# ---- sd_cmd_sequencer_flat ----
### config.mk
export PLATFORM = sky130hd
export DESIGN_NAME = sd_cmd_sequencer_flat
export DESIGN_NICKNAME = d
export VERILOG_FILES = /design/src/rtl/sd_host_pkg.sv /design/src/rtl/sd_cmd_sequencer_if.sv /design/src/rtl/sd_cmd_timeout_ctr.sv /design/src/rtl/sd_cmd_sequencer.sv /design/src/flat_wrapper.sv
export SDC_FILE = /design/constraint.sdc
export NUM_CORES = 1
export LEC_CHECK = 0
export CAP_MARGIN = 20
export CORE_MARGIN = 1.5
export CORE_UTILIZATION = 40
export DETAILED_ROUTE_END_ITERATION = 16
export HOLD_SLACK_MARGIN = 0.15
export PLACE_DENSITY = 0.77
export SLEW_MARGIN = 20
export SYNTH_ARGS = -nofsm -noshare
export SYNTH_HDL_FRONTEND = slang
export SYNTH_SLANG_ARGS = --single-unit
### constraint.sdc
create_clock -name clock -period 4 [get_ports clock]
set_input_delay 0.8 -clock clock [delete_from_list [all_inputs] [get_ports clock]]
set_output_delay 0.8 -clock clock [all_outputs]
set_load 0.02 [all_outputs]
### src/rtl/sd_host_pkg.sv
// Shared definitions for the SD host command path.
// Holds the command sequencer state encoding, the response-type encodings,
// the default response timeout and a helper that sizes the timeout counter.
package sd_host_pkg;

  // Default number of clock cycles to wait for a card response.
  localparam int TIMEOUT_CYC_DEFAULT = 64;

  // Frame handed to the serializer: {index[5:0], arg[31:0]}.
  localparam int FRAME_W = 38;

  typedef enum logic [2:0] {
    ST_IDLE      = 3'd0,
    ST_SEND      = 3'd1,
    ST_SHIFT     = 3'd2,
    ST_WAIT_RESP = 3'd3,
    ST_DONE      = 3'd4
  } seq_state_t;

  typedef enum logic [1:0] {
    RESP_NONE    = 2'b00,
    RESP_136     = 2'b01,
    RESP_48      = 2'b10,
    RESP_48_BUSY = 2'b11
  } resp_type_t;

  // Width of a counter that must reach cycles-1; never narrower than 1 bit.
  function automatic int ctr_width(input int cycles);
    return (cycles > 1) ? $clog2(cycles) : 1;
  endfunction

endpackage

### src/rtl/sd_cmd_sequencer_if.sv
// Link between the command sequencer and the card-side command serializer
// and response receiver.
//   master (sequencer): drives tx_valid, tx_frame, rx_en;
//                       receives tx_ready, tx_done, rx_valid, rx_data, rx_crc_err
//   slave  (phy side) : the mirror image
interface sd_cmd_sequencer_if;
  import sd_host_pkg::*;

  logic               tx_valid;
  logic               tx_ready;
  logic [FRAME_W-1:0] tx_frame;
  logic               tx_done;
  logic               rx_en;
  logic               rx_valid;
  logic [31:0]        rx_data;
  logic               rx_crc_err;

  modport master (
    output tx_valid, tx_frame, rx_en,
    input  tx_ready, tx_done, rx_valid, rx_data, rx_crc_err
  );

  modport slave (
    input  tx_valid, tx_frame, rx_en,
    output tx_ready, tx_done, rx_valid, rx_data, rx_crc_err
  );
endinterface

### src/rtl/sd_cmd_timeout_ctr.sv
// Response timeout counter for the command sequencer.
// Ports:
//   clock, reset : block clock, asynchronous active-high reset
//   clear        : synchronous clear to zero (has priority over enable)
//   enable       : count one cycle
//   expired      : counter currently equals TIMEOUT_CYC-1
// The counter saturates at all-ones so it can never wrap back into range.
module sd_cmd_timeout_ctr
  import sd_host_pkg::*;
#(
  parameter int TIMEOUT_CYC = TIMEOUT_CYC_DEFAULT
) (
  input  logic clock,
  input  logic reset,
  input  logic clear,
  input  logic enable,
  output logic expired
);

  localparam int              CW   = ctr_width(TIMEOUT_CYC);
  localparam logic [CW-1:0]   LAST = CW'(TIMEOUT_CYC - 1);
  localparam logic [CW-1:0]   SAT  = {CW{1'b1}};

  logic [CW-1:0] count_r;

  // Count waiting cycles; clear wins, hold once saturated.
  always_ff @(posedge clock or posedge reset) begin
    if (reset) begin
      count_r <= {CW{1'b0}};
    end else if (clear) begin
      count_r <= {CW{1'b0}};
    end else if (enable && (count_r != SAT)) begin
      count_r <= count_r + CW'(1'b1);
    end else begin
      count_r <= count_r;
    end
  end

  assign expired = (count_r == LAST);

endmodule

### src/rtl/sd_cmd_sequencer.sv
// SD host command sequencer: takes a CPU command write, offers the frame to
// the command serializer, optionally waits for the card response, and keeps
// the sticky interrupt status bits.
// Ports:
//   clock, reset          : block clock, asynchronous active-high reset
//   cmd_issue             : one-cycle pulse, CPU wrote the command register
//   cmd_index/cmd_arg     : command index and argument
//   resp_type             : expected response (none / 136 / 48 / 48 busy)
//   int_clear             : write-1-clear {err_crc, err_timeout, cmd_complete}
//   link                  : serializer / receiver side (master modport)
//   cmd_inhibit           : command in flight
//   cmd_complete, err_timeout, err_crc : sticky status bits
//   resp_reg              : last latched response payload
module sd_cmd_sequencer
  import sd_host_pkg::*;
#(
  parameter int TIMEOUT_CYC = TIMEOUT_CYC_DEFAULT
) (
  input  logic                 clock,
  input  logic                 reset,
  input  logic                 cmd_issue,
  input  logic [5:0]           cmd_index,
  input  logic [31:0]          cmd_arg,
  input  logic [1:0]           resp_type,
  input  logic [2:0]           int_clear,
  sd_cmd_sequencer_if.master   link,
  output logic                 cmd_inhibit,
  output logic                 cmd_complete,
  output logic                 err_timeout,
  output logic                 err_crc,
  output logic [31:0]          resp_reg
);

  seq_state_t  state_r, state_nxt_s;
  logic        tx_valid_r, rx_en_r, inhibit_r;
  logic        tx_valid_nxt_s, rx_en_nxt_s, inhibit_nxt_s;
  logic [5:0]  index_r;
  logic [31:0] arg_r;
  resp_type_t  rtype_r;
  logic [31:0] resp_r;
  logic        timed_out_r;
  logic        cc_r, to_r, crc_r;
  logic        issue_s, resp_load_s, timeout_s, complete_s, expired_s;

  sd_cmd_timeout_ctr #(.TIMEOUT_CYC(TIMEOUT_CYC)) u_timeout (
    .clock   (clock),
    .reset   (reset),
    .clear   (state_r != ST_WAIT_RESP),
    .enable  (state_r == ST_WAIT_RESP),
    .expired (expired_s)
  );

  // Next-state decode.
  always_comb begin
    state_nxt_s = state_r;
    case (state_r)
      ST_IDLE: begin
        if (cmd_issue) state_nxt_s = ST_SEND;
        else           state_nxt_s = ST_IDLE;
      end
      ST_SEND: begin
        if (tx_valid_r && link.tx_ready) state_nxt_s = ST_SHIFT;
        else                             state_nxt_s = ST_SEND;
      end
      ST_SHIFT: begin
        if (!link.tx_done)              state_nxt_s = ST_SHIFT;
        else if (rtype_r == RESP_NONE)  state_nxt_s = ST_DONE;
        else                            state_nxt_s = ST_WAIT_RESP;
      end
      ST_WAIT_RESP: begin
        // A response arriving on the expiry cycle still counts as a response.
        if (link.rx_valid || expired_s) state_nxt_s = ST_DONE;
        else                            state_nxt_s = ST_WAIT_RESP;
      end
      ST_DONE:  state_nxt_s = ST_IDLE;
      default:  state_nxt_s = ST_IDLE;
    endcase
  end

  // Output and event decode; handshake outputs are registered from next state.
  always_comb begin
    tx_valid_nxt_s = (state_nxt_s == ST_SEND);
    rx_en_nxt_s    = (state_nxt_s == ST_WAIT_RESP);
    inhibit_nxt_s  = (state_nxt_s != ST_IDLE);
    issue_s        = (state_r == ST_IDLE) && cmd_issue;
    resp_load_s    = (state_r == ST_WAIT_RESP) && link.rx_valid;
    timeout_s      = (state_r == ST_WAIT_RESP) && !link.rx_valid && expired_s;
    complete_s     = (state_r == ST_DONE) && !timed_out_r;
  end

  // State register and registered handshake outputs.
  always_ff @(posedge clock or posedge reset) begin
    if (reset) begin
      state_r    <= ST_IDLE;
      tx_valid_r <= 1'b0;
      rx_en_r    <= 1'b0;
      inhibit_r  <= 1'b0;
    end else begin
      state_r    <= state_nxt_s;
      tx_valid_r <= tx_valid_nxt_s;
      rx_en_r    <= rx_en_nxt_s;
      inhibit_r  <= inhibit_nxt_s;
    end
  end

  // Command fields, response payload and per-command timeout marker.
  always_ff @(posedge clock or posedge reset) begin
    if (reset) begin
      index_r     <= 6'd0;
      arg_r       <= 32'd0;
      rtype_r     <= RESP_NONE;
      resp_r      <= 32'd0;
      timed_out_r <= 1'b0;
    end else begin
      if (issue_s) begin
        index_r <= cmd_index;
        arg_r   <= cmd_arg;
        rtype_r <= resp_type_t'(resp_type);
      end
      if (resp_load_s) begin
        resp_r <= link.rx_data;
      end
      if (issue_s) begin
        timed_out_r <= 1'b0;
      end else if (timeout_s) begin
        timed_out_r <= 1'b1;
      end
    end
  end

  // Sticky status bits: a set in the same cycle as a clear wins.
  always_ff @(posedge clock or posedge reset) begin
    if (reset) begin
      cc_r  <= 1'b0;
      to_r  <= 1'b0;
      crc_r <= 1'b0;
    end else begin
      cc_r  <= complete_s | (cc_r & ~int_clear[0]);
      to_r  <= timeout_s | (to_r & ~int_clear[1]);
      crc_r <= (resp_load_s & link.rx_crc_err) | (crc_r & ~int_clear[2]);
    end
  end

  assign link.tx_valid = tx_valid_r;
  assign link.tx_frame = {index_r, arg_r};
  assign link.rx_en    = rx_en_r;
  assign cmd_inhibit   = inhibit_r;
  assign cmd_complete  = cc_r;
  assign err_timeout   = to_r;
  assign err_crc       = crc_r;
  assign resp_reg      = resp_r;

endmodule

### src/flat_wrapper.sv
// flat-port wrapper written by rule: the top's interface ports become plain ports
module sd_cmd_sequencer_flat import sd_host_pkg::*;
#(
  parameter int TIMEOUT_CYC = TIMEOUT_CYC_DEFAULT
)
  (clock, reset, cmd_issue, cmd_index, cmd_arg, resp_type, int_clear, cmd_inhibit, cmd_complete, err_timeout, err_crc, resp_reg, link_tx_valid, link_tx_frame, link_rx_en, link_tx_ready, link_tx_done, link_rx_valid, link_rx_data, link_rx_crc_err);
  sd_cmd_sequencer_if link_i ();
  input  logic clock;
  input  logic reset;
  input  logic cmd_issue;
  input  logic [5:0] cmd_index;
  input  logic [31:0] cmd_arg;
  input  logic [1:0] resp_type;
  input  logic [2:0] int_clear;
  output logic cmd_inhibit;
  output logic cmd_complete;
  output logic err_timeout;
  output logic err_crc;
  output logic [31:0] resp_reg;
  output wire logic [$bits(link_i.tx_valid)-1:0] link_tx_valid;
  output wire logic [$bits(link_i.tx_frame)-1:0] link_tx_frame;
  output wire logic [$bits(link_i.rx_en)-1:0] link_rx_en;
  input wire logic [$bits(link_i.tx_ready)-1:0] link_tx_ready;
  input wire logic [$bits(link_i.tx_done)-1:0] link_tx_done;
  input wire logic [$bits(link_i.rx_valid)-1:0] link_rx_valid;
  input wire logic [$bits(link_i.rx_data)-1:0] link_rx_data;
  input wire logic [$bits(link_i.rx_crc_err)-1:0] link_rx_crc_err;
  assign link_tx_valid = link_i.tx_valid;
  assign link_tx_frame = link_i.tx_frame;
  assign link_rx_en = link_i.rx_en;
  assign link_i.tx_ready = link_tx_ready;
  assign link_i.tx_done = link_tx_done;
  assign link_i.rx_valid = link_rx_valid;
  assign link_i.rx_data = link_rx_data;
  assign link_i.rx_crc_err = link_rx_crc_err;
  sd_cmd_sequencer #(.TIMEOUT_CYC(TIMEOUT_CYC)) u_core (.clock(clock), .reset(reset), .cmd_issue(cmd_issue), .cmd_index(cmd_index), .cmd_arg(cmd_arg), .resp_type(resp_type), .int_clear(int_clear), .link(link_i), .cmd_inhibit(cmd_inhibit), .cmd_complete(cmd_complete), .err_timeout(err_timeout), .err_crc(err_crc), .resp_reg(resp_reg));
endmodule
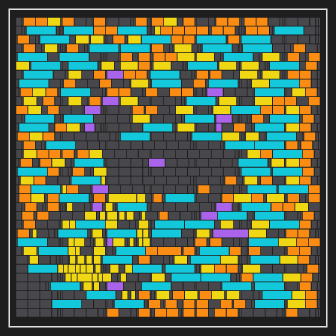
**Above:** sd_cmd_sequencer_flat (cells colored by class).
Fill, decap, tap and diode cells in gray.
Key: purple = clock drivers and dummy loads [cells 15, share of their area 3.7%]; yellow = all other logic [cells 128, share of their area 24%]; orange = other buffers and delay cells [cells 160, share of their area 30%]; cyan = flip-flops [cells 88, share of their area 42%]
core box area: 8680 µm²
fin area: 5420 µm²
fin util: 62.4%

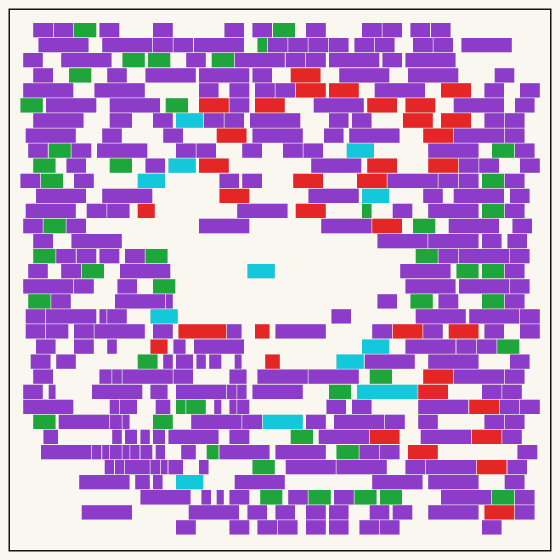
**Above:** sd_cmd_sequencer_flat (sizing map).
Key: purple = drive 1 or less [cells 298]; cyan = drive 6 and up [cells 12]; green = drive 2 [cells 46]; red = drive 3 to 4 [cells 35]
count of non-CTS buffers in the layout: 160
Final WS setup: 1720 ps
P&R area growth vs syn: 51.8%

==> impl_metrics.json <==
{
  "status": "finished clean",
  "clkbuf_count": 10,
  "fin_crit_sh_pct": 56.9,
  "die_h_um": 97.5,
  "path_buffers": 1,
  "die_area_um2": 9500,
  "total_power_mw": 4.20,
  "grt_max_degree": 53,
  "drt-vias-per-instance": 4.84,
  "dieWidth_um": 97.5,
  "min_path_type": "reg -> reg",
  "ys_sh_adder_pct": 0.351,
  "synthSimpleGateAreaFrac_pct": 5.19,
  "clock_area_share_pct": 3.60,
  "wl_per_cell_um": 15.7
}
[layer usage]
layer	vias to the layer above	global-route usage [%]	wire, µm
met1	1170	22.6	3380
met5	-	0	0
met4	0	6.37	147
met3	13	5.83	645
met2	105	26.0	3680
li1	1127	-	-
[synth_stat cells]
cell / count
a211o_1: 1
a21o_1: 1
a21oi_1: 3
a311oi_1: 1
a31oi_1: 3
and3_1: 1
and3b_2: 1
buf_6: 8
dfrtp_1: 88
ha_1: 1
inv_1: 6
mux2_1: 3
mux2_2: 39
mux2_4: 30
nand2_1: 3
nand2_2: 1
nand2b_1: 1
nand3_1: 7
nand3b_1: 1
nand4_1: 1
nor2_1: 3
nor3_1: 3
nor3b_1: 1
nor4_1: 1
nor4b_4: 1
o2111ai_1: 1
o211ai_1: 2
o21a_1: 1
o21ai_0: 5
o21ba_2: 1
or3_1: 2
or4b_1: 1
or4b_2: 1
xor2_1: 1
[worst reg2reg max path, delay by kind of cell (launching register included)]
kind,cells,cell delay [ps]
DFF,1,520
muxes,1,430
and+or+nand+nor,2,1060
[power by group]
part           total, mW  switching (mW)  internal [mW]
clock network      0.601           0.298          0.302
registers           1.53           0.235           1.29
logic               2.07           0.891           1.18

# ---- simd_lane_issue_ctrl ----
===== config.mk =====
export PLATFORM = sky130hd
export DESIGN_NAME = simd_lane_issue_ctrl
export DESIGN_NICKNAME = d
export VERILOG_FILES = /design/src/rtl/simd_lane_issue_ctrl.sv
export SDC_FILE = /design/constraint.sdc
export NUM_CORES = 1
export LEC_CHECK = 0
export CORE_MARGIN = 8
export CORE_UTILIZATION = 43
export DETAILED_ROUTE_END_ITERATION = 8
export PLACE_DENSITY_LB_ADDON = 0.12
export REMOVE_ABC_BUFFERS = 1
export SLEW_MARGIN = 30
export SYNTH_ARGS = -nofsm -noshare
export SYNTH_HDL_FRONTEND = slang
export SYNTH_SLANG_ARGS = --single-unit
export TNS_END_PERCENT = 1

===== constraint.sdc =====
create_clock -name clk -period 2.7 [get_ports clk]
set_input_delay 0.675 -clock clk [delete_from_list [all_inputs] [get_ports clk]]
set_output_delay 0.675 -clock clk [all_outputs]
set_load 0.005 [all_outputs]

===== src/rtl/simd_lane_issue_ctrl.sv =====
`default_nettype none
// ============================================================================
// Module      : simd_lane_issue_ctrl
// Description : Issue-side controller for one SIMD lane: drives the lane
//               regfile ports and ALU op enables, captures the ALU result.
// Revision    : 1.0 - initial release
// ============================================================================
module simd_lane_issue_ctrl #(
    parameter int unsigned DATA_W = 16,
    parameter int unsigned ADDR_W = 5,
    parameter int unsigned RD_LAT = 1,
    parameter bit          WB_EN  = 1'b1
) (
    input  logic              clk,
    input  logic              rst,
    input  logic              instr_valid,
    output logic              instr_ready,
    input  logic [2:0]        instr_op,
    input  logic [ADDR_W-1:0] instr_rd,
    input  logic [ADDR_W-1:0] instr_rs1,
    input  logic [ADDR_W-1:0] instr_rs2,
    input  logic [DATA_W-1:0] instr_imm,
    output logic [ADDR_W-1:0] rs1,
    output logic [ADDR_W-1:0] rs2,
    output logic [ADDR_W-1:0] rd,
    output logic [DATA_W-1:0] wr_data,
    output logic              rd_wr_en,
    output logic              rs1_rd_en,
    output logic              rs2_rd_en,
    output logic              Radd_en,
    output logic              Rsub_en,
    output logic              bitrev_en,
    output logic              mul_en,
    input  logic [DATA_W-1:0] aluresult_in,
    output logic              res_valid,
    input  logic              res_ready,
    output logic [DATA_W-1:0] res_data,
    output logic [ADDR_W-1:0] res_rd,
    output logic              illegal_op
);

    typedef enum logic [2:0] {
        S_IDLE    = 3'd0,
        S_LOAD_WR = 3'd1,
        S_EXEC    = 3'd2,
        S_WB      = 3'd3,
        S_RESP    = 3'd4
    } state_t;

    localparam logic [2:0] c_op_nop    = 3'b000;
    localparam logic [2:0] c_op_load   = 3'b001;
    localparam logic [2:0] c_op_add    = 3'b010;
    localparam logic [2:0] c_op_sub    = 3'b011;
    localparam logic [2:0] c_op_bitrev = 3'b100;
    localparam logic [2:0] c_op_mul    = 3'b101;
    localparam logic [2:0] c_last_cnt  = 3'(RD_LAT);

    state_t              state_q, state_d;
    logic [2:0]          lat_op_q, lat_op_d;
    logic [ADDR_W-1:0]   lat_rd_q, lat_rd_d;
    logic [ADDR_W-1:0]   lat_rs1_q, lat_rs1_d;
    logic [ADDR_W-1:0]   lat_rs2_q, lat_rs2_d;
    logic [DATA_W-1:0]   lat_imm_q, lat_imm_d;
    logic [2:0]          cnt_q, cnt_d;
    logic [DATA_W-1:0]   res_data_q, res_data_d;
    logic [ADDR_W-1:0]   res_rd_q, res_rd_d;
    logic                illegal_q, illegal_d;

    always_ff @(posedge clk or posedge rst) begin
        if (rst) begin
            state_q    <= S_IDLE;
            lat_op_q   <= '0;
            lat_rd_q   <= '0;
            lat_rs1_q  <= '0;
            lat_rs2_q  <= '0;
            lat_imm_q  <= '0;
            cnt_q      <= '0;
            res_data_q <= '0;
            res_rd_q   <= '0;
            illegal_q  <= 1'b0;
        end else begin
            state_q    <= state_d;
            lat_op_q   <= lat_op_d;
            lat_rd_q   <= lat_rd_d;
            lat_rs1_q  <= lat_rs1_d;
            lat_rs2_q  <= lat_rs2_d;
            lat_imm_q  <= lat_imm_d;
            cnt_q      <= cnt_d;
            res_data_q <= res_data_d;
            res_rd_q   <= res_rd_d;
            illegal_q  <= illegal_d;
        end
    end

    always_comb begin
        state_d    = state_q;
        lat_op_d   = lat_op_q;
        lat_rd_d   = lat_rd_q;
        lat_rs1_d  = lat_rs1_q;
        lat_rs2_d  = lat_rs2_q;
        lat_imm_d  = lat_imm_q;
        cnt_d      = cnt_q;
        res_data_d = res_data_q;
        res_rd_d   = res_rd_q;
        illegal_d  = 1'b0;

        case (state_q)
            S_IDLE: begin
                // instr_ready is exactly "in IDLE", so instr_valid here is an accept
                if (instr_valid) begin
                    lat_op_d  = instr_op;
                    lat_rd_d  = instr_rd;
                    lat_rs1_d = instr_rs1;
                    lat_rs2_d = instr_rs2;
                    lat_imm_d = instr_imm;
                    case (instr_op)
                        c_op_nop:  state_d = S_IDLE;
                        c_op_load: state_d = S_LOAD_WR;
                        c_op_add, c_op_sub, c_op_bitrev, c_op_mul: begin
                            state_d = S_EXEC;
                            cnt_d   = '0;
                        end
                        default:   illegal_d = 1'b1;
                    endcase
                end
            end
            S_LOAD_WR: state_d = S_IDLE;
            S_EXEC: begin
                if (cnt_q == c_last_cnt) begin
                    res_data_d = aluresult_in;
                    res_rd_d   = lat_rd_q;
                    state_d    = WB_EN ? S_WB : S_RESP;
                end else begin
                    cnt_d = 3'(cnt_q + 3'd1);
                end
            end
            S_WB:   state_d = S_RESP;
            S_RESP: if (res_ready) state_d = S_IDLE;
            default: state_d = S_IDLE;
        endcase
    end

    // Outputs decode only from registered state and latched fields.
    always_comb begin
        instr_ready = (state_q == S_IDLE);
        res_valid   = (state_q == S_RESP);
        res_data    = res_data_q;
        res_rd      = res_rd_q;
        illegal_op  = illegal_q;
        rs1         = '0;
        rs2         = '0;
        rd          = '0;
        wr_data     = '0;
        rd_wr_en    = 1'b0;
        rs1_rd_en   = 1'b0;
        rs2_rd_en   = 1'b0;
        Radd_en     = 1'b0;
        Rsub_en     = 1'b0;
        bitrev_en   = 1'b0;
        mul_en      = 1'b0;

        case (state_q)
            S_LOAD_WR: begin
                rd       = lat_rd_q;
                wr_data  = lat_imm_q;
                rd_wr_en = 1'b1;
            end
            S_EXEC: begin
                rs1       = lat_rs1_q;
                rs2       = lat_rs2_q;
                rs1_rd_en = 1'b1;
                rs2_rd_en = 1'b1;
                Radd_en   = (lat_op_q == c_op_add);
                Rsub_en   = (lat_op_q == c_op_sub);
                bitrev_en = (lat_op_q == c_op_bitrev);
                mul_en    = (lat_op_q == c_op_mul);
            end
            S_WB: begin
                rd       = lat_rd_q;
                wr_data  = res_data_q;
                rd_wr_en = 1'b1;
            end
            default: ;
        endcase
    end

endmodule
`default_nettype wire


==> impl_metrics.json <==
{
  "syn_inst": 212,
  "comb_area_um2": 1290,
  "fin_skew_ps": 10.2,
  "setup_tns_ps": 0,
  "holdBufCountCts": 0,
  "status": "finished clean",
  "xor_area_share_pct": 0.300,
  "setup_violations": 0,
  "layout_top_cells": "clkdlybuf4s50_1 (114), dfrtp_1 (60), mux2_2 (35)",
  "comb_power_share_pct": 52.2,
  "flop-count": 62,
  "cp.depth": 3,
  "r2r_start": "cnt_q[1]",
  "criticalPathCategory": "reg -> out",
  "drive_gt1_share_pct": 25.9,
  "fin_crit_ps": 2630,
  "grt_max_degree": 49,
  "critical_path.top_delay_family": "simple AND/OR/NAND/NOR gates",
  "numCtsBuffers": 9,
  "crit_start": "state_q[2]",
  "start_kind": "register",
  "via_count": 2072,
  "seqPwrFrac_pct": 33.3,
  "path_buffers": 1,
  "diodes": 0,
  "worst_slew_pin_slew_ps": 447,
  "grt_overflow": 0,
  "grt_pass1_vias": 2281,
  "drt-vias-per-instance": 4.98
}
[power groups by stage]
stage / combinational (mW) / sequential (mW) / clock [mW]
floorplan: 1.41 / 1.74 / 0
global placement: 2.73 / 1.73 / 0
detailed placement: 2.76 / 1.75 / 0
CTS: 2.78 / 1.76 / 0.790
global route: 2.98 / 1.82 / 0.833
finish: 2.75 / 1.75 / 0.762
[per-stage QoR]
stage / power, mW / area, µm² / std cells / hold WS [ps] / utilization (%)
after global placement: 4.46 / 4160 / 400 / 481 / 62.2
after detailed placement: 4.51 / 4160 / 400 / 489 / 62.2
after floorplan: 3.15 / 2820 / 198 / 472 / -
after global routing: 5.63 / 4380 / 416 / 520 / 65.6
after CTS: 5.33 / 4360 / 415 / 503 / 65.2
final: 5.26 / 4380 / 416 / 497 / 65.6
[per-layer routing]
metal | global-route usage, % | wire, µm | up-vias
met2 | 24.6 | 3640 | 66
met3 | 6.69 | 568 | 9
met5 | 0 | 0 | -
met1 | 18.1 | 3000 | 1026
met4 | 6.73 | 117 | 0
li1 | - | - | 971
[repair_timing]
action                     4_1_cts  5_1_grt
buffers inserted                 0        1
gates cloned                     0        0
setup endpoints to repair        6       31
pin swaps                        0        1
resized                          4        4
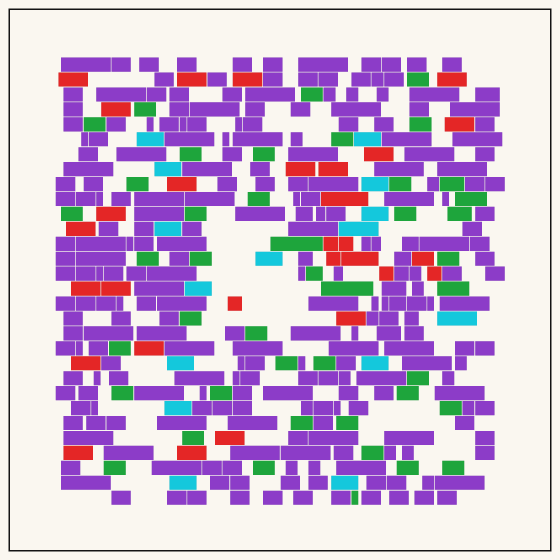
**Above:** simd_lane_issue_ctrl (sizing map).
Key: cyan = drive 6 and up [cells 15]; purple = drive 1 or less [cells 249]; green = drive 2 [cells 43]; red = drive 3 to 4 [cells 29]
fin area: 4380 µm²
P&R area growth vs syn: 50.3%

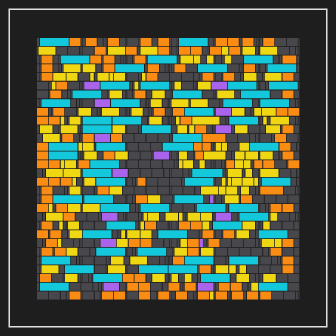
**Above:** simd_lane_issue_ctrl (cells colored by class).
Fill, decap, tap and diode cells in gray.
Key: purple = clock drivers and dummy loads [cells 15, share of their area 4.4%]; yellow = all other logic [cells 136, share of their area 30%]; orange = other buffers and delay cells [cells 123, share of their area 29%]; cyan = flip-flops [cells 62, share of their area 36%]
fin util: 65.6%
core box area: 6680 µm²
# rows: 30
flop share of the area: 35.5%


# ---- prescaled_counter_flat ----
===== src/rtl/prescaled_counter_pkg.sv =====
// Shared constants for the prescaled counter: direction/end-mode encodings and defaults.
package prescaled_counter_pkg;

  // Default geometry
  localparam int unsigned WIDTH = 4;
  localparam int unsigned DIV_W = 30;

  // up_dn encoding
  localparam logic DIR_DOWN = 1'b0;
  localparam logic DIR_UP   = 1'b1;

  // sat_mode encoding
  localparam logic END_WRAP = 1'b0;
  localparam logic END_SAT  = 1'b1;

endpackage


===== src/rtl/prescaled_counter_if.sv =====
// Control/status bundle between a counter user (master) and the counter (slave).
interface prescaled_counter_if #(
  parameter int unsigned WIDTH = prescaled_counter_pkg::WIDTH,
  parameter int unsigned DIV_W = prescaled_counter_pkg::DIV_W
);

  logic             enable;
  logic             up_dn;
  logic             sat_mode;
  logic             load;
  logic [WIDTH-1:0] load_val;
  logic [DIV_W-1:0] div;
  logic [WIDTH-1:0] out;
  logic             tick;
  logic             tc;

  modport master (
    output enable, up_dn, sat_mode, load, load_val, div,
    input  out, tick, tc
  );

  modport slave (
    input  enable, up_dn, sat_mode, load, load_val, div,
    output out, tick, tc
  );

endinterface


===== src/rtl/prescaled_counter_clk_prescaler.sv =====
// Clock-enable prescaler: raises step once every div+1 enabled cycles.
module clk_prescaler #(
  parameter int unsigned DIV_W = prescaled_counter_pkg::DIV_W
) (
  input  logic             clk,
  input  logic             reset,
  input  logic             enable,
  input  logic             clear,
  input  logic [DIV_W-1:0] div,
  output logic             step
);

  logic [DIV_W-1:0] r_pre_cnt;
  logic             w_period_done;

  // >= rather than == so a lowered div ends the period at the next edge
  assign w_period_done = (r_pre_cnt >= div);
  assign step          = enable & ~clear & w_period_done;

  // Prescale count: cleared by load, frozen while disabled, restarts after each step
  always_ff @(posedge clk or negedge reset) begin
    if (!reset) begin
      r_pre_cnt <= '0;
    end else if (clear) begin
      r_pre_cnt <= '0;
    end else if (enable) begin
      if (w_period_done) begin
        r_pre_cnt <= '0;
      end else begin
        r_pre_cnt <= r_pre_cnt + DIV_W'(1);
      end
    end
  end

endmodule


===== src/rtl/prescaled_counter.sv =====
// Up/down counter stepped by an on-chip prescaler; wrap or saturate, load, tick and tc pulses.
module prescaled_counter #(
  parameter int unsigned WIDTH = prescaled_counter_pkg::WIDTH,
  parameter int unsigned DIV_W = prescaled_counter_pkg::DIV_W
) (
  input logic              clk,
  input logic              reset,
  prescaled_counter_if.slave bus
);

  import prescaled_counter_pkg::*;

  localparam logic [WIDTH-1:0] CNT_MAX = '1;
  localparam logic [WIDTH-1:0] CNT_MIN = '0;

  logic             w_step;
  logic             w_up;
  logic             w_sat;
  logic             w_at_end;
  logic [WIDTH-1:0] w_out_nxt;

  logic [WIDTH-1:0] r_out;
  logic             r_tick;
  logic             r_tc;

  clk_prescaler #(
    .DIV_W (DIV_W)
  ) u_prescaler (
    .clk    (clk),
    .reset  (reset),
    .enable (bus.enable),
    .clear  (bus.load),
    .div    (bus.div),
    .step   (w_step)
  );

  // Value the counter takes on a step: modulo +/-1, or held when saturating at an end
  always_comb begin
    w_up      = (bus.up_dn == DIR_UP);
    w_sat     = (bus.sat_mode == END_SAT);
    w_at_end  = 1'b0;
    w_out_nxt = r_out;
    if (w_up) begin
      w_at_end  = (r_out == CNT_MAX);
      w_out_nxt = r_out + WIDTH'(1);
    end else begin
      w_at_end  = (r_out == CNT_MIN);
      w_out_nxt = r_out - WIDTH'(1);
    end
    if (w_at_end && w_sat) begin
      w_out_nxt = r_out;
    end
  end

  // Counter and pulse registers: load beats step beats hold
  always_ff @(posedge clk or negedge reset) begin
    if (!reset) begin
      r_out  <= '0;
      r_tick <= 1'b0;
      r_tc   <= 1'b0;
    end else if (bus.load) begin
      r_out  <= bus.load_val;
      r_tick <= 1'b0;
      r_tc   <= 1'b0;
    end else if (w_step) begin
      r_out  <= w_out_nxt;
      r_tick <= 1'b1;
      r_tc   <= w_at_end;
    end else begin
      r_tick <= 1'b0;
      r_tc   <= 1'b0;
    end
  end

  assign bus.out  = r_out;
  assign bus.tick = r_tick;
  assign bus.tc   = r_tc;

endmodule

===== src/flat_wrapper.sv =====
// flat-port wrapper written by rule: the top's interface ports become plain ports
module prescaled_counter_flat import prescaled_counter_pkg::*;
#(
  parameter int unsigned WIDTH = prescaled_counter_pkg::WIDTH,
  parameter int unsigned DIV_W = prescaled_counter_pkg::DIV_W
)
  (clk, reset, bus_enable, bus_up_dn, bus_sat_mode, bus_load, bus_load_val, bus_div, bus_out, bus_tick, bus_tc);
  prescaled_counter_if #(.WIDTH(WIDTH), .DIV_W(DIV_W)) bus_i ();
  input logic clk;
  input logic reset;
  input wire logic [$bits(bus_i.enable)-1:0] bus_enable;
  input wire logic [$bits(bus_i.up_dn)-1:0] bus_up_dn;
  input wire logic [$bits(bus_i.sat_mode)-1:0] bus_sat_mode;
  input wire logic [$bits(bus_i.load)-1:0] bus_load;
  input wire logic [$bits(bus_i.load_val)-1:0] bus_load_val;
  input wire logic [$bits(bus_i.div)-1:0] bus_div;
  output wire logic [$bits(bus_i.out)-1:0] bus_out;
  output wire logic [$bits(bus_i.tick)-1:0] bus_tick;
  output wire logic [$bits(bus_i.tc)-1:0] bus_tc;
  assign bus_i.enable = bus_enable;
  assign bus_i.up_dn = bus_up_dn;
  assign bus_i.sat_mode = bus_sat_mode;
  assign bus_i.load = bus_load;
  assign bus_i.load_val = bus_load_val;
  assign bus_i.div = bus_div;
  assign bus_out = bus_i.out;
  assign bus_tick = bus_i.tick;
  assign bus_tc = bus_i.tc;
  prescaled_counter #(.WIDTH(WIDTH), .DIV_W(DIV_W)) u_core (.clk(clk), .reset(reset), .bus(bus_i));
endmodule

===== config.mk =====
export PLATFORM = sky130hd
export DESIGN_NAME = prescaled_counter_flat
export DESIGN_NICKNAME = d
export VERILOG_FILES = /design/src/rtl/prescaled_counter_pkg.sv /design/src/rtl/prescaled_counter_if.sv /design/src/rtl/prescaled_counter_clk_prescaler.sv /design/src/rtl/prescaled_counter.sv /design/src/flat_wrapper.sv
export SDC_FILE = /design/constraint.sdc
export NUM_CORES = 1
export LEC_CHECK = 0
export CAP_MARGIN = 10
export CORE_MARGIN = 5
export CORE_UTILIZATION = 40
export CTS_CLUSTER_SIZE = 10
export DETAILED_ROUTE_END_ITERATION = 10
export PLACE_DENSITY_LB_ADDON = 0.15
export SKIP_LAST_GASP = 1
export SYNTH_ARGS = -nofsm -noshare
export SYNTH_HDL_FRONTEND = slang
export SYNTH_HIERARCHICAL = 1
export SYNTH_SLANG_ARGS = --single-unit

===== constraint.sdc =====
create_clock -name clk -period 7.6 [get_ports clk]
set_clock_uncertainty 0.2 [all_clocks]
set_input_delay 1.14 -clock clk [delete_from_list [all_inputs] [get_ports clk]]
set_output_delay 1.14 -clock clk [all_outputs]
set_load 0.01 [all_outputs]

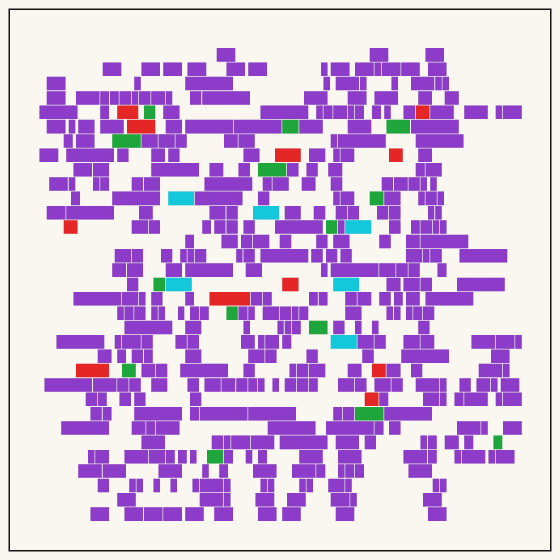
**Above:** prescaled_counter_flat (sizing map).
Key: green = drive 2 [cells 14]; red = drive 3 to 4 [cells 11]; cyan = drive 6 and up [cells 6]; purple = drive 1 or less [cells 410]
fin area: 3970 µm²
P&R area growth vs syn: 16.5%

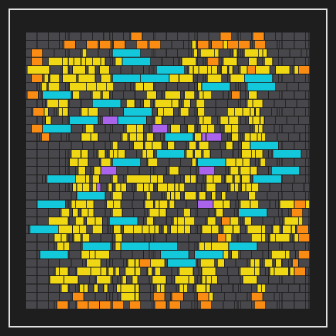
**Above:** prescaled_counter_flat (cells colored by class).
Fill, decap, tap and diode cells in gray.
Key: purple = clock drivers and dummy loads [cells 8, share of their area 2.3%]; cyan = flip-flops [cells 36, share of their area 23%]; yellow = all other logic [cells 347, share of their area 62%]; orange = other buffers and delay cells [cells 50, share of their area 13%]
flop share of the area: 22.7%
# rows: 33
fin util: 48.1%

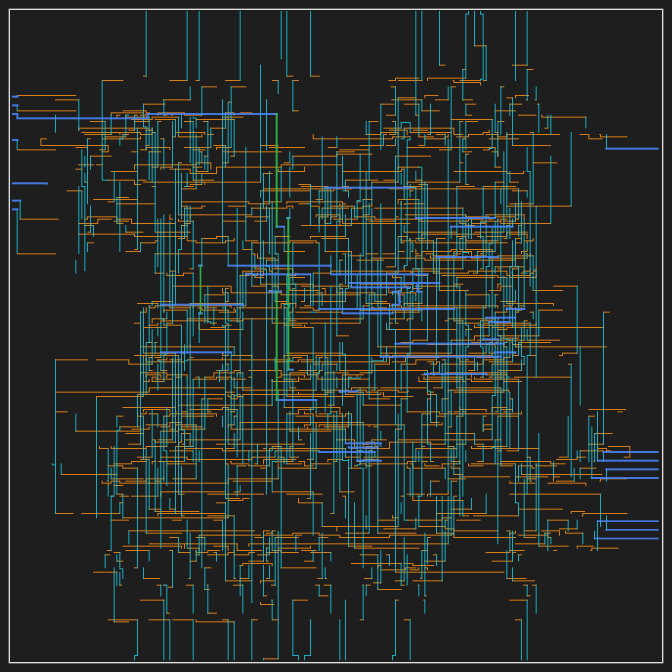
**Above:** prescaled_counter_flat (wiring by layer).
Key: green = met4 [wire length 66.0 µm]; orange = met1 [wire length 3800 µm]; blue = met3 [wire length 390 µm]; cyan = met2 [wire length 4190 µm]
DR vias: 3142
Total Routed Length: 8440 µm
Wirelength per Cell: 15.5 µm

==> impl_metrics.json <==
{
  "async_flop_share_pct": 100,
  "topCellsByArea": "dfrtp_1 (26%), ha_1 (12%), nand4_1 (5.7%)",
  "yosysTopAreaCell": "dfrtp_1",
  "synth_chip_area_um2": 3410,
  "antenna_left": 0,
  "crit_path_end": "u_core/bus.out[1]",
  "synth_cell_types": 57,
  "root_buffer": "clkbuf_8",
  "ys_seq_elements": 36,
  "start_kind": "input port",
  "setup_tns_ps": 0,
  "holdWs_ps": 379,
  "cp_cell_sequence": "clkdlybuf4s50_1, ha_1, nand2b_1, a211oi_1, nor4_1, o2111ai_2, buf_4, nand3_1, and3b_1, o221ai_2, mux2i_1, o21ai_1",
  "power_frac_clock_pct": 34.5,
  "powerSeq_uw": 200,
  "synth_seq_share_pct": 26.4,
  "crit_slowest_cell": "nand3_1",
  "ir_worst_vdd_uv": 60.6,
  "cts_tree": "done",
  "timing.final.ws_setup_ps": 2930,
  "synth_nets": 477,
  "cpPeakStageDelay_ps": 750,
  "diodes": 0,
  "yosys-stat-cells": 403,
  "fin_nets": 514,
  "die_h_um": 102,
  "status": "finished clean",
  "gp_congestion": 0.843
}
==> critical path, delay by kind of cell <==
kind | cells | cell delay [ps]
buffers and inverters | 2 | 730
and+or+nand+nor | 4 | 1570
adders and majority gates | 1 | 290
AOI/OAI and AO/OA | 4 | 660
muxes | 1 | 220
==> layout make-up <==
type                    count  area, µm²
clock buffers               8       90.1
fillers                   810       4280
inverters                  34        128
multi-input cells         313       2240
flip-flops and latches     36        901
well taps                 105        131
repair buffers             50        483
==> layer usage <==
| layer | wire length, µm | GRT usage, % |
|---|---|---|
| met3 | 390 | 2.25 |
| met4 | 65 | 2.83 |
| met1 | 3800 | 23.1 |
| met2 | 4190 | 27.7 |
| met5 | 0 | 0 |
==> sequential cells by signal, summed over array words and instances, names as in the netlist <==
register                      cells
u_core/bus.tc                     1
u_core/u_prescaler/r_pre_cnt     30
u_core/bus.out                    4
u_core/bus.tick                   1
==> logic make-up after synthesis <==
logic type	share of synthesized area (%)
DFF	26.4
adders and majority gates	12.7
muxes	1.32
and+or+nand+nor	33.3
xor gates and xnor gates	1.54
buffers and inverters	7.89
AOI/OAI and AO/OA	16.9

# ---- hbox_filter ----
**hbox_filter: port wiring**

Scale bar: 50 µm.
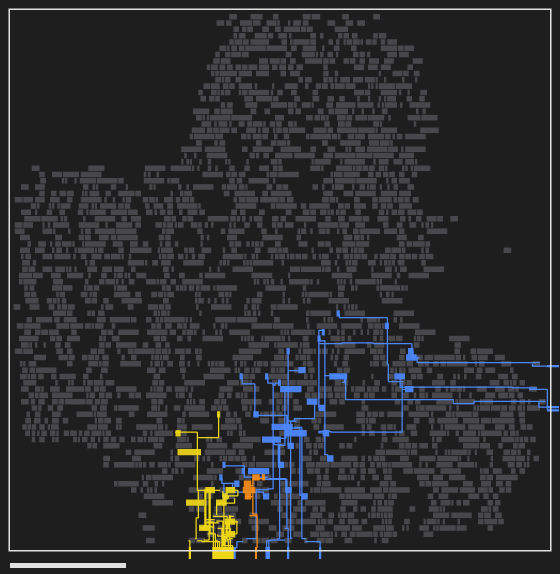
**hbox_filter: cells colored by class**

Fill, decap, tap and diode cells in gray.
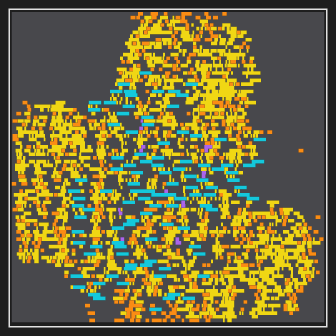
--- src/rtl/hbox_filter.sv ---
// Horizontal box filter: per-channel moving average over the last TAPS pixels of a
// line using a running sum, with bypass, control-packet pass-through and 1-cycle latency.

module hbox_lane #(
  parameter int TAPS = 3,
  parameter int DW   = 8
) (
  input  logic          clk,
  input  logic          rst,
  input  logic [DW-1:0] pix_i,
  input  logic          ctrl_i,
  input  logic          vid_px_i,
  input  logic          line_start_i,
  input  logic          old_en_i,
  input  logic          filt_i,
  input  logic          win_ok_i,
  output logic [DW-1:0] pix_o
);
  localparam int SW = DW + $clog2(TAPS);
  localparam int HN = TAPS - 1;
  localparam logic [SW-1:0] TAPS_W = SW'(TAPS);
  localparam logic [SW-1:0] RECIP  = SW'((1 << SW) / TAPS);

  // sum_q always equals the sum of the history entries; the window adds the current pixel
  logic [HN-1:0][DW-1:0] hist_q, hist_d;
  logic [SW-1:0]         sum_q, sum_d;
  logic [DW-1:0]         out_q, out_d;
  logic [SW-1:0]         pix_w, oldest, win;
  logic [2*SW-1:0]       prod;
  logic [SW-1:0]         q0, qt, rem, quo;
  logic                  lane_unused;

  assign pix_w  = SW'(pix_i);
  assign oldest = old_en_i ? SW'(hist_q[HN-1]) : '0;
  assign win    = line_start_i ? pix_w : sum_q + pix_w;

  // Reciprocal estimate is at most one low for win < 2^SW; one remainder check fixes it
  assign prod = {{SW{1'b0}}, win} * {{SW{1'b0}}, RECIP};
  assign q0   = prod[2*SW-1:SW];
  assign qt   = q0 * TAPS_W;
  assign rem  = win - qt;
  assign quo  = (rem >= TAPS_W) ? q0 + SW'(1) : q0;
  assign lane_unused = ^{prod[SW-1:0], quo[SW-1:DW]};

  always_comb begin
    sum_d  = sum_q;
    hist_d = hist_q;
    out_d  = out_q;
    if (ctrl_i) begin
      out_d = pix_i;
    end else if (vid_px_i) begin
      sum_d     = line_start_i ? pix_w : sum_q + pix_w - oldest;
      hist_d[0] = pix_i;
      for (int i = 1; i < HN; i++) hist_d[i] = line_start_i ? '0 : hist_q[i-1];
      if (!filt_i)        out_d = pix_i;
      else if (!win_ok_i) out_d = '0;
      else                out_d = quo[DW-1:0];
    end
  end

  always_ff @(posedge clk or negedge rst) begin
    if (!rst) begin
      hist_q <= '0;
      sum_q  <= '0;
      out_q  <= '0;
    end else begin
      hist_q <= hist_d;
      sum_q  <= sum_d;
      out_q  <= out_d;
    end
  end

  assign pix_o = out_q;
endmodule

module hbox_filter #(
  parameter int TAPS = 3,
  parameter int DW   = 8,
  parameter int XW   = 11
) (
  input  logic          clk,
  input  logic          rst,
  input  logic          valid,
  input  logic          packet_video,
  input  logic          enable,
  input  logic [DW-1:0] r_in,
  input  logic [DW-1:0] g_in,
  input  logic [DW-1:0] b_in,
  input  logic [XW-1:0] x_in,
  output logic [DW-1:0] r_out,
  output logic [DW-1:0] g_out,
  output logic [DW-1:0] b_out,
  output logic          out_valid
);
  localparam int NCH = 3;
  localparam int FW  = $clog2(TAPS);
  localparam logic [FW-1:0] FILL_MAX = FW'(TAPS - 1);
  localparam logic [XW-1:0] X_FULL   = XW'(TAPS - 1);

  logic [FW-1:0]              fill_q, fill_d;
  logic                       out_valid_q;
  logic                       vid_px, line_start, old_en, win_ok;
  logic [NCH-1:0][DW-1:0]     pix_in, pix_out;

  assign vid_px     = packet_video & valid;
  assign line_start = (x_in == '0);
  assign old_en     = (fill_q == FILL_MAX);
  assign win_ok     = (x_in >= X_FULL);
  assign pix_in     = {r_in, g_in, b_in};

  always_comb begin
    fill_d = fill_q;
    if (vid_px) begin
      if (line_start)    fill_d = FW'(1);
      else if (!old_en)  fill_d = fill_q + FW'(1);
    end
  end

  always_ff @(posedge clk or negedge rst) begin
    if (!rst) begin
      fill_q      <= '0;
      out_valid_q <= 1'b0;
    end else begin
      fill_q      <= fill_d;
      out_valid_q <= valid;
    end
  end

  for (genvar c = 0; c < NCH; c++) begin : g_lane
    hbox_lane #(.TAPS(TAPS), .DW(DW)) u_lane (
      .clk          (clk),
      .rst          (rst),
      .pix_i        (pix_in[c]),
      .ctrl_i       (~packet_video),
      .vid_px_i     (vid_px),
      .line_start_i (line_start),
      .old_en_i     (old_en),
      .filt_i       (enable),
      .win_ok_i     (win_ok),
      .pix_o        (pix_out[c])
    );
  end

  assign r_out     = pix_out[2];
  assign g_out     = pix_out[1];
  assign b_out     = pix_out[0];
  assign out_valid = out_valid_q;
endmodule
--- config.mk ---
export PLATFORM = sky130hd
export DESIGN_NAME = hbox_filter
export DESIGN_NICKNAME = d
export VERILOG_FILES = /design/src/rtl/hbox_filter.sv
export SDC_FILE = /design/constraint.sdc
export NUM_CORES = 1
export LEC_CHECK = 0
export CAP_MARGIN = 20
export CORE_UTILIZATION = 25
export CTS_BUF_LIST = sky130_fd_sc_hd__clkbuf_4
export CTS_CLUSTER_SIZE = 40
export DETAILED_ROUTE_END_ITERATION = 10
export PLACE_DENSITY = 0.44
export SLEW_MARGIN = 20
export SYNTH_ARGS = -nofsm -noshare
export SYNTH_HDL_FRONTEND = slang
export SYNTH_SLANG_ARGS = --single-unit
--- constraint.sdc ---
create_clock -name clk -period 8.4 [get_ports clk]
set_clock_uncertainty 0.15 [all_clocks]
set_input_delay 1.26 -clock clk [delete_from_list [all_inputs] [get_ports clk]]
set_output_delay 1.26 -clock clk [all_outputs]
set_load 0.005 [all_outputs]
==> impl_metrics.json <==
{
  "criticalPathCategory": "in -> reg",
  "hold_violations": 0,
  "antenna_left": 0,
  "grt_setup_unrepaired": "yes",
  "dpl_cell_area_um2": 18200,
  "grt_max_degree": 63,
  "synth-main-ff-cell": "dfrtp_1",
  "clkTransAtPathRegs_ps": 200,
  "sh_comb_area_pct": 56.2,
  "buf_share_pct": 21.9,
  "setup_tns_ps": -3480,
  "num-nonclk-inverters": 228,
  "syn_inst": 1596,
  "die_area_um2": 54200,
  "timing.final.ws_setup_ps": -250,
  "aoi_share_pct": 16.9,
  "grt_pass1_wl_um": 71400,
  "layout_top_cell": "buf_4",
  "clkLatencyLatePin_ps": 500,
  "cts_tree": "done",
  "status": "finished with violations",
  "violations": "setup timing",
  "setup_violations": 23,
  "yosysWarningCount": 0
}
## Picture notes: 'port wiring' of hbox_filter
Key: blue = g_in [bits 8, direction input, edge 5 south, 3 east, end cells 35, wire 1110 µm]; orange = packet_video [bits 1, direction input, edge south, end cells 6, wire 45.6 µm]; yellow = x_in [bits 11, direction input, edge south, end cells 12, wire 396 µm]
Top Ports: 65
Buffers on Ports: 64

## Picture notes: 'cells colored by class' of hbox_filter
Key: purple = clock drivers and dummy loads [cells 16, share of their area 0.67%]; orange = other buffers and delay cells [cells 551, share of their area 23%]; yellow = all other logic [cells 1450, share of their area 63%]; cyan = flip-flops [cells 105, share of their area 13%]
fin util: 38.8%
# rows: 84

-- per-layer routing --
| layer | share of wire (%) | vias to the layer above | track usage [%] | wire (µm) |
|---|---|---|---|---|
| met4 | 1.1 | 0 | 2.68 | 495 |
| met2 | 52 | 99 | 30.5 | 22700 |
| met5 | 0 | - | 0 | 0 |
| met3 | 1.2 | 31 | 1.05 | 538 |
| met1 | 46 | 6193 | 21.4 | 20200 |
| li1 | - | 6489 | - | - |
-- path summary, 6_finish.rpt --
kind	startpoint	endpoint	slack, ps	cells after the start
setup / recovery	x_in[7]	g_lane[0].u_lane.pix_o[3]	-250	36
hold / removal	fill_q[0]	fill_q[0]	350	1
setup reg to reg	g_lane[2].u_lane.sum_q[0]	g_lane[2].u_lane.pix_o[7]	130	34
hold reg to reg	fill_q[0]	fill_q[0]	350	1
max in group asynchronous	rst	g_lane[2].u_lane.sum_q[8]	6210	2
min in group asynchronous	rst	g_lane[0].u_lane.sum_q[9]	630	1

# ---- imem_loader ----
**imem_loader: wiring by layer**

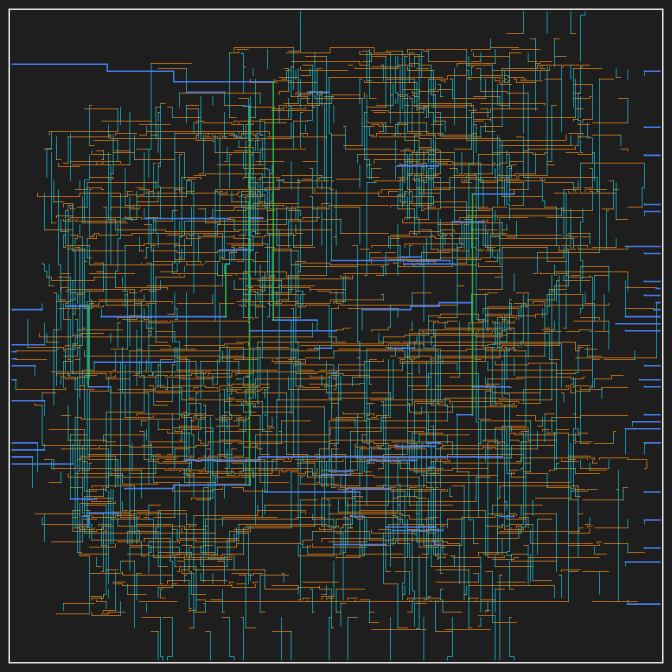
**config.mk**
```make
export PLATFORM = sky130hd
export DESIGN_NAME = imem_loader
export DESIGN_NICKNAME = d
export VERILOG_FILES = /design/src/rtl/loader_pkg.sv /design/src/rtl/word_assembler.sv /design/src/rtl/imem_loader.sv
export SDC_FILE = /design/constraint.sdc
export NUM_CORES = 1
export LEC_CHECK = 0
export CAP_MARGIN = 20
export CORE_MARGIN = 3
export CORE_UTILIZATION = 45
export DETAILED_ROUTE_END_ITERATION = 8
export PLACE_DENSITY_LB_ADDON = 0.08
export SYNTH_ARGS = -nofsm -noshare
export SYNTH_HDL_FRONTEND = slang
export SYNTH_SLANG_ARGS = --single-unit
export TNS_END_PERCENT = 100
```
**constraint.sdc**
```tcl
create_clock -name clk -period 4.6 [get_ports clk]
set_input_delay 0.92 -clock clk [delete_from_list [all_inputs] [get_ports clk]]
set_output_delay 0.92 -clock clk [all_outputs]
set_load 0.01 [all_outputs]
```
**src/rtl/loader_pkg.sv**
```systemverilog
// rtl/loader_pkg.sv - shared state encoding and constants for the instruction-memory loader
package loader_pkg;

    typedef enum logic [2:0] {
        ST_IDLE = 3'd0,
        ST_LEN  = 3'd1,
        ST_DATA = 3'd2,
        ST_CSUM = 3'd3,
        ST_DONE = 3'd4,
        ST_ERR  = 3'd5
    } state_t;

    // Length header is always four bytes, LSB first, whatever the word size.
    localparam int LEN_BYTES = 4;
    // Payload checksum is a plain modulo-256 byte sum.
    localparam int CSUM_W    = 8;

endpackage

```
**src/rtl/word_assembler.sv**
```systemverilog
// rtl/word_assembler.sv - packs consecutive bytes into one memory word
//
// Ports:
//   clk, resetb        clock, asynchronous active-low reset
//   clear              drop any partial word and restart at lane 0
//   byte_en            a byte is being consumed this cycle
//   byte_data          the byte being consumed
//   word               partial word with byte_data already merged in (combinational),
//                      so the caller can register it on the edge of the last byte
//   last               the byte at byte_data completes the current word
module word_assembler #(
    parameter int WORD_BYTES = 4,
    parameter bit BIG_ENDIAN = 1'b0
) (
    input  logic                    clk,
    input  logic                    resetb,
    input  logic                    clear,
    input  logic                    byte_en,
    input  logic [7:0]              byte_data,
    output logic [8*WORD_BYTES-1:0] word,
    output logic                    last
);

    localparam int LANE_W = (WORD_BYTES > 1) ? $clog2(WORD_BYTES) : 1;
    localparam logic [LANE_W-1:0] LAST_LANE = LANE_W'(WORD_BYTES - 1);

    logic [LANE_W-1:0]       lane;
    logic [LANE_W-1:0]       pos;
    logic [8*WORD_BYTES-1:0] partial;

    // The first byte of a word lands in the LSB lane for little-endian
    // and in the MSB lane for big-endian.
    always_comb begin
        pos  = BIG_ENDIAN ? (LAST_LANE - lane) : lane;
        word = partial;
        word[8*pos +: 8] = byte_data;
    end

    assign last = (lane == LAST_LANE);

    always_ff @(posedge clk or negedge resetb) begin
        if (!resetb) begin
            lane    <= '0;
            partial <= '0;
        end else if (clear) begin
            lane    <= '0;
            partial <= '0;
        end else if (byte_en) begin
            if (last) begin
                lane    <= '0;
                partial <= '0;
            end else begin
                lane    <= lane + LANE_W'(1);
                partial <= word;
            end
        end
    end

endmodule

```
**src/rtl/imem_loader.sv**
```systemverilog
// rtl/imem_loader.sv - loads a length-prefixed, checksummed byte stream into instruction memory
//
// Ports:
//   clk, resetb         clock, asynchronous active-low reset
//   start               begin a new load session (honoured in IDLE, DONE, ERR)
//   s_valid, s_data     incoming byte stream
//   s_ready             stream ready (high while receiving LEN, DATA or CSUM)
//   mem_we, mem_addr,   one-cycle word write into instruction memory
//   mem_wdata
//   core_resetb         releases the core only after a successful load
//   busy, done, error   registered session status
module imem_loader
    import loader_pkg::*;
#(
    parameter int ADDR_W     = 10,
    parameter int WORD_BYTES = 4,
    parameter bit BIG_ENDIAN = 1'b0
) (
    input  logic                    clk,
    input  logic                    resetb,
    input  logic                    start,
    input  logic                    s_valid,
    input  logic [7:0]              s_data,
    output logic                    s_ready,
    output logic                    mem_we,
    output logic [ADDR_W-1:0]       mem_addr,
    output logic [8*WORD_BYTES-1:0] mem_wdata,
    output logic                    core_resetb,
    output logic                    busy,
    output logic                    done,
    output logic                    error
);

    localparam int WORD_W = 8 * WORD_BYTES;

    state_t              state, next_state;
    logic [31:0]         len_word;
    logic [1:0]          len_cnt;
    logic [ADDR_W:0]     word_idx;   // one extra bit so a full-depth count fits
    logic [ADDR_W:0]     n_words;
    logic [CSUM_W-1:0]   csum;

    logic                accept;
    logic                start_ok;
    logic [31:0]         len_full;
    logic                len_last;
    logic                len_too_big;
    logic [WORD_W-1:0]   asm_word;
    logic                asm_last;
    logic                word_done;
    logic                last_word;

    assign s_ready   = busy;
    assign accept    = s_valid && s_ready;
    assign start_ok  = start && ((state == ST_IDLE) || (state == ST_DONE) || (state == ST_ERR));
    // Length arrives LSB first: shifting right leaves the complete count once the 4th byte lands.
    assign len_full  = {s_data, len_word[31:8]};
    assign len_last  = (len_cnt == 2'(LEN_BYTES - 1));
    assign len_too_big = ({1'b0, len_full} > (33'd1 << ADDR_W));
    assign word_done = accept && (state == ST_DATA) && asm_last;
    assign last_word = ((word_idx + (ADDR_W+1)'(1)) == n_words);

    word_assembler #(
        .WORD_BYTES (WORD_BYTES),
        .BIG_ENDIAN (BIG_ENDIAN)
    ) u_asm (
        .clk       (clk),
        .resetb    (resetb),
        .clear     (start_ok),
        .byte_en   (accept && (state == ST_DATA)),
        .byte_data (s_data),
        .word      (asm_word),
        .last      (asm_last)
    );

    always_comb begin
        next_state = state;
        case (state)
            ST_IDLE, ST_DONE, ST_ERR: begin
                if (start) next_state = ST_LEN;
            end
            ST_LEN: begin
                if (accept && len_last) begin
                    if (len_too_big)        next_state = ST_ERR;
                    else if (len_full == 0) next_state = ST_CSUM;
                    else                    next_state = ST_DATA;
                end
            end
            ST_DATA: begin
                if (word_done && last_word) next_state = ST_CSUM;
            end
            ST_CSUM: begin
                if (accept) next_state = (s_data == csum) ? ST_DONE : ST_ERR;
            end
            default: next_state = ST_IDLE;
        endcase
    end

    // Status outputs are registered from next_state so they change on the
    // same edge as the state itself.
    always_ff @(posedge clk or negedge resetb) begin
        if (!resetb) begin
            state       <= ST_IDLE;
            busy        <= 1'b0;
            done        <= 1'b0;
            error       <= 1'b0;
            core_resetb <= 1'b0;
        end else begin
            state       <= next_state;
            busy        <= (next_state == ST_LEN) || (next_state == ST_DATA) || (next_state == ST_CSUM);
            done        <= (next_state == ST_DONE);
            error       <= (next_state == ST_ERR);
            core_resetb <= (next_state == ST_DONE);
        end
    end

    always_ff @(posedge clk or negedge resetb) begin
        if (!resetb) begin
            len_word  <= '0;
            len_cnt   <= '0;
            word_idx  <= '0;
            n_words   <= '0;
            csum      <= '0;
            mem_we    <= 1'b0;
            mem_addr  <= '0;
            mem_wdata <= '0;
        end else begin
            mem_we <= 1'b0;
            if (start_ok) begin
                len_word <= '0;
                len_cnt  <= '0;
                word_idx <= '0;
                n_words  <= '0;
                csum     <= '0;
            end else if (accept) begin
                case (state)
                    ST_LEN: begin
                        len_word <= len_full;
                        len_cnt  <= len_cnt + 2'd1;
                        if (len_last) n_words <= len_full[ADDR_W:0];
                    end
                    ST_DATA: begin
                        csum <= csum + s_data;
                        if (asm_last) begin
                            mem_we    <= 1'b1;
                            mem_addr  <= word_idx[ADDR_W-1:0];
                            mem_wdata <= asm_word;
                            word_idx  <= word_idx + (ADDR_W+1)'(1);
                        end
                    end
                    default: ;
                endcase
            end
        end
    end

endmodule

```
==> impl_metrics.json <==
{
  "ys_seq_elements": 139,
  "p_sw_mw": 1.08,
  "fin_area_um2": 7810,
  "setup_tns_ps": 0,
  "synth_cell_types": 51,
  "drt-pass1-iter-count": 5,
  "crit_slowest_cell": "clkdlybuf4s50_1",
  "p_int_mw": 2.40,
  "root_buffer": "clkbuf_16",
  "fp_util_pct": 46.5,
  "min_path_type": "in -> async",
  "port_buffers": 59,
  "die_h_um": 126,
  "dieWidth_um": 126,
  "synth_nets": 706,
  "cts_tree": "done",
  "cpPeakStageDelay_ps": 840,
  "antenna_found_initial": 0,
  "met2_length_um": 6810,
  "synth_seq_share_pct": 53.3,
  "fin_crit_sh_pct": 71.3,
  "aoi_share_pct": 17.2,
  "slew_headroom_pct": 33.7,
  "status": "finished clean",
  "worst_slew_pin_slew_ps": 987
}
Notes on 'wiring by layer' of imem_loader above:
Key: green = met4 [wire length 188 µm]; orange = met1 [wire length 7700 µm]; blue = met3 [wire length 623 µm]; cyan = met2 [wire length 6810 µm]
Total Routed Length: 15300 µm
Wirelength per Cell: 16.7 µm

==> worst max-delay path by stage <==
stage / from / to
2_1_floorplan: s_data[1] / csum[7]
3_3_place_gp: s_data[1] / csum[7]
3_5_place_dp: s_data[1] / csum[7]
4_1_cts: s_data[1] / csum[7]
5_1_grt: s_data[1] / csum[7]
6_report: s_data[1] / csum[7]
==> cells in the mapped netlist (all sizes together) (4+ instances only) <==
cell | n | share of area [%]
dfrtp | 139 | 53
nand3 | 28 | 2.1
nand2 | 124 | 7.1
a22o | 32 | 4.3
inv | 20 | 1.1
nor3 | 6 | 0.46
o31ai | 6 | 0.69
or3 | 6 | 0.57
xor2 | 10 | 1.3
and2 | 5 | 0.48
a21oi | 34 | 2.7
nor2 | 79 | 4.5
nor3b | 4 | 0.61
ha | 15 | 2.9
o21ai | 29 | 2.2
nand4 | 4 | 0.38
nor4 | 11 | 1.2
buf | 9 | 0.92
o211ai | 4 | 0.46
a221oi | 32 | 4.3
clkbuf | 36 | 2.1
xnor2 | 14 | 1.9
==> layout make-up <==
class                      instances  area, µm²
clock inverter                     6       36.3
fill                            1261       6230
sequential                       139       3480
multi-input combinational        474       2800
inverter                          20       75.1
tap                              180        225
clock buffer                      26        509
timing repair buffer              70        694

# ---- mbox_mem_ref_ctl ----
**mbox_mem_ref_ctl: sizing map**

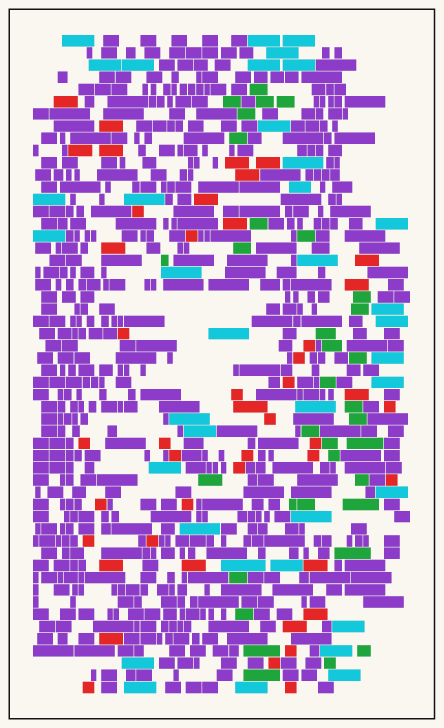
**mbox_mem_ref_ctl: wiring by layer**

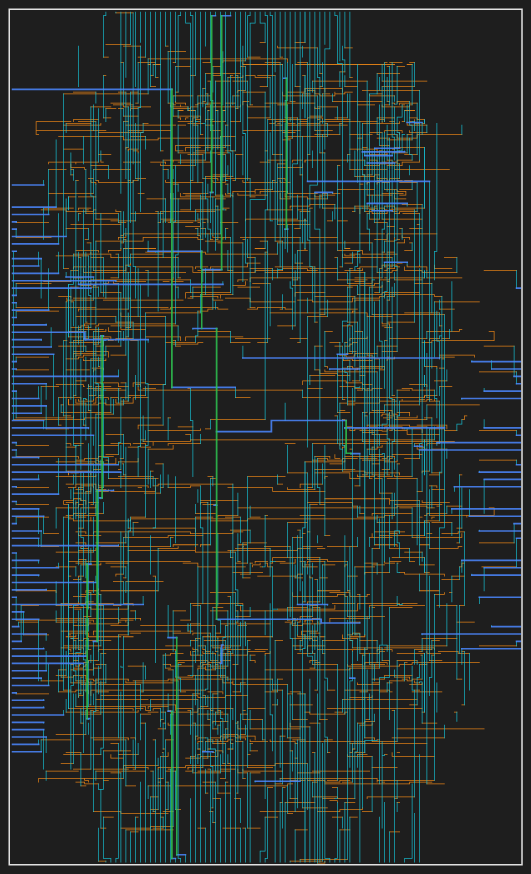
[src/rtl/mbox_mem_ref_ctl.sv]
// MBOX memory reference controller: round-robin arbitration of NCHAN requesters
// onto one SBUS port, NXM timeout and cleanup, sticky error flags and ERA capture.
//
// state  | meaning
// IDLE   | no reference; arbitrate START, grant and latch the winner
// REQ    | MEM_START asserted, waiting for ACKN, counting toward timeout
// RDWAIT | read acknowledged, waiting for DATA_VAL, counting toward timeout
// NXM    | five-cycle cleanup T2..T6; T6 sets NXM_ERR and fakes data-valid on reads
module mbox_mem_ref_ctl #(
  parameter int NCHAN   = 4,
  parameter int ADR_W   = 22,
  parameter int TMO_W   = 8,
  parameter int TIMEOUT = 200
) (
  input  logic                   clk,
  input  logic                   RESET_N,
  input  logic [NCHAN-1:0]       START,
  input  logic [NCHAN-1:0]       RD_RQ,
  input  logic [NCHAN-1:0]       WR_RQ,
  input  logic [NCHAN*ADR_W-1:0] ADR,
  output logic [NCHAN-1:0]       GRANT,
  output logic                   MEM_START,
  output logic [ADR_W-1:0]       MEM_ADR,
  output logic                   MEM_RD,
  input  logic                   ACKN,
  input  logic                   DATA_VAL,
  input  logic                   MEM_ERROR,
  output logic                   CORE_BUSY,
  output logic                   NXM_DATA_VAL,
  output logic [NCHAN-1:0]       NXM_ERR,
  input  logic [NCHAN-1:0]       ERR_CLR,
  output logic                   ERA_VALID,
  output logic [ADR_W+5:0]       ERA,
  input  logic [1:0]             DIAG_SEL,
  output logic [35:0]            DIAG_DATA
);

  localparam int PTR_W = (NCHAN > 1) ? $clog2(NCHAN) : 1;
  localparam int D0_W  = 3 + TMO_W + 2 + PTR_W;

  localparam logic [2:0] ST_IDLE   = 3'd0;
  localparam logic [2:0] ST_REQ    = 3'd1;
  localparam logic [2:0] ST_RDWAIT = 3'd2;
  localparam logic [2:0] ST_NXM    = 3'd3;

  localparam logic [TMO_W-1:0] TMO_LAST = TMO_W'(TIMEOUT - 1);
  localparam logic [2:0]       NXM_LAST = 3'd4;

  logic [2:0]       state_q, state_d;
  logic [TMO_W-1:0] cnt_q, cnt_d;
  logic [2:0]       ph_q, ph_d;
  logic [PTR_W-1:0] ptr_q, ptr_d;
  logic [PTR_W-1:0] chan_q, chan_d;
  logic [ADR_W-1:0] adr_q, adr_d;
  logic             rd_q, rd_d;
  logic             rpw_q, rpw_d;
  logic [NCHAN-1:0] grant_q, grant_d;
  logic             mem_start_q, mem_start_d;
  logic             core_busy_q, core_busy_d;
  logic             ndv_q, ndv_d;
  logic [NCHAN-1:0] nxm_err_q, nxm_err_d;
  logic             era_valid_q, era_valid_d;
  logic [ADR_W+5:0] era_q, era_d;

  logic             req_found;
  logic [PTR_W-1:0] req_sel;
  logic [PTR_W-1:0] req_idx;
  logic [ADR_W-1:0] sel_adr;
  logic             sel_rd;
  logic             sel_wr;
  logic             nxm_entry;
  logic             t6_done;
  logic             merr_hit;
  logic             clr_hit;
  logic             era_capture;
  logic [35:0]      diag_data;

  // Round-robin pick: first asserted START at or after the pointer.
  always_comb begin
    req_found = 1'b0;
    req_sel   = '0;
    req_idx   = '0;
    for (int j = 0; j < NCHAN; j++) begin
      req_idx = PTR_W'((int'(ptr_q) + j) % NCHAN);
      if (!req_found && START[req_idx]) begin
        req_found = 1'b1;
        req_sel   = req_idx;
      end
    end
    sel_adr = '0;
    sel_rd  = 1'b0;
    sel_wr  = 1'b0;
    for (int i = 0; i < NCHAN; i++) begin
      if (req_sel == PTR_W'(i)) begin
        sel_adr = ADR[i*ADR_W +: ADR_W];
        sel_rd  = RD_RQ[i];
        sel_wr  = WR_RQ[i];
      end
    end
  end

  always_ff @(posedge clk or negedge RESET_N) begin
    if (!RESET_N) begin
      state_q <= ST_IDLE;
      cnt_q   <= '0;
      ph_q    <= '0;
      ptr_q   <= '0;
      chan_q  <= '0;
      adr_q   <= '0;
      rd_q    <= 1'b0;
      rpw_q   <= 1'b0;
    end else begin
      state_q <= state_d;
      cnt_q   <= cnt_d;
      ph_q    <= ph_d;
      ptr_q   <= ptr_d;
      chan_q  <= chan_d;
      adr_q   <= adr_d;
      rd_q    <= rd_d;
      rpw_q   <= rpw_d;
    end
  end

  always_comb begin
    state_d   = state_q;
    cnt_d     = cnt_q;
    ph_d      = ph_q;
    ptr_d     = ptr_q;
    chan_d    = chan_q;
    adr_d     = adr_q;
    rd_d      = rd_q;
    rpw_d     = rpw_q;
    grant_d   = '0;
    nxm_entry = 1'b0;
    t6_done   = 1'b0;
    case (state_q)
      ST_IDLE: begin
        cnt_d = '0;
        if (req_found) begin
          state_d = ST_REQ;
          grant_d = NCHAN'(1) << req_sel;
          chan_d  = req_sel;
          adr_d   = sel_adr;
          rd_d    = sel_rd;
          rpw_d   = sel_rd & sel_wr;
          ptr_d   = (req_sel == PTR_W'(NCHAN - 1)) ? '0 : req_sel + 1'b1;
        end
      end
      ST_REQ: begin
        // ACKN is tested first so it wins over a same-cycle timeout.
        if (ACKN) begin
          state_d = rd_q ? ST_RDWAIT : ST_IDLE;
          cnt_d   = '0;
        end else if (cnt_q == TMO_LAST) begin
          state_d   = ST_NXM;
          ph_d      = '0;
          nxm_entry = 1'b1;
        end else begin
          cnt_d = cnt_q + 1'b1;
        end
      end
      ST_RDWAIT: begin
        if (DATA_VAL) begin
          state_d = ST_IDLE;
          cnt_d   = '0;
        end else if (cnt_q == TMO_LAST) begin
          state_d   = ST_NXM;
          ph_d      = '0;
          nxm_entry = 1'b1;
        end else begin
          cnt_d = cnt_q + 1'b1;
        end
      end
      ST_NXM: begin
        if (ph_q == NXM_LAST) begin
          state_d = ST_IDLE;
          cnt_d   = '0;
          t6_done = 1'b1;
        end else begin
          ph_d = ph_q + 1'b1;
        end
      end
      default: begin
        state_d = ST_IDLE;
        cnt_d   = '0;
      end
    endcase
  end

  always_comb begin
    mem_start_d = (state_d == ST_REQ);
    core_busy_d = (state_d != ST_IDLE);
    ndv_d       = t6_done & rd_q;
    merr_hit    = (state_q == ST_REQ) & ACKN & MEM_ERROR;

    // A flag being set at T6 outranks a same-cycle clear.
    nxm_err_d = (nxm_err_q & ~ERR_CLR) | (t6_done ? (NCHAN'(1) << chan_q) : '0);

    clr_hit = 1'b0;
    for (int i = 0; i < NCHAN; i++) begin
      if (ERR_CLR[i] && (era_q[ADR_W+5 -: 3] == 3'(i))) clr_hit = 1'b1;
    end

    era_capture = (nxm_entry | merr_hit) & (~era_valid_q | clr_hit);
    era_d       = era_capture ? {3'(chan_q), rpw_q, rd_q, nxm_entry, adr_q} : era_q;
    era_valid_d = era_capture ? 1'b1 : (clr_hit ? 1'b0 : era_valid_q);

    diag_data = '0;
    case (DIAG_SEL)
      2'd0:    diag_data[D0_W-1:0]    = {state_q, cnt_q, core_busy_q, rd_q, ptr_q};
      2'd1:    diag_data[NCHAN-1:0]   = nxm_err_q;
      2'd2:    diag_data[ADR_W+5:0]   = era_q;
      default: diag_data[ADR_W-1:0]   = adr_q;
    endcase
  end

  always_ff @(posedge clk or negedge RESET_N) begin
    if (!RESET_N) begin
      grant_q     <= '0;
      mem_start_q <= 1'b0;
      core_busy_q <= 1'b0;
      ndv_q       <= 1'b0;
      nxm_err_q   <= '0;
      era_valid_q <= 1'b0;
      era_q       <= '0;
    end else begin
      grant_q     <= grant_d;
      mem_start_q <= mem_start_d;
      core_busy_q <= core_busy_d;
      ndv_q       <= ndv_d;
      nxm_err_q   <= nxm_err_d;
      era_valid_q <= era_valid_d;
      era_q       <= era_d;
    end
  end

  assign GRANT        = grant_q;
  assign MEM_START    = mem_start_q;
  assign MEM_ADR      = adr_q;
  assign MEM_RD       = rd_q;
  assign CORE_BUSY    = core_busy_q;
  assign NXM_DATA_VAL = ndv_q;
  assign NXM_ERR      = nxm_err_q;
  assign ERA_VALID    = era_valid_q;
  assign ERA          = era_q;
  assign DIAG_DATA    = diag_data;

endmodule
[config.mk]
export PLATFORM = sky130hd
export DESIGN_NAME = mbox_mem_ref_ctl
export DESIGN_NICKNAME = d
export VERILOG_FILES = /design/src/rtl/mbox_mem_ref_ctl.sv
export SDC_FILE = /design/constraint.sdc
export NUM_CORES = 1
export LEC_CHECK = 0
export CAP_MARGIN = 20
export CORE_ASPECT_RATIO = 1.75
export CORE_MARGIN = 5
export CORE_UTILIZATION = 39
export DETAILED_ROUTE_END_ITERATION = 7
export GPL_TIMING_DRIVEN = 1
export PLACE_DENSITY_LB_ADDON = 0.2
export SKIP_CTS_REPAIR_TIMING = 1
export SLEW_MARGIN = 5
export SYNTH_ARGS = -nofsm -noshare
export SYNTH_HDL_FRONTEND = slang
export SYNTH_SLANG_ARGS = --single-unit
export TNS_END_PERCENT = 30
[constraint.sdc]
create_clock -name clk -period 4.38 [get_ports clk]
set_clock_uncertainty 0.2 [all_clocks]
set_input_delay 1.314 -clock clk [delete_from_list [all_inputs] [get_ports clk]]
set_output_delay 1.314 -clock clk [all_outputs]
set_load 0.05 [all_outputs]
==> impl_metrics.json <==
{
  "yosysWarningCount": 0,
  "layout_top_cell": "clkdlybuf4s50_1",
  "syn_inst": 521,
  "grt_max_degree": 82,
  "grt_pass1_wl_um": 25800,
  "rrSetupSlack_ps": 1580,
  "clkbuf_count": 12,
  "comb_cells": 367,
  "synth_cell_types": 52,
  "status": "finished clean",
  "cts_tree": "done",
  "core_area_um2": 12400,
  "clkTransAtPathRegs_ps": 50,
  "gp_congestion": 0.861,
  "ys_seq_elements": 81,
  "r2r_start": "ptr_q[1]",
  "dp_hpwl_um": 12600,
  "cp.depth": 5,
  "crit_start": "DIAG_SEL[0]",
  "ys_sh_adder_pct": 1.80
}
About 'sizing map' of mbox_mem_ref_ctl:
Key: cyan = drive 6 and up [cells 37]; green = drive 2 [cells 34]; purple = drive 1 or less [cells 603]; red = drive 3 to 4 [cells 45]
P&R area growth vs syn: 55.4%
count of non-CTS buffers in the layout: 222
Final WS setup: 67.4 ps
fin area: 7560 µm²

About 'wiring by layer' of mbox_mem_ref_ctl:
Key: blue = met3 [wire length 1030 µm]; cyan = met2 [wire length 9080 µm]; orange = met1 [wire length 5950 µm]; green = met4 [wire length 391 µm]
DR vias: 4639
Wirelength per Cell: 18.5 µm
Total Routed Length: 16400 µm
GR Util All Layers: 22.4%

flip-flops by register name, indices dropped and copies added, names as in the netlist:
register	flops
NXM_ERR	4
ph_q	3
MEM_START	1
CORE_BUSY	1
MEM_ADR	22
NXM_DATA_VAL	1
GRANT	4
cnt_q	8
rpw_q	1
ERA_VALID	1
ERA	27
state_q	3
chan_q	2
MEM_RD	1
ptr_q	2
power by group:
group          internal [mW]  leakage [nW]  switching, mW
Clock                  0.395         0.128          0.289
Combinational           1.27          2.16           1.90
Sequential              1.02          1.00          0.317
Total                   2.68          3.29           2.50
synth_stat cells (6+ instances only):
library cell | count | share of area (%)
nor2b_1 | 9 | 1.2
nand2_1 | 45 | 3.5
buf_4 | 10 | 1.5
mux2_4 | 19 | 5.9
a22o_1 | 15 | 2.7
mux2i_1 | 10 | 2.1
a21oi_1 | 53 | 5.4
o21ai_0 | 38 | 3.9
nor2_1 | 52 | 4.0
dfrtp_1 | 81 | 42
nand3_1 | 12 | 1.2
inv_1 | 34 | 2.6
mux2_2 | 18 | 4.2
and2_1 | 10 | 1.3
clkbuf_1 | 28 | 2.2
ha_1 | 7 | 1.8
buf_2 | 6 | 0.62
a221oi_1 | 22 | 4.0

# ---- lcd_write_sequencer ----
File: src/rtl/lcd_write_sequencer.sv
// lcd_write_sequencer: HD44780-style LCD write strobe sequencer with power-up and execution waits
//
// Ports:
//   clk        system clock (50 MHz)
//   rst_n      asynchronous active-low reset
//   req_valid  write request present
//   req_ready  high only in IDLE; a request is accepted when req_valid && req_ready
//   req_rs     register select of the request: 0 command, 1 data
//   req_data   byte to write
//   lcd_data   LCD data bus, latched on accept and held until the next accept
//   lcd_ctrl   {RW, RS}; RW is always 0
//   lcd_enable LCD E strobe, registered
//   busy       high whenever the sequencer is not IDLE
module lcd_write_sequencer #(
    parameter int POWERON_CYCLES    = 750000,
    parameter int SETUP_CYCLES      = 4,
    parameter int PULSE_CYCLES      = 24,
    parameter int HOLD_CYCLES       = 2,
    parameter int WAIT_CYCLES       = 2500,
    parameter int CLEAR_WAIT_CYCLES = 82000
) (
    input  logic       clk,
    input  logic       rst_n,
    input  logic       req_valid,
    output logic       req_ready,
    input  logic       req_rs,
    input  logic [7:0] req_data,
    output logic [7:0] lcd_data,
    output logic [1:0] lcd_ctrl,
    output logic       lcd_enable,
    output logic       busy
);
    localparam int M0   = POWERON_CYCLES > SETUP_CYCLES ? POWERON_CYCLES : SETUP_CYCLES;
    localparam int M1   = M0 > PULSE_CYCLES ? M0 : PULSE_CYCLES;
    localparam int M2   = M1 > HOLD_CYCLES ? M1 : HOLD_CYCLES;
    localparam int M3   = M2 > WAIT_CYCLES ? M2 : WAIT_CYCLES;
    localparam int MAXC = M3 > CLEAR_WAIT_CYCLES ? M3 : CLEAR_WAIT_CYCLES;
    localparam int CW   = $clog2(MAXC + 1);

    typedef enum logic [2:0] {INIT, IDLE, SETUP, PULSE, HOLD, WAIT} state_t;

    state_t        state;
    logic [CW-1:0] cnt;
    logic          last;
    logic          clear_cmd;

    // Each timed state lasts exactly the loaded count: leave when the counter reads 1.
    assign last      = cnt == CW'(1);
    // Clear display / return home need the long execution wait; decided from the latched byte.
    assign clear_cmd = !lcd_ctrl[0] && (lcd_data == 8'h01 || lcd_data == 8'h02 || lcd_data == 8'h03);
    assign req_ready = state == IDLE;
    assign busy      = state != IDLE;

    always_ff @(posedge clk or negedge rst_n) begin
        if (!rst_n) begin
            state      <= INIT;
            cnt        <= CW'(POWERON_CYCLES);
            lcd_data   <= 8'h00;
            lcd_ctrl   <= 2'b00;
            lcd_enable <= 1'b0;
        end else begin
            case (state)
                INIT: begin
                    if (last) state <= IDLE;
                    else cnt <= cnt - CW'(1);
                end
                IDLE: begin
                    if (req_valid) begin
                        state    <= SETUP;
                        cnt      <= CW'(SETUP_CYCLES);
                        lcd_data <= req_data;
                        lcd_ctrl <= {1'b0, req_rs};
                    end
                end
                SETUP: begin
                    if (last) begin
                        state      <= PULSE;
                        cnt        <= CW'(PULSE_CYCLES);
                        lcd_enable <= 1'b1;
                    end else cnt <= cnt - CW'(1);
                end
                PULSE: begin
                    if (last) begin
                        state      <= HOLD;
                        cnt        <= CW'(HOLD_CYCLES);
                        lcd_enable <= 1'b0;
                    end else cnt <= cnt - CW'(1);
                end
                HOLD: begin
                    if (last) begin
                        state <= WAIT;
                        cnt   <= clear_cmd ? CW'(CLEAR_WAIT_CYCLES) : CW'(WAIT_CYCLES);
                    end else cnt <= cnt - CW'(1);
                end
                WAIT: begin
                    if (last) state <= IDLE;
                    else cnt <= cnt - CW'(1);
                end
                default: begin
                    state      <= INIT;
                    cnt        <= CW'(POWERON_CYCLES);
                    lcd_enable <= 1'b0;
                end
            endcase
        end
    end
endmodule

File: config.mk
export PLATFORM = sky130hd
export DESIGN_NAME = lcd_write_sequencer
export DESIGN_NICKNAME = d
export VERILOG_FILES = /design/src/rtl/lcd_write_sequencer.sv
export SDC_FILE = /design/constraint.sdc
export NUM_CORES = 1
export LEC_CHECK = 0
export ABC_AREA = 1
export CAP_MARGIN = 40
export CORE_AREA = 2 2 72 74
export DETAILED_ROUTE_END_ITERATION = 16
export DIE_AREA = 0 0 74 76
export PLACE_DENSITY_LB_ADDON = 0.08
export SYNTH_ARGS = -nofsm -noshare
export SYNTH_HDL_FRONTEND = slang
export SYNTH_SLANG_ARGS = --single-unit
File: constraint.sdc
create_clock -name clk -period 2.4 [get_ports clk]
set_input_delay 0.48 -clock clk [delete_from_list [all_inputs] [get_ports clk]]
set_output_delay 0.48 -clock clk [all_outputs]
set_load 0.01 [all_outputs]
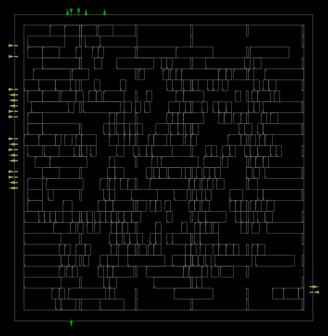
**Above:** lcd_write_sequencer (cell placement).
core box area: 4910 µm²
tap cells: 70
# fillers: 484
flop share of the area: 33.3%
flip-flops: 33

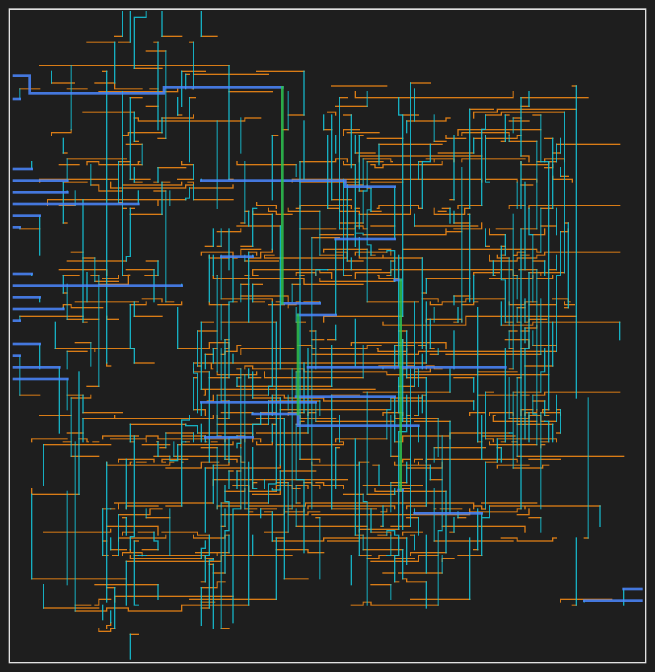
**Above:** lcd_write_sequencer (wiring by layer).
Key: cyan = met2 [wire length 2210 µm]; orange = met1 [wire length 2330 µm]; green = met4 [wire length 61.2 µm]; blue = met3 [wire length 248 µm]
DR vias: 1904
GR Util All Layers: 18.8%
Total Routed Length: 4860 µm
Wirelength per Cell: 12.2 µm

==> impl_metrics.json <==
{
  "required_ps": 1920,
  "synth_cell_types": 29,
  "grt_max_degree": 34,
  "p_sw_uw": 231,
  "met2_usage_pct": 28.7,
  "report.final.slew_viol_count": 0,
  "p_sw_share_pct": 21.7,
  "numCtsBuffers": 5,
  "comb_cells": 225,
  "grt_use_met3_pct": 4.76,
  "syn_to_final_growth_pct": 17.8,
  "buffers_excl_clock": 24,
  "cpPeakStageDelay_ps": 550,
  "warning_count": 27,
  "holdWs_ps": 498,
  "diodes": 0,
  "yosysWarningCount": 0,
  "start_kind": "register",
  "fp_util_pct": 43.5,
  "fmax_ghz": 0.494,
  "post-place-ws_ps": 484,
  "avgSynthCellArea_um2": 7.10,
  "grt_overflow": 0,
  "drv_cap": 0,
  "num_rows": 26,
  "fin_crit_sh_pct": 84.3,
  "pwr_density_cell_nw_per_um2": 423,
  "edf_count": 0,
  "status": "finished clean"
}
==> kinds of logic (layout without fill, tap and decap cells) <==
logic type      Yosys count  after routing  synth area share (%)
other cells               1              1                 0.175
flops                    33             33                  39.2
mux                       6              6                  3.16
xor+xnor                 13             13                  5.32
fa+ha+maj                 2              2                  1.17
buf+inv                  43             70                  8.84
compound gates           31             31                  8.02
simple gates            172            172                  34.1
==> cell usage after synthesis (2+ instances only) <==
cell      number
nand3_1       25
inv_1         35
inv_2          3
xor2_1         7
nand2_1       80
ha_1           2
nor2_4         2
o21bai_1       2
xnor2_1        6
buf_6          3
nand2_2        3
mux2_2         6
nor2_1        54
dfrtp_1       23
o21ai_1        5
dfstp_2       10
a21oi_1       13
nand4_1        2
o21ai_0       10
==> path summary, 6_finish.rpt <==
path	start	endpoint	slack [ps]
max reg2reg	cnt[9]	cnt[6]	530
min in group asynchronous	rst_n	cnt[0]	590
max	state[2]	req_ready	380
max in group asynchronous	rst_n	cnt[8]	1470
min reg2reg	lcd_enable	lcd_enable	500
min	lcd_enable	lcd_enable	500
==> state kept, by name, summed over array words and instances, names as in the netlist <==
name / flops
lcd_data: 8
cnt: 20
state: 3
lcd_enable: 1
lcd_ctrl: 1

# ---- ps2_host_tx ----
<file path="src/rtl/ps2_host_tx.sv">
// PS/2 host-to-device command transmitter: clock inhibit, request-to-send,
// 8 data bits LSB first, odd parity, stop bit, then device acknowledge.
module ps2_host_tx #(
  parameter int unsigned INHIBIT_CYCLES = 5000,    // must be >= 2
  parameter int unsigned TIMEOUT_CYCLES = 1000000
) (
  input  logic       clk,
  input  logic       rst,
  input  logic       tx_start,
  input  logic [7:0] tx_data,
  input  logic       ps2_clk_in,
  input  logic       ps2_data_in,
  output logic       ps2_clk_oe,
  output logic       ps2_data_oe,
  output logic       busy,
  output logic       tx_done,
  output logic       tx_error
);

  localparam int unsigned INH_W = $clog2(INHIBIT_CYCLES + 1);
  localparam int unsigned TO_W  = $clog2(TIMEOUT_CYCLES + 1);
  localparam logic [INH_W-1:0] INH_START = INH_W'(INHIBIT_CYCLES - 2);
  localparam logic [INH_W-1:0] INH_LAST  = INH_W'(INHIBIT_CYCLES - 1);
  localparam logic [TO_W-1:0]  TO_LAST   = TO_W'(TIMEOUT_CYCLES - 1);

  typedef enum logic [2:0] {
    S_IDLE, S_INHIBIT, S_RTS, S_SHIFT, S_ACK, S_WAIT_RELEASE
  } state_t;

  logic [1:0]       r_clk_sync, r_data_sync;
  logic [7:0]       r_clk_sh, r_data_sh;
  logic             r_clk_f, r_data_f, r_clk_f_d;
  logic             w_fall;

  state_t           r_state;
  logic [INH_W-1:0] r_inh_cnt;
  logic [TO_W-1:0]  r_to_cnt;
  logic [3:0]       r_edge_cnt;
  logic [7:0]       r_data;
  logic             r_parity;

  // Synchronise and glitch-filter both lines; filters idle at the released (high) level
  always_ff @(posedge clk) begin
    if (!rst) begin
      r_clk_sync  <= 2'b11;
      r_data_sync <= 2'b11;
      r_clk_sh    <= 8'hFF;
      r_data_sh   <= 8'hFF;
      r_clk_f     <= 1'b1;
      r_data_f    <= 1'b1;
      r_clk_f_d   <= 1'b1;
    end else begin
      r_clk_sync  <= {r_clk_sync[0], ps2_clk_in};
      r_data_sync <= {r_data_sync[0], ps2_data_in};
      r_clk_sh    <= {r_clk_sh[6:0], r_clk_sync[1]};
      r_data_sh   <= {r_data_sh[6:0], r_data_sync[1]};
      if (&r_clk_sh)        r_clk_f <= 1'b1;
      else if (~|r_clk_sh)  r_clk_f <= 1'b0;
      if (&r_data_sh)       r_data_f <= 1'b1;
      else if (~|r_data_sh) r_data_f <= 1'b0;
      r_clk_f_d   <= r_clk_f;
    end
  end

  assign w_fall = r_clk_f_d & ~r_clk_f;

  always_ff @(posedge clk) begin
    if (!rst) begin
      r_state     <= S_IDLE;
      r_inh_cnt   <= '0;
      r_to_cnt    <= '0;
      r_edge_cnt  <= '0;
      r_data      <= '0;
      r_parity    <= 1'b0;
      ps2_clk_oe  <= 1'b0;
      ps2_data_oe <= 1'b0;
      busy        <= 1'b0;
      tx_done     <= 1'b0;
      tx_error    <= 1'b0;
    end else begin
      tx_done  <= 1'b0;
      tx_error <= 1'b0;
      case (r_state)
        S_IDLE: begin
          ps2_clk_oe  <= 1'b0;
          ps2_data_oe <= 1'b0;
          busy        <= 1'b0;
          if (tx_start) begin
            r_data     <= tx_data;
            r_parity   <= ~^tx_data;
            r_edge_cnt <= '0;
            r_inh_cnt  <= '0;
            ps2_clk_oe <= 1'b1;
            busy       <= 1'b1;
            r_state    <= S_INHIBIT;
          end
        end
        // Start bit goes low one cycle before the clock is released
        S_INHIBIT: begin
          r_inh_cnt <= r_inh_cnt + INH_W'(1);
          if (r_inh_cnt == INH_START) ps2_data_oe <= 1'b1;
          if (r_inh_cnt == INH_LAST) begin
            ps2_clk_oe <= 1'b0;
            r_to_cnt   <= '0;
            r_state    <= S_RTS;
          end
        end
        default: begin
          if (r_to_cnt == TO_LAST) begin
            ps2_clk_oe  <= 1'b0;
            ps2_data_oe <= 1'b0;
            busy        <= 1'b0;
            tx_error    <= 1'b1;
            r_state     <= S_IDLE;
          end else begin
            r_to_cnt <= r_to_cnt + TO_W'(1);
            case (r_state)
              S_RTS: r_state <= S_SHIFT;
              S_SHIFT: begin
                if (w_fall) begin
                  r_edge_cnt <= r_edge_cnt + 4'd1;
                  if (r_edge_cnt < 4'd8) begin
                    ps2_data_oe <= ~r_data[r_edge_cnt[2:0]];
                  end else if (r_edge_cnt == 4'd8) begin
                    ps2_data_oe <= ~r_parity;
                  end else begin
                    ps2_data_oe <= 1'b0;
                    r_state     <= S_ACK;
                  end
                end
              end
              S_ACK: begin
                if (w_fall) begin
                  if (r_data_f) begin
                    busy     <= 1'b0;
                    tx_error <= 1'b1;
                    r_state  <= S_IDLE;
                  end else begin
                    r_state <= S_WAIT_RELEASE;
                  end
                end
              end
              S_WAIT_RELEASE: begin
                if (r_clk_f && r_data_f) begin
                  busy    <= 1'b0;
                  tx_done <= 1'b1;
                  r_state <= S_IDLE;
                end
              end
              default: r_state <= S_IDLE;
            endcase
          end
        end
      endcase
    end
  end

endmodule

</file>
<file path="config.mk">
export PLATFORM = sky130hd
export DESIGN_NAME = ps2_host_tx
export DESIGN_NICKNAME = d
export VERILOG_FILES = /design/src/rtl/ps2_host_tx.sv
export SDC_FILE = /design/constraint.sdc
export NUM_CORES = 1
export LEC_CHECK = 0
export CORE_MARGIN = 1.5
export CORE_UTILIZATION = 59
export CTS_CLUSTER_SIZE = 12
export DETAILED_ROUTE_END_ITERATION = 7
export GPL_TIMING_DRIVEN = 0
export PLACE_DENSITY = 0.82
export SLEW_MARGIN = 0
export SYNTH_ARGS = -nofsm -noshare
export SYNTH_HDL_FRONTEND = slang
export SYNTH_SLANG_ARGS = --single-unit
</file>
<file path="constraint.sdc">
create_clock -name clk -period 2.2 [get_ports clk]
set_clock_uncertainty 0.2 [all_clocks]
set_input_delay 0.33 -clock clk [delete_from_list [all_inputs] [get_ports clk]]
set_output_delay 0.33 -clock clk [all_outputs]
set_load 0.1 [all_outputs]
</file>
==> impl_metrics.json <==
{
  "status": "finished clean",
  "p_int_mw": 2.37,
  "start_kind": "register",
  "fin_nets": 447,
  "xor_area_share_pct": 6.45,
  "top_logic_kind": "simple AND/OR/NAND/NOR gates",
  "report.final.slew_viol_count": 0,
  "grt.busiest_layer": "met2",
  "yosysWarningCount": 0,
  "antenna_found_initial": 0,
  "pwr_density_cell_nw_per_um2": 834,
  "p_sw_mw": 1.06,
  "comb_power_share_pct": 19.7,
  "clkbuf_count": 10,
  "wl_per_cell_um": 14.8,
  "aoi_share_pct": 13.6,
  "dp.cells": 490,
  "drv_cap": 0,
  "diodes": 0,
  "h-tree-depth": 3,
  "largest_reg_flops": 20,
  "clock-sinks": 77,
  "crit_fanout": 3,
  "ys_sh_mux_pct": 3.26,
  "cpPeakStageDelay_ps": 870
}
## worst register-to-register path: stages, from the launching register on
cell and delay [ps]:
dfxtp_1 380, or3b_1 410, buf_2 210, or3_4 440
nand2_4 150, buf_6 160, nor2_1 60
## worst max-delay path by stage
stage / from / end / cells past startpoint
2_1_floorplan: r_to_cnt[0] / ps2_data_oe / 6
6_report: ps2_data_oe / ps2_data_oe / 1
3_3_place_gp: tx_start / r_inh_cnt[2] / 6
3_5_place_dp: r_to_cnt[0] / ps2_data_oe / 6
4_1_cts: r_to_cnt[0] / r_to_cnt[14] / 6
5_1_grt: r_to_cnt[16] / ps2_data_oe / 6
## Yosys cell counts (all sizes together), types with 9 or more instances
| cell | n | area share, % |
|---|---|---|
| dfxtp | 77 | 44 |
| nand2 | 44 | 4.8 |
| nor2 | 36 | 3.8 |
| nand2b | 24 | 4.3 |
| nand3 | 21 | 3.1 |
| o21ai | 19 | 2.7 |
| xnor2 | 17 | 4.2 |
| a21boi | 13 | 2.8 |
| a21oi | 12 | 1.7 |
| clkbuf | 12 | 1.3 |
| and2 | 11 | 1.9 |
| xor2 | 9 | 2.2 |
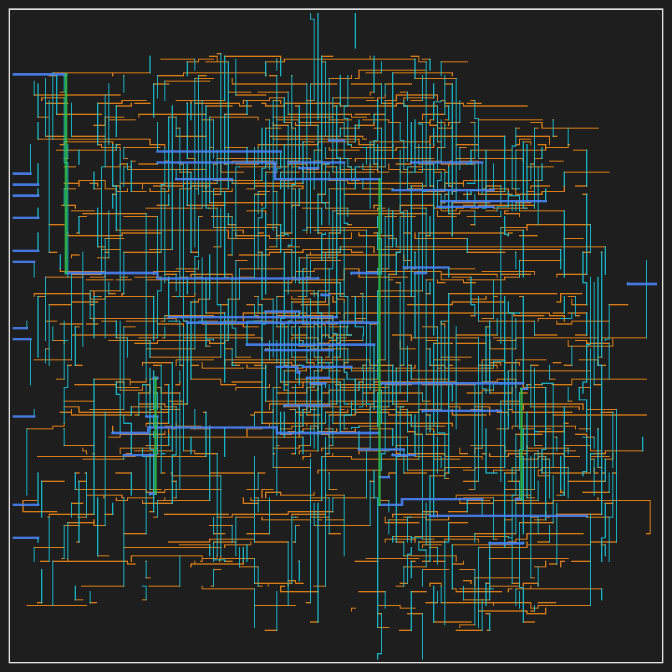
**Above:** ps2_host_tx (wiring by layer).
Key: orange = met1 [wire length 3340 µm]; blue = met3 [wire length 392 µm]; cyan = met2 [wire length 3660 µm]; green = met4 [wire length 92.5 µm]
GR Util All Layers: 25.6%
Total Routed Length: 7490 µm
DR vias: 2985

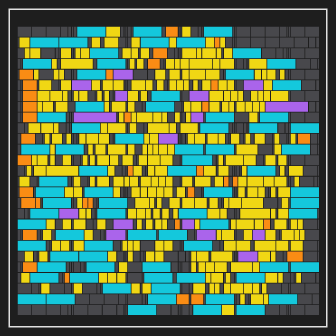
**Above:** ps2_host_tx (cells colored by class).
Fill, decap, tap and diode cells in gray.
Key: orange = other buffers and delay cells [cells 34, share of their area 6.1%]; purple = clock drivers and dummy loads [cells 16, share of their area 5.8%]; yellow = all other logic [cells 307, share of their area 50%]; cyan = flip-flops [cells 77, share of their area 38%]
flop share of the area: 37.6%
fin area: 4100 µm²
fin util: 72.7%


# ---- line_raster_engine ----
**line_raster_engine: port wiring**

Scale bar: 50 µm.
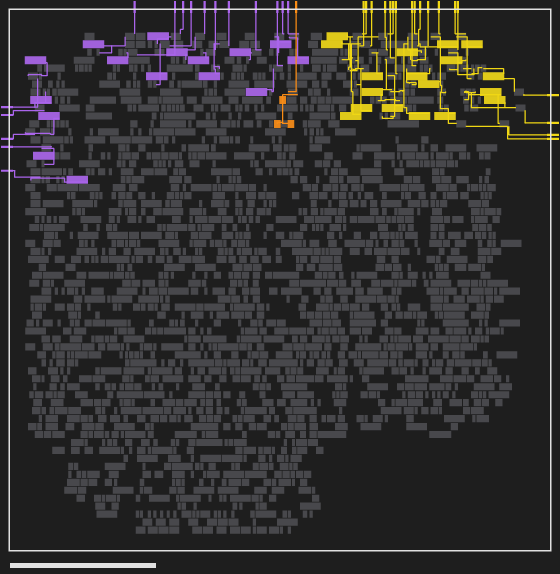
**line_raster_engine: cells colored by class**

Fill, decap, tap and diode cells in gray.
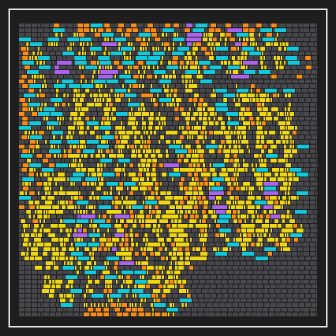
## config.mk

```make
export PLATFORM = sky130hd
export DESIGN_NAME = line_raster_engine
export DESIGN_NICKNAME = d
export VERILOG_FILES = /design/src/rtl/line_raster_engine.sv
export SDC_FILE = /design/constraint.sdc
export NUM_CORES = 1
export LEC_CHECK = 0
export CAP_MARGIN = 5
export CORE_MARGIN = 5
export CORE_UTILIZATION = 40
export CTS_CLUSTER_DIAMETER = 150
export DETAILED_ROUTE_END_ITERATION = 10
export SLEW_MARGIN = 15
export SYNTH_ARGS = -nofsm -noshare
export SYNTH_HDL_FRONTEND = slang
export SYNTH_SLANG_ARGS = --single-unit
```

## constraint.sdc

```tcl
create_clock -name I_CLK -period 4.1 [get_ports I_CLK]
set_input_delay 0.615 -clock I_CLK [delete_from_list [all_inputs] [get_ports I_CLK]]
set_output_delay 0.615 -clock I_CLK [all_outputs]
set_load 0.01 [all_outputs]
```

## src/rtl/line_raster_engine.sv

```systemverilog
// Bresenham line rasteriser: takes one endpoint pair plus colour, writes every in-frame pixel to the frame buffer.
// Latency: first write request 2 cycles after command accept, then one pixel per cycle.
// Backpressure: a presented write holds address/data until I_GPU_READY; clipped pixels take one cycle.
module line_raster_engine #(
    parameter int FB_WIDTH  = 640,
    parameter int FB_HEIGHT = 400,
    parameter int COORD_W   = 10,
    parameter int ADDR_W    = 18,
    parameter int DATA_W    = 16
) (
    input  logic               I_CLK,
    input  logic               I_RST,
    input  logic               I_CMD_VALID,
    output logic               O_CMD_READY,
    input  logic [COORD_W-1:0] I_X0,
    input  logic [COORD_W-1:0] I_Y0,
    input  logic [COORD_W-1:0] I_X1,
    input  logic [COORD_W-1:0] I_Y1,
    input  logic [DATA_W-1:0]  I_COLOR,
    output logic [ADDR_W-1:0]  O_GPU_ADDR,
    output logic [DATA_W-1:0]  O_GPU_DATA,
    output logic               O_GPU_WRITE,
    input  logic               I_GPU_READY,
    output logic               O_BUSY,
    output logic               O_DONE,
    output logic [ADDR_W-1:0]  O_PIX_COUNT
);

    localparam int EW = COORD_W + 2;
    localparam logic [31:0]       FB_W_U = FB_WIDTH;
    localparam logic [31:0]       FB_H_U = FB_HEIGHT;
    localparam logic [ADDR_W-1:0] STRIDE = ADDR_W'(FB_WIDTH);

    typedef struct packed {
        logic [COORD_W-1:0] x0;
        logic [COORD_W-1:0] y0;
        logic [COORD_W-1:0] x1;
        logic [COORD_W-1:0] y1;
        logic [DATA_W-1:0]  color;
    } cmd_t;

    typedef enum logic [1:0] {IDLE, SETUP, DRAW, DONE} state_t;

    state_t state;
    cmd_t   cmd;

    logic [COORD_W-1:0]   x, y;
    logic                 x_dec, y_dec;
    logic signed [EW-1:0] dx, dy, err;

    // Two-stage walk: (x,y) is the next point to emit; the output registers hold the point on the bus.
    logic pt_vld;
    logic out_vld;
    logic out_last;

    logic [COORD_W-1:0]   abs_dx, abs_dy;
    logic signed [EW-1:0] setup_dx, setup_dy;

    assign abs_dx   = (cmd.x1 >= cmd.x0) ? cmd.x1 - cmd.x0 : cmd.x0 - cmd.x1;
    assign abs_dy   = (cmd.y1 >= cmd.y0) ? cmd.y1 - cmd.y0 : cmd.y0 - cmd.y1;
    assign setup_dx = $signed({2'b00, abs_dx});
    assign setup_dy = -$signed({2'b00, abs_dy});

    logic signed [EW:0]   e2, dx_ext, dy_ext;
    logic                 step_x, step_y;
    logic signed [EW-1:0] err_next;
    logic [COORD_W-1:0]   x_next, y_next;

    assign e2     = {err, 1'b0};
    assign dx_ext = {dx[EW-1], dx};
    assign dy_ext = {dy[EW-1], dy};
    assign step_x = (e2 >= dy_ext);
    assign step_y = (e2 <= dx_ext);

    // Both tests use e2 from the old error term.
    always_comb begin
        x_next   = x;
        y_next   = y;
        err_next = err;
        if (step_x) begin
            x_next   = x_dec ? x - COORD_W'(1) : x + COORD_W'(1);
            err_next = err_next + dy;
        end
        if (step_y) begin
            y_next   = y_dec ? y - COORD_W'(1) : y + COORD_W'(1);
            err_next = err_next + dx;
        end
    end

    logic              pt_last;
    logic              pt_in_frame;
    logic [ADDR_W-1:0] pix_addr;
    logic              out_free;
    logic              out_retire;

    assign pt_last     = (x == cmd.x1) && (y == cmd.y1);
    assign pt_in_frame = (32'(x) < FB_W_U) && (32'(y) < FB_H_U);
    assign pix_addr    = ADDR_W'(y) * STRIDE + ADDR_W'(x);

    // A clipped slot (valid but no write request) always frees after one cycle.
    assign out_free   = !out_vld || !O_GPU_WRITE || I_GPU_READY;
    assign out_retire = out_vld && out_free;

    always_ff @(posedge I_CLK) begin
        if (I_RST) begin
            state       <= IDLE;
            cmd         <= '0;
            x           <= '0;
            y           <= '0;
            x_dec       <= 1'b0;
            y_dec       <= 1'b0;
            dx          <= '0;
            dy          <= '0;
            err         <= '0;
            pt_vld      <= 1'b0;
            out_vld     <= 1'b0;
            out_last    <= 1'b0;
            O_CMD_READY <= 1'b1;
            O_GPU_ADDR  <= '0;
            O_GPU_DATA  <= '0;
            O_GPU_WRITE <= 1'b0;
            O_BUSY      <= 1'b0;
            O_DONE      <= 1'b0;
            O_PIX_COUNT <= '0;
        end else begin
            O_DONE <= 1'b0;
            case (state)
                IDLE: begin
                    if (I_CMD_VALID && O_CMD_READY) begin
                        cmd.x0      <= I_X0;
                        cmd.y0      <= I_Y0;
                        cmd.x1      <= I_X1;
                        cmd.y1      <= I_Y1;
                        cmd.color   <= I_COLOR;
                        O_PIX_COUNT <= '0;
                        O_CMD_READY <= 1'b0;
                        O_BUSY      <= 1'b1;
                        state       <= SETUP;
                    end
                end
                SETUP: begin
                    x       <= cmd.x0;
                    y       <= cmd.y0;
                    x_dec   <= !(cmd.x0 < cmd.x1);
                    y_dec   <= !(cmd.y0 < cmd.y1);
                    dx      <= setup_dx;
                    dy      <= setup_dy;
                    err     <= setup_dx + setup_dy;
                    pt_vld  <= 1'b1;
                    out_vld <= 1'b0;
                    state   <= DRAW;
                end
                DRAW: begin
                    if (out_vld && O_GPU_WRITE && I_GPU_READY) begin
                        O_PIX_COUNT <= O_PIX_COUNT + ADDR_W'(1);
                    end
                    if (out_retire && out_last) begin
                        out_vld     <= 1'b0;
                        O_GPU_WRITE <= 1'b0;
                        O_DONE      <= 1'b1;
                        state       <= DONE;
                    end else if (out_free) begin
                        if (pt_vld) begin
                            out_vld     <= 1'b1;
                            out_last    <= pt_last;
                            O_GPU_WRITE <= pt_in_frame;
                            O_GPU_ADDR  <= pix_addr;
                            O_GPU_DATA  <= cmd.color;
                            if (pt_last) begin
                                pt_vld <= 1'b0;
                            end else begin
                                x   <= x_next;
                                y   <= y_next;
                                err <= err_next;
                            end
                        end else begin
                            out_vld     <= 1'b0;
                            O_GPU_WRITE <= 1'b0;
                        end
                    end
                end
                DONE: begin
                    O_BUSY      <= 1'b0;
                    O_CMD_READY <= 1'b1;
                    state       <= IDLE;
                end
                default: begin
                    state <= IDLE;
                end
            endcase
        end
    end

endmodule

```

==> impl_metrics.json <==
{
  "status": "finished with violations",
  "violations": "setup timing",
  "comb_power_share_pct": 74.9,
  "synth_area_um2": 12200,
  "p_int_mw": 9.02,
  "synth_cell_types": 76,
  "wl_per_cell_um": 16.0,
  "fin_nets": 1960,
  "post-place-ws_ps": -308,
  "min_to": "O_GPU_DATA[6]",
  "slew_headroom_pct": 37.5,
  "crit_fanout": 6,
  "r2r_start": "cmd[16]",
  "largest_reg_flops": 56,
  "clkLatencyLatePin_ps": 450,
  "xor_area_share_pct": 7.81,
  "reg2regPathDepth": 20,
  "clkTransAtPathRegs_ps": 80,
  "dp.cells": 2120,
  "cts_buffer_depth": 2,
  "setup_violations": 4,
  "timing.final.ws_setup_ps": -216,
  "criticalPathCategory": "reg -> reg",
  "synth_seq_share_pct": 28.5,
  "synth_nets": 1729,
  "r2r-end": "err[11]",
  "die_h_um": 184,
  "cpPeakStageDelay_ps": 390
}
## Picture notes: 'port wiring' of line_raster_engine
Key: yellow = O_PIX_COUNT [bits 18, direction output, edge 14 north, 4 east, end cells 18, wire 689 µm]; purple = O_GPU_DATA [bits 16, direction output, edge 11 north, 5 west, end cells 16, wire 406 µm]; orange = I_GPU_READY [bits 1, direction input, edge north, end cells 3, wire 49.7 µm]
Buffers on Ports: 115
Top Ports: 116

## Picture notes: 'cells colored by class' of line_raster_engine
Key: yellow = all other logic [cells 1286, share of their area 57%]; orange = other buffers and delay cells [cells 279, share of their area 16%]; purple = clock drivers and dummy loads [cells 32, share of their area 4.2%]; cyan = flip-flops [cells 173, share of their area 23%]
fin util: 52.4%
# rows: 63
flop share of the area: 22.2%
core box area: 29900 µm²

[area by class of cell]
cell class / instances / area, µm²
clock buffer: 17 / 425
clock inverter: 15 / 204
fill: 2800 / 14200
inverter: 121 / 454
multi-input combinational: 1165 / 8220
sequential: 173 / 3470
tap: 390 / 488
timing repair buffer: 279 / 2390
[through the flow]
stage | hold WS, ps | setup TNS, ps
floorplan | 432 | -118
global placement | 438 | -688
detailed placement | 446 | -1170
CTS | 455 | -839
global route | 468 | -1480
finish | 449 | -571
[repair_timing]
action,in CTS,in global routing
cloned,0,0
endpoints found under the setup margin,5,7
setup buffers,5,3
pin swaps,14,18
gates resized,12,28
hold buffers,0,0
[cells in the final DEF, fill, tap and decap left out, types with 37 or more instances in the layout]
| cell type | instances |
|---|---|
| a21oi_1 | 173 |
| xnor2_1 | 64 |
| dfxtp_1 | 169 |
| inv_1 | 117 |
| nand2_1 | 229 |
| nor2_1 | 116 |
| mux2i_1 | 37 |
| clkdlybuf4s50_1 | 114 |
| buf_4 | 164 |
| ha_1 | 127 |
[layer usage]
layer	part of all wire, %	track usage (%)
met4	2.2	6.09
met5	0	0
met1	46	26.3
met3	3.3	3.79
met2	48	34.8

# ---- median_window_gen ----
**src/rtl/median_window_gen_pkg.sv**
```systemverilog
// Shared constants and state encoding for the median-filter window generator.
package median_window_gen_pkg;

  // Default pixel width. The top level exposes it as the BIT_WIDTH parameter.
  localparam int PIX_WIDTH_DEF = 8;

  // Number of taps in a 3x3 neighbourhood.
  localparam int WIN_TAPS = 9;

  // FILL : accepting pixels, shifting the window
  // ISSUE: one-cycle start pulse to the sorter
  // WAIT : stalled until the sorter's done rises
  typedef enum logic [1:0] {
    FILL  = 2'd0,
    ISSUE = 2'd1,
    WAIT  = 2'd2
  } win_state_e;

endpackage

```
**src/rtl/median_window_gen_line_buffer.sv**
```systemverilog
// One image line of storage. The read is combinational, so a write to the
// address being read returns the old contents in the same cycle.
module median_window_gen_line_buffer #(
  parameter int DEPTH = 8,
  parameter int WIDTH = 8,
  parameter int AW    = $clog2(DEPTH)
) (
  input  logic             clk,
  input  logic [AW-1:0]    addr,
  input  logic             wr_en,
  input  logic [WIDTH-1:0] wr_data,
  output logic [WIDTH-1:0] rd_data
);

  logic [WIDTH-1:0] mem_q [DEPTH];

  // Old data is presented until the write lands on the clock edge.
  assign rd_data = mem_q[addr];

  // Storage is intentionally not reset; rows 0-1 refill it every frame.
  always_ff @(posedge clk) begin
    if (wr_en) begin
      mem_q[addr] <= wr_data;
    end
  end

endmodule

```
**src/rtl/median_window_gen.sv**
```systemverilog
// Forms 3x3 neighbourhoods from a raster pixel stream and hands each interior
// window to the sorter, stalling the stream until the sorter finishes.
//
// state | meaning
// FILL  | pixels accepted; window and line buffers shift on each transfer
// ISSUE | win_start_o high for one cycle, stream stalled
// WAIT  | stream stalled until a fresh 0->1 edge on sort_done_i
module median_window_gen
  import median_window_gen_pkg::*;
#(
  parameter int BIT_WIDTH  = PIX_WIDTH_DEF,
  parameter int IMG_WIDTH  = 8,
  parameter int IMG_HEIGHT = 8
) (
  input  logic                 CLK,
  input  logic                 RST,
  input  logic                 pix_valid_i,
  input  logic [BIT_WIDTH-1:0] pix_data_i,
  output logic                 pix_ready_o,
  input  logic                 sort_done_i,
  output logic                 win_start_o,
  output logic [BIT_WIDTH-1:0] win0_o,
  output logic [BIT_WIDTH-1:0] win1_o,
  output logic [BIT_WIDTH-1:0] win2_o,
  output logic [BIT_WIDTH-1:0] win3_o,
  output logic [BIT_WIDTH-1:0] win4_o,
  output logic [BIT_WIDTH-1:0] win5_o,
  output logic [BIT_WIDTH-1:0] win6_o,
  output logic [BIT_WIDTH-1:0] win7_o,
  output logic [BIT_WIDTH-1:0] win8_o,
  output logic                 frame_done_o
);

  localparam int CW = $clog2(IMG_WIDTH);
  localparam int RW = $clog2(IMG_HEIGHT);

  win_state_e           state_q, state_d;
  logic [CW-1:0]        col_q, col_d;
  logic [RW-1:0]        row_q, row_d;
  logic                 done_prev_q, done_prev_d;
  logic                 frame_done_q, frame_done_d;
  logic [BIT_WIDTH-1:0] win_q [WIN_TAPS];
  logic [BIT_WIDTH-1:0] win_d [WIN_TAPS];

  logic                 xfer;
  logic                 done_edge;
  logic                 last_col;
  logic                 last_row;
  logic [BIT_WIDTH-1:0] lb0_rd;
  logic [BIT_WIDTH-1:0] lb1_rd;

  // Ready is forced low during reset even though state is already FILL.
  assign pix_ready_o = (state_q == FILL) && !RST;
  assign win_start_o = (state_q == ISSUE);
  assign frame_done_o = frame_done_q;

  assign xfer      = pix_valid_i && pix_ready_o;
  assign done_edge = sort_done_i && !done_prev_q;
  assign last_col  = (col_q == CW'(IMG_WIDTH - 1));
  assign last_row  = (row_q == RW'(IMG_HEIGHT - 1));

  assign win0_o = win_q[0];
  assign win1_o = win_q[1];
  assign win2_o = win_q[2];
  assign win3_o = win_q[3];
  assign win4_o = win_q[4];
  assign win5_o = win_q[5];
  assign win6_o = win_q[6];
  assign win7_o = win_q[7];
  assign win8_o = win_q[8];

  // lb0 holds the previous line, lb1 the line before it.
  median_window_gen_line_buffer #(
    .DEPTH (IMG_WIDTH),
    .WIDTH (BIT_WIDTH)
  ) u_lb0 (
    .clk     (CLK),
    .addr    (col_q),
    .wr_en   (xfer),
    .wr_data (pix_data_i),
    .rd_data (lb0_rd)
  );

  median_window_gen_line_buffer #(
    .DEPTH (IMG_WIDTH),
    .WIDTH (BIT_WIDTH)
  ) u_lb1 (
    .clk     (CLK),
    .addr    (col_q),
    .wr_en   (xfer),
    .wr_data (lb0_rd),
    .rd_data (lb1_rd)
  );

  // Next-state, raster counters and window shift.
  always_comb begin
    state_d      = state_q;
    col_d        = col_q;
    row_d        = row_q;
    done_prev_d  = sort_done_i;
    frame_done_d = 1'b0;
    win_d        = win_q;

    case (state_q)
      FILL: begin
        if (xfer && (row_q >= RW'(2)) && (col_q >= CW'(2))) begin
          state_d = ISSUE;
        end
      end
      ISSUE:   state_d = WAIT;
      WAIT: begin
        if (done_edge) begin
          state_d = FILL;
        end
      end
      default: state_d = FILL;
    endcase

    if (xfer) begin
      for (int r = 0; r < 3; r++) begin
        win_d[r*3+0] = win_q[r*3+1];
        win_d[r*3+1] = win_q[r*3+2];
      end
      win_d[2] = lb1_rd;
      win_d[5] = lb0_rd;
      win_d[8] = pix_data_i;

      if (last_col) begin
        col_d = '0;
        row_d = last_row ? '0 : row_q + RW'(1);
      end else begin
        col_d = col_q + CW'(1);
      end
      frame_done_d = last_col && last_row;
    end
  end

  // State, counters and window registers with synchronous reset.
  always_ff @(posedge CLK) begin
    if (RST) begin
      state_q      <= FILL;
      col_q        <= '0;
      row_q        <= '0;
      done_prev_q  <= 1'b0;
      frame_done_q <= 1'b0;
      for (int i = 0; i < WIN_TAPS; i++) begin
        win_q[i] <= '0;
      end
    end else begin
      state_q      <= state_d;
      col_q        <= col_d;
      row_q        <= row_d;
      done_prev_q  <= done_prev_d;
      frame_done_q <= frame_done_d;
      win_q        <= win_d;
    end
  end

endmodule

```
**config.mk**
```make
export PLATFORM = sky130hd
export DESIGN_NAME = median_window_gen
export DESIGN_NICKNAME = d
export VERILOG_FILES = /design/src/rtl/median_window_gen_pkg.sv /design/src/rtl/median_window_gen_line_buffer.sv /design/src/rtl/median_window_gen.sv
export SDC_FILE = /design/constraint.sdc
export NUM_CORES = 1
export LEC_CHECK = 0
export CAP_MARGIN = 5
export CORE_ASPECT_RATIO = 1.25
export CORE_MARGIN = 2
export CORE_UTILIZATION = 35
export CTS_CLUSTER_SIZE = 30
export DETAILED_ROUTE_END_ITERATION = 8
export MAX_ROUTING_LAYER = met4
export SLEW_MARGIN = 25
export SYNTH_ARGS = -nofsm -noshare
export SYNTH_HDL_FRONTEND = slang
export SYNTH_SLANG_ARGS = --single-unit
```
**constraint.sdc**
```tcl
create_clock -name CLK -period 5.35 [get_ports CLK]
set_input_delay 1.07 -clock CLK [delete_from_list [all_inputs] [get_ports CLK]]
set_output_delay 1.07 -clock CLK [all_outputs]
set_load 0.05 [all_outputs]
```
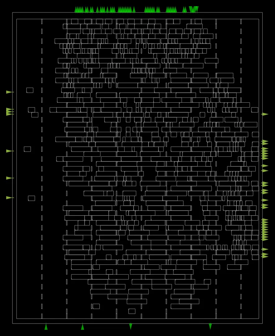
**Above:** median_window_gen (cell placement).
flop share of the area: 56.9%
tap cells: 283
Non-Filler Instances: 978

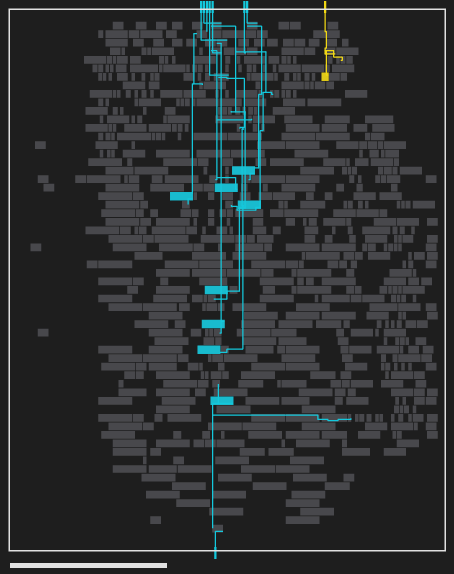
**Above:** median_window_gen (port wiring).
Scale bar: 50 µm.
Key: cyan = win5_o [bits 8, direction output, edge 7 north, 1 south, end cells 8, wire 770 µm]; yellow = win_start_o [bits 1, direction output, edge north, end cells 1, wire 35.2 µm]
Buffers on Ports: 86
Top Ports: 87

==> impl_metrics.json <==
{
  "fp_util_pct": 35.6,
  "path_buffers": 2,
  "yosys-stat-cells": 600,
  "synth_cell_types": 35,
  "drive_gt1_share_pct": 9.78,
  "regArea_um2": 5550,
  "rrSetupSlack_ps": 2820,
  "clkTransAtPathRegs_ps": 60,
  "dp.cells": 942,
  "comb_area_um2": 2250,
  "status": "finished clean",
  "warning_count": 27,
  "cp_cell_sequence": "buf_2, nor3_1, clkdlybuf4s50_1",
  "yosysTopAreaCell": "edfxtp_1",
  "required_ps": 4280,
  "start_kind": "input port",
  "ir_worst_vdd_uv": 182,
  "layout_top_cell": "nand2_1",
  "dieWidth_um": 139
}
-- cell families (layout without fill, tap and decap cells) --
logic type,after synthesis,in the layout,share of synthesized area [%]
simple gates,199,199,11.8
fa+ha+maj,5,5,0.789
buf+inv,44,139,2.26
mux,51,51,8.54
compound gates,88,88,6.72
flops,213,213,69.9
-- cell type report --
class                      instances  share of cell area, %
timing repair buffer             101                   9.94
multi-input combinational        343                   23.1
inverter                           2                 0.0771
tap                              283                   3.64
sequential                       213                   56.9
clock inverter                    10                  0.719
clock buffer                      26                   5.59
-- worst min-delay path, cell delays in order (launching register included) --
cell and delay (ps):
dfxtp_1 310, nand2_1 50, a21oi_1 50
-- metal layers --
layer / track usage, % / vias up / share of wire [%]
met5: - / - / 0
met2: 27.4 / 94 / 54
li1: - / 2353 / -
met4: 4.22 / 0 / 1.9
met3: 2.13 / 24 / 3.7
met1: 16.2 / 2437 / 40
-- report_power, final --
group / internal, mW / total (mW) / switching (mW)
sequential: 1.77 / 1.80 / 0.0218
combinational: 0.0862 / 0.259 / 0.173
clock: 0.766 / 1.34 / 0.572

# ---- universal_shift_register ----
**universal_shift_register: cell placement**

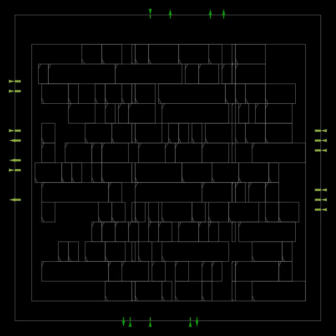
**universal_shift_register: sizing map**

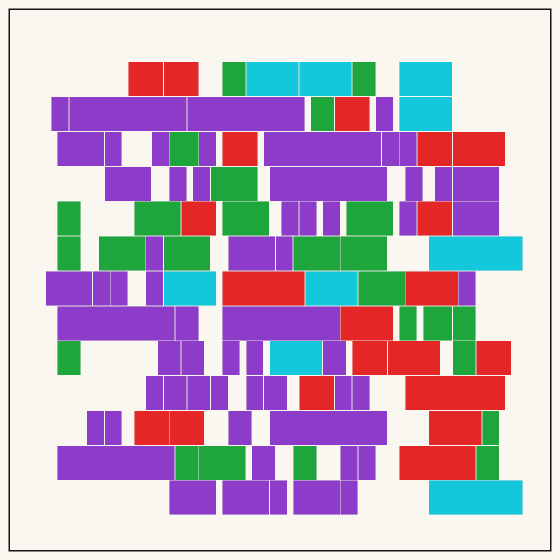
**universal_shift_register: cells colored by class**

Fill, decap, tap and diode cells in gray.
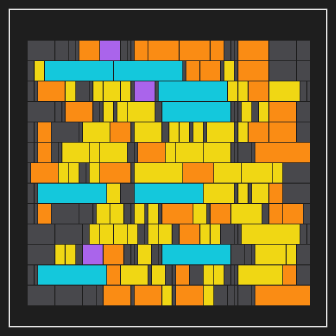
File: config.mk
export PLATFORM = sky130hd
export DESIGN_NAME = universal_shift_register
export DESIGN_NICKNAME = d
export VERILOG_FILES = /design/src/rtl/usr_pkg.sv /design/src/rtl/usr_op_decode.sv /design/src/rtl/universal_shift_register.sv
export SDC_FILE = /design/constraint.sdc
export NUM_CORES = 1
export LEC_CHECK = 0
export ABC_AREA = 1
export CORE_MARGIN = 2
export CORE_UTILIZATION = 36
export DETAILED_ROUTE_END_ITERATION = 10
export GPL_TIMING_DRIVEN = 0
export PLACE_DENSITY = 0.71
export SYNTH_ARGS = -nofsm -noshare
export SYNTH_HDL_FRONTEND = slang
export SYNTH_SLANG_ARGS = --single-unit
File: constraint.sdc
create_clock -name clk -period 0.8 [get_ports clk]
set_clock_uncertainty 0.1 [all_clocks]
set_input_delay 0.16 -clock clk [delete_from_list [all_inputs] [get_ports clk]]
set_output_delay 0.16 -clock clk [all_outputs]
set_load 0.01 [all_outputs]
File: src/rtl/usr_pkg.sv
// Shared types and constants for the universal shift register.
package usr_pkg;

  typedef enum logic [1:0] {
    OP_HOLD = 2'd0,
    OP_LOAD = 2'd1,
    OP_SHL  = 2'd2,
    OP_SHR  = 2'd3
  } usr_op_e;

  localparam int unsigned FILL_ZERO   = 0;
  localparam int unsigned FILL_ROTATE = 1;

endpackage : usr_pkg

File: src/rtl/usr_op_decode.sv
// Priority decode of the control inputs into a single operation code.
module usr_op_decode
  import usr_pkg::*;
(
  input  logic    enable_i,
  input  logic    parallel_load_i,
  input  logic    shift_left_i,
  input  logic    shift_right_i,
  output usr_op_e op_c_o
);

  // Load beats shift-left beats shift-right; disabled means hold.
  always_comb begin
    op_c_o = OP_HOLD;
    if (enable_i) begin
      if (parallel_load_i) begin
        op_c_o = OP_LOAD;
      end else if (shift_left_i) begin
        op_c_o = OP_SHL;
      end else if (shift_right_i) begin
        op_c_o = OP_SHR;
      end
    end
  end

endmodule : usr_op_decode

File: src/rtl/universal_shift_register.sv
// Universal shift register: parallel load, logical/rotating shift left or right, hold.
// Output is taken straight from the state register.
module universal_shift_register
  import usr_pkg::*;
#(
  parameter int unsigned     WIDTH       = 8,
  parameter int unsigned     FILL_MODE   = FILL_ZERO,
  parameter logic [WIDTH-1:0] RESET_VALUE = '0
) (
  input  logic             clk,
  input  logic             reset,
  input  logic             shift_left,
  input  logic             shift_right,
  input  logic             parallel_load,
  input  logic [WIDTH-1:0] data_in,
  input  logic             enable,
  output logic [WIDTH-1:0] data_out
);

  usr_op_e          op_c;
  logic [WIDTH-1:0] data_q;
  logic [WIDTH-1:0] data_d;
  logic             fill_l_c;
  logic             fill_r_c;

  usr_op_decode u_op_decode (
    .enable_i        (enable),
    .parallel_load_i (parallel_load),
    .shift_left_i    (shift_left),
    .shift_right_i   (shift_right),
    .op_c_o          (op_c)
  );

  // Vacated bit is either zero or the bit leaving the opposite end.
  assign fill_l_c = (FILL_MODE == FILL_ROTATE) ? data_q[WIDTH-1] : 1'b0;
  assign fill_r_c = (FILL_MODE == FILL_ROTATE) ? data_q[0]       : 1'b0;

  always_comb begin
    data_d = data_q;
    unique case (op_c)
      OP_LOAD: data_d = data_in;
      OP_SHL:  data_d = {data_q[WIDTH-2:0], fill_l_c};
      OP_SHR:  data_d = {fill_r_c, data_q[WIDTH-1:1]};
      default: data_d = data_q;
    endcase
  end

  always_ff @(posedge clk or negedge reset) begin
    if (!reset) begin
      data_q <= RESET_VALUE;
    end else begin
      data_q <= data_d;
    end
  end

  assign data_out = data_q;

endmodule : universal_shift_register

==> impl_metrics.json <==
{
  "grt_pass1_vias": 630,
  "r2r-end": "data_out[2]",
  "drtIter0Drc": 11,
  "grt_max_degree": 11,
  "top_logic_kind": "simple AND/OR/NAND/NOR gates",
  "status": "finished with violations",
  "dp_hpwl_um": 930,
  "violations": "setup timing",
  "ir_worst_vdd_uv": 1050,
  "synth_cell_types": 11,
  "xor_area_share_pct": 0,
  "p_sw_uw": 469,
  "power_leader": "combinational logic",
  "p_sw_share_pct": 33.1,
  "cts_tree": "done",
  "hold_violations": 0,
  "reg2regPathDepth": 5,
  "timing.final.ws_setup_ps": -250,
  "setup_violations": 16,
  "grt_pass1_wl_um": 2950,
  "min_path_type": "in -> async"
}
Notes on 'cell placement' of universal_shift_register above:
flop share of the area: 20.5%
fin util: 73.3%
flip-flops: 8
# rows: 13
core box area: 1330 µm²

Notes on 'sizing map' of universal_shift_register above:
Key: green = drive 2 [cells 25]; red = drive 3 to 4 [cells 20]; cyan = drive 6 and up [cells 9]; purple = drive 1 or less [cells 60]
fin area: 977 µm²
count of non-CTS buffers in the layout: 38
P&R area growth vs syn: 86.8%

Notes on 'cells colored by class' of universal_shift_register above:
Key: purple = cells driving clock nets [cells 3, share of their area 2.3%]; cyan = flip-flops [cells 8, share of their area 21%]; yellow = all other logic [cells 65, share of their area 42%]; orange = other buffers and delay cells [cells 38, share of their area 35%]

-- cell usage in the layout (no fill, tap or decap), types with 3 or more instances in the layout --
cell type,count
buf_2,10
clkbuf_4,3
dfrtp_1,8
nand2_1,33
nand2_4,3
buf_6,7
nand3_2,10
buf_4,9
nand3_1,9
clkdlybuf4s50_1,9
-- metal layers --
metal / global-route usage [%] / share of wire [%]
met2: 33.1 / 46
met3: 3.88 / 7.4
met5: 0 / 0
met1: 29.7 / 43
met4: 11.3 / 3.3
-- final cells by class --
cell class	instances	area [µm²]	area share, %
plain buffers	2	31.3	3.20
repair buffers	36	300	30.7
flip-flops and latches	8	200	20.5
clock buffers	3	22.5	2.30
inverters	3	11.3	1.15
well taps	15	18.8	1.92
multi-input cells	62	393	40.2
-- Yosys cell counts --
cell type	n	area share (%)
nand2_1	35	25
nand3_1	20	19
dfrtp_1	8	38
inv_1	2	1.4
nand2_2	2	2.4
nor2_4	2	4.3
buf_4	1	1.4
buf_6	1	2.2
inv_2	1	0.72
o21ai_0	1	0.96
o31ai_4	1	4.1
-- timing repair --
item,in CTS,in global routing
pin swaps,15,6
hold buffers,0,0
cloned,2,0
gates resized,55,10
buffers inserted,14,1
setup endpoints to repair,16,16

# ---- register_file_4bit ----
--- config.mk ---
export PLATFORM = sky130hd
export DESIGN_NAME = register_file_4bit
export DESIGN_NICKNAME = d
export VERILOG_FILES = /design/src/rtl/register_file_4bit.sv
export SDC_FILE = /design/constraint.sdc
export NUM_CORES = 1
export LEC_CHECK = 0
export CAP_MARGIN = 20
export CORE_MARGIN = 3
export CORE_UTILIZATION = 45
export CTS_CLUSTER_DIAMETER = 60
export DETAILED_ROUTE_END_ITERATION = 10
export HOLD_SLACK_MARGIN = 0.08
export PLACE_DENSITY = 0.74
export SYNTH_ARGS = -nofsm -noshare
export SYNTH_HDL_FRONTEND = slang
export SYNTH_SLANG_ARGS = --single-unit
--- constraint.sdc ---
create_clock -name clk -period 5.1 [get_ports clk]
set_input_delay 1.275 -clock clk [delete_from_list [all_inputs] [get_ports clk]]
set_output_delay 1.275 -clock clk [all_outputs]
set_load 0.02 [all_outputs]
--- src/rtl/register_file_4bit.sv ---
// ---------------------------------------------------------------------------
// register_file_4bit
//
// Eight-entry, 4-bit register file with a four-bit status flag register. It
// feeds operands to an external function unit and writes back the selected
// result (function-unit output or memory read data).
//
// Configuration macro:
//   REG0_ZERO_EN  defined   -> R0 is hard-wired to zero; writes to R0 are
//                              discarded and reads of address 0 return 0.
//                 undefined -> R0 is an ordinary writable register.
//
// Ports:
//   clk          in   1  rising-edge clock for all state
//   rst_n        in   1  asynchronous active-low reset (clears R0..R7, flags)
//   DA           in   3  destination register address
//   AA           in   3  busA source register address
//   BA           in   3  busB source register address
//   RW           in   1  register write enable
//   MB           in   1  busB select: 0 = R[BA], 1 = constant_in
//   MD           in   1  busD select: 0 = F, 1 = data_in
//   constant_in  in   4  immediate operand
//   data_in      in   4  memory read data
//   F            in   4  function-unit result
//   V, C, N, Z   in   1  function-unit status bits
//   FL           in   1  flag register load enable
//   busA         out  4  operand A (R[AA])
//   busB         out  4  operand B (constant_in or R[BA])
//   address_out  out  4  memory address, equal to busA
//   data_out     out  4  memory write data, R[BA] regardless of MB
//   flags        out  4  registered status {V,C,N,Z}
// ---------------------------------------------------------------------------
module register_file_4bit (
    input  logic       clk,
    input  logic       rst_n,
    input  logic [2:0] DA,
    input  logic [2:0] AA,
    input  logic [2:0] BA,
    input  logic       RW,
    input  logic       MB,
    input  logic       MD,
    input  logic [3:0] constant_in,
    input  logic [3:0] data_in,
    input  logic [3:0] F,
    input  logic       V,
    input  logic       C,
    input  logic       N,
    input  logic       Z,
    input  logic       FL,
    output logic [3:0] busA,
    output logic [3:0] busB,
    output logic [3:0] address_out,
    output logic [3:0] data_out,
    output logic [3:0] flags
);

    localparam int NUM_REGS = 8;

    // Current contents of every register, one element per generate slice.
    logic [3:0] reg_q [NUM_REGS];

    // One-hot write strobe per register.
    logic [NUM_REGS-1:0] wr_en;

    // Write-back data. Only consumed at the clock edge, so the read ports
    // never see it in the same cycle: no bypass path and no loop through
    // the function unit.
    logic [3:0] bus_d;

    logic [3:0] flags_reg;

    assign bus_d = MD ? data_in : F;

    // -----------------------------------------------------------------------
    // Register storage. Each register is a separate flop group because the
    // asynchronous clear rules out a memory macro.
    // -----------------------------------------------------------------------
    generate
        for (genvar gi = 0; gi < NUM_REGS; gi++) begin : g_reg
            assign wr_en[gi] = RW && (DA == 3'(gi));

`ifdef REG0_ZERO_EN
            if (gi == 0) begin : g_zero
                // R0 is a constant; its write strobe is simply ignored.
                assign reg_q[gi] = 4'h0;
            end else begin : g_store
                logic [3:0] data_reg;

                always_ff @(posedge clk or negedge rst_n) begin
                    if (!rst_n) begin
                        data_reg <= 4'h0;
                    end else if (wr_en[gi]) begin
                        data_reg <= bus_d;
                    end
                end

                assign reg_q[gi] = data_reg;
            end
`else
            begin : g_store
                logic [3:0] data_reg;

                always_ff @(posedge clk or negedge rst_n) begin
                    if (!rst_n) begin
                        data_reg <= 4'h0;
                    end else if (wr_en[gi]) begin
                        data_reg <= bus_d;
                    end
                end

                assign reg_q[gi] = data_reg;
            end
`endif
        end
    endgenerate

    // -----------------------------------------------------------------------
    // Status flag register, loaded independently of the register write.
    // -----------------------------------------------------------------------
    always_ff @(posedge clk or negedge rst_n) begin
        if (!rst_n) begin
            flags_reg <= 4'h0;
        end else if (FL) begin
            flags_reg <= {V, C, N, Z};
        end
    end

    // -----------------------------------------------------------------------
    // Combinational read ports. A read of the register being written this
    // cycle returns the pre-edge value.
    // -----------------------------------------------------------------------
    assign busA        = reg_q[AA];
    assign busB        = MB ? constant_in : reg_q[BA];
    assign address_out = busA;
    assign data_out    = reg_q[BA];
    assign flags       = flags_reg;

endmodule

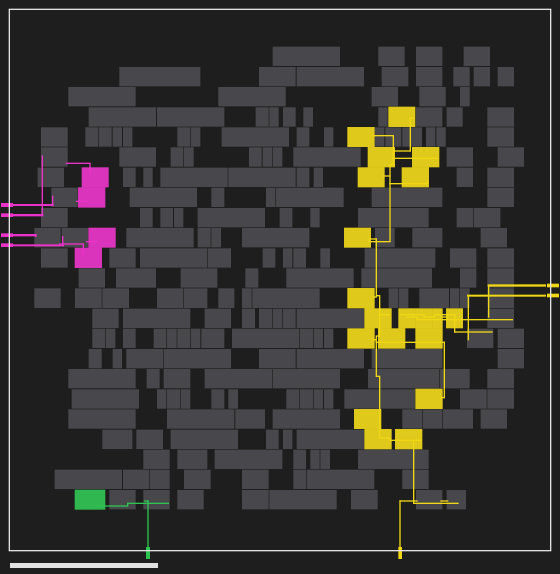
**Above:** register_file_4bit (port wiring).
Scale bar: 20 µm.
Key: green = Z [bits 1, direction input, edge south, end cells 1, wire 16.8 µm]; magenta = data_in [bits 4, direction input, edge west, end cells 4, wire 41.3 µm]; yellow = BA [bits 3, direction input, edge 2 east, 1 south, end cells 20, wire 179 µm]
Top Ports: 51
Buffers on Ports: 50

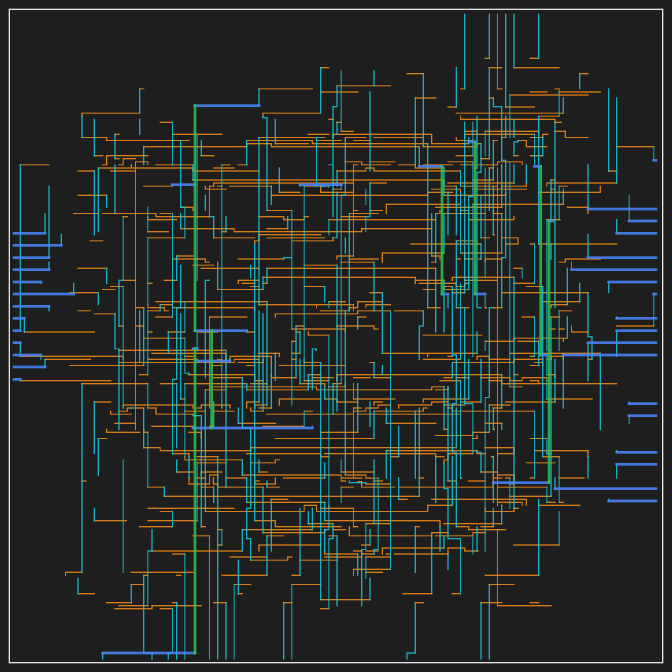
**Above:** register_file_4bit (wiring by layer).
Key: orange = met1 [wire length 2040 µm]; cyan = met2 [wire length 2090 µm]; blue = met3 [wire length 196 µm]; green = met4 [wire length 152 µm]
GR Util All Layers: 18.6%
DR vias: 1587
Total Routed Length: 4470 µm
Wirelength per Cell: 15.7 µm

==> impl_metrics.json <==
{
  "drt-pass1-iter-count": 4,
  "p_int_uw": 641,
  "ys_sh_adder_pct": 0,
  "reg2regPathDepth": 1,
  "ys_seq_elements": 36,
  "criticalPathCategory": "in -> out",
  "num_rows": 23,
  "synth_seq_share_pct": 44.7,
  "comb_power_share_pct": 31.1,
  "crit_fanout": 8,
  "synth_cell_types": 22,
  "fin_crit_ps": 4690,
  "synthSimpleGateAreaFrac_pct": 14.9,
  "status": "finished clean",
  "num-nonclk-inverters": 1,
  "dp.cells": 275,
  "grt_max_degree": 37
}
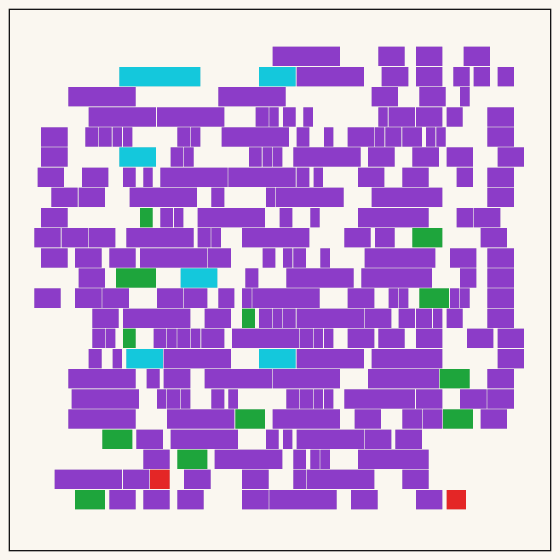
**Above:** register_file_4bit (sizing map).
Key: red = drive 3 to 4 [cells 2]; purple = drive 1 or less [cells 215]; cyan = drive 6 and up [cells 6]; green = drive 2 [cells 12]
count of non-CTS buffers in the layout: 54
fin area: 2630 µm²
P&R area growth vs syn: 30.6%
Final WS setup: 407 ps

## per-stage QoR
step	power, mW	hold slack, ps	area [µm²]	worst slack [ps]	utilization (%)
2_1_floorplan	0.561	463	2010	1400	-
3_3_place_gp	0.675	488	2510	416	60.7
3_5_place_dp	0.681	495	2510	400	60.7
4_1_cts	0.921	509	2620	391	63.3
5_1_grt	0.967	518	2630	356	63.5
6_report	0.914	503	2630	407	63.5
## cell families after synthesis
group,count (synthesis)
AND/OR/NAND/NOR,60
AND-OR/OR-AND,40
multiplexers,36
flip-flops,36
buffers and inverters,13
## cell usage after synthesis
cell type	number	area [µm²]
buf_6	1	11.3
and2_1	5	31.3
nor4b_2	1	15.0
nor4bb_1	3	30.0
a41o_1	4	40.0
nand4b_1	3	26.3
nand4_1	1	6.26
nand2_1	24	90.1
a22oi_1	4	30.0
nor2_1	17	63.8
clkbuf_1	2	7.51
and3_1	4	25.0
mux2_2	8	90.1
mux2i_1	20	200
mux4_1	8	210
inv_1	1	3.75
buf_2	3	15.0
o21ai_0	16	80.1
nor2b_1	2	12.5
dfrtp_1	36	901
buf_4	6	45.0
a21oi_1	16	80.1
## critical path: cells and delay by family
family                 cells  cell delay [ps]
buffers and inverters      2             1250
muxes                      2              900

# ---- sdram_port_arbiter ----
**sdram_port_arbiter: sizing map**

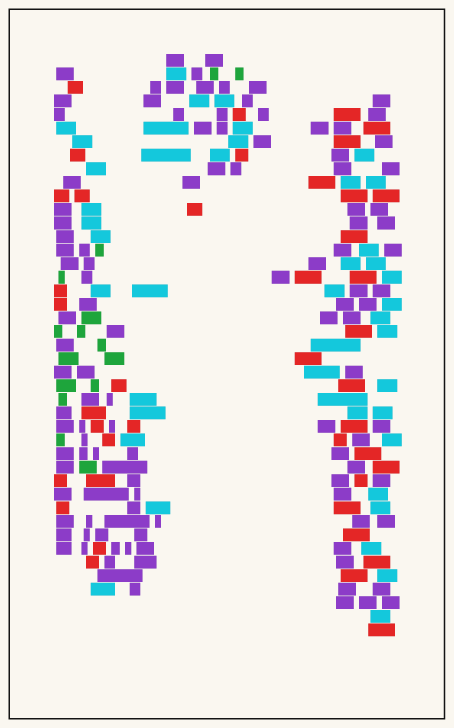
**sdram_port_arbiter: cells colored by class**

Fill, decap, tap and diode cells in gray.
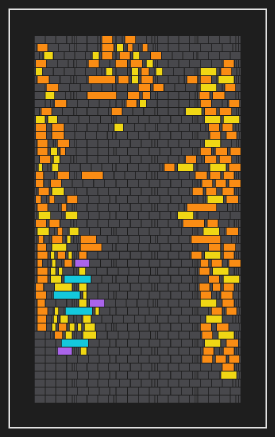
**src/rtl/sdram_arb_pkg.sv**
```systemverilog
// Shared types and constants for the two-master SDRAM port arbiter.
package sdram_arb_pkg;

  typedef enum logic [1:0] {
    OWN_IDLE  = 2'd0,
    OWN_CPU   = 2'd1,
    OWN_VIDEO = 2'd2
  } owner_t;

  localparam int DEFAULT_BURST_LEN = 4;
  localparam int SDRAM_DATA_W      = 16;
  localparam int SDRAM_MASK_W      = 2;

  // Encoding of the round-robin last_grant bit.
  localparam logic LAST_GRANT_CPU   = 1'b0;
  localparam logic LAST_GRANT_VIDEO = 1'b1;

  function automatic int cnt_width(input int n);
    return (n > 1) ? $clog2(n) : 1;
  endfunction

endpackage

```
**src/rtl/sdram_port_arbiter.sv**
```systemverilog
// CPU/video arbiter in front of the single-port SDRAM controller; video has fixed
// priority unless SDRAM_ARB_ROUND_ROBIN_EN is defined (alternating on contention).
module sdram_port_arbiter
  import sdram_arb_pkg::*;
#(
  parameter int BURST_LEN = DEFAULT_BURST_LEN,
  parameter int ADDR_W    = 24
) (
  input  logic                    clk_i,
  input  logic                    rst_i,

  output logic                    sdram_rd,
  output logic                    sdram_wr,
  output logic [ADDR_W-1:0]       sdram_addr_x16,
  output logic [SDRAM_DATA_W-1:0] sdram_wdata,
  output logic [SDRAM_MASK_W-1:0] sdram_wmask,
  output logic                    sdram_burst,
  input  logic [SDRAM_DATA_W-1:0] sdram_rdata,
  input  logic                    sdram_ack,
  input  logic                    sdram_rdy,

  input  logic                    cpu_sdram_rd,
  input  logic                    cpu_sdram_wr,
  input  logic [ADDR_W-1:0]       cpu_sdram_addr_x16,
  input  logic [SDRAM_DATA_W-1:0] cpu_sdram_wdata,
  input  logic [SDRAM_MASK_W-1:0] cpu_sdram_wmask,
  output logic [SDRAM_DATA_W-1:0] cpu_sdram_rdata,
  output logic                    cpu_sdram_ack,
  output logic                    cpu_sdram_rdy,

  input  logic                    video_sdram_rd,
  input  logic [ADDR_W-1:0]       video_sdram_addr_x16,
  output logic [SDRAM_DATA_W-1:0] video_sdram_rdata,
  output logic                    video_sdram_ack,
  output logic                    video_sdram_rdy
);

  localparam int               CNT_W    = cnt_width(BURST_LEN);
  localparam logic [CNT_W-1:0] LAST_ACK = CNT_W'(BURST_LEN - 1);

  owner_t           owner_q, owner_d;
  logic [CNT_W-1:0] ack_cnt_q, ack_cnt_d;

  logic cpu_req;
  logic grant_ok;
  logic grant_cpu;
  logic grant_video;

  assign cpu_req  = cpu_sdram_rd | cpu_sdram_wr;
  // Reset gates the grant so no strobe escapes while reset is held.
  assign grant_ok = (owner_q == OWN_IDLE) && sdram_rdy && !rst_i;

`ifdef SDRAM_ARB_ROUND_ROBIN_EN
  logic last_grant_q;

  always_comb begin
    grant_video = 1'b0;
    grant_cpu   = 1'b0;
    if (grant_ok) begin
      if (video_sdram_rd && cpu_req) begin
        grant_video = (last_grant_q == LAST_GRANT_CPU);
        grant_cpu   = (last_grant_q == LAST_GRANT_VIDEO);
      end else begin
        grant_video = video_sdram_rd;
        grant_cpu   = cpu_req;
      end
    end
  end

  always_ff @(posedge clk_i or posedge rst_i) begin
    if (rst_i) begin
      last_grant_q <= LAST_GRANT_CPU;
    end else if (grant_video) begin
      last_grant_q <= LAST_GRANT_VIDEO;
    end else if (grant_cpu) begin
      last_grant_q <= LAST_GRANT_CPU;
    end
  end
`else
  assign grant_video = grant_ok && video_sdram_rd;
  assign grant_cpu   = grant_ok && cpu_req && !video_sdram_rd;
`endif

  assign cpu_sdram_rdy   = grant_cpu;
  assign video_sdram_rdy = grant_video;

  // Command mux; address and data idle on the CPU inputs.
  always_comb begin
    sdram_rd       = 1'b0;
    sdram_wr       = 1'b0;
    sdram_burst    = 1'b0;
    sdram_addr_x16 = cpu_sdram_addr_x16;
    sdram_wdata    = cpu_sdram_wdata;
    sdram_wmask    = cpu_sdram_wmask;
    if (grant_video) begin
      sdram_rd       = 1'b1;
      sdram_burst    = 1'b1;
      sdram_addr_x16 = video_sdram_addr_x16;
      sdram_wdata    = '0;
      sdram_wmask    = '1;
    end else if (grant_cpu) begin
      sdram_wr = cpu_sdram_wr;
      sdram_rd = !cpu_sdram_wr;
    end
  end

  assign cpu_sdram_ack     = sdram_ack && (owner_q == OWN_CPU);
  assign video_sdram_ack   = sdram_ack && (owner_q == OWN_VIDEO);
  assign cpu_sdram_rdata   = sdram_rdata;
  assign video_sdram_rdata = sdram_rdata;

  // Ownership: held from the grant until the transaction's final ack.
  always_comb begin
    owner_d   = owner_q;
    ack_cnt_d = ack_cnt_q;
    unique case (owner_q)
      OWN_IDLE: begin
        ack_cnt_d = '0;
        if (grant_video) begin
          owner_d = OWN_VIDEO;
        end else if (grant_cpu) begin
          owner_d = OWN_CPU;
        end
      end
      OWN_CPU: begin
        if (sdram_ack) begin
          owner_d = OWN_IDLE;
        end
      end
      OWN_VIDEO: begin
        if (sdram_ack) begin
          if (ack_cnt_q == LAST_ACK) begin
            owner_d   = OWN_IDLE;
            ack_cnt_d = '0;
          end else begin
            ack_cnt_d = ack_cnt_q + 1'b1;
          end
        end
      end
      default: begin
        owner_d   = OWN_IDLE;
        ack_cnt_d = '0;
      end
    endcase
  end

  always_ff @(posedge clk_i or posedge rst_i) begin
    if (rst_i) begin
      owner_q   <= OWN_IDLE;
      ack_cnt_q <= '0;
    end else begin
      owner_q   <= owner_d;
      ack_cnt_q <= ack_cnt_d;
    end
  end

endmodule

```
**config.mk**
```make
export PLATFORM = sky130hd
export DESIGN_NAME = sdram_port_arbiter
export DESIGN_NICKNAME = d
export VERILOG_FILES = /design/src/rtl/sdram_arb_pkg.sv /design/src/rtl/sdram_port_arbiter.sv
export SDC_FILE = /design/constraint.sdc
export NUM_CORES = 1
export LEC_CHECK = 0
export CAP_MARGIN = 20
export CELL_PAD_IN_SITES_DETAIL_PLACEMENT = 1
export CELL_PAD_IN_SITES_GLOBAL_PLACEMENT = 1
export CORE_AREA = 8 8 79 134
export CTS_BUF_LIST = sky130_fd_sc_hd__clkbuf_8
export CTS_CLUSTER_DIAMETER = 40
export DETAILED_ROUTE_END_ITERATION = 6
export DIE_AREA = 0 0 87 142
export PLACE_DENSITY = 0.76
export SYNTH_ARGS = -nofsm -noshare
export SYNTH_HDL_FRONTEND = slang
export SYNTH_SLANG_ARGS = --single-unit
export TNS_END_PERCENT = 50
```
**constraint.sdc**
```tcl
create_clock -name clk_i -period 2.1 [get_ports clk_i]
set_input_delay 0.42 -clock clk_i [delete_from_list [all_inputs] [get_ports clk_i]]
set_output_delay 0.42 -clock clk_i [all_outputs]
set_load 0.02 [all_outputs]
```
==> impl_metrics.json <==
{
  "grt_pass1_vias": 1321,
  "clock-sinks": 4,
  "violations": "setup timing",
  "yosysTopAreaCell": "mux2_4",
  "setup_violations": 44,
  "gp_congestion": 0.736,
  "topCellsByArea": "mux2_4 (29%), buf_4 (24%), and2_1 (9.8%)",
  "fin_crit_ps": 2480,
  "synth_nets": 201,
  "critical_path.top_delay_family": "simple AND/OR/NAND/NOR gates",
  "avgSynthCellArea_um2": 9.20,
  "met2_usage_pct": 13.4,
  "crit_arrival_ps": 2060,
  "wl_per_cell_um": 15.1,
  "drtIter0Drc": 5,
  "synthDominantCellAreaShare_pct": 29.4,
  "crit_fanout": 5,
  "p_clk_uw": 168,
  "leakage_nw": 1.12,
  "cpPeakStageDelay_ps": 520,
  "timing.final.ws_setup_ps": -383,
  "clkLatencyLatePin_ps": 220,
  "status": "finished with violations",
  "synth_seq_share_pct": 9.80,
  "h-tree-depth": 1,
  "comb_area_um2": 619,
  "yosys-stat-cells": 111
}
Notes on 'sizing map' of sdram_port_arbiter above:
Key: red = drive 3 to 4 [cells 41]; cyan = drive 6 and up [cells 44]; green = drive 2 [cells 15]; purple = drive 1 or less [cells 112]
Final WS setup: -383 ps
count of non-CTS buffers in the layout: 136
P&R area growth vs syn: 131%
fin area: 2360 µm²

Notes on 'cells colored by class' of sdram_port_arbiter above:
Key: purple = cells driving clock nets [cells 3, share of their area 1.9%]; orange = other buffers and delay cells [cells 136, share of their area 64%]; cyan = flip-flops [cells 4, share of their area 4.5%]; yellow = all other logic [cells 69, share of their area 29%]
core box area: 8810 µm²
fin util: 26.8%
# rows: 46

-- per-stage QoR --
step	hold WS [ps]	total power, mW
after global routing	86.3	1.14
after global placement	549	0.826
after detailed placement	583	0.843
final	77.5	1.08
after CTS	240	1.06
after floorplan	186	0.555
-- cell families after synthesis --
group           synth area share (%)
simple gates                    17.9
flops                           9.80
compound gates                  3.68
fa+ha+maj                       1.23
mux                             34.8
buf+inv                         32.6
-- synthesized netlist by cell type --
| cell type | count |
|---|---|
| mux2i_1 | 1 |
| nor3b_1 | 1 |
| a21oi_1 | 2 |
| nand2_1 | 1 |
| or2_1 | 1 |
| or4b_4 | 1 |
| and2_1 | 16 |
| nor2_1 | 4 |
| nand2b_1 | 3 |
| clkbuf_1 | 2 |
| nor3_1 | 2 |
| buf_6 | 1 |
| ha_1 | 1 |
| o21bai_1 | 1 |
| inv_1 | 7 |
| o22ai_1 | 2 |
| buf_12 | 2 |
| a21o_1 | 1 |
| buf_4 | 33 |
| dfrtp_1 | 4 |
| or2b_1 | 1 |
| mux2_4 | 20 |
| mux2_2 | 4 |
-- flip-flops by register name, summed over array words and instances (netlist names) --
register   count
ack_cnt_q      2
owner_q        2

# ---- vip_conv2d_filter_scheduler ----
--- config.mk ---
export PLATFORM = sky130hd
export DESIGN_NAME = vip_conv2d_filter_scheduler
export DESIGN_NICKNAME = d
export VERILOG_FILES = /design/src/rtl/vip_conv2d_filter_scheduler.sv
export SDC_FILE = /design/constraint.sdc
export NUM_CORES = 1
export LEC_CHECK = 0
export CORE_AREA = 2 2 155 157
export DETAILED_ROUTE_END_ITERATION = 8
export DIE_AREA = 0 0 157 159
export PLACE_DENSITY = 0.58
export SLEW_MARGIN = 25
export SYNTH_ARGS = -nofsm -noshare
export SYNTH_HDL_FRONTEND = slang
export SYNTH_SLANG_ARGS = --single-unit
export TNS_END_PERCENT = 30
--- constraint.sdc ---
create_clock -name clock -period 2.1 [get_ports clock]
set_input_delay 0.315 -clock clock [delete_from_list [all_inputs] [get_ports clock]]
set_output_delay 0.315 -clock clock [all_outputs]
set_load 0.05 [all_outputs]
--- src/rtl/vip_conv2d_filter_scheduler.sv ---
// Conv2d layer scheduler: broadcasts source pixel triples to NUM_FILTERS filter
// wrappers and drains their results round-robin into one channel-tagged stream.
module vip_conv2d_filter_scheduler #(
  parameter int unsigned DWIDTH       = 32,
  parameter int unsigned NUM_FILTERS  = 4,
  parameter int unsigned FIDX_W       = 2,
  parameter int unsigned FRAME_PIXELS = 12544,
  parameter int unsigned CNT_W        = 14
) (
  input  logic                          clock,
  input  logic                          reset,
  input  logic                          start,
  output logic                          busy,
  output logic                          done,
  input  logic [3*DWIDTH-1:0]           src_data,
  input  logic                          src_valid,
  output logic                          src_ready,
  output logic [3*DWIDTH-1:0]           flt_in_data,
  output logic [NUM_FILTERS-1:0]        flt_in_wrreq,
  input  logic [NUM_FILTERS-1:0]        flt_in_full,
  input  logic [DWIDTH*NUM_FILTERS-1:0] flt_out_data,
  output logic [NUM_FILTERS-1:0]        flt_out_rdreq,
  input  logic [NUM_FILTERS-1:0]        flt_out_empty,
  output logic [DWIDTH-1:0]             dst_data,
  output logic [FIDX_W-1:0]             dst_ch,
  output logic                          dst_valid,
  input  logic                          dst_ready,
  output logic [CNT_W-1:0]              px_count
);

  localparam logic [CNT_W-1:0]  FRAME_END = CNT_W'(FRAME_PIXELS);
  localparam logic [FIDX_W-1:0] CH_LAST   = FIDX_W'(NUM_FILTERS - 1);

  typedef enum logic [1:0] {
    IDLE  = 2'd0,
    RUN   = 2'd1,
    FLUSH = 2'd2,
    DONE  = 2'd3
  } state_t;

  state_t                  state;
  state_t                  state_next;
  logic [CNT_W-1:0]        feed_cnt;
  logic [FIDX_W-1:0]       ch;
  logic                    feed_en;
  logic                    drain_act;
  logic                    out_free;
  logic                    pop;
  logic                    sel_empty;
  logic [DWIDTH-1:0]       sel_data;
  logic [NUM_FILTERS-1:0]  ch_onehot;

  // Select the output FIFO currently owed a word (strict round-robin, no skipping).
  always_comb begin
    sel_data  = '0;
    sel_empty = 1'b1;
    ch_onehot = '0;
    for (int unsigned f = 0; f < NUM_FILTERS; f++) begin
      if (ch == FIDX_W'(f)) begin
        sel_data     = flt_out_data[f*DWIDTH +: DWIDTH];
        sel_empty    = flt_out_empty[f];
        ch_onehot[f] = 1'b1;
      end
    end
  end

  // Next state plus the handshake strobes; feed is all-or-nothing across filters.
  always_comb begin
    state_next    = state;
    busy          = 1'b0;
    done          = 1'b0;
    feed_en       = 1'b0;
    drain_act     = 1'b0;
    out_free      = ~dst_valid | dst_ready;
    pop           = 1'b0;
    src_ready     = 1'b0;
    flt_in_data   = src_data;
    flt_in_wrreq  = '0;
    flt_out_rdreq = '0;

    case (state)
      IDLE: begin
        if (start) state_next = RUN;
      end
      RUN: begin
        busy      = 1'b1;
        drain_act = 1'b1;
        feed_en   = src_valid & ~|flt_in_full & (feed_cnt < FRAME_END);
        if (feed_cnt == FRAME_END) state_next = FLUSH;
      end
      FLUSH: begin
        busy      = 1'b1;
        drain_act = 1'b1;
        if ((px_count == FRAME_END) && out_free) state_next = DONE;
      end
      DONE: begin
        done       = 1'b1;
        state_next = IDLE;
      end
      default: state_next = IDLE;
    endcase

    pop           = drain_act & out_free & ~sel_empty & (px_count != FRAME_END);
    src_ready     = feed_en;
    flt_in_wrreq  = {NUM_FILTERS{feed_en}};
    flt_out_rdreq = pop ? ch_onehot : '0;
  end

  always_ff @(posedge clock or negedge reset) begin
    if (!reset) state <= IDLE;
    else        state <= state_next;
  end

  // Frame counters and the channel pointer; a new frame starts from a clean slate.
  always_ff @(posedge clock or negedge reset) begin
    if (!reset) begin
      feed_cnt <= '0;
      px_count <= '0;
      ch       <= '0;
    end else if ((state == IDLE) && start) begin
      feed_cnt <= '0;
      px_count <= '0;
      ch       <= '0;
    end else begin
      if (feed_en) feed_cnt <= feed_cnt + CNT_W'(1);
      if (pop) begin
        if (ch == CH_LAST) begin
          ch       <= '0;
          px_count <= px_count + CNT_W'(1);
        end else begin
          ch <= ch + FIDX_W'(1);
        end
      end
    end
  end

  // Output register holds data and channel stable until the consumer takes them.
  always_ff @(posedge clock or negedge reset) begin
    if (!reset) begin
      dst_data  <= '0;
      dst_ch    <= '0;
      dst_valid <= 1'b0;
    end else if (pop) begin
      dst_data  <= sel_data;
      dst_ch    <= ch;
      dst_valid <= 1'b1;
    end else if (dst_ready) begin
      dst_valid <= 1'b0;
    end
  end

endmodule

==> impl_metrics.json <==
{
  "status": "finished with violations",
  "violations": "setup timing",
  "drive_gt1_share_pct": 17.0,
  "yosysWarningCount": 0,
  "fin_nets": 948,
  "gp_congestion": 0.796,
  "ys_seq_elements": 67,
  "met2_usage_pct": 20.0,
  "edf_count": 0,
  "setup_violations": 7,
  "timing.final.ws_setup_ps": -237,
  "dp_hpwl_um": 12200,
  "setup_tns_ps": -988,
  "drtIter0Drc": 199,
  "async_flop_share_pct": 100
}
-- worst max-delay path, delay by kind of cell, from the launching register on --
| kind | cells | cell delay (ps) |
|---|---|---|
| flops | 1 | 450 |
| buf+inv | 3 | 360 |
| compound gates | 1 | 100 |
| fa+ha+maj | 1 | 180 |
| simple gates | 3 | 610 |
-- cell type report --
type	instances	area (µm²)
fillers	2451	15800
repair buffers	255	2620
multi-input cells	351	2330
flip-flops and latches	67	1680
well taps	319	399
clock buffers	10	239
inverters	14	52.6
clock inverters	5	40.0
-- Yosys cell counts, types with 5 or more instances --
cell type | count | area (µm²)
a21oi_1 | 70 | 350
nand2_1 | 14 | 52.6
clkbuf_1 | 23 | 86.3
inv_1 | 14 | 52.6
xnor2_1 | 18 | 158
buf_4 | 105 | 788
nor2b_1 | 33 | 206
nand3_1 | 9 | 45.0
nor3_1 | 42 | 210
o21ai_0 | 6 | 30.0
dfrtp_1 | 67 | 1680
and2_1 | 5 | 31.3
nor3b_1 | 5 | 37.5
a221oi_1 | 31 | 272
nor2_1 | 60 | 225
ha_1 | 13 | 163
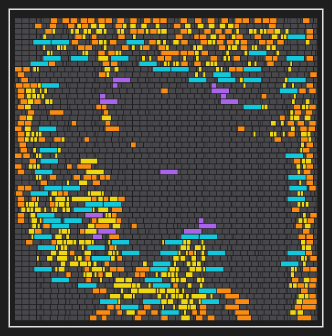
**Above:** vip_conv2d_filter_scheduler (cells colored by class).
Fill, decap, tap and diode cells in gray.
Key: cyan = flip-flops [cells 67, share of their area 24%]; orange = other buffers and delay cells [cells 255, share of their area 38%]; purple = clock drivers and dummy loads [cells 15, share of their area 4.0%]; yellow = all other logic [cells 365, share of their area 34%]
fin area: 7360 µm²
core box area: 23200 µm²

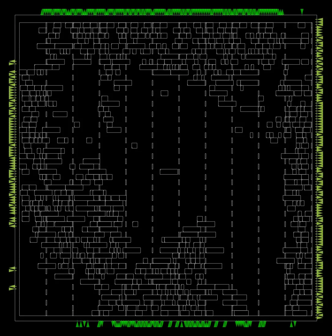
**Above:** vip_conv2d_filter_scheduler (cell placement).
Non-Filler Instances: 1021
# rows: 56


# ---- posit_unit_arbiter ----
**posit_unit_arbiter: cell placement**

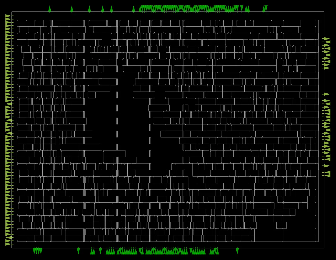
**posit_unit_arbiter: sizing map**

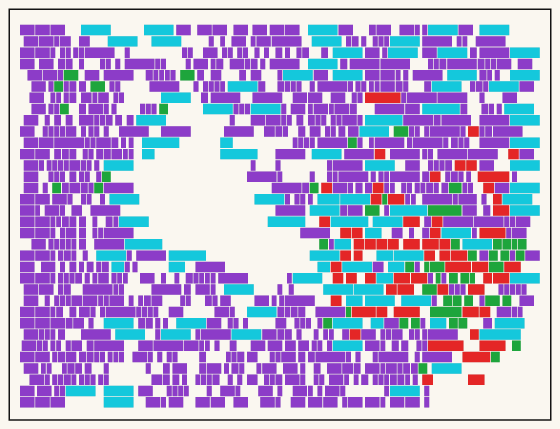
**posit_unit_arbiter: cells colored by class**

Fill, decap, tap and diode cells in gray.
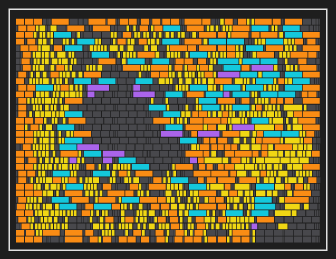
===== src/rtl/posit_unit_arbiter.sv =====
// Round-robin arbiter that shares one fixed-latency, fully pipelined posit
// unit among NUM_REQ requesters. It registers operands into the unit, uses a
// tag pipe to return each result with its owner ID, and supports a drain
// (flush) sequence.
module posit_unit_arbiter #(
    parameter int unsigned POSIT_WIDTH  = 16,
    parameter int unsigned NUM_REQ      = 4,
    parameter int unsigned UNIT_LATENCY = 4,
    parameter int unsigned ID_W         = (NUM_REQ > 1) ? $clog2(NUM_REQ) : 1
) (
    input  logic                            clk,
    input  logic                            rst_n,
    input  logic [NUM_REQ-1:0]              req_valid,
    output logic [NUM_REQ-1:0]              req_ready,
    input  logic [NUM_REQ*POSIT_WIDTH-1:0]  req_a,
    input  logic [NUM_REQ*POSIT_WIDTH-1:0]  req_b,
    input  logic [NUM_REQ-1:0]              req_op,
    input  logic                            flush_i,
    output logic                            unit_valid_o,
    output logic [POSIT_WIDTH-1:0]          unit_a_o,
    output logic [POSIT_WIDTH-1:0]          unit_b_o,
    output logic                            unit_op_o,
    input  logic [POSIT_WIDTH-1:0]          unit_res_i,
    output logic                            res_valid,
    output logic [ID_W-1:0]                 res_id,
    output logic [POSIT_WIDTH-1:0]          res_data,
    output logic                            busy,
    output logic                            flush_done
);

    localparam int unsigned CNT_W = $clog2(UNIT_LATENCY + 2);

    typedef enum logic {RUN, DRAIN} state_t;

    state_t                 state;
    state_t                 state_next;
    logic [ID_W-1:0]        rr_ptr;
    logic [ID_W-1:0]        grant_id;
    logic [ID_W-1:0]        cand;
    logic                   grant;
    logic [UNIT_LATENCY-1:0] tag_v;
    logic [ID_W-1:0]        tag_id [UNIT_LATENCY];
    logic [CNT_W-1:0]       count;
    logic [POSIT_WIDTH-1:0] a_arr [NUM_REQ];
    logic [POSIT_WIDTH-1:0] b_arr [NUM_REQ];

    for (genvar g = 0; g < int'(NUM_REQ); g++) begin : g_unpack
        assign a_arr[g] = req_a[g*POSIT_WIDTH +: POSIT_WIDTH];
        assign b_arr[g] = req_b[g*POSIT_WIDTH +: POSIT_WIDTH];
    end

    // Stage 0 of the tag pipe is loaded on the grant edge, so it is valid in
    // the same cycle as the issue strobe; the strobe is simply that stage.
    assign unit_valid_o = tag_v[0];
    assign busy         = (count != '0) || unit_valid_o;

    // Round-robin search from rr_ptr; flush and DRAIN suppress all grants.
    always_comb begin
        grant     = 1'b0;
        grant_id  = '0;
        cand      = '0;
        req_ready = '0;
        if (state == RUN && !flush_i) begin
            for (int unsigned i = 0; i < NUM_REQ; i++) begin
                cand = ID_W'((32'(rr_ptr) + i) % NUM_REQ);
                if (!grant && req_valid[cand]) begin
                    grant    = 1'b1;
                    grant_id = cand;
                end
            end
            if (grant) begin
                req_ready[grant_id] = 1'b1;
            end
        end
    end

    // Next-state logic and drain-complete pulse.
    always_comb begin
        state_next = state;
        flush_done = 1'b0;
        case (state)
            RUN: begin
                if (flush_i) begin
                    state_next = DRAIN;
                end
            end
            DRAIN: begin
                if (!busy) begin
                    flush_done = 1'b1;
                    state_next = flush_i ? DRAIN : RUN;
                end
            end
            default: state_next = RUN;
        endcase
    end

    // State register.
    always_ff @(posedge clk) begin
        if (!rst_n) begin
            state <= RUN;
        end else begin
            state <= state_next;
        end
    end

    // Pointer advance and operand registers into the shared unit.
    always_ff @(posedge clk) begin
        if (!rst_n) begin
            rr_ptr    <= '0;
            unit_a_o  <= '0;
            unit_b_o  <= '0;
            unit_op_o <= 1'b0;
        end else if (grant) begin
            rr_ptr    <= (grant_id == ID_W'(NUM_REQ - 1)) ? '0 : grant_id + 1'b1;
            unit_a_o  <= a_arr[grant_id];
            unit_b_o  <= b_arr[grant_id];
            unit_op_o <= req_op[grant_id];
        end
    end

    // Tag pipe tracking the owner of every in-flight operation.
    always_ff @(posedge clk) begin
        if (!rst_n) begin
            tag_v <= '0;
            for (int unsigned i = 0; i < UNIT_LATENCY; i++) begin
                tag_id[i] <= '0;
            end
        end else begin
            tag_v[0]  <= grant;
            tag_id[0] <= grant_id;
            for (int unsigned i = 1; i < UNIT_LATENCY; i++) begin
                tag_v[i]  <= tag_v[i-1];
                tag_id[i] <= tag_id[i-1];
            end
        end
    end

    // Result capture: unit output is sampled only when the tag says it is ours.
    always_ff @(posedge clk) begin
        if (!rst_n) begin
            res_valid <= 1'b0;
            res_id    <= '0;
            res_data  <= '0;
        end else begin
            res_valid <= tag_v[UNIT_LATENCY-1];
            if (tag_v[UNIT_LATENCY-1]) begin
                res_id   <= tag_id[UNIT_LATENCY-1];
                res_data <= unit_res_i;
            end
        end
    end

    // In-flight counter: issue increments, retire decrements.
    always_ff @(posedge clk) begin
        if (!rst_n) begin
            count <= '0;
        end else begin
            case ({unit_valid_o, res_valid})
                2'b10:   count <= count + 1'b1;
                2'b01:   count <= count - 1'b1;
                default: count <= count;
            endcase
        end
    end

endmodule

===== config.mk =====
export PLATFORM = sky130hd
export DESIGN_NAME = posit_unit_arbiter
export DESIGN_NICKNAME = d
export VERILOG_FILES = /design/src/rtl/posit_unit_arbiter.sv
export SDC_FILE = /design/constraint.sdc
export NUM_CORES = 1
export LEC_CHECK = 0
export ABC_AREA = 1
export ABC_CLOCK_PERIOD_IN_PS = 1650
export CAP_MARGIN = 10
export CORE_ASPECT_RATIO = 0.75
export CORE_MARGIN = 2
export CORE_UTILIZATION = 37
export CTS_CLUSTER_DIAMETER = 40
export DETAILED_ROUTE_END_ITERATION = 8
export HOLD_SLACK_MARGIN = 0.12
export PLACE_DENSITY = 0.79
export SYNTH_ARGS = -nofsm -noshare
export SYNTH_HDL_FRONTEND = slang
export SYNTH_SLANG_ARGS = --single-unit
export TNS_END_PERCENT = 10

===== constraint.sdc =====
create_clock -name clk -period 1.65 [get_ports clk]
set_input_delay 0.33 -clock clk [delete_from_list [all_inputs] [get_ports clk]]
set_output_delay 0.33 -clock clk [all_outputs]
set_load 0.1 [all_outputs]

==> impl_metrics.json <==
{
  "timing.final.ws_setup_ps": -706,
  "cp_cell_sequence": "clkdlybuf4s50_1, inv_1, nand2_1, nand2_2, nand2_2, nand2_2, nand4_1, nand3_4, buf_6, nor3_4, buf_12",
  "grt_pass1_vias": 5105,
  "die_area_um2": 12900,
  "cts_resized": 47,
  "grt_pass1_wl_um": 24200,
  "powerSeq_mw": 2.22,
  "p_int_mw": 5.89,
  "status": "finished with violations",
  "fin_skew_ps": 5.76,
  "crit_start": "req_valid[0]",
  "setup_violations": 43,
  "cts_tree": "done",
  "violations": "setup timing",
  "critical_path.top_delay_family": "buffers and inverters"
}
About 'cell placement' of posit_unit_arbiter:
flop share of the area: 17.0%
core box area: 11600 µm²
fin util: 71.2%
# rows: 34
tap cells: 162

About 'sizing map' of posit_unit_arbiter:
Key: purple = drive 1 or less [cells 787]; green = drive 2 [cells 50]; cyan = drive 6 and up [cells 93]; red = drive 3 to 4 [cells 62]
Final WS setup: -706 ps
count of non-CTS buffers in the layout: 261
fin area: 8270 µm²
P&R area growth vs syn: 87.1%

About 'cells colored by class' of posit_unit_arbiter:
Key: purple = clock drivers and dummy loads [cells 16, share of their area 3.5%]; yellow = all other logic [cells 645, share of their area 39%]; cyan = flip-flops [cells 70, share of their area 17%]; orange = other buffers and delay cells [cells 261, share of their area 40%]

-- final cells by class --
| cell class | count | area (µm²) | area share [%] |
|---|---|---|---|
| clock buffers | 9 | 225 | 2.72 |
| clock inverters | 7 | 61.3 | 0.741 |
| inverters | 168 | 654 | 7.91 |
| multi-input cells | 476 | 2470 | 29.8 |
| flip-flops and latches | 70 | 1410 | 17.0 |
| well taps | 162 | 203 | 2.45 |
| repair buffers | 261 | 3250 | 39.2 |
| repair inverters | 1 | 6.26 | 0.0756 |
-- per-stage QoR --
stage,TNS [ps],instances
2_1_floorplan,-7250,755
3_3_place_gp,-24920,1125
3_5_place_dp,-26520,1125
4_1_cts,-15830,1151
5_1_grt,-22640,1154
6_report,-17770,1154
-- metal layers --
| layer | track usage [%] | share of wire, % | vias up |
|---|---|---|---|
| met5 | 0 | 0 | - |
| met4 | 8.02 | 2.6 | 0 |
| met3 | 6.51 | 8.2 | 35 |
| met2 | 39.8 | 49 | 227 |
| met1 | 29.0 | 40 | 2424 |
| li1 | - | - | 2714 |
-- cell families after synthesis --
kind of cell | after synthesis
AOI/OAI and AO/OA | 63
DFF | 70
adders and majority gates | 2
buffers and inverters | 209
and+or+nand+nor | 411

# ---- oam_dma_flat ----
**oam_dma_flat: port wiring**

Scale bar: 20 µm.
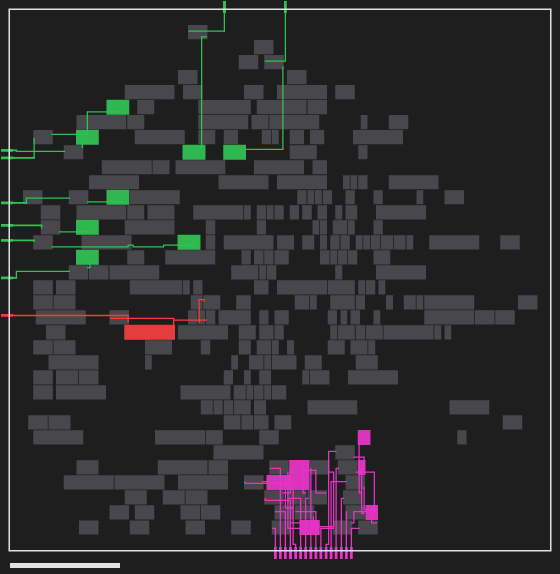
**oam_dma_flat: cells colored by class**

Fill, decap, tap and diode cells in gray.
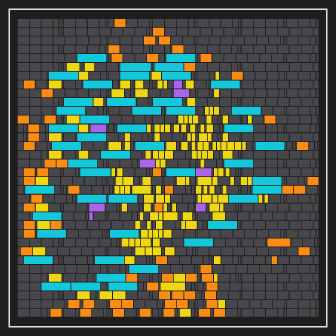
**oam_dma_flat: wiring by layer**

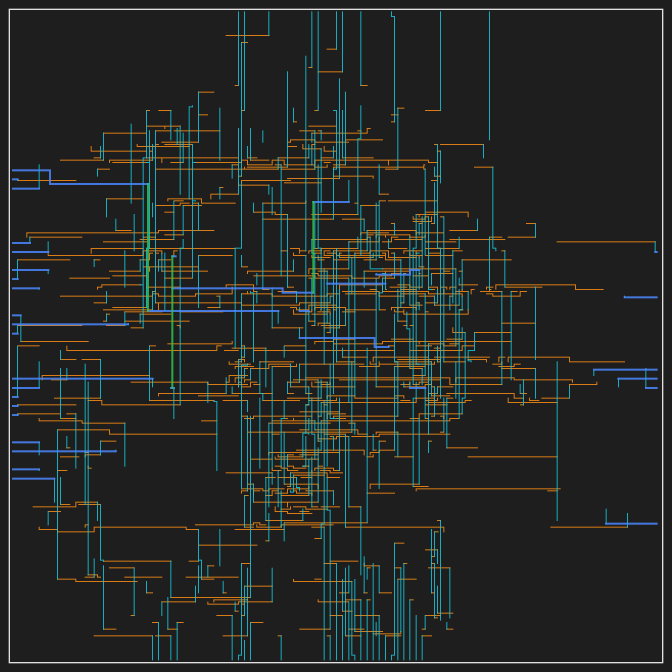
$ cat config.mk
export PLATFORM = sky130hd
export DESIGN_NAME = oam_dma_flat
export DESIGN_NICKNAME = d
export VERILOG_FILES = /design/src/rtl/oam_dma_if.sv /design/src/rtl/oam_dma.sv /design/src/flat_wrapper.sv
export SDC_FILE = /design/constraint.sdc
export NUM_CORES = 1
export LEC_CHECK = 0
export CAP_MARGIN = 20
export CORE_MARGIN = 2
export CORE_UTILIZATION = 25
export DETAILED_ROUTE_END_ITERATION = 10
export GPL_ROUTABILITY_DRIVEN = 0
export SETUP_SLACK_MARGIN = 0.2
export SYNTH_ARGS = -nofsm -noshare
export SYNTH_HDL_FRONTEND = slang
export SYNTH_SLANG_ARGS = --single-unit
$ cat constraint.sdc
create_clock -name clk -period 3.65 [get_ports clk]
set_clock_uncertainty 0.1 [all_clocks]
set_input_delay 0.365 -clock clk [delete_from_list [all_inputs] [get_ports clk]]
set_output_delay 0.365 -clock clk [all_outputs]
set_load 0.01 [all_outputs]
$ cat src/rtl/oam_dma_if.sv
// oam_dma_if
// Groups the CPU-side bus signals that the sprite DMA engine watches and the
// DMA-side bus signals it drives.
//   cpu_ce     one-clk pulse per CPU cycle
//   cpu_addr   CPU address bus
//   cpu_rw     CPU R/W, 1 = read
//   cpu_dout   CPU write data
//   bus_din    data returned by the bus on DMA read cycles
//   rdy        CPU RDY, 0 halts the CPU
//   dma_active 1 = DMA owns the bus (bus mux select)
//   dma_addr   DMA bus address
//   dma_rw     DMA R/W, 1 = read
//   dma_dout   DMA write data
// The slave modport is the DMA engine; the master modport is the CPU/bus side.
interface oam_dma_if;
  logic        cpu_ce;
  logic [15:0] cpu_addr;
  logic        cpu_rw;
  logic [7:0]  cpu_dout;
  logic [7:0]  bus_din;
  logic        rdy;
  logic        dma_active;
  logic [15:0] dma_addr;
  logic        dma_rw;
  logic [7:0]  dma_dout;

  modport slave (
    input  cpu_ce, cpu_addr, cpu_rw, cpu_dout, bus_din,
    output rdy, dma_active, dma_addr, dma_rw, dma_dout
  );

  modport master (
    output cpu_ce, cpu_addr, cpu_rw, cpu_dout, bus_din,
    input  rdy, dma_active, dma_addr, dma_rw, dma_dout
  );
endinterface

$ cat src/rtl/oam_dma.sv
// oam_dma
// Sprite DMA engine for the 2A03 bus. A CPU write to REG_ADDR latches a page
// number and halts the CPU via RDY; the engine then copies page $XX00-$XXFF
// to OAM_PORT as alternating get (read) / put (write) cycles and releases the
// bus when the 256th byte has been written.
// Ports:
//   clk      system clock
//   n_reset  asynchronous active-low reset
//   bus      oam_dma_if.slave: CPU inputs, bus read data, RDY and DMA bus outputs
// Every register advances only on clk edges with bus.cpu_ce = 1, so every
// output holds for the full CPU cycle that follows the edge that set it.
module oam_dma #(
  parameter logic [15:0] REG_ADDR = 16'h4014,
  parameter logic [15:0] OAM_PORT = 16'h2004
) (
  input  logic     clk,
  input  logic     n_reset,
  oam_dma_if.slave bus
);

  typedef enum logic [2:0] {
    IDLE,
    HALT,
    ALIGN,
    READ,
    WRITE
  } state_t;

  state_t      state_q, state_d;
  logic        par_q, par_d;
  logic        rdy_q, rdy_d;
  logic        active_q, active_d;
  logic [15:0] addr_q, addr_d;
  logic        rw_q, rw_d;
  logic [7:0]  page_q, page_d;
  logic [7:0]  idx_q, idx_d;
  logic [7:0]  latch_q, latch_d;
  logic [7:0]  idx_inc;

  // Wraps at 8 bits so the page number is never incremented.
  assign idx_inc = idx_q + 8'd1;

  // State register. par_q is the parity of the CPU cycle currently running:
  // 0 = get cycle, 1 = put cycle.
  always_ff @(posedge clk or negedge n_reset) begin
    if (!n_reset) begin
      state_q  <= IDLE;
      par_q    <= 1'b0;
      rdy_q    <= 1'b1;
      active_q <= 1'b0;
      addr_q   <= 16'h0000;
      rw_q     <= 1'b1;
      page_q   <= 8'h00;
      idx_q    <= 8'h00;
      latch_q  <= 8'h00;
    end else begin
      state_q  <= state_d;
      par_q    <= par_d;
      rdy_q    <= rdy_d;
      active_q <= active_d;
      addr_q   <= addr_d;
      rw_q     <= rw_d;
      page_q   <= page_d;
      idx_q    <= idx_d;
      latch_q  <= latch_d;
    end
  end

  // Next state and next registered outputs. Each case computes the outputs
  // for the cycle that the new state represents, so the bus values are ready
  // at the start of that cycle.
  always_comb begin
    state_d  = state_q;
    par_d    = par_q;
    rdy_d    = rdy_q;
    active_d = active_q;
    addr_d   = addr_q;
    rw_d     = rw_q;
    page_d   = page_q;
    idx_d    = idx_q;
    latch_d  = latch_q;

    if (bus.cpu_ce) begin
      par_d = ~par_q;
      unique case (state_q)
        IDLE: begin
          if (!bus.cpu_rw && bus.cpu_addr == REG_ADDR) begin
            page_d  = bus.cpu_dout;
            idx_d   = 8'h00;
            rdy_d   = 1'b0;
            state_d = HALT;
          end
        end
        // The CPU only honours RDY on a read, so write cycles keep us here.
        // A put halt cycle means the next cycle is a get: read immediately.
        HALT: begin
          if (bus.cpu_rw) begin
            active_d = 1'b1;
            addr_d   = {page_q, idx_q};
            rw_d     = 1'b1;
            state_d  = par_q ? READ : ALIGN;
          end
        end
        // Dummy read keeps the same address; the returned data is ignored.
        ALIGN: begin
          state_d = READ;
        end
        READ: begin
          latch_d = bus.bus_din;
          addr_d  = OAM_PORT;
          rw_d    = 1'b0;
          state_d = WRITE;
        end
        WRITE: begin
          idx_d = idx_inc;
          rw_d  = 1'b1;
          if (idx_q == 8'hFF) begin
            rdy_d    = 1'b1;
            active_d = 1'b0;
            addr_d   = 16'h0000;
            state_d  = IDLE;
          end else begin
            addr_d  = {page_q, idx_inc};
            state_d = READ;
          end
        end
        default: begin
          state_d = IDLE;
        end
      endcase
    end
  end

  assign bus.rdy        = rdy_q;
  assign bus.dma_active = active_q;
  assign bus.dma_addr   = addr_q;
  assign bus.dma_rw     = rw_q;
  assign bus.dma_dout   = latch_q;

endmodule

$ cat src/flat_wrapper.sv
// flat-port wrapper written by rule: the top's interface ports become plain ports
module oam_dma_flat 
#(
  parameter logic [15:0] REG_ADDR = 16'h4014,
  parameter logic [15:0] OAM_PORT = 16'h2004
)
  (clk, n_reset, bus_cpu_ce, bus_cpu_addr, bus_cpu_rw, bus_cpu_dout, bus_bus_din, bus_rdy, bus_dma_active, bus_dma_addr, bus_dma_rw, bus_dma_dout);
  oam_dma_if bus_i ();
  input  logic clk;
  input  logic n_reset;
  input wire logic [$bits(bus_i.cpu_ce)-1:0] bus_cpu_ce;
  input wire logic [$bits(bus_i.cpu_addr)-1:0] bus_cpu_addr;
  input wire logic [$bits(bus_i.cpu_rw)-1:0] bus_cpu_rw;
  input wire logic [$bits(bus_i.cpu_dout)-1:0] bus_cpu_dout;
  input wire logic [$bits(bus_i.bus_din)-1:0] bus_bus_din;
  output wire logic [$bits(bus_i.rdy)-1:0] bus_rdy;
  output wire logic [$bits(bus_i.dma_active)-1:0] bus_dma_active;
  output wire logic [$bits(bus_i.dma_addr)-1:0] bus_dma_addr;
  output wire logic [$bits(bus_i.dma_rw)-1:0] bus_dma_rw;
  output wire logic [$bits(bus_i.dma_dout)-1:0] bus_dma_dout;
  assign bus_i.cpu_ce = bus_cpu_ce;
  assign bus_i.cpu_addr = bus_cpu_addr;
  assign bus_i.cpu_rw = bus_cpu_rw;
  assign bus_i.cpu_dout = bus_cpu_dout;
  assign bus_i.bus_din = bus_bus_din;
  assign bus_rdy = bus_i.rdy;
  assign bus_dma_active = bus_i.dma_active;
  assign bus_dma_addr = bus_i.dma_addr;
  assign bus_dma_rw = bus_i.dma_rw;
  assign bus_dma_dout = bus_i.dma_dout;
  oam_dma #(.REG_ADDR(REG_ADDR), .OAM_PORT(OAM_PORT)) u_core (.clk(clk), .n_reset(n_reset), .bus(bus_i));
endmodule
==> impl_metrics.json <==
{
  "synth_nets": 244,
  "end_kind": "register",
  "yosysMostFrequentCell": "dfrtp_1",
  "clkbuf_count": 6,
  "power_frac_clock_pct": 17.1,
  "via_count": 1751,
  "fp_util_pct": 25.5,
  "grt_pass1_wl_um": 9150,
  "clock_area_share_pct": 2.91,
  "h-tree-depth": 2,
  "synth_area_um2": 2200,
  "drv_cap": 0,
  "dp_hpwl_um": 3780,
  "fill_cells": 862,
  "synth_chip_area_um2": 2200,
  "cpPeakStageDelay_ps": 570,
  "diodes": 0,
  "ir_worst_vdd_uv": 328,
  "dpl_cell_area_um2": 2940,
  "routed-wl-met3_um": 230,
  "criticalPathCategory": "in -> reg",
  "pwr_density_cell_nw_per_um2": 620,
  "required_ps": 3740,
  "grt_overflow": 0,
  "status": "finished clean",
  "nWellTaps": 108,
  "fin_crit_ps": 2520,
  "clkTransAtPathRegs_ps": 90,
  "avgSynthCellArea_um2": 10.6,
  "drtIter0Drc": 173
}
Notes on 'port wiring' of oam_dma_flat above:
Key: red = bus_dma_active [bits 1, direction output, edge west, end cells 1, wire 48.7 µm]; green = bus_cpu_dout [bits 8, direction input, edge 6 west, 2 north, end cells 8, wire 179 µm]; magenta = bus_cpu_addr [bits 16, direction input, edge south, end cells 6, wire 291 µm]
Top Ports: 63
Buffers on Ports: 62

Notes on 'cells colored by class' of oam_dma_flat above:
Key: yellow = all other logic [cells 151, share of their area 34%]; cyan = flip-flops [cells 47, share of their area 40%]; purple = clock drivers and dummy loads [cells 8, share of their area 3.0%]; orange = other buffers and delay cells [cells 67, share of their area 23%]
fin util: 35.4%
fin area: 3050 µm²
core box area: 8640 µm²
flop share of the area: 38.6%
# rows: 34

Notes on 'wiring by layer' of oam_dma_flat above:
Key: orange = met1 [wire length 2490 µm]; green = met4 [wire length 52.4 µm]; blue = met3 [wire length 231 µm]; cyan = met2 [wire length 2510 µm]
Wirelength per Cell: 13.8 µm
Total Routed Length: 5280 µm
GR Util All Layers: 11.7%

-- power groups by stage --
stage	clock network (mW)	registers (mW)	logic [mW]
after floorplan	0	0.821	0.404
after global placement	0	0.834	0.738
after detailed placement	0	0.839	0.746
after CTS	0.334	0.829	0.751
after global routing	0.360	0.863	0.822
final	0.323	0.829	0.742
-- registers in the layout (all words and copies together), names as in the netlist --
| signal | cells |
|---|---|
| u_core.bus.dma_active | 1 |
| u_core.bus.dma_addr | 16 |
| u_core.bus.dma_dout | 8 |
| u_core.bus.dma_rw | 1 |
| u_core.bus.rdy | 1 |
| u_core.idx_q | 8 |
| u_core.page_q | 8 |
| u_core.par_q | 1 |
| u_core.state_q | 3 |
-- layer usage --
metal  global-route usage [%]  vias to the layer above
met5                        0                        -
met4                     3.74                        0
met3                     3.01                        7
met2                     19.2                       41
met1                     15.2                      828
li1                         -                      875
-- through the flow --
step	hold slack [ps]	util (%)	power, mW
6_report	365	35.4	1.89
5_1_grt	399	35.4	2.04
4_1_cts	202	35.0	1.91
3_3_place_gp	350	34.0	1.57
2_1_floorplan	-30.6	-	1.23
3_5_place_dp	356	34.0	1.58

# ---- uart_rx_ctrl_flat ----
**uart_rx_ctrl_flat: wiring by layer**

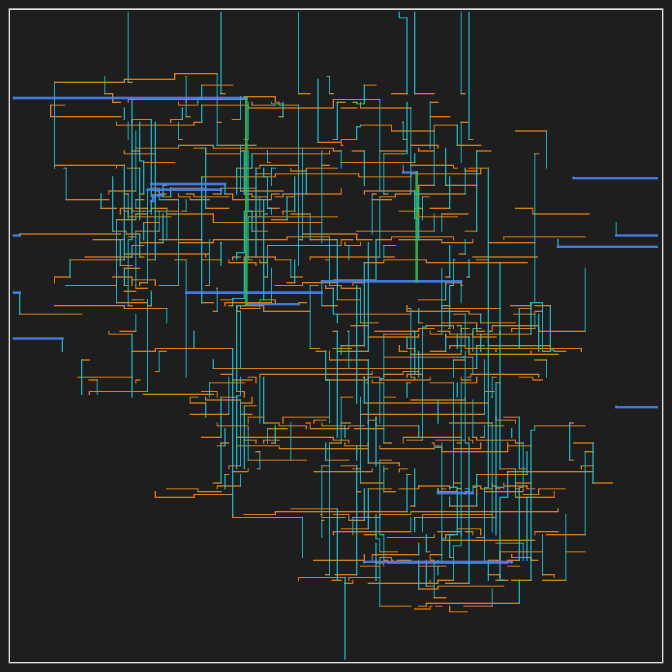
**uart_rx_ctrl_flat: cells colored by class**

Fill, decap, tap and diode cells in gray.
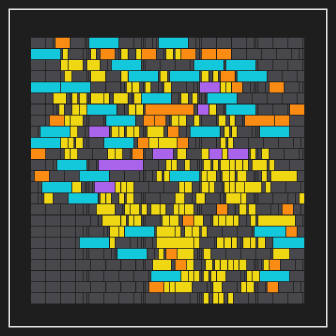
==> config.mk <==
export PLATFORM = sky130hd
export DESIGN_NAME = uart_rx_ctrl_flat
export DESIGN_NICKNAME = d
export VERILOG_FILES = /design/src/rtl/uart_rx_ctrl_if.sv /design/src/rtl/uart_rx_ctrl.sv /design/src/flat_wrapper.sv
export SDC_FILE = /design/constraint.sdc
export NUM_CORES = 1
export LEC_CHECK = 0
export ABC_AREA = 1
export CAP_MARGIN = 25
export CORE_MARGIN = 5
export CORE_UTILIZATION = 35
export DETAILED_ROUTE_END_ITERATION = 8
export GPL_ROUTABILITY_DRIVEN = 0
export PLACE_DENSITY = 0.53
export SYNTH_ARGS = -nofsm -noshare
export SYNTH_HDL_FRONTEND = slang
export SYNTH_SLANG_ARGS = --single-unit
==> constraint.sdc <==
create_clock -name clk -period 1.7 [get_ports clk]
set_clock_uncertainty 0.15 [all_clocks]
set_input_delay 0.34 -clock clk [delete_from_list [all_inputs] [get_ports clk]]
set_output_delay 0.34 -clock clk [all_outputs]
set_load 0.005 [all_outputs]
==> src/rtl/uart_rx_ctrl_if.sv <==
// uart_rx_ctrl_if: groups the baud tick, serial line and received-frame
// results between the baud generator / host side and the RX controller.
interface uart_rx_ctrl_if #(
  parameter int DBIT = 8
);
  logic            s_tick;
  logic            rx;
  logic [DBIT-1:0] dout;
  logic            rx_done_tick;
  logic            framing_err;
  logic            parity_err;
  logic            busy;

  // Host / stimulus side: supplies tick and line, consumes results.
  modport master (
    output s_tick, rx,
    input  dout, rx_done_tick, framing_err, parity_err, busy
  );

  // Receiver side.
  modport slave (
    input  s_tick, rx,
    output dout, rx_done_tick, framing_err, parity_err, busy
  );
endinterface

==> src/rtl/uart_rx_ctrl.sv <==
// uart_rx_ctrl: 16x-oversampled UART receive controller.
// Detects the start bit on a synchronized falling edge, samples each data
// bit at mid-bit, checks the stop bit and strobes the received word.
// Optional feature macro: UART_RX_PARITY_EN adds an even-parity bit between
// the data and stop bits; without it parity_err is tied low.
//
// state  | meaning
// IDLE   | line idle, waiting for a falling edge on rx
// START  | counting to mid start bit, rejecting glitches
// DATA   | sampling DBIT data bits at mid-bit, LSB first
// PARITY | sampling the parity bit (only with UART_RX_PARITY_EN)
// STOP   | waiting SB_TICK ticks, then checking the stop bit
module uart_rx_ctrl #(
  parameter int DBIT    = 8,
  parameter int SB_TICK = 16,
  parameter int OS_RATE = 16
) (
  input  logic          clk,
  input  logic          reset,
  uart_rx_ctrl_if.slave bus
);

  typedef enum logic [2:0] {
    IDLE   = 3'd0,
    START  = 3'd1,
    DATA   = 3'd2,
    PARITY = 3'd3,
    STOP   = 3'd4
  } state_t;

  localparam logic [4:0] MID_CNT  = 5'(OS_RATE / 2 - 1);
  localparam logic [4:0] BIT_CNT  = 5'(OS_RATE - 1);
  localparam logic [4:0] STOP_CNT = 5'(SB_TICK - 1);
  localparam logic [2:0] N_LAST   = 3'(DBIT - 1);

  logic            rx_meta_q, rx_sync_q, rx_prev_q;
  logic            fall;

  state_t          state_q, state_d;
  logic [4:0]      s_cnt_q, s_cnt_d;
  logic [2:0]      n_q, n_d;
  logic [DBIT-1:0] shreg_q, shreg_d;
  logic [DBIT-1:0] dout_q, dout_d;
  logic            done_q, done_d;
  logic            ferr_q, ferr_d;
  logic            busy_q, busy_d;
`ifdef UART_RX_PARITY_EN
  logic            par_q, par_d;
  logic            perr_q, perr_d;
`endif

  // Two-flop synchronizer plus previous-value flop; all reset high so
  // leaving reset never looks like a falling edge.
  always_ff @(posedge clk) begin
    if (reset) begin
      rx_meta_q <= 1'b1;
      rx_sync_q <= 1'b1;
      rx_prev_q <= 1'b1;
    end else begin
      rx_meta_q <= bus.rx;
      rx_sync_q <= rx_meta_q;
      rx_prev_q <= rx_sync_q;
    end
  end

  assign fall = rx_prev_q & ~rx_sync_q;

  // Next-state, counter and output-register logic for the frame sequencer.
  always_comb begin
    state_d = state_q;
    s_cnt_d = s_cnt_q;
    n_d     = n_q;
    shreg_d = shreg_q;
    dout_d  = dout_q;
    done_d  = 1'b0;
    ferr_d  = ferr_q;
`ifdef UART_RX_PARITY_EN
    par_d   = par_q;
    perr_d  = perr_q;
`endif

    case (state_q)
      IDLE: begin
        // Ticks are ignored here; only an edge starts a frame.
        if (fall) begin
          state_d = START;
          s_cnt_d = 5'd0;
        end
      end
      START: begin
        if (bus.s_tick) begin
          if (s_cnt_q == MID_CNT) begin
            if (!rx_sync_q) begin
              state_d = DATA;
              s_cnt_d = 5'd0;
              n_d     = 3'd0;
            end else begin
              state_d = IDLE;
            end
          end else begin
            s_cnt_d = s_cnt_q + 5'd1;
          end
        end
      end
      DATA: begin
        if (bus.s_tick) begin
          if (s_cnt_q == BIT_CNT) begin
            shreg_d = {rx_sync_q, shreg_q[DBIT-1:1]};
            s_cnt_d = 5'd0;
            if (n_q == N_LAST) begin
`ifdef UART_RX_PARITY_EN
              state_d = PARITY;
`else
              state_d = STOP;
`endif
            end else begin
              n_d = n_q + 3'd1;
            end
          end else begin
            s_cnt_d = s_cnt_q + 5'd1;
          end
        end
      end
`ifdef UART_RX_PARITY_EN
      PARITY: begin
        if (bus.s_tick) begin
          if (s_cnt_q == BIT_CNT) begin
            par_d   = rx_sync_q;
            s_cnt_d = 5'd0;
            state_d = STOP;
          end else begin
            s_cnt_d = s_cnt_q + 5'd1;
          end
        end
      end
`endif
      STOP: begin
        if (bus.s_tick) begin
          if (s_cnt_q == STOP_CNT) begin
            dout_d  = shreg_q;
            ferr_d  = ~rx_sync_q;
            done_d  = 1'b1;
            s_cnt_d = 5'd0;
            state_d = IDLE;
`ifdef UART_RX_PARITY_EN
            // Even parity: data bits plus parity bit must XOR to zero.
            perr_d  = (^shreg_q) ^ par_q;
`endif
          end else begin
            s_cnt_d = s_cnt_q + 5'd1;
          end
        end
      end
      default: begin
        state_d = IDLE;
      end
    endcase

    busy_d = (state_d != IDLE);
  end

  // State and output registers.
  always_ff @(posedge clk) begin
    if (reset) begin
      state_q <= IDLE;
      s_cnt_q <= 5'd0;
      n_q     <= 3'd0;
      shreg_q <= '0;
      dout_q  <= '0;
      done_q  <= 1'b0;
      ferr_q  <= 1'b0;
      busy_q  <= 1'b0;
`ifdef UART_RX_PARITY_EN
      par_q   <= 1'b0;
      perr_q  <= 1'b0;
`endif
    end else begin
      state_q <= state_d;
      s_cnt_q <= s_cnt_d;
      n_q     <= n_d;
      shreg_q <= shreg_d;
      dout_q  <= dout_d;
      done_q  <= done_d;
      ferr_q  <= ferr_d;
      busy_q  <= busy_d;
`ifdef UART_RX_PARITY_EN
      par_q   <= par_d;
      perr_q  <= perr_d;
`endif
    end
  end

  assign bus.dout         = dout_q;
  assign bus.rx_done_tick = done_q;
  assign bus.framing_err  = ferr_q;
  assign bus.busy         = busy_q;
`ifdef UART_RX_PARITY_EN
  assign bus.parity_err   = perr_q;
`else
  assign bus.parity_err   = 1'b0;
`endif

endmodule

==> src/flat_wrapper.sv <==
// flat-port wrapper written by rule: the top's interface ports become plain ports
module uart_rx_ctrl_flat 
#(
  parameter int DBIT    = 8,
  parameter int SB_TICK = 16,
  parameter int OS_RATE = 16
)
  (clk, reset, bus_s_tick, bus_rx, bus_dout, bus_rx_done_tick, bus_framing_err, bus_parity_err, bus_busy);
  uart_rx_ctrl_if #(.DBIT(DBIT)) bus_i ();
  input  logic clk;
  input  logic reset;
  input wire logic [$bits(bus_i.s_tick)-1:0] bus_s_tick;
  input wire logic [$bits(bus_i.rx)-1:0] bus_rx;
  output wire logic [$bits(bus_i.dout)-1:0] bus_dout;
  output wire logic [$bits(bus_i.rx_done_tick)-1:0] bus_rx_done_tick;
  output wire logic [$bits(bus_i.framing_err)-1:0] bus_framing_err;
  output wire logic [$bits(bus_i.parity_err)-1:0] bus_parity_err;
  output wire logic [$bits(bus_i.busy)-1:0] bus_busy;
  assign bus_i.s_tick = bus_s_tick;
  assign bus_i.rx = bus_rx;
  assign bus_dout = bus_i.dout;
  assign bus_rx_done_tick = bus_i.rx_done_tick;
  assign bus_framing_err = bus_i.framing_err;
  assign bus_parity_err = bus_i.parity_err;
  assign bus_busy = bus_i.busy;
  uart_rx_ctrl #(.DBIT(DBIT), .SB_TICK(SB_TICK), .OS_RATE(OS_RATE)) u_core (.clk(clk), .reset(reset), .bus(bus_i));
endmodule
==> impl_metrics.json <==
{
  "h-tree-depth": 2,
  "final-instance-count-excl-fill": 305,
  "diodes": 0,
  "crit_start": "u_core.s_cnt_q[0]",
  "hold_violations": 0,
  "required_ps": 1770,
  "p_sw_share_pct": 23.1,
  "dp_hpwl_um": 2550,
  "yosys-stat-cells": 221,
  "holdPathStages": 1,
  "use_met1_pct": 17.1,
  "cp_cell_sequence": "ha_4, nand2_4, nor2_4, ha_4, inv_2, nor2_2, nor2_1, nor2_2, nand2_2, inv_2, nor2_1, nor2_1",
  "drc": 0,
  "fin_crit_ps": 1640,
  "p_sw_uw": 379,
  "power_frac_clock_pct": 45.5,
  "status": "finished clean",
  "r2r_start": "u_core.s_cnt_q[0]",
  "synth-main-ff-cell": "dfxtp_1",
  "cts_resized": 9,
  "total_power_mw": 1.64,
  "clkLatencyLatePin_ps": 290,
  "yosysMostFrequentCell": "nand2_1",
  "cts_tree": "done"
}
About 'wiring by layer' of uart_rx_ctrl_flat:
Key: cyan = met2 [wire length 1540 µm]; blue = met3 [wire length 148 µm]; green = met4 [wire length 37.4 µm]; orange = met1 [wire length 1770 µm]
Total Routed Length: 3490 µm
DR vias: 1447
Wirelength per Cell: 11.5 µm

About 'cells colored by class' of uart_rx_ctrl_flat:
Key: orange = other buffers and delay cells [cells 31, share of their area 15%]; purple = clock drivers and dummy loads [cells 8, share of their area 5.6%]; yellow = all other logic [cells 181, share of their area 48%]; cyan = flip-flops [cells 33, share of their area 32%]
core box area: 4380 µm²
fin area: 2130 µm²
fin util: 48.7%
# rows: 24
flop share of the area: 31.1%

state kept, by name, summed over array words and instances, names as in the netlist:
register,flops
u_core.shreg_q,8
u_core.rx_prev_q,1
u_core.rx_meta_q,1
u_core.bus.rx_done_tick,1
u_core.bus.busy,1
u_core.state_q,3
u_core.rx_sync_q,1
u_core.n_q,3
u_core.s_cnt_q,5
u_core.bus.framing_err,1
u_core.bus.dout,8
final cells by class:
type / instances / area (µm²)
multi-input combinational: 157 / 888
tap: 52 / 65.1
fill: 428 / 2250
clock inverter: 3 / 46.3
timing repair buffer: 31 / 305
inverter: 24 / 96.3
sequential: 33 / 663
clock buffer: 5 / 68.8
cells by family (layout without fill, tap and decap cells):
kind of cell               after synthesis  in the layout  share of synthesized area (%)
and+or+nand+nor                        118            118                           34.6
DFF                                     33             33                           41.5
AOI/OAI and AO/OA                       32             32                           10.6
buffers and inverters                   31             63                           8.33
adders and majority gates                6              6                           4.72
other                                    1              1                          0.236
worst reg2reg max path: stages (launching register included):
cell and delay (ps):
dfxtp_2 350, ha_4 150, nand2_4 60, nor2_4 130, ha_4 150, inv_2 40
nor2_2 90, nor2_1 50, nor2_2 130, nand2_2 70, inv_2 80, nor2_1 50
nor2_1 90

# ---- load_store_pipe_flat ----
**load_store_pipe_flat: cells colored by class**

Fill, decap, tap and diode cells in gray.
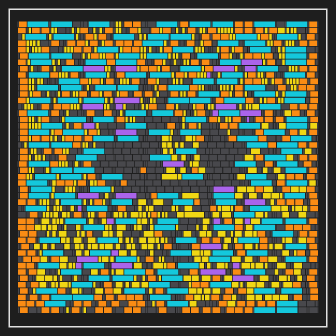
**load_store_pipe_flat: port wiring**

Scale bar: 50 µm.
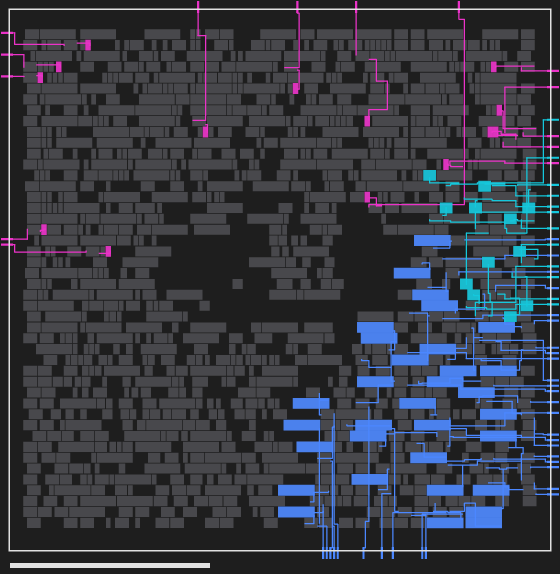
$ cat src/rtl/load_store_pipe_pkg.sv
// load_store_pkg: shared definitions for the load/store pipe.
//   - access-size (order) encodings
//   - FSM state encoding
//   - alignment-fault completion flag
//   - helpers for the effective byte lane and misalignment detection
// Used by: load_store_pipe, load_store_data_align.
package load_store_pkg;

    localparam logic [1:0] ORDER_BYTE = 2'b00;
    localparam logic [1:0] ORDER_HALF = 2'b01;
    localparam logic [1:0] ORDER_WORD = 2'b10;
    localparam logic [1:0] ORDER_NONE = 2'b11;

    localparam logic [11:0] FLAG_ALIGN_FAULT = 12'h800;

    typedef enum logic [1:0] {
        ST_IDLE = 2'b00,
        ST_REQ  = 2'b01,
        ST_WAIT = 2'b10,
        ST_RESP = 2'b11
    } ldst_state_t;

    // Low address bits that cannot be honoured for the access size are forced
    // to zero, so a misaligned half/word access lands on its natural boundary.
    function automatic logic [1:0] eff_lane(input logic [1:0] order, input logic [1:0] addr_lo);
        logic [1:0] lane;
        case (order)
            ORDER_HALF: lane = {addr_lo[1], 1'b0};
            ORDER_WORD: lane = 2'b00;
            default:    lane = addr_lo;
        endcase
        return lane;
    endfunction

    // True when the address is not naturally aligned for the access size.
    function automatic logic is_misaligned(input logic [1:0] order, input logic [1:0] addr_lo);
        logic bad;
        case (order)
            ORDER_HALF: bad = addr_lo[0];
            ORDER_WORD: bad = |addr_lo;
            default:    bad = 1'b0;
        endcase
        return bad;
    endfunction

endpackage

$ cat src/rtl/load_store_pipe_if.sv
// load_store_pipe_if: request side (iLDST_*/oLDST_*) and memory side
// (oMEM_*/iMEM_*) of the load/store pipe bundled in one interface.
//   slave  : view taken by load_store_pipe
//   master : view taken by the surrounding logic (core + memory)
interface load_store_pipe_if;
    logic        iLDST_REQ;
    logic        oLDST_BUSY;
    logic [1:0]  iLDST_ORDER;
    logic [3:0]  iLDST_MASK;
    logic        iLDST_RW;
    logic [13:0] iLDST_ASID;
    logic [1:0]  iLDST_MMUMOD;
    logic [2:0]  iLDST_MMUPS;
    logic [31:0] iLDST_PDT;
    logic [31:0] iLDST_ADDR;
    logic [31:0] iLDST_DATA;
    logic        oLDST_VALID;
    logic [11:0] oLDST_MMU_FLAGS;
    logic [31:0] oLDST_DATA;

    logic        oMEM_REQ;
    logic        iMEM_BUSY;
    logic        oMEM_RW;
    logic [3:0]  oMEM_BYTEENA;
    logic [31:0] oMEM_ADDR;
    logic [31:0] oMEM_DATA;
    logic [13:0] oMEM_ASID;
    logic [1:0]  oMEM_MMUMOD;
    logic [2:0]  oMEM_MMUPS;
    logic [31:0] oMEM_PDT;
    logic        iMEM_VALID;
    logic [11:0] iMEM_MMU_FLAGS;
    logic [31:0] iMEM_DATA;

    modport slave (
        input  iLDST_REQ, iLDST_ORDER, iLDST_MASK, iLDST_RW, iLDST_ASID, iLDST_MMUMOD,
               iLDST_MMUPS, iLDST_PDT, iLDST_ADDR, iLDST_DATA,
               iMEM_BUSY, iMEM_VALID, iMEM_MMU_FLAGS, iMEM_DATA,
        output oLDST_BUSY, oLDST_VALID, oLDST_MMU_FLAGS, oLDST_DATA,
               oMEM_REQ, oMEM_RW, oMEM_BYTEENA, oMEM_ADDR, oMEM_DATA,
               oMEM_ASID, oMEM_MMUMOD, oMEM_MMUPS, oMEM_PDT
    );

    modport master (
        output iLDST_REQ, iLDST_ORDER, iLDST_MASK, iLDST_RW, iLDST_ASID, iLDST_MMUMOD,
               iLDST_MMUPS, iLDST_PDT, iLDST_ADDR, iLDST_DATA,
               iMEM_BUSY, iMEM_VALID, iMEM_MMU_FLAGS, iMEM_DATA,
        input  oLDST_BUSY, oLDST_VALID, oLDST_MMU_FLAGS, oLDST_DATA,
               oMEM_REQ, oMEM_RW, oMEM_BYTEENA, oMEM_ADDR, oMEM_DATA,
               oMEM_ASID, oMEM_MMUMOD, oMEM_MMUPS, oMEM_PDT
    );
endinterface

$ cat src/rtl/load_store_pipe_data_align.sv
// load_store_data_align: combinational lane logic for the load/store pipe.
//   i_order/i_lane/i_mask/i_st_data -> o_byteena, o_st_data (request side)
//   i_ld_order/i_ld_lane/i_mem_data -> o_ld_data           (response side)
// o_byteena = size-based lane pattern & mask; o_st_data = store data moved
// to its byte lane; o_ld_data = selected bytes right-justified, zero-extended.
module load_store_data_align
    import load_store_pkg::*;
(
    input  logic [1:0]  i_order,
    input  logic [1:0]  i_lane,
    input  logic [3:0]  i_mask,
    input  logic [31:0] i_st_data,
    output logic [3:0]  o_byteena,
    output logic [31:0] o_st_data,
    input  logic [1:0]  i_ld_order,
    input  logic [1:0]  i_ld_lane,
    input  logic [31:0] i_mem_data,
    output logic [31:0] o_ld_data
);

    logic [3:0]  w_be_base;
    logic [31:0] w_ld_shift;

    // Byte-enable pattern for the access size, shifted to the lane.
    always_comb begin
        case (i_order)
            ORDER_BYTE: w_be_base = 4'b0001 << i_lane;
            ORDER_HALF: w_be_base = 4'b0011 << i_lane;
            ORDER_WORD: w_be_base = 4'b1111;
            default:    w_be_base = 4'b0000;
        endcase
    end

    assign o_byteena  = w_be_base & i_mask;
    assign o_st_data  = i_st_data << {i_ld_lane_unused_guard(i_lane), 3'b000};
    assign w_ld_shift = i_mem_data >> {i_ld_lane, 3'b000};

    // Keep only the bytes of the access size; upper bits read as zero.
    always_comb begin
        case (i_ld_order)
            ORDER_BYTE: o_ld_data = {24'h000000, w_ld_shift[7:0]};
            ORDER_HALF: o_ld_data = {16'h0000, w_ld_shift[15:0]};
            ORDER_WORD: o_ld_data = w_ld_shift;
            default:    o_ld_data = 32'h00000000;
        endcase
    end

    // Identity on the lane; keeps the shift amount expression 5 bits wide.
    function automatic logic [1:0] i_ld_lane_unused_guard(input logic [1:0] lane);
        return lane;
    endfunction

endmodule

$ cat src/rtl/load_store_pipe.sv
// load_store_pipe: single-outstanding load/store unit between a core and a
// word-wide memory. FSM IDLE -> REQ -> WAIT -> RESP (or IDLE -> RESP for
// order 11 / alignment faults).
// Ports:
//   iCLOCK  rising-edge clock
//   iRESET  asynchronous active-high reset (all outputs 0, FSM to IDLE)
//   bus     load_store_pipe_if.slave: iLDST_*/oLDST_* request side and
//           oMEM_*/iMEM_* memory side; all outputs are registered.
// Configuration:
//   LDST_ALIGN_CHECK_EN  defined: misaligned half/word accesses complete
//                        without memory access, flags 12'h800, data 0.
//                        undefined: offending low address bits are ignored.
module load_store_pipe
    import load_store_pkg::*;
(
    input  logic iCLOCK,
    input  logic iRESET,
    load_store_pipe_if.slave bus
);

    ldst_state_t r_state;
    logic        r_busy;
    logic        r_valid;
    logic [31:0] r_ldst_data;
    logic [11:0] r_ldst_flags;
    logic        r_mem_req;
    logic        r_mem_rw;
    logic [3:0]  r_mem_be;
    logic [31:0] r_mem_addr;
    logic [31:0] r_mem_data;
    logic [13:0] r_mem_asid;
    logic [1:0]  r_mem_mmumod;
    logic [2:0]  r_mem_mmups;
    logic [31:0] r_mem_pdt;
    logic [1:0]  r_order;
    logic [1:0]  r_lane;

    logic [1:0]  w_lane;
    logic [3:0]  w_be;
    logic [31:0] w_st_data;
    logic [31:0] w_ld_data;

    assign w_lane = eff_lane(bus.iLDST_ORDER, bus.iLDST_ADDR[1:0]);

`ifdef LDST_ALIGN_CHECK_EN
    logic w_misalign;
    assign w_misalign = is_misaligned(bus.iLDST_ORDER, bus.iLDST_ADDR[1:0]);
`endif

    // Request-side lanes come straight from the inputs (captured on accept);
    // response-side extraction uses the latched order and lane.
    load_store_data_align u_align (
        .i_order    (bus.iLDST_ORDER),
        .i_lane     (w_lane),
        .i_mask     (bus.iLDST_MASK),
        .i_st_data  (bus.iLDST_DATA),
        .o_byteena  (w_be),
        .o_st_data  (w_st_data),
        .i_ld_order (r_order),
        .i_ld_lane  (r_lane),
        .i_mem_data (bus.iMEM_DATA),
        .o_ld_data  (w_ld_data)
    );

    // Transaction FSM with registered handshake, memory and completion outputs.
    always_ff @(posedge iCLOCK or posedge iRESET) begin
        if (iRESET) begin
            r_state      <= ST_IDLE;
            r_busy       <= 1'b0;
            r_valid      <= 1'b0;
            r_ldst_data  <= 32'h00000000;
            r_ldst_flags <= 12'h000;
            r_mem_req    <= 1'b0;
            r_mem_rw     <= 1'b0;
            r_mem_be     <= 4'h0;
            r_mem_addr   <= 32'h00000000;
            r_mem_data   <= 32'h00000000;
            r_mem_asid   <= 14'h0000;
            r_mem_mmumod <= 2'b00;
            r_mem_mmups  <= 3'b000;
            r_mem_pdt    <= 32'h00000000;
            r_order      <= 2'b00;
            r_lane       <= 2'b00;
        end else begin
            case (r_state)
                ST_IDLE: begin
                    // Busy is low in IDLE, so a raised request is accepted.
                    if (bus.iLDST_REQ) begin
                        r_busy       <= 1'b1;
                        r_order      <= bus.iLDST_ORDER;
                        r_lane       <= w_lane;
                        r_mem_rw     <= bus.iLDST_RW;
                        r_mem_be     <= w_be;
                        r_mem_addr   <= {bus.iLDST_ADDR[31:2], 2'b00};
                        r_mem_data   <= w_st_data;
                        r_mem_asid   <= bus.iLDST_ASID;
                        r_mem_mmumod <= bus.iLDST_MMUMOD;
                        r_mem_mmups  <= bus.iLDST_MMUPS;
                        r_mem_pdt    <= bus.iLDST_PDT;
                        if (bus.iLDST_ORDER == ORDER_NONE) begin
                            r_ldst_data  <= 32'h00000000;
                            r_ldst_flags <= 12'h000;
                            r_valid      <= 1'b1;
                            r_state      <= ST_RESP;
                        end
`ifdef LDST_ALIGN_CHECK_EN
                        else if (w_misalign) begin
                            r_ldst_data  <= 32'h00000000;
                            r_ldst_flags <= FLAG_ALIGN_FAULT;
                            r_valid      <= 1'b1;
                            r_state      <= ST_RESP;
                        end
`endif
                        else begin
                            r_mem_req <= 1'b1;
                            r_state   <= ST_REQ;
                        end
                    end else begin
                        r_state <= ST_IDLE;
                    end
                end
                ST_REQ: begin
                    if (!bus.iMEM_BUSY) begin
                        r_mem_req <= 1'b0;
                        r_state   <= ST_WAIT;
                    end else begin
                        r_state <= ST_REQ;
                    end
                end
                ST_WAIT: begin
                    // Writes also wait for the memory acknowledge; their data reads as 0.
                    if (bus.iMEM_VALID) begin
                        r_ldst_data  <= r_mem_rw ? 32'h00000000 : w_ld_data;
                        r_ldst_flags <= bus.iMEM_MMU_FLAGS;
                        r_valid      <= 1'b1;
                        r_state      <= ST_RESP;
                    end else begin
                        r_state <= ST_WAIT;
                    end
                end
                ST_RESP: begin
                    r_valid <= 1'b0;
                    r_busy  <= 1'b0;
                    r_state <= ST_IDLE;
                end
                default: begin
                    r_valid   <= 1'b0;
                    r_busy    <= 1'b0;
                    r_mem_req <= 1'b0;
                    r_state   <= ST_IDLE;
                end
            endcase
        end
    end

    assign bus.oLDST_BUSY      = r_busy;
    assign bus.oLDST_VALID     = r_valid;
    assign bus.oLDST_DATA      = r_ldst_data;
    assign bus.oLDST_MMU_FLAGS = r_ldst_flags;
    assign bus.oMEM_REQ        = r_mem_req;
    assign bus.oMEM_RW         = r_mem_rw;
    assign bus.oMEM_BYTEENA    = r_mem_be;
    assign bus.oMEM_ADDR       = r_mem_addr;
    assign bus.oMEM_DATA       = r_mem_data;
    assign bus.oMEM_ASID       = r_mem_asid;
    assign bus.oMEM_MMUMOD     = r_mem_mmumod;
    assign bus.oMEM_MMUPS      = r_mem_mmups;
    assign bus.oMEM_PDT        = r_mem_pdt;

endmodule

$ cat src/flat_wrapper.sv
// flat-port wrapper written by rule: the top's interface ports become plain ports
module load_store_pipe_flat import load_store_pkg::*;
  (iCLOCK, iRESET, bus_iLDST_REQ, bus_iLDST_ORDER, bus_iLDST_MASK, bus_iLDST_RW, bus_iLDST_ASID, bus_iLDST_MMUMOD, bus_iLDST_MMUPS, bus_iLDST_PDT, bus_iLDST_ADDR, bus_iLDST_DATA, bus_iMEM_BUSY, bus_iMEM_VALID, bus_iMEM_MMU_FLAGS, bus_iMEM_DATA, bus_oLDST_BUSY, bus_oLDST_VALID, bus_oLDST_MMU_FLAGS, bus_oLDST_DATA, bus_oMEM_REQ, bus_oMEM_RW, bus_oMEM_BYTEENA, bus_oMEM_ADDR, bus_oMEM_DATA, bus_oMEM_ASID, bus_oMEM_MMUMOD, bus_oMEM_MMUPS, bus_oMEM_PDT);
  load_store_pipe_if bus_i ();
  input  logic iCLOCK;
  input  logic iRESET;
  input wire logic [$bits(bus_i.iLDST_REQ)-1:0] bus_iLDST_REQ;
  input wire logic [$bits(bus_i.iLDST_ORDER)-1:0] bus_iLDST_ORDER;
  input wire logic [$bits(bus_i.iLDST_MASK)-1:0] bus_iLDST_MASK;
  input wire logic [$bits(bus_i.iLDST_RW)-1:0] bus_iLDST_RW;
  input wire logic [$bits(bus_i.iLDST_ASID)-1:0] bus_iLDST_ASID;
  input wire logic [$bits(bus_i.iLDST_MMUMOD)-1:0] bus_iLDST_MMUMOD;
  input wire logic [$bits(bus_i.iLDST_MMUPS)-1:0] bus_iLDST_MMUPS;
  input wire logic [$bits(bus_i.iLDST_PDT)-1:0] bus_iLDST_PDT;
  input wire logic [$bits(bus_i.iLDST_ADDR)-1:0] bus_iLDST_ADDR;
  input wire logic [$bits(bus_i.iLDST_DATA)-1:0] bus_iLDST_DATA;
  input wire logic [$bits(bus_i.iMEM_BUSY)-1:0] bus_iMEM_BUSY;
  input wire logic [$bits(bus_i.iMEM_VALID)-1:0] bus_iMEM_VALID;
  input wire logic [$bits(bus_i.iMEM_MMU_FLAGS)-1:0] bus_iMEM_MMU_FLAGS;
  input wire logic [$bits(bus_i.iMEM_DATA)-1:0] bus_iMEM_DATA;
  output wire logic [$bits(bus_i.oLDST_BUSY)-1:0] bus_oLDST_BUSY;
  output wire logic [$bits(bus_i.oLDST_VALID)-1:0] bus_oLDST_VALID;
  output wire logic [$bits(bus_i.oLDST_MMU_FLAGS)-1:0] bus_oLDST_MMU_FLAGS;
  output wire logic [$bits(bus_i.oLDST_DATA)-1:0] bus_oLDST_DATA;
  output wire logic [$bits(bus_i.oMEM_REQ)-1:0] bus_oMEM_REQ;
  output wire logic [$bits(bus_i.oMEM_RW)-1:0] bus_oMEM_RW;
  output wire logic [$bits(bus_i.oMEM_BYTEENA)-1:0] bus_oMEM_BYTEENA;
  output wire logic [$bits(bus_i.oMEM_ADDR)-1:0] bus_oMEM_ADDR;
  output wire logic [$bits(bus_i.oMEM_DATA)-1:0] bus_oMEM_DATA;
  output wire logic [$bits(bus_i.oMEM_ASID)-1:0] bus_oMEM_ASID;
  output wire logic [$bits(bus_i.oMEM_MMUMOD)-1:0] bus_oMEM_MMUMOD;
  output wire logic [$bits(bus_i.oMEM_MMUPS)-1:0] bus_oMEM_MMUPS;
  output wire logic [$bits(bus_i.oMEM_PDT)-1:0] bus_oMEM_PDT;
  assign bus_i.iLDST_REQ = bus_iLDST_REQ;
  assign bus_i.iLDST_ORDER = bus_iLDST_ORDER;
  assign bus_i.iLDST_MASK = bus_iLDST_MASK;
  assign bus_i.iLDST_RW = bus_iLDST_RW;
  assign bus_i.iLDST_ASID = bus_iLDST_ASID;
  assign bus_i.iLDST_MMUMOD = bus_iLDST_MMUMOD;
  assign bus_i.iLDST_MMUPS = bus_iLDST_MMUPS;
  assign bus_i.iLDST_PDT = bus_iLDST_PDT;
  assign bus_i.iLDST_ADDR = bus_iLDST_ADDR;
  assign bus_i.iLDST_DATA = bus_iLDST_DATA;
  assign bus_i.iMEM_BUSY = bus_iMEM_BUSY;
  assign bus_i.iMEM_VALID = bus_iMEM_VALID;
  assign bus_i.iMEM_MMU_FLAGS = bus_iMEM_MMU_FLAGS;
  assign bus_i.iMEM_DATA = bus_iMEM_DATA;
  assign bus_oLDST_BUSY = bus_i.oLDST_BUSY;
  assign bus_oLDST_VALID = bus_i.oLDST_VALID;
  assign bus_oLDST_MMU_FLAGS = bus_i.oLDST_MMU_FLAGS;
  assign bus_oLDST_DATA = bus_i.oLDST_DATA;
  assign bus_oMEM_REQ = bus_i.oMEM_REQ;
  assign bus_oMEM_RW = bus_i.oMEM_RW;
  assign bus_oMEM_BYTEENA = bus_i.oMEM_BYTEENA;
  assign bus_oMEM_ADDR = bus_i.oMEM_ADDR;
  assign bus_oMEM_DATA = bus_i.oMEM_DATA;
  assign bus_oMEM_ASID = bus_i.oMEM_ASID;
  assign bus_oMEM_MMUMOD = bus_i.oMEM_MMUMOD;
  assign bus_oMEM_MMUPS = bus_i.oMEM_MMUPS;
  assign bus_oMEM_PDT = bus_i.oMEM_PDT;
  load_store_pipe u_core (.iCLOCK(iCLOCK), .iRESET(iRESET), .bus(bus_i));
endmodule
$ cat config.mk
export PLATFORM = sky130hd
export DESIGN_NAME = load_store_pipe_flat
export DESIGN_NICKNAME = d
export VERILOG_FILES = /design/src/rtl/load_store_pipe_pkg.sv /design/src/rtl/load_store_pipe_if.sv /design/src/rtl/load_store_pipe_data_align.sv /design/src/rtl/load_store_pipe.sv /design/src/flat_wrapper.sv
export SDC_FILE = /design/constraint.sdc
export NUM_CORES = 1
export LEC_CHECK = 0
export CORE_MARGIN = 3
export CORE_UTILIZATION = 46
export CTS_CLUSTER_DIAMETER = 80
export DETAILED_ROUTE_END_ITERATION = 8
export PLACE_DENSITY_LB_ADDON = 0.25
export SLEW_MARGIN = 20
export SYNTH_ARGS = -nofsm -noshare
export SYNTH_HDL_FRONTEND = slang
export SYNTH_SLANG_ARGS = --single-unit
$ cat constraint.sdc
create_clock -name iCLOCK -period 14.69 [get_ports iCLOCK]
set_input_delay 1.469 -clock iCLOCK [delete_from_list [all_inputs] [get_ports iCLOCK]]
set_output_delay 1.469 -clock iCLOCK [all_outputs]
set_load 0.03 [all_outputs]
==> impl_metrics.json <==
{
  "crit_path_end": "u_core.bus.oMEM_DATA[29]",
  "dp_hpwl_um": 16500,
  "rrSetupSlack_ps": 12450,
  "grt_pass1_vias": 6847,
  "comb_area_um2": 3020,
  "drt_wl_total_um": 23400,
  "root_buffer": "clkbuf_16",
  "grt_max_degree": 100,
  "status": "finished clean",
  "num_rows": 46,
  "via_count": 6798,
  "path_buffers": 2,
  "leakage_nw": 5.39,
  "ys_seq_elements": 171,
  "diodes": 0,
  "power_frac_clock_pct": 17.5,
  "clock-sinks": 171
}
## Picture notes: 'cells colored by class' of load_store_pipe_flat
Key: orange = other buffers and delay cells [cells 343, share of their area 30%]; purple = clock drivers and dummy loads [cells 32, share of their area 5.2%]; yellow = all other logic [cells 554, share of their area 27%]; cyan = flip-flops [cells 171, share of their area 38%]
fin util: 72.1%
core box area: 16100 µm²

## Picture notes: 'port wiring' of load_store_pipe_flat
Key: cyan = bus_iMEM_MMU_FLAGS [bits 12, direction input, edge east, end cells 12, wire 353 µm]; blue = bus_oLDST_DATA [bits 32, direction output, edge 22 east, 10 south, end cells 32, wire 998 µm]; magenta = bus_iLDST_ASID [bits 14, direction input, edge 5 east, 5 west, 4 north, end cells 14, wire 362 µm]
Top Ports: 338
Buffers on Ports: 335

## cells by family after synthesis
logic type | Yosys count | synth area share, %
DFF | 171 | 55.7
muxes | 48 | 6.51
and+or+nand+nor | 368 | 20.6
xor gates and xnor gates | 1 | 0.114
adders and majority gates | 2 | 0.325
buffers and inverters | 67 | 5.16
AOI/OAI and AO/OA | 121 | 11.6
other | 1 | 0.0488
## power by group through the flow
| stage | Combinational (mW) | Clock, mW | Sequential [mW] |
|---|---|---|---|
| 2_1_floorplan | 0.418 | 0 | 1.18 |
| 3_3_place_gp | 1.31 | 0 | 0.807 |
| 3_5_place_dp | 1.33 | 0 | 0.809 |
| 4_1_cts | 1.34 | 0.460 | 0.808 |
| 5_1_grt | 1.41 | 0.482 | 0.836 |
| 6_report | 1.32 | 0.453 | 0.809 |
## metal layers
layer,part of all wire [%],wire [µm],track usage [%]
met4,2.8,665,9.13
met5,0,0,0
met3,9.1,2130,8.66
met2,48,11300,41.0
met1,40,9280,31.8

# ---- eb_rd_ptr_ctrl ----
File: config.mk
export PLATFORM = sky130hd
export DESIGN_NAME = eb_rd_ptr_ctrl
export DESIGN_NICKNAME = d
export VERILOG_FILES = /design/src/rtl/eb_rd_ptr_ctrl.sv
export SDC_FILE = /design/constraint.sdc
export NUM_CORES = 1
export LEC_CHECK = 0
export ABC_AREA = 1
export CORE_UTILIZATION = 45
export CTS_CLUSTER_DIAMETER = 120
export DETAILED_ROUTE_END_ITERATION = 6
export HOLD_SLACK_MARGIN = 0.15
export PLACE_DENSITY = 0.7
export SKIP_LAST_GASP = 1
export SYNTH_ARGS = -nofsm -noshare
export SYNTH_HDL_FRONTEND = slang
export SYNTH_SLANG_ARGS = --single-unit
File: constraint.sdc
create_clock -name clk -period 3.25 [get_ports clk]
set_input_delay 0.65 -clock clk [delete_from_list [all_inputs] [get_ports clk]]
set_output_delay 0.65 -clock clk [all_outputs]
set_load 0.02 [all_outputs]
File: src/rtl/eb_rd_ptr_ctrl.sv
// ----------------------------------------------------------------------------
// eb_rd_ptr_ctrl
//
// Read-side pointer controller for the PCS RX elastic buffer.
// Brings the gray-coded write pointer across from the recovered-clock domain
// through a two-flop synchroniser, decodes it to binary, owns the binary read
// pointer, and produces empty / fill-level / underflow status for the
// skip/insert logic. The gray-coded read pointer is returned to the write side.
//
// Parameters
//   COUNTER_WIDTH  pointer width including the wrap bit; depth = 2^(CW-1)
//
// Ports
//   clk          in   local read clock, rising edge
//   rst          in   asynchronous active-high reset
//   wr_ptr_gray  in   [CW]   gray write pointer, asynchronous to clk
//   rd_en        in   read request; pops one entry when not empty
//   rd_addr      out  [CW-1] RAM read address (low bits of the read pointer)
//   rd_ptr_gray  out  [CW]   registered gray read pointer for the write side
//   empty        out  registered; synchronised write ptr == read ptr
//   fill_level   out  [CW]   registered entry count, 0 .. 2^(CW-1)
//   underflow    out  registered one-cycle pulse: rd_en while empty
// ----------------------------------------------------------------------------
module eb_rd_ptr_ctrl #(
    parameter int COUNTER_WIDTH = 4
) (
    input  logic                     clk,
    input  logic                     rst,
    input  logic [COUNTER_WIDTH-1:0] wr_ptr_gray,
    input  logic                     rd_en,
    output logic [COUNTER_WIDTH-2:0] rd_addr,
    output logic [COUNTER_WIDTH-1:0] rd_ptr_gray,
    output logic                     empty,
    output logic [COUNTER_WIDTH-1:0] fill_level,
    output logic                     underflow
);

    localparam int N = COUNTER_WIDTH;

    logic [N-1:0] wq1;
    logic [N-1:0] wq2;
    logic [N-1:0] wr_bin;
    logic [N-1:0] rd_ptr_bin;
    logic [N-1:0] rd_ptr_next;
    logic [N-1:0] rd_gray_next;
    logic         pop;

    // Two-flop synchroniser. No logic may sit between wq1 and wq2: only a
    // gray-coded bus, which changes one bit at a time, is safe to sample here.
    // NOTE: non-blocking assignments so both flops sample the pre-edge value;
    // blocking would collapse the pair into a single flop.
    always_ff @(posedge clk or posedge rst) begin
        if (rst) begin
            wq1 <= '0;
            wq2 <= '0;
        end else begin
            wq1 <= wr_ptr_gray;
            wq2 <= wq1;
        end
    end

    // Gray-to-binary: each binary bit is the XOR of all gray bits at or above it.
    // NOTE: every bit is assigned on every pass, so no latch can be inferred.
    always_comb begin
        wr_bin = '0;
        for (int i = 0; i < N; i++) begin
            wr_bin[i] = ^(wq2 >> i);
        end
    end

    // Pops are gated by the registered empty flag, so an underflowing request
    // leaves the pointer (and the RAM address) untouched.
    assign pop          = rd_en && !empty;
    assign rd_ptr_next  = pop ? rd_ptr_bin + 1'b1 : rd_ptr_bin;
    assign rd_gray_next = rd_ptr_next ^ (rd_ptr_next >> 1);

    // Status is computed from the post-pop pointer so it is already correct in
    // the cycle after a pop, allowing back-to-back reads. Modulo-2^N
    // subtraction lets the wrap bit tell full (2^(N-1)) apart from empty (0).
    always_ff @(posedge clk or posedge rst) begin
        if (rst) begin
            rd_ptr_bin  <= '0;
            rd_ptr_gray <= '0;
            empty       <= 1'b1;
            fill_level  <= '0;
            underflow   <= 1'b0;
        end else begin
            rd_ptr_bin  <= rd_ptr_next;
            rd_ptr_gray <= rd_gray_next;
            empty       <= (rd_gray_next == wq2);
            fill_level  <= wr_bin - rd_ptr_next;
            underflow   <= rd_en && empty;
        end
    end

    assign rd_addr = rd_ptr_bin[N-2:0];

endmodule

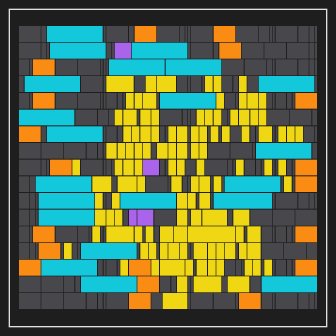
**Above:** eb_rd_ptr_ctrl (cells colored by class).
Fill, decap, tap and diode cells in gray.
Key: purple = clock drivers and dummy loads [cells 4, share of their area 2.0%]; cyan = flip-flops [cells 21, share of their area 40%]; yellow = all other logic [cells 114, share of their area 43%]; orange = other buffers and delay cells [cells 19, share of their area 15%]
fin util: 59.6%
core box area: 2250 µm²
fin area: 1340 µm²

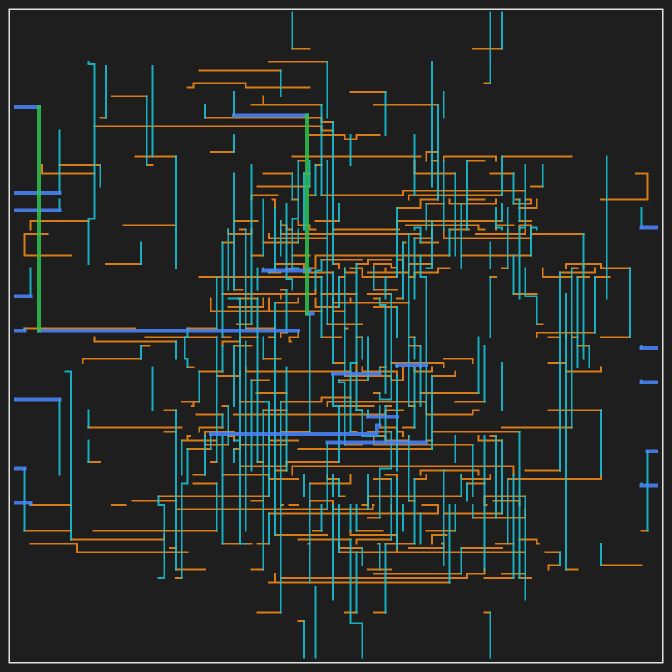
**Above:** eb_rd_ptr_ctrl (wiring by layer).
Key: green = met4 [wire length 33.3 µm]; orange = met1 [wire length 942 µm]; blue = met3 [wire length 81.4 µm]; cyan = met2 [wire length 1020 µm]
Wirelength per Cell: 11.2 µm
DR vias: 932
GR Util All Layers: 18.7%

==> impl_metrics.json <==
{
  "pwr_density_cell_nw_per_um2": 949,
  "grt_overflow": 0,
  "status": "finished clean",
  "dominant_cells": "sequential cells",
  "numCtsBuffers": 3,
  "min_to": "wq2[1]",
  "fp_util_pct": 48.9,
  "setup_violations": 0,
  "cp.depth": 10,
  "drive_gt1_share_pct": 11.4,
  "sh_comb_area_pct": 36.5,
  "holdBufCountCts": 0,
  "cts_setup_buffers": 0,
  "dp_hpwl_um": 1590,
  "comb_cells": 94
}
## where the power goes
part,switching (mW),internal [mW]
sequential,0.0549,0.346
combinational,0.450,0.300
clock,0.0773,0.0479
total,0.582,0.694
## sequential cells by signal (all words and copies together) (netlist names)
| signal | count |
|---|---|
| fill_level | 4 |
| rd_ptr_bin | 4 |
| wq1 | 4 |
| wq2 | 4 |
| rd_ptr_gray | 3 |
| empty | 1 |
| underflow | 1 |
## layer usage
| layer | wire [µm] | GRT usage, % | vias up | share of wire [%] |
|---|---|---|---|---|
| li1 | - | - | 464 | - |
| met1 | 941 | 22.6 | 435 | 45 |
| met2 | 1020 | 31.4 | 29 | 49 |
| met3 | 81 | 3.51 | 4 | 3.9 |
| met4 | 33 | 9.91 | 0 | 1.6 |
| met5 | 0 | 0 | - | 0 |
## Yosys cell counts
cell	instances
a21oi_1	1
buf_6	1
dfrtp_1	20
dfstp_2	1
ha_1	3
inv_1	17
inv_2	3
nand2_1	50
nand2_2	4
nand2_4	3
nand3_1	20
nand3_2	1
nand3b_1	1
nand4_1	1
nand4_4	1
nor2_1	3
nor2_2	2
or2_1	1
xnor2_1	1
xor2_1	2

# ---- fifo_packer ----
===== config.mk =====
export PLATFORM = sky130hd
export DESIGN_NAME = fifo_packer
export DESIGN_NICKNAME = d
export VERILOG_FILES = /design/src/rtl/fifo_pkg.sv /design/src/rtl/fifo_byte_packer.sv /design/src/rtl/fifo_packer.sv
export SDC_FILE = /design/constraint.sdc
export NUM_CORES = 1
export LEC_CHECK = 0
export CORE_AREA = 2 2 195 197
export CTS_CLUSTER_SIZE = 16
export DETAILED_ROUTE_END_ITERATION = 12
export DIE_AREA = 0 0 197 199
export GPL_TIMING_DRIVEN = 1
export PLACE_DENSITY_LB_ADDON = 0.05
export SYNTH_ARGS = -nofsm -noshare
export SYNTH_HDL_FRONTEND = slang
export SYNTH_SLANG_ARGS = --single-unit

===== constraint.sdc =====
create_clock -name CLK -period 5.7 [get_ports CLK]
set_clock_uncertainty 0.05 [all_clocks]
set_input_delay 1.14 -clock CLK [delete_from_list [all_inputs] [get_ports CLK]]
set_output_delay 1.14 -clock CLK [all_outputs]
set_load 0.1 [all_outputs]

===== src/rtl/fifo_pkg.sv =====
// Shared constants and helpers for the packing FIFO.
package fifo_pkg;

  localparam int FIFO_DEPTH_DEF = 8;
  localparam int FIFO_WIDTH_DEF = 32;

  // Ceiling log2, usable in parameter expressions.
  function automatic int clog2(input int value);
    int res;
    res = 0;
    for (int i = 0; i < 31; i++) begin
      if ((1 << i) < value) res = i + 1;
    end
    return res;
  endfunction

  // Big-endian lane for a byte pointer: the first byte lands in the top lane.
  function automatic int lane_idx(input int nb, input int bp);
    return nb - 1 - bp;
  endfunction

endpackage


===== src/rtl/fifo_byte_packer.sv =====
// Byte-to-word packer: owns the byte pointer and staging word and decides
// when a word (packed, flushed or written whole) is handed to storage.
module fifo_byte_packer
  import fifo_pkg::*;
#(
  parameter int  WIDTH = FIFO_WIDTH_DEF,
  localparam int NB    = WIDTH / 8,
  localparam int BPW   = (NB > 1) ? clog2(NB) : 1
) (
  input  logic             clk_i,
  input  logic             rst_ni,
  input  logic             clr_i,
  input  logic             wr_en_i,
  input  logic             wr_byte_i,
  input  logic [WIDTH-1:0] wr_data_i,
  input  logic             flush_i,
  output logic [BPW-1:0]   bp_o,
  output logic             commit_valid_o,
  output logic [WIDTH-1:0] commit_data_o,
  output logic             align_err_o
);

  localparam logic [BPW-1:0] BP_FINAL = BPW'(NB - 1);

  logic [BPW-1:0]   bp_q, bp_d;
  logic [WIDTH-1:0] stage_q, stage_d;
  logic [NB-1:0]    lane_hit;

  // One-hot lane select for the incoming byte at the current pointer.
  for (genvar gi = 0; gi < NB; gi++) begin : g_lane
    assign lane_hit[gi] = (lane_idx(NB, int'(bp_q)) == gi);
  end

  // Write is applied first, then a flush acts on the resulting staging word.
  always_comb begin
    stage_d        = stage_q;
    bp_d           = bp_q;
    commit_valid_o = 1'b0;
    commit_data_o  = '0;
    align_err_o    = 1'b0;
    if (wr_en_i) begin
      if (wr_byte_i) begin
        for (int i = 0; i < NB; i++) begin
          if (lane_hit[i]) stage_d[i*8 +: 8] = wr_data_i[7:0];
        end
        if (bp_q == BP_FINAL) begin
          commit_valid_o = 1'b1;
          commit_data_o  = stage_d;
          stage_d        = '0;
          bp_d           = '0;
        end else begin
          bp_d = bp_q + BPW'(1);
        end
      end else if (bp_q == '0) begin
        commit_valid_o = 1'b1;
        commit_data_o  = wr_data_i;
      end else begin
        // Whole word would straddle a half-packed word: drop it.
        align_err_o = 1'b1;
      end
    end
    if (flush_i && (bp_d != '0)) begin
      commit_valid_o = 1'b1;
      commit_data_o  = stage_d;
      stage_d        = '0;
      bp_d           = '0;
    end
  end

  // Pointer and staging registers; reset and clear empty the staging word.
  always_ff @(posedge clk_i) begin
    if (!rst_ni || clr_i) begin
      bp_q    <= '0;
      stage_q <= '0;
    end else begin
      bp_q    <= bp_d;
      stage_q <= stage_d;
    end
  end

  assign bp_o = bp_q;

endmodule


===== src/rtl/fifo_packer.sv =====
// Word FIFO with big-endian byte packing on the write side and a
// show-ahead pop on the read side, plus count and sticky error flags.
module fifo_packer
  import fifo_pkg::*;
#(
  parameter int  DEPTH = FIFO_DEPTH_DEF,
  parameter int  WIDTH = FIFO_WIDTH_DEF,
  localparam int NB    = WIDTH / 8,
  localparam int AW    = clog2(DEPTH),
  localparam int BPW   = (NB > 1) ? clog2(NB) : 1
) (
  input  logic             CLK,
  input  logic             RST_FIFO_,
  input  logic             CLR,
  input  logic             WR_EN,
  input  logic             WR_BYTE,
  input  logic [WIDTH-1:0] WR_DATA,
  input  logic             FLUSH,
  input  logic             RD_EN,
  output logic [WIDTH-1:0] RD_DATA,
  output logic             FULL,
  output logic             EMPTY,
  output logic [AW:0]      COUNT,
  output logic [BPW-1:0]   BP,
  output logic             BP_EQ0,
  output logic             BP_LAST,
  output logic             OVF,
  output logic             UNF,
  output logic             ALIGN_ERR
);

  localparam logic [AW:0] COUNT_MAX = (AW+1)'(DEPTH);

  logic [WIDTH-1:0] mem_q [DEPTH];
  logic [AW-1:0]    wptr_q, wptr_d, rptr_q, rptr_d;
  logic [AW:0]      count_q, count_d;
  logic             ovf_q, ovf_d, unf_q, unf_d, align_q, align_d;
  logic             commit_valid, align_evt;
  logic [WIDTH-1:0] commit_data;
  logic             full_w, empty_w, pop, push;

  fifo_byte_packer #(.WIDTH(WIDTH)) u_packer (
    .clk_i          (CLK),
    .rst_ni         (RST_FIFO_),
    .clr_i          (CLR),
    .wr_en_i        (WR_EN),
    .wr_byte_i      (WR_BYTE),
    .wr_data_i      (WR_DATA),
    .flush_i        (FLUSH),
    .bp_o           (BP),
    .commit_valid_o (commit_valid),
    .commit_data_o  (commit_data),
    .align_err_o    (align_evt)
  );

  assign full_w  = (count_q == COUNT_MAX);
  assign empty_w = (count_q == '0);
  assign pop     = RD_EN && !empty_w;
  // A pop in the same cycle frees the slot, so a commit into a full FIFO survives.
  assign push    = commit_valid && (!full_w || pop);

  // Pointer, count and sticky-flag next state.
  always_comb begin
    wptr_d  = wptr_q;
    rptr_d  = rptr_q;
    count_d = count_q;
    ovf_d   = ovf_q;
    unf_d   = unf_q;
    align_d = align_q | align_evt;
    if (pop)  rptr_d = rptr_q + AW'(1);
    if (push) wptr_d = wptr_q + AW'(1);
    if (push && !pop)      count_d = count_q + (AW+1)'(1);
    else if (pop && !push) count_d = count_q - (AW+1)'(1);
    if (commit_valid && full_w && !pop) ovf_d = 1'b1;
    if (RD_EN && empty_w)               unf_d = 1'b1;
  end

  // Control state; reset and clear take priority over all traffic.
  always_ff @(posedge CLK) begin
    if (!RST_FIFO_ || CLR) begin
      wptr_q  <= '0;
      rptr_q  <= '0;
      count_q <= '0;
      ovf_q   <= 1'b0;
      unf_q   <= 1'b0;
      align_q <= 1'b0;
    end else begin
      wptr_q  <= wptr_d;
      rptr_q  <= rptr_d;
      count_q <= count_d;
      ovf_q   <= ovf_d;
      unf_q   <= unf_d;
      align_q <= align_d;
    end
  end

  // Storage write; contents need no reset since EMPTY masks the read port.
  always_ff @(posedge CLK) begin
    if (push && RST_FIFO_ && !CLR) mem_q[wptr_q] <= commit_data;
  end

  assign RD_DATA   = empty_w ? '0 : mem_q[rptr_q];
  assign FULL      = full_w;
  assign EMPTY     = empty_w;
  assign COUNT     = count_q;
  assign BP_EQ0    = (BP == '0);
  assign BP_LAST   = (BP == BPW'(NB - 1));
  assign OVF       = ovf_q;
  assign UNF       = unf_q;
  assign ALIGN_ERR = align_q;

endmodule

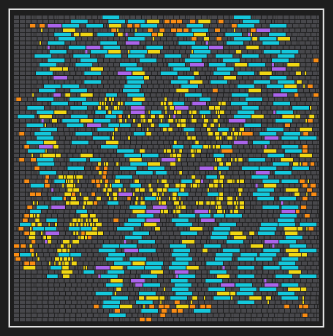
**Above:** fifo_packer (cells colored by class).
Fill, decap, tap and diode cells in gray.
Key: orange = other buffers and delay cells [cells 106, share of their area 6.9%]; cyan = flip-flops [cells 306, share of their area 59%]; purple = clock drivers and dummy loads [cells 61, share of their area 7.3%]; yellow = all other logic [cells 435, share of their area 27%]
flop share of the area: 56.7%
# rows: 71
core box area: 37100 µm²
fin area: 15300 µm²

==> impl_metrics.json <==
{
  "largest_reg_flops": 256,
  "ys_sh_mux_pct": 15.8,
  "seqPwrFrac_pct": 45.6,
  "r2r_start": "u_packer.bp_o[0]",
  "cts_tree": "done",
  "crit_fanout": 30,
  "synth_nets": 846,
  "min_to": "u_packer.stage_q[4]",
  "h-tree-depth": 2,
  "numCtsBuffers": 35,
  "drt_wl_total_um": 33300,
  "status": "finished clean",
  "start_kind": "register",
  "cts_setup_buffers": 0,
  "yosysWarningCount": 0,
  "buf_share_pct": 6.64,
  "drive_gt1_share_pct": 17.2,
  "die_h_um": 199,
  "hold_violations": 0
}
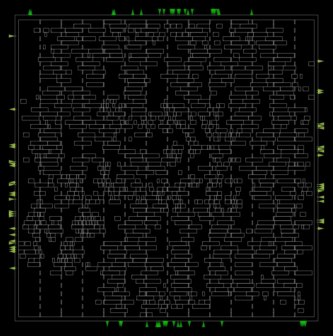
**Above:** fifo_packer (cell placement).
flip-flops: 306
fin util: 41.3%
# fillers: 3353
Non-Filler Instances: 1382

-- critical path, stage by stage, from the launching register on --
cell             delay [ps]
dfxtp_4                 340
buf_4                   500
mux4_2                  600
mux2i_1                 320
nor2_1                   90
clkdlybuf4s50_1         980
-- layer usage --
| layer | share of wire, % | vias up | GRT usage (%) |
|---|---|---|---|
| met5 | 0 | - | 0 |
| met4 | 2.5 | 0 | 5.07 |
| met3 | 3.2 | 53 | 2.61 |
| met2 | 48 | 133 | 28.5 |
| met1 | 46 | 3824 | 24.1 |
| li1 | - | 3342 | - |
-- synthesized netlist by cell type, drive strengths merged --
master / n
o21ai: 34
mux2i: 59
nand2b: 2
o32ai: 1
nor2: 73
edfxtp: 256
nand3: 15
and3: 12
and4b: 1
nor3: 6
nand3b: 2
fa: 1
ha: 9
nand4: 1
xnor2: 2
nor2b: 10
a21oi: 8
xor2: 3
dfxtp: 50
nand2: 38
a211oi: 2
a211o: 1
o32a: 1
and2: 4
buf: 26
a221oi: 24
a31o: 2
clkbuf: 30
nor4: 2
mux4: 64
inv: 8
and3b: 1
nor3b: 24
o2111ai: 24
or3: 1

# ---- ws2812_tx ----
--- config.mk ---
export PLATFORM = sky130hd
export DESIGN_NAME = ws2812_tx
export DESIGN_NICKNAME = d
export VERILOG_FILES = /design/src/rtl/ws2812_tx.sv
export SDC_FILE = /design/constraint.sdc
export NUM_CORES = 1
export LEC_CHECK = 0
export CORE_AREA = 5 5 74 76
export DETAILED_ROUTE_END_ITERATION = 10
export DIE_AREA = 0 0 79 81
export PLACE_DENSITY_LB_ADDON = 0.08
export SYNTH_ARGS = -nofsm -noshare
export SYNTH_HDL_FRONTEND = slang
export SYNTH_SLANG_ARGS = --single-unit
--- constraint.sdc ---
create_clock -name clk -period 1.6 [get_ports clk]
set_clock_uncertainty 0.1 [all_clocks]
set_input_delay 0.32 -clock clk [delete_from_list [all_inputs] [get_ports clk]]
set_output_delay 0.32 -clock clk [all_outputs]
set_load 0.1 [all_outputs]
--- src/rtl/ws2812_tx.sv ---
`default_nettype none
// ============================================================================
// Module      : ws2812_tx
// Description : Serialises one 24-bit GRB pixel onto a WS2812 data line using
//               fixed-length bit slots with 0/1 high-time encoding.
// Revision    : 1.0 - initial release
// ============================================================================
module ws2812_tx #(
    parameter int CYCLES_PER_BIT = 15,
    parameter int T0H            = 4,
    parameter int T1H            = 9
) (
    input  logic       clk,
    input  logic       rst,
    input  logic       load_sreg,
    input  logic       transmit_pixel,
    input  logic [7:0] red,
    input  logic [7:0] green,
    input  logic [7:0] blue,
    output logic       data_out,
    output logic       busy,
    output logic       pixel_done,
    output logic       abort
);

    // Parameters are expected to satisfy 0 < T0H < T1H < CYCLES_PER_BIT.
    localparam int SLOT_W = (CYCLES_PER_BIT > 1) ? $clog2(CYCLES_PER_BIT) : 1;

    localparam logic [SLOT_W-1:0] c_last_slot = SLOT_W'(CYCLES_PER_BIT - 1);
    localparam logic [SLOT_W-1:0] c_t0h       = SLOT_W'(T0H);
    localparam logic [SLOT_W-1:0] c_t1h       = SLOT_W'(T1H);
    localparam logic [SLOT_W-1:0] c_slot_one  = SLOT_W'(1);
    localparam logic [4:0]        c_last_bit  = 5'd23;

    typedef enum logic [1:0] {
        ST_IDLE = 2'd0,
        ST_SEND = 2'd1,
        ST_DONE = 2'd2
    } state_t;

    state_t            r_state,      w_state_next;
    logic [23:0]       r_sreg,       w_sreg_next;
    logic              r_loaded,     w_loaded_next;
    logic [4:0]        r_bit_cnt,    w_bit_next;
    logic [SLOT_W-1:0] r_slot_cnt,   w_slot_next;
    logic              r_data_out,   w_data_next;
    logic              r_pixel_done, w_done_next;
    logic              r_abort,      w_abort_next;
    logic [23:0]       w_sreg_shift;
    logic [SLOT_W-1:0] w_th_cur;

    assign w_sreg_shift = {r_sreg[22:0], 1'b0};
    assign w_th_cur     = r_sreg[23] ? c_t1h : c_t0h;

    always_ff @(posedge clk) begin
        if (rst) begin
            r_state      <= ST_IDLE;
            r_sreg       <= '0;
            r_loaded     <= 1'b0;
            r_bit_cnt    <= '0;
            r_slot_cnt   <= '0;
            r_data_out   <= 1'b0;
            r_pixel_done <= 1'b0;
            r_abort      <= 1'b0;
        end else begin
            r_state      <= w_state_next;
            r_sreg       <= w_sreg_next;
            r_loaded     <= w_loaded_next;
            r_bit_cnt    <= w_bit_next;
            r_slot_cnt   <= w_slot_next;
            r_data_out   <= w_data_next;
            r_pixel_done <= w_done_next;
            r_abort      <= w_abort_next;
        end
    end

    // data_out is computed from the next slot/sreg values so the line is
    // high from the very first cycle after the SEND-entry edge.
    always_comb begin
        w_state_next  = r_state;
        w_sreg_next   = r_sreg;
        w_loaded_next = r_loaded;
        w_bit_next    = r_bit_cnt;
        w_slot_next   = r_slot_cnt;
        w_data_next   = 1'b0;
        w_done_next   = 1'b0;
        w_abort_next  = 1'b0;

        case (r_state)
            ST_IDLE, ST_DONE: begin
                if (load_sreg) begin
                    w_sreg_next   = {green, red, blue};
                    w_loaded_next = 1'b1;
                end
                if (r_state == ST_IDLE) begin
                    if (transmit_pixel && r_loaded) begin
                        w_state_next = ST_SEND;
                        w_bit_next   = '0;
                        w_slot_next  = '0;
                        w_data_next  = (w_sreg_next[23] ? c_t1h : c_t0h) != '0;
                    end
                end else if (!transmit_pixel) begin
                    w_state_next = ST_IDLE;
                end
            end

            ST_SEND: begin
                if (!transmit_pixel) begin
                    w_state_next  = ST_IDLE;
                    w_loaded_next = 1'b0;
                    w_abort_next  = 1'b1;
                    w_bit_next    = '0;
                    w_slot_next   = '0;
                end else if (r_slot_cnt == c_last_slot) begin
                    w_slot_next = '0;
                    w_sreg_next = w_sreg_shift;
                    if (r_bit_cnt == c_last_bit) begin
                        w_state_next  = ST_DONE;
                        w_loaded_next = 1'b0;
                        w_done_next   = 1'b1;
                        w_bit_next    = '0;
                    end else begin
                        w_bit_next  = r_bit_cnt + 5'd1;
                        w_data_next = (w_sreg_shift[23] ? c_t1h : c_t0h) != '0;
                    end
                end else begin
                    w_slot_next = r_slot_cnt + c_slot_one;
                    w_data_next = w_slot_next < w_th_cur;
                end
            end

            default: begin
                w_state_next = ST_IDLE;
            end
        endcase
    end

    assign data_out   = r_data_out;
    assign busy       = (r_state == ST_SEND);
    assign pixel_done = r_pixel_done;
    assign abort      = r_abort;

endmodule
`default_nettype wire

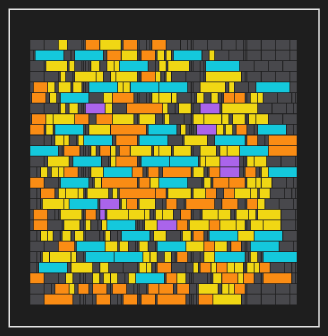
**Above:** ws2812_tx (cells colored by class).
Fill, decap, tap and diode cells in gray.
Key: cyan = flip-flops [cells 39, share of their area 26%]; orange = other buffers and delay cells [cells 81, share of their area 29%]; purple = clock drivers and dummy loads [cells 8, share of their area 3.3%]; yellow = all other logic [cells 169, share of their area 42%]
fin util: 66.9%
# rows: 25
flop share of the area: 25.5%
core box area: 4660 µm²
fin area: 3120 µm²

==> impl_metrics.json <==
{
  "worst_slew_pin_slew_ps": 415,
  "met2_length_um": 3020,
  "dominant_cells": "logic gates",
  "setup_violations": 3,
  "critical_path.top_delay_family": "AND-OR/OR-AND gates",
  "p_int_mw": 1.69,
  "comb_cells": 164,
  "p_clk_uw": 765,
  "drc": 0,
  "grt_pass1_vias": 1783,
  "dieWidth_um": 79,
  "status": "finished with violations",
  "cpPeakStageDelay_ps": 370,
  "violations": "setup timing",
  "powerSeq_mw": 1.06,
  "synthDominantCellAreaShare_pct": 42.2,
  "layout_top_cells": "dfxtp_1 (34), buf_4 (33), clkdlybuf4s50_1 (26)",
  "drive_gt1_share_pct": 41.4,
  "fin_crit_sh_pct": 103,
  "syn_to_final_growth_pct": 68.6,
  "port_buffers": 31,
  "edf_count": 0,
  "timing.final.ws_setup_ps": -42.9
}
==> sequential cells by signal, summed over array words and instances, names as in the netlist, named ones only <==
register	cells
abort	1
data_out	1
pixel_done	1
r_bit_cnt	5
r_loaded	1
r_slot_cnt	4
r_sreg	23
r_state	2
==> cells by family (layout without fill, tap and decap cells) <==
logic type | Yosys count | in the layout | synth area share, %
compound gates | 54 | 54 | 21.7
xor+xnor | 2 | 2 | 0.947
fa+ha+maj | 5 | 5 | 3.38
buf+inv | 24 | 94 | 5.89
flops | 39 | 39 | 42.2
simple gates | 103 | 103 | 25.8
==> timing repair <==
item / CTS / global route
pin swaps: 6 / 28
gates cloned: 0 / 7
gates resized: 16 / 60
buffers inserted: 2 / 7
endpoints found under the setup margin: 31 / 30
==> worst register-to-register path, stage by stage (launching register included) <==
cell,delay (ps)
dfxtp_4,370
ha_4,160
xor2_1,140
ha_1,270
a21o_1,150
a211o_1,280
a21oi_2,110
==> through the flow <==
step	std cells	hold WS (ps)	setup WS (ps)	instance area [µm²]
floorplan	227	299	-16.9	1890
global placement	328	363	-381	2510
detailed placement	328	370	-433	2510
CTS	337	381	-43.6	2670
global route	351	417	-80.4	3120
finish	351	388	-42.9	3120

# ---- add_sub_pipe ----
**add_sub_pipe: sizing map**

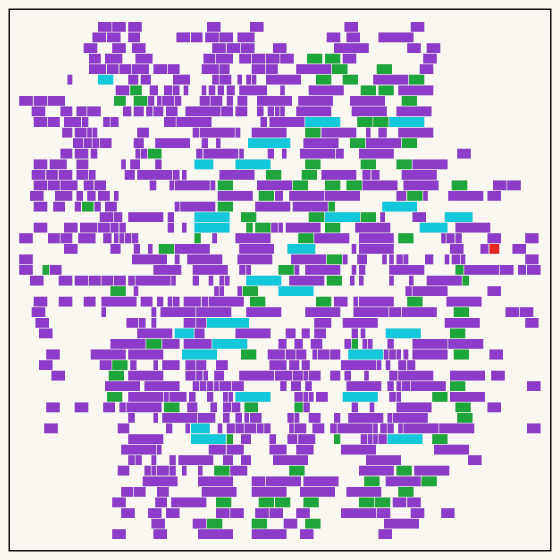
## src/rtl/add_sub_pipe.sv

```systemverilog
// rtl/add_sub_pipe.sv - pipelined signed/unsigned adder-subtractor with valid/ready handshake
// Optional saturation of signed overflow enabled by defining ADD_SUB_PIPE_SAT_EN.
module add_sub_pipe #(
    parameter int NBITS  = 32,
    parameter int STAGES = 2
) (
    input  logic             clk,
    input  logic             reset,
    input  logic             in_valid,
    output logic             in_ready,
    input  logic [1:0]       op,
    input  logic [NBITS-1:0] A,
    input  logic [NBITS-1:0] B,
    output logic             out_valid,
    input  logic             out_ready,
    output logic [NBITS-1:0] Result,
    output logic             carry,
    output logic             overflow,
    output logic             zero
);

    localparam int W = NBITS / STAGES;
    localparam int L = STAGES - 1;

    logic [STAGES-1:0] vld, en, v_s, c_s, c_n, c_q;
    logic [NBITS-1:0]  a_q   [STAGES];
    logic [NBITS-1:0]  bx_q  [STAGES];
    logic [NBITS-1:0]  sum_q [STAGES];
    logic [NBITS-1:0]  a_s   [STAGES];
    logic [NBITS-1:0]  bx_s  [STAGES];
    logic [NBITS-1:0]  sum_s [STAGES];
    logic [NBITS-1:0]  sum_n [STAGES];
    logic [1:0]        op_q  [STAGES];
    logic [1:0]        op_s  [STAGES];

    logic             en_out;
    logic [NBITS-1:0] res_n;
    logic             carry_n, ovf_n, a_msb, bx_msb, s_msb;

    // Stage k consumes the carry of stage k-1 and fills in slice k of the running sum.
    always_comb begin : slices
        logic [W:0] part;
        part     = '0;
        v_s[0]   = in_valid;
        a_s[0]   = A;
        bx_s[0]  = op[1] ? ~B : B;
        sum_s[0] = '0;
        c_s[0]   = op[1];
        op_s[0]  = op;
        for (int k = 1; k < STAGES; k++) begin
            v_s[k]   = vld[k-1];
            a_s[k]   = a_q[k-1];
            bx_s[k]  = bx_q[k-1];
            sum_s[k] = sum_q[k-1];
            c_s[k]   = c_q[k-1];
            op_s[k]  = op_q[k-1];
        end
        for (int k = 0; k < STAGES; k++) begin
            part     = {1'b0, a_s[k][k*W +: W]} + {1'b0, bx_s[k][k*W +: W]} + {{W{1'b0}}, c_s[k]};
            sum_n[k] = sum_s[k];
            sum_n[k][k*W +: W] = part[W-1:0];
            c_n[k]   = part[W];
        end
    end

    always_comb begin
        a_msb   = a_q[L][NBITS-1];
        bx_msb  = bx_q[L][NBITS-1];
        s_msb   = sum_q[L][NBITS-1];
        ovf_n   = ~op_q[L][0] & (a_msb == bx_msb) & (s_msb != a_msb);
        carry_n = c_q[L] ^ op_q[L][1];
        res_n   = sum_q[L];
`ifdef ADD_SUB_PIPE_SAT_EN
        if (ovf_n) begin
            res_n = a_msb ? {1'b1, {(NBITS-1){1'b0}}} : {1'b0, {(NBITS-1){1'b1}}};
        end
`endif
    end

    // A stage may load when it is empty or when everything downstream moves this cycle.
    always_comb begin
        en_out = ~out_valid | out_ready;
        en     = '0;
        en[L]  = ~vld[L] | en_out;
        for (int k = STAGES - 2; k >= 0; k--) begin
            en[k] = ~vld[k] | en[k+1];
        end
    end

    assign in_ready = en[0] & ~reset;

    always_ff @(posedge clk or posedge reset) begin
        if (reset) begin
            vld       <= '0;
            c_q       <= '0;
            for (int k = 0; k < STAGES; k++) begin
                a_q[k]   <= '0;
                bx_q[k]  <= '0;
                sum_q[k] <= '0;
                op_q[k]  <= '0;
            end
            out_valid <= 1'b0;
            Result    <= '0;
            carry     <= 1'b0;
            overflow  <= 1'b0;
            zero      <= 1'b0;
        end else begin
            for (int k = 0; k < STAGES; k++) begin
                if (en[k]) begin
                    vld[k] <= v_s[k];
                    if (v_s[k]) begin
                        a_q[k]   <= a_s[k];
                        bx_q[k]  <= bx_s[k];
                        sum_q[k] <= sum_n[k];
                        c_q[k]   <= c_n[k];
                        op_q[k]  <= op_s[k];
                    end
                end
            end
            if (en_out) begin
                out_valid <= vld[L];
                if (vld[L]) begin
                    Result   <= res_n;
                    carry    <= carry_n;
                    overflow <= ovf_n;
                    zero     <= ~|res_n;
                end
            end
        end
    end

endmodule

```

## config.mk

```make
export PLATFORM = sky130hd
export DESIGN_NAME = add_sub_pipe
export DESIGN_NICKNAME = d
export VERILOG_FILES = /design/src/rtl/add_sub_pipe.sv
export SDC_FILE = /design/constraint.sdc
export NUM_CORES = 1
export LEC_CHECK = 0
export CAP_MARGIN = 20
export CORE_MARGIN = 2
export CORE_UTILIZATION = 35
export DETAILED_ROUTE_END_ITERATION = 7
export GPL_ROUTABILITY_DRIVEN = 0
export GPL_TIMING_DRIVEN = 0
export PLACE_DENSITY_LB_ADDON = 0.2
export SLEW_MARGIN = 20
export SYNTH_ARGS = -nofsm -noshare
export SYNTH_HDL_FRONTEND = slang
export SYNTH_SLANG_ARGS = --single-unit
```

## constraint.sdc

```tcl
create_clock -name clk -period 4.1 [get_ports clk]
set_input_delay 0.82 -clock clk [delete_from_list [all_inputs] [get_ports clk]]
set_output_delay 0.82 -clock clk [all_outputs]
set_load 0.05 [all_outputs]
```

==> impl_metrics.json <==
{
  "via_count": 4609,
  "dieWidth_um": 139,
  "topCellsByArea": "dfrtp_1 (49%), mux2_2 (13%), ha_1 (5.9%)",
  "drt_wl_total_um": 14800,
  "p_int_mw": 3.48,
  "status": "finished clean",
  "powerSeq_mw": 1.99,
  "leakage_nw": 3.62,
  "synth_nets": 666,
  "comb_area_um2": 3100,
  "num_rows": 49,
  "fin_skew_ps": 8.40,
  "drt-vias-per-instance": 4.96,
  "synth_chip_area_um2": 6380,
  "cp_cell_sequence": "buf_2, buf_1, xor2_1, ha_1, and4_2, a211oi_1, or4b_1, a21oi_1, xor2_1, o21ai_1",
  "grt_overflow": 0,
  "r2r-end": "res_n[28]",
  "ys_sh_adder_pct": 6.83,
  "num-nonclk-inverters": 8,
  "post-place-ws_ps": 134,
  "aoi_share_pct": 11.9,
  "p_sw_share_pct": 36.8,
  "met2_usage_pct": 25.0,
  "warning_count": 26,
  "layout_top_cells": "dfrtp_1 (126), clkdlybuf4s50_1 (105), mux2_2 (73)",
  "crit_arrival_ps": 3830
}
About 'sizing map' of add_sub_pipe:
Key: green = drive 2 [cells 89]; red = drive 3 to 4 [cells 1]; cyan = drive 6 and up [cells 26]; purple = drive 1 or less [cells 585]
fin area: 8340 µm²
P&R area growth vs syn: 30.8%
Final WS setup: 553 ps
count of non-CTS buffers in the layout: 131

synth_stat cells (2+ instances only):
library cell  instances
nor4_1                9
o21ai_1               4
fa_1                  3
nor2b_1               4
a221o_1               2
or2_2                 2
xor2_1               32
inv_1                 8
clkbuf_1             10
ha_1                 30
a21oi_1              24
dfrtp_1             126
nand4_1               3
xnor2_1              25
nand3_1               4
o31a_1                2
buf_2                 2
o31ai_1               3
mux2_2               73
nor3b_1               3
o22ai_1               3
a21o_1               17
nand2b_1              7
or3_1                 2
a31oi_1               4
o21ai_0              47
nand2_1              57
o21bai_1              3
buf_1                10
nor3_1                4
nor2_1               13
a211oi_1              6
o21a_1                3
worst min path at each step:
| stage | start | endpoint | slack (ps) | depth (start not counted) |
|---|---|---|---|---|
| floorplan | op_q[0] | overflow | 430 | 1 |
| global placement | op_q[0] | overflow | 440 | 1 |
| detailed placement | op_q[0] | overflow | 460 | 1 |
| CTS | op_q[0] | overflow | 470 | 1 |
| global route | op_q[0] | overflow | 490 | 1 |
| finish | op_q[0] | overflow | 460 | 1 |

# ---- exception_queue ----
**exception_queue: wiring by layer**

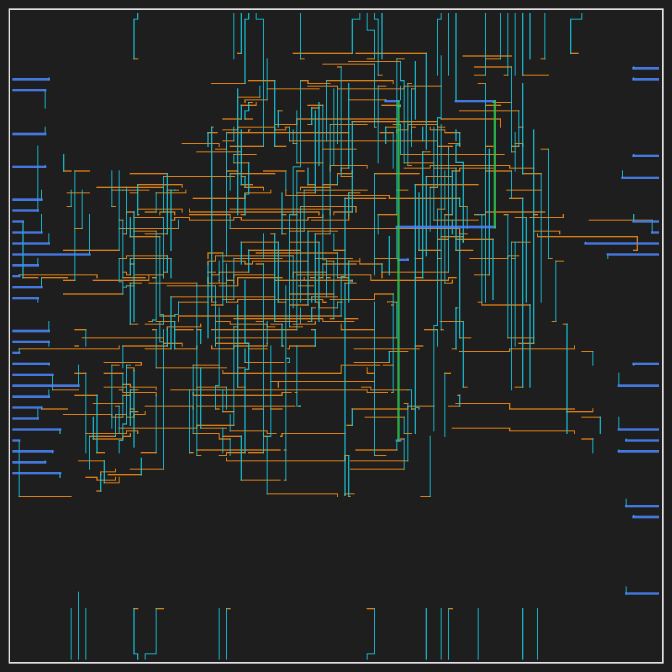
[src/rtl/exception_queue.sv]
// Multi-channel exception classifier feeding a DEPTH-entry FIFO drained to the $rstatus writeback port.
// Optional saturating drop counter enabled by defining EXC_DROP_CNT_EN.
module exception_queue #(
  parameter int NUM_CH      = 2,
  parameter int DEPTH       = 4,
  parameter int CODE_W      = 32,
  parameter int RSTATUS_REG = 30,
  localparam int CNT_W      = $clog2(DEPTH + 1)
) (
  input  logic                   i_clk,
  input  logic                   i_rst_n,
  input  logic [NUM_CH-1:0]      i_ch_valid,
  input  logic [NUM_CH*32-1:0]   i_ch_ins,
  input  logic [NUM_CH-1:0]      i_ch_error,
  input  logic                   i_flush,
  input  logic                   i_wb_ready,
  output logic                   o_wb_valid,
  output logic [4:0]             o_wb_reg,
  output logic [CODE_W-1:0]      o_wb_data,
  output logic [CNT_W-1:0]       o_pending_cnt,
  output logic                   o_fifo_full,
  output logic                   o_drop_flag,
  output logic [7:0]             o_drop_cnt
);

  localparam int PTR_W = (DEPTH > 1) ? $clog2(DEPTH) : 1;
  localparam int SW    = CNT_W + 1;

  typedef logic [2:0] code_t;

  function automatic code_t f_decode(input logic [4:0] op, input logic [4:0] aluop);
    code_t code;
    code = 3'd0;
    if (op == 5'b00000) begin
      case (aluop)
        5'b00000: code = 3'd1;
        5'b00001: code = 3'd3;
        5'b00110: code = 3'd4;
        5'b00111: code = 3'd5;
        default:  code = 3'd0;
      endcase
    end else if (op == 5'b00101) begin
      code = 3'd2;
    end
    return code;
  endfunction

  code_t            r_mem [DEPTH];
  logic [PTR_W-1:0] r_wr_ptr;
  logic [PTR_W-1:0] r_rd_ptr;
  logic [CNT_W-1:0] r_cnt;
  logic             r_drop_flag;

  code_t            w_code     [NUM_CH];
  logic [PTR_W-1:0] w_push_idx [NUM_CH];
  logic [NUM_CH-1:0] w_req;
  logic [NUM_CH-1:0] w_push;
  logic [SW-1:0]    w_cap;
  logic [SW-1:0]    w_n_push;
  logic [SW-1:0]    w_n_drop;
  logic             w_pop;
  logic             w_unused_ins;

  // Only the op and aluop fields of each instruction word matter here.
  assign w_unused_ins = ^i_ch_ins;

  assign w_pop = (r_cnt != '0) && i_wb_ready;
  assign w_cap = SW'(DEPTH) - SW'(r_cnt) + SW'(w_pop);

  // NOTE: blocking assignments in always_comb let the running push count feed later channels in the same pass.
  always_comb begin
    w_n_push = '0;
    w_n_drop = '0;
    w_push   = '0;
    w_req    = '0;
    for (int i = 0; i < NUM_CH; i++) begin
      w_code[i]     = f_decode(i_ch_ins[32*i+27 +: 5], i_ch_ins[32*i+2 +: 5]);
      w_req[i]      = i_ch_valid[i] && i_ch_error[i] && (w_code[i] != 3'd0);
      w_push_idx[i] = r_wr_ptr + PTR_W'(w_n_push);
      if (w_req[i]) begin
        if (w_n_push < w_cap) begin
          w_push[i] = 1'b1;
          w_n_push  = w_n_push + SW'(1);
        end else begin
          w_n_drop  = w_n_drop + SW'(1);
        end
      end
    end
  end

  // NOTE: sequential state uses non-blocking assignments so every register samples pre-edge values.
  always_ff @(posedge i_clk or negedge i_rst_n) begin
    if (!i_rst_n) begin
      r_wr_ptr    <= '0;
      r_rd_ptr    <= '0;
      r_cnt       <= '0;
      r_drop_flag <= 1'b0;
    end else if (i_flush) begin
      r_wr_ptr    <= '0;
      r_rd_ptr    <= '0;
      r_cnt       <= '0;
    end else begin
      r_rd_ptr <= r_rd_ptr + PTR_W'(w_pop);
      r_wr_ptr <= r_wr_ptr + PTR_W'(w_n_push);
      r_cnt    <= r_cnt + CNT_W'(w_n_push) - CNT_W'(w_pop);
      if (w_n_drop != '0) begin
        r_drop_flag <= 1'b1;
      end
    end
  end

  // NOTE: storage has no reset; the output is gated by the count so stale entries are never visible.
  always_ff @(posedge i_clk) begin
    if (!i_flush) begin
      for (int i = 0; i < NUM_CH; i++) begin
        if (w_push[i]) begin
          r_mem[w_push_idx[i]] <= w_code[i];
        end
      end
    end
  end

`ifdef EXC_DROP_CNT_EN
  logic [7:0] r_drop_cnt;
  logic [8:0] w_drop_sum;

  assign w_drop_sum = {1'b0, r_drop_cnt} + 9'(w_n_drop);

  always_ff @(posedge i_clk or negedge i_rst_n) begin
    if (!i_rst_n) begin
      r_drop_cnt <= 8'd0;
    end else if (!i_flush) begin
      r_drop_cnt <= w_drop_sum[8] ? 8'hFF : w_drop_sum[7:0];
    end
  end

  assign o_drop_cnt = r_drop_cnt;
`else
  assign o_drop_cnt = 8'd0;
`endif

  assign o_wb_valid    = (r_cnt != '0);
  assign o_wb_data     = o_wb_valid ? CODE_W'(r_mem[r_rd_ptr]) : '0;
  assign o_wb_reg      = 5'(RSTATUS_REG);
  assign o_pending_cnt = r_cnt;
  assign o_fifo_full   = (r_cnt == CNT_W'(DEPTH));
  assign o_drop_flag   = r_drop_flag;

endmodule

[config.mk]
export PLATFORM = sky130hd
export DESIGN_NAME = exception_queue
export DESIGN_NICKNAME = d
export VERILOG_FILES = /design/src/rtl/exception_queue.sv
export SDC_FILE = /design/constraint.sdc
export NUM_CORES = 1
export LEC_CHECK = 0
export CAP_MARGIN = 10
export CORE_MARGIN = 3
export CORE_UTILIZATION = 32
export DETAILED_ROUTE_END_ITERATION = 12
export HOLD_SLACK_MARGIN = 0.15
export PLACE_DENSITY = 0.77
export SLEW_MARGIN = 20
export SYNTH_ARGS = -nofsm -noshare
export SYNTH_HDL_FRONTEND = slang
export SYNTH_SLANG_ARGS = --single-unit
[constraint.sdc]
create_clock -name i_clk -period 3.4 [get_ports i_clk]
set_clock_uncertainty 0.2 [all_clocks]
set_input_delay 0.34 -clock i_clk [delete_from_list [all_inputs] [get_ports i_clk]]
set_output_delay 0.34 -clock i_clk [all_outputs]
set_load 0.01 [all_outputs]
==> impl_metrics.json <==
{
  "crit_path_end": "o_pending_cnt[1]",
  "rrSetupSlack_ps": -250,
  "synth_cell_types": 47,
  "setup_violations": 2,
  "edf_count": 12,
  "comb_power_share_pct": 56.5,
  "power_leader": "combinational logic",
  "synth-main-ff-cell": "edfxtp_1",
  "p_int_uw": 833,
  "violations": "setup timing",
  "clock-sinks": 20,
  "antenna_found_initial": 0,
  "async_flop_share_pct": 40.0,
  "synthSimpleGateAreaFrac_pct": 17.9,
  "timing.final.ws_setup_ps": -249,
  "status": "finished with violations"
}
## Picture notes: 'wiring by layer' of exception_queue
Key: green = met4 [wire length 57.8 µm]; blue = met3 [wire length 194 µm]; orange = met1 [wire length 1610 µm]; cyan = met2 [wire length 1970 µm]
GR Util All Layers: 11.9%
Total Routed Length: 3830 µm
Wirelength per Cell: 12.8 µm

[critical path: stages (launching register included)]
cell      delay (ps)
dfrtp_2          400
or3_4            400
nand2_4           80
ha_4             140
inv_4             40
ha_4             150
nor4bb_4         160
o211ai_1         290
nand3_2          130
inv_2            100
ha_4             130
or4b_4           500
ha_4             240
fa_2             520
nor2_2            30
[routing by layer]
| layer | GRT usage, % | vias to the layer above |
|---|---|---|
| met5 | 0 | - |
| met4 | 5.07 | 0 |
| met3 | 1.22 | 5 |
| met2 | 21.1 | 49 |
| met1 | 14.5 | 624 |
| li1 | - | 658 |
[sequential cells by signal, summed over array words and instances, names as in the netlist]
register	flops
r_wr_ptr	2
r_rd_ptr	2
o_drop_flag	1
o_pending_cnt	3
r_mem	12
[area by class of cell]
| type | count | area [µm²] |
|---|---|---|
| fill | 511 | 2850 |
| multi-input combinational | 143 | 1170 |
| sequential | 20 | 563 |
| timing repair buffer | 54 | 495 |
| tap | 70 | 87.6 |
| clock buffer | 3 | 41.3 |
| inverter | 9 | 36.3 |
| clock inverter | 1 | 30.0 |
[what timing repair did]
item                       4_1_cts  5_1_grt
buffers inserted                 2        2
setup endpoints to repair        6       24
pin swaps                        9        8
gates resized                   12        3


==> layout pictures side by side <==
Cells colored by class.
Fill, decap, tap and diode cells in gray.
picture 1
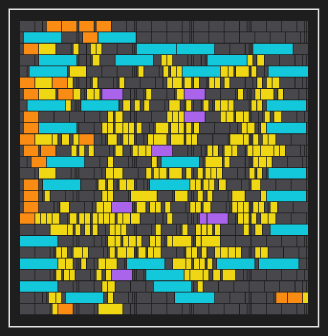
picture 2
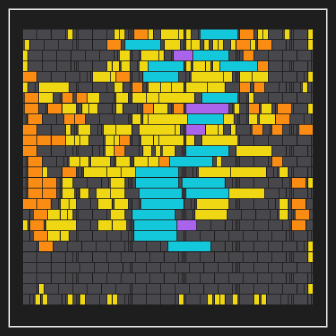
picture 3
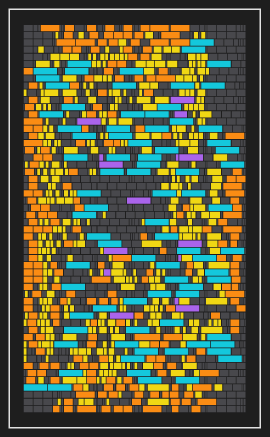
picture 4
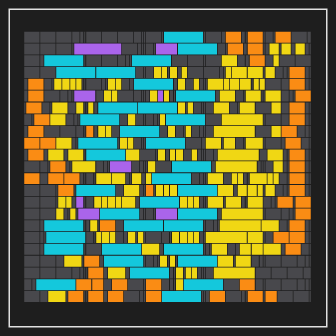
picture 5
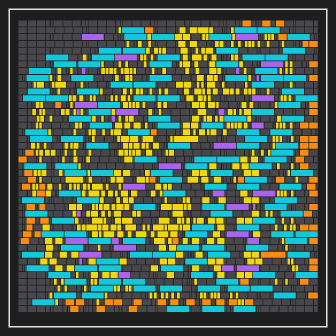
picture 6
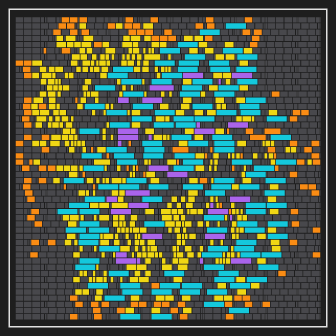
Of these, fewest sequential cells: picture 2
- add_sub_pipe = picture 6
- exception_queue = picture 2
- mbox_mem_ref_ctl = picture 3
- register_file_4bit = picture 4
- lcd_write_sequencer = picture 1
- imem_loader = picture 5

Key to picture 4:
Key: orange = other buffers and delay cells [cells 54, share of their area 20%]; cyan = flip-flops [cells 36, share of their area 35%]; purple = clock drivers and dummy loads [cells 8, share of their area 4.2%]; yellow = all other logic [cells 137, share of their area 40%]


## Gallery

Wiring by layer.
shot_01.png
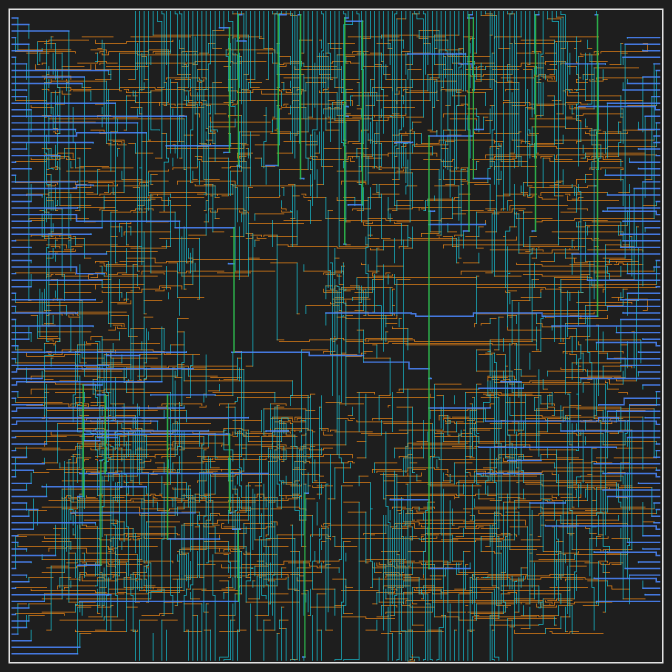
shot_02.png
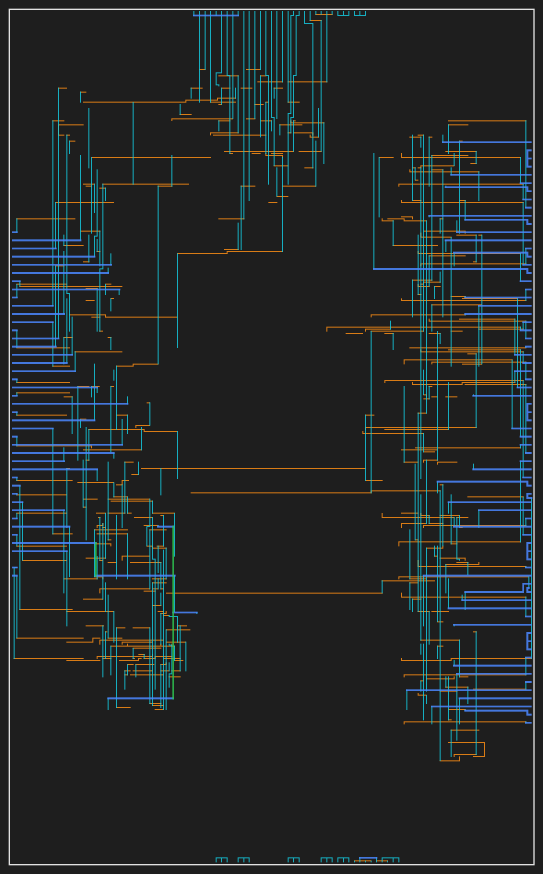
shot_03.png
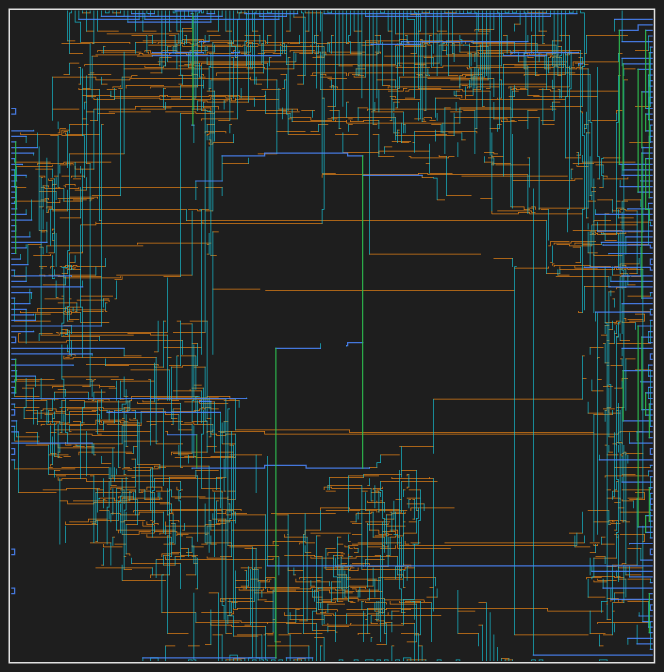
shot_04.png
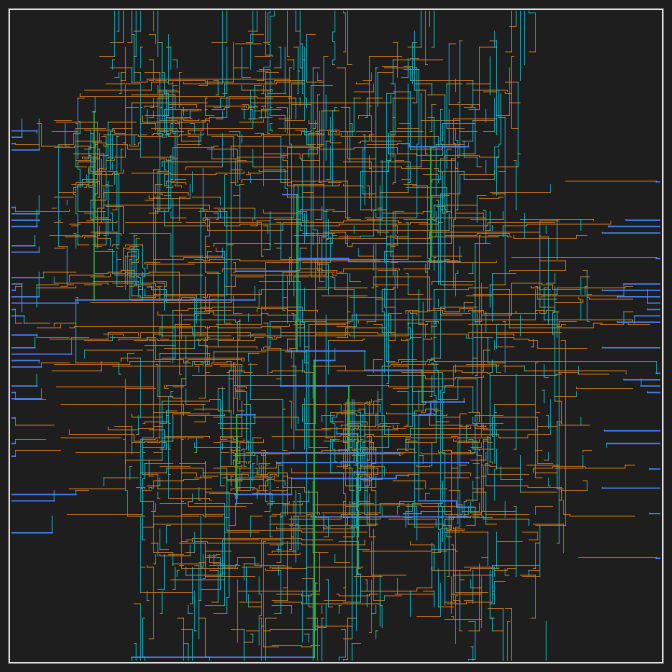
shot_05.png
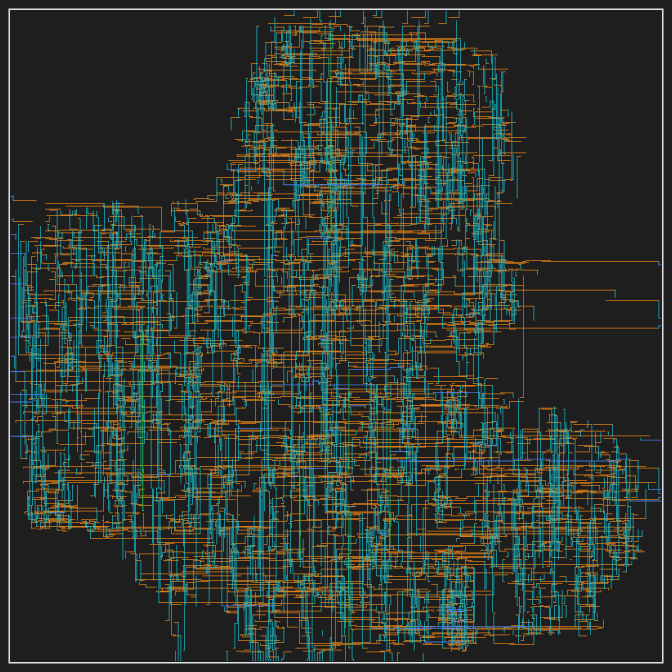
shot_06.png
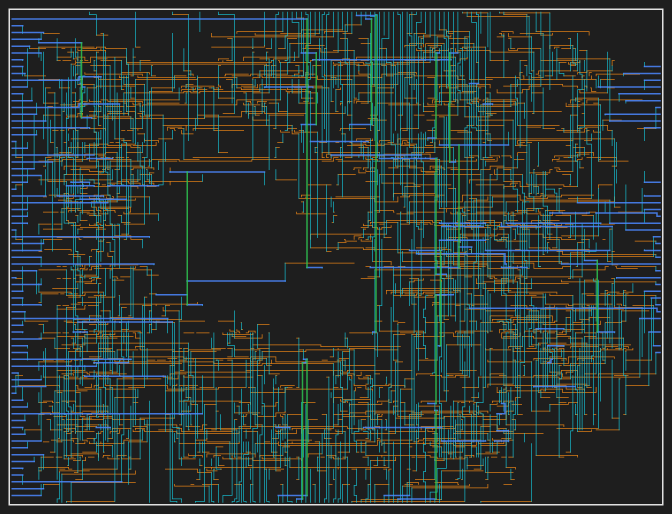
| picture | from |
|---|---|
| shot_04.png | add_sub_pipe |
| shot_06.png | posit_unit_arbiter |
| shot_03.png | vip_conv2d_filter_scheduler |
| shot_02.png | sdram_port_arbiter |
| shot_05.png | hbox_filter |
| shot_01.png | load_store_pipe_flat |

No activity file was given, so power comes from the tool's default toggle rates.
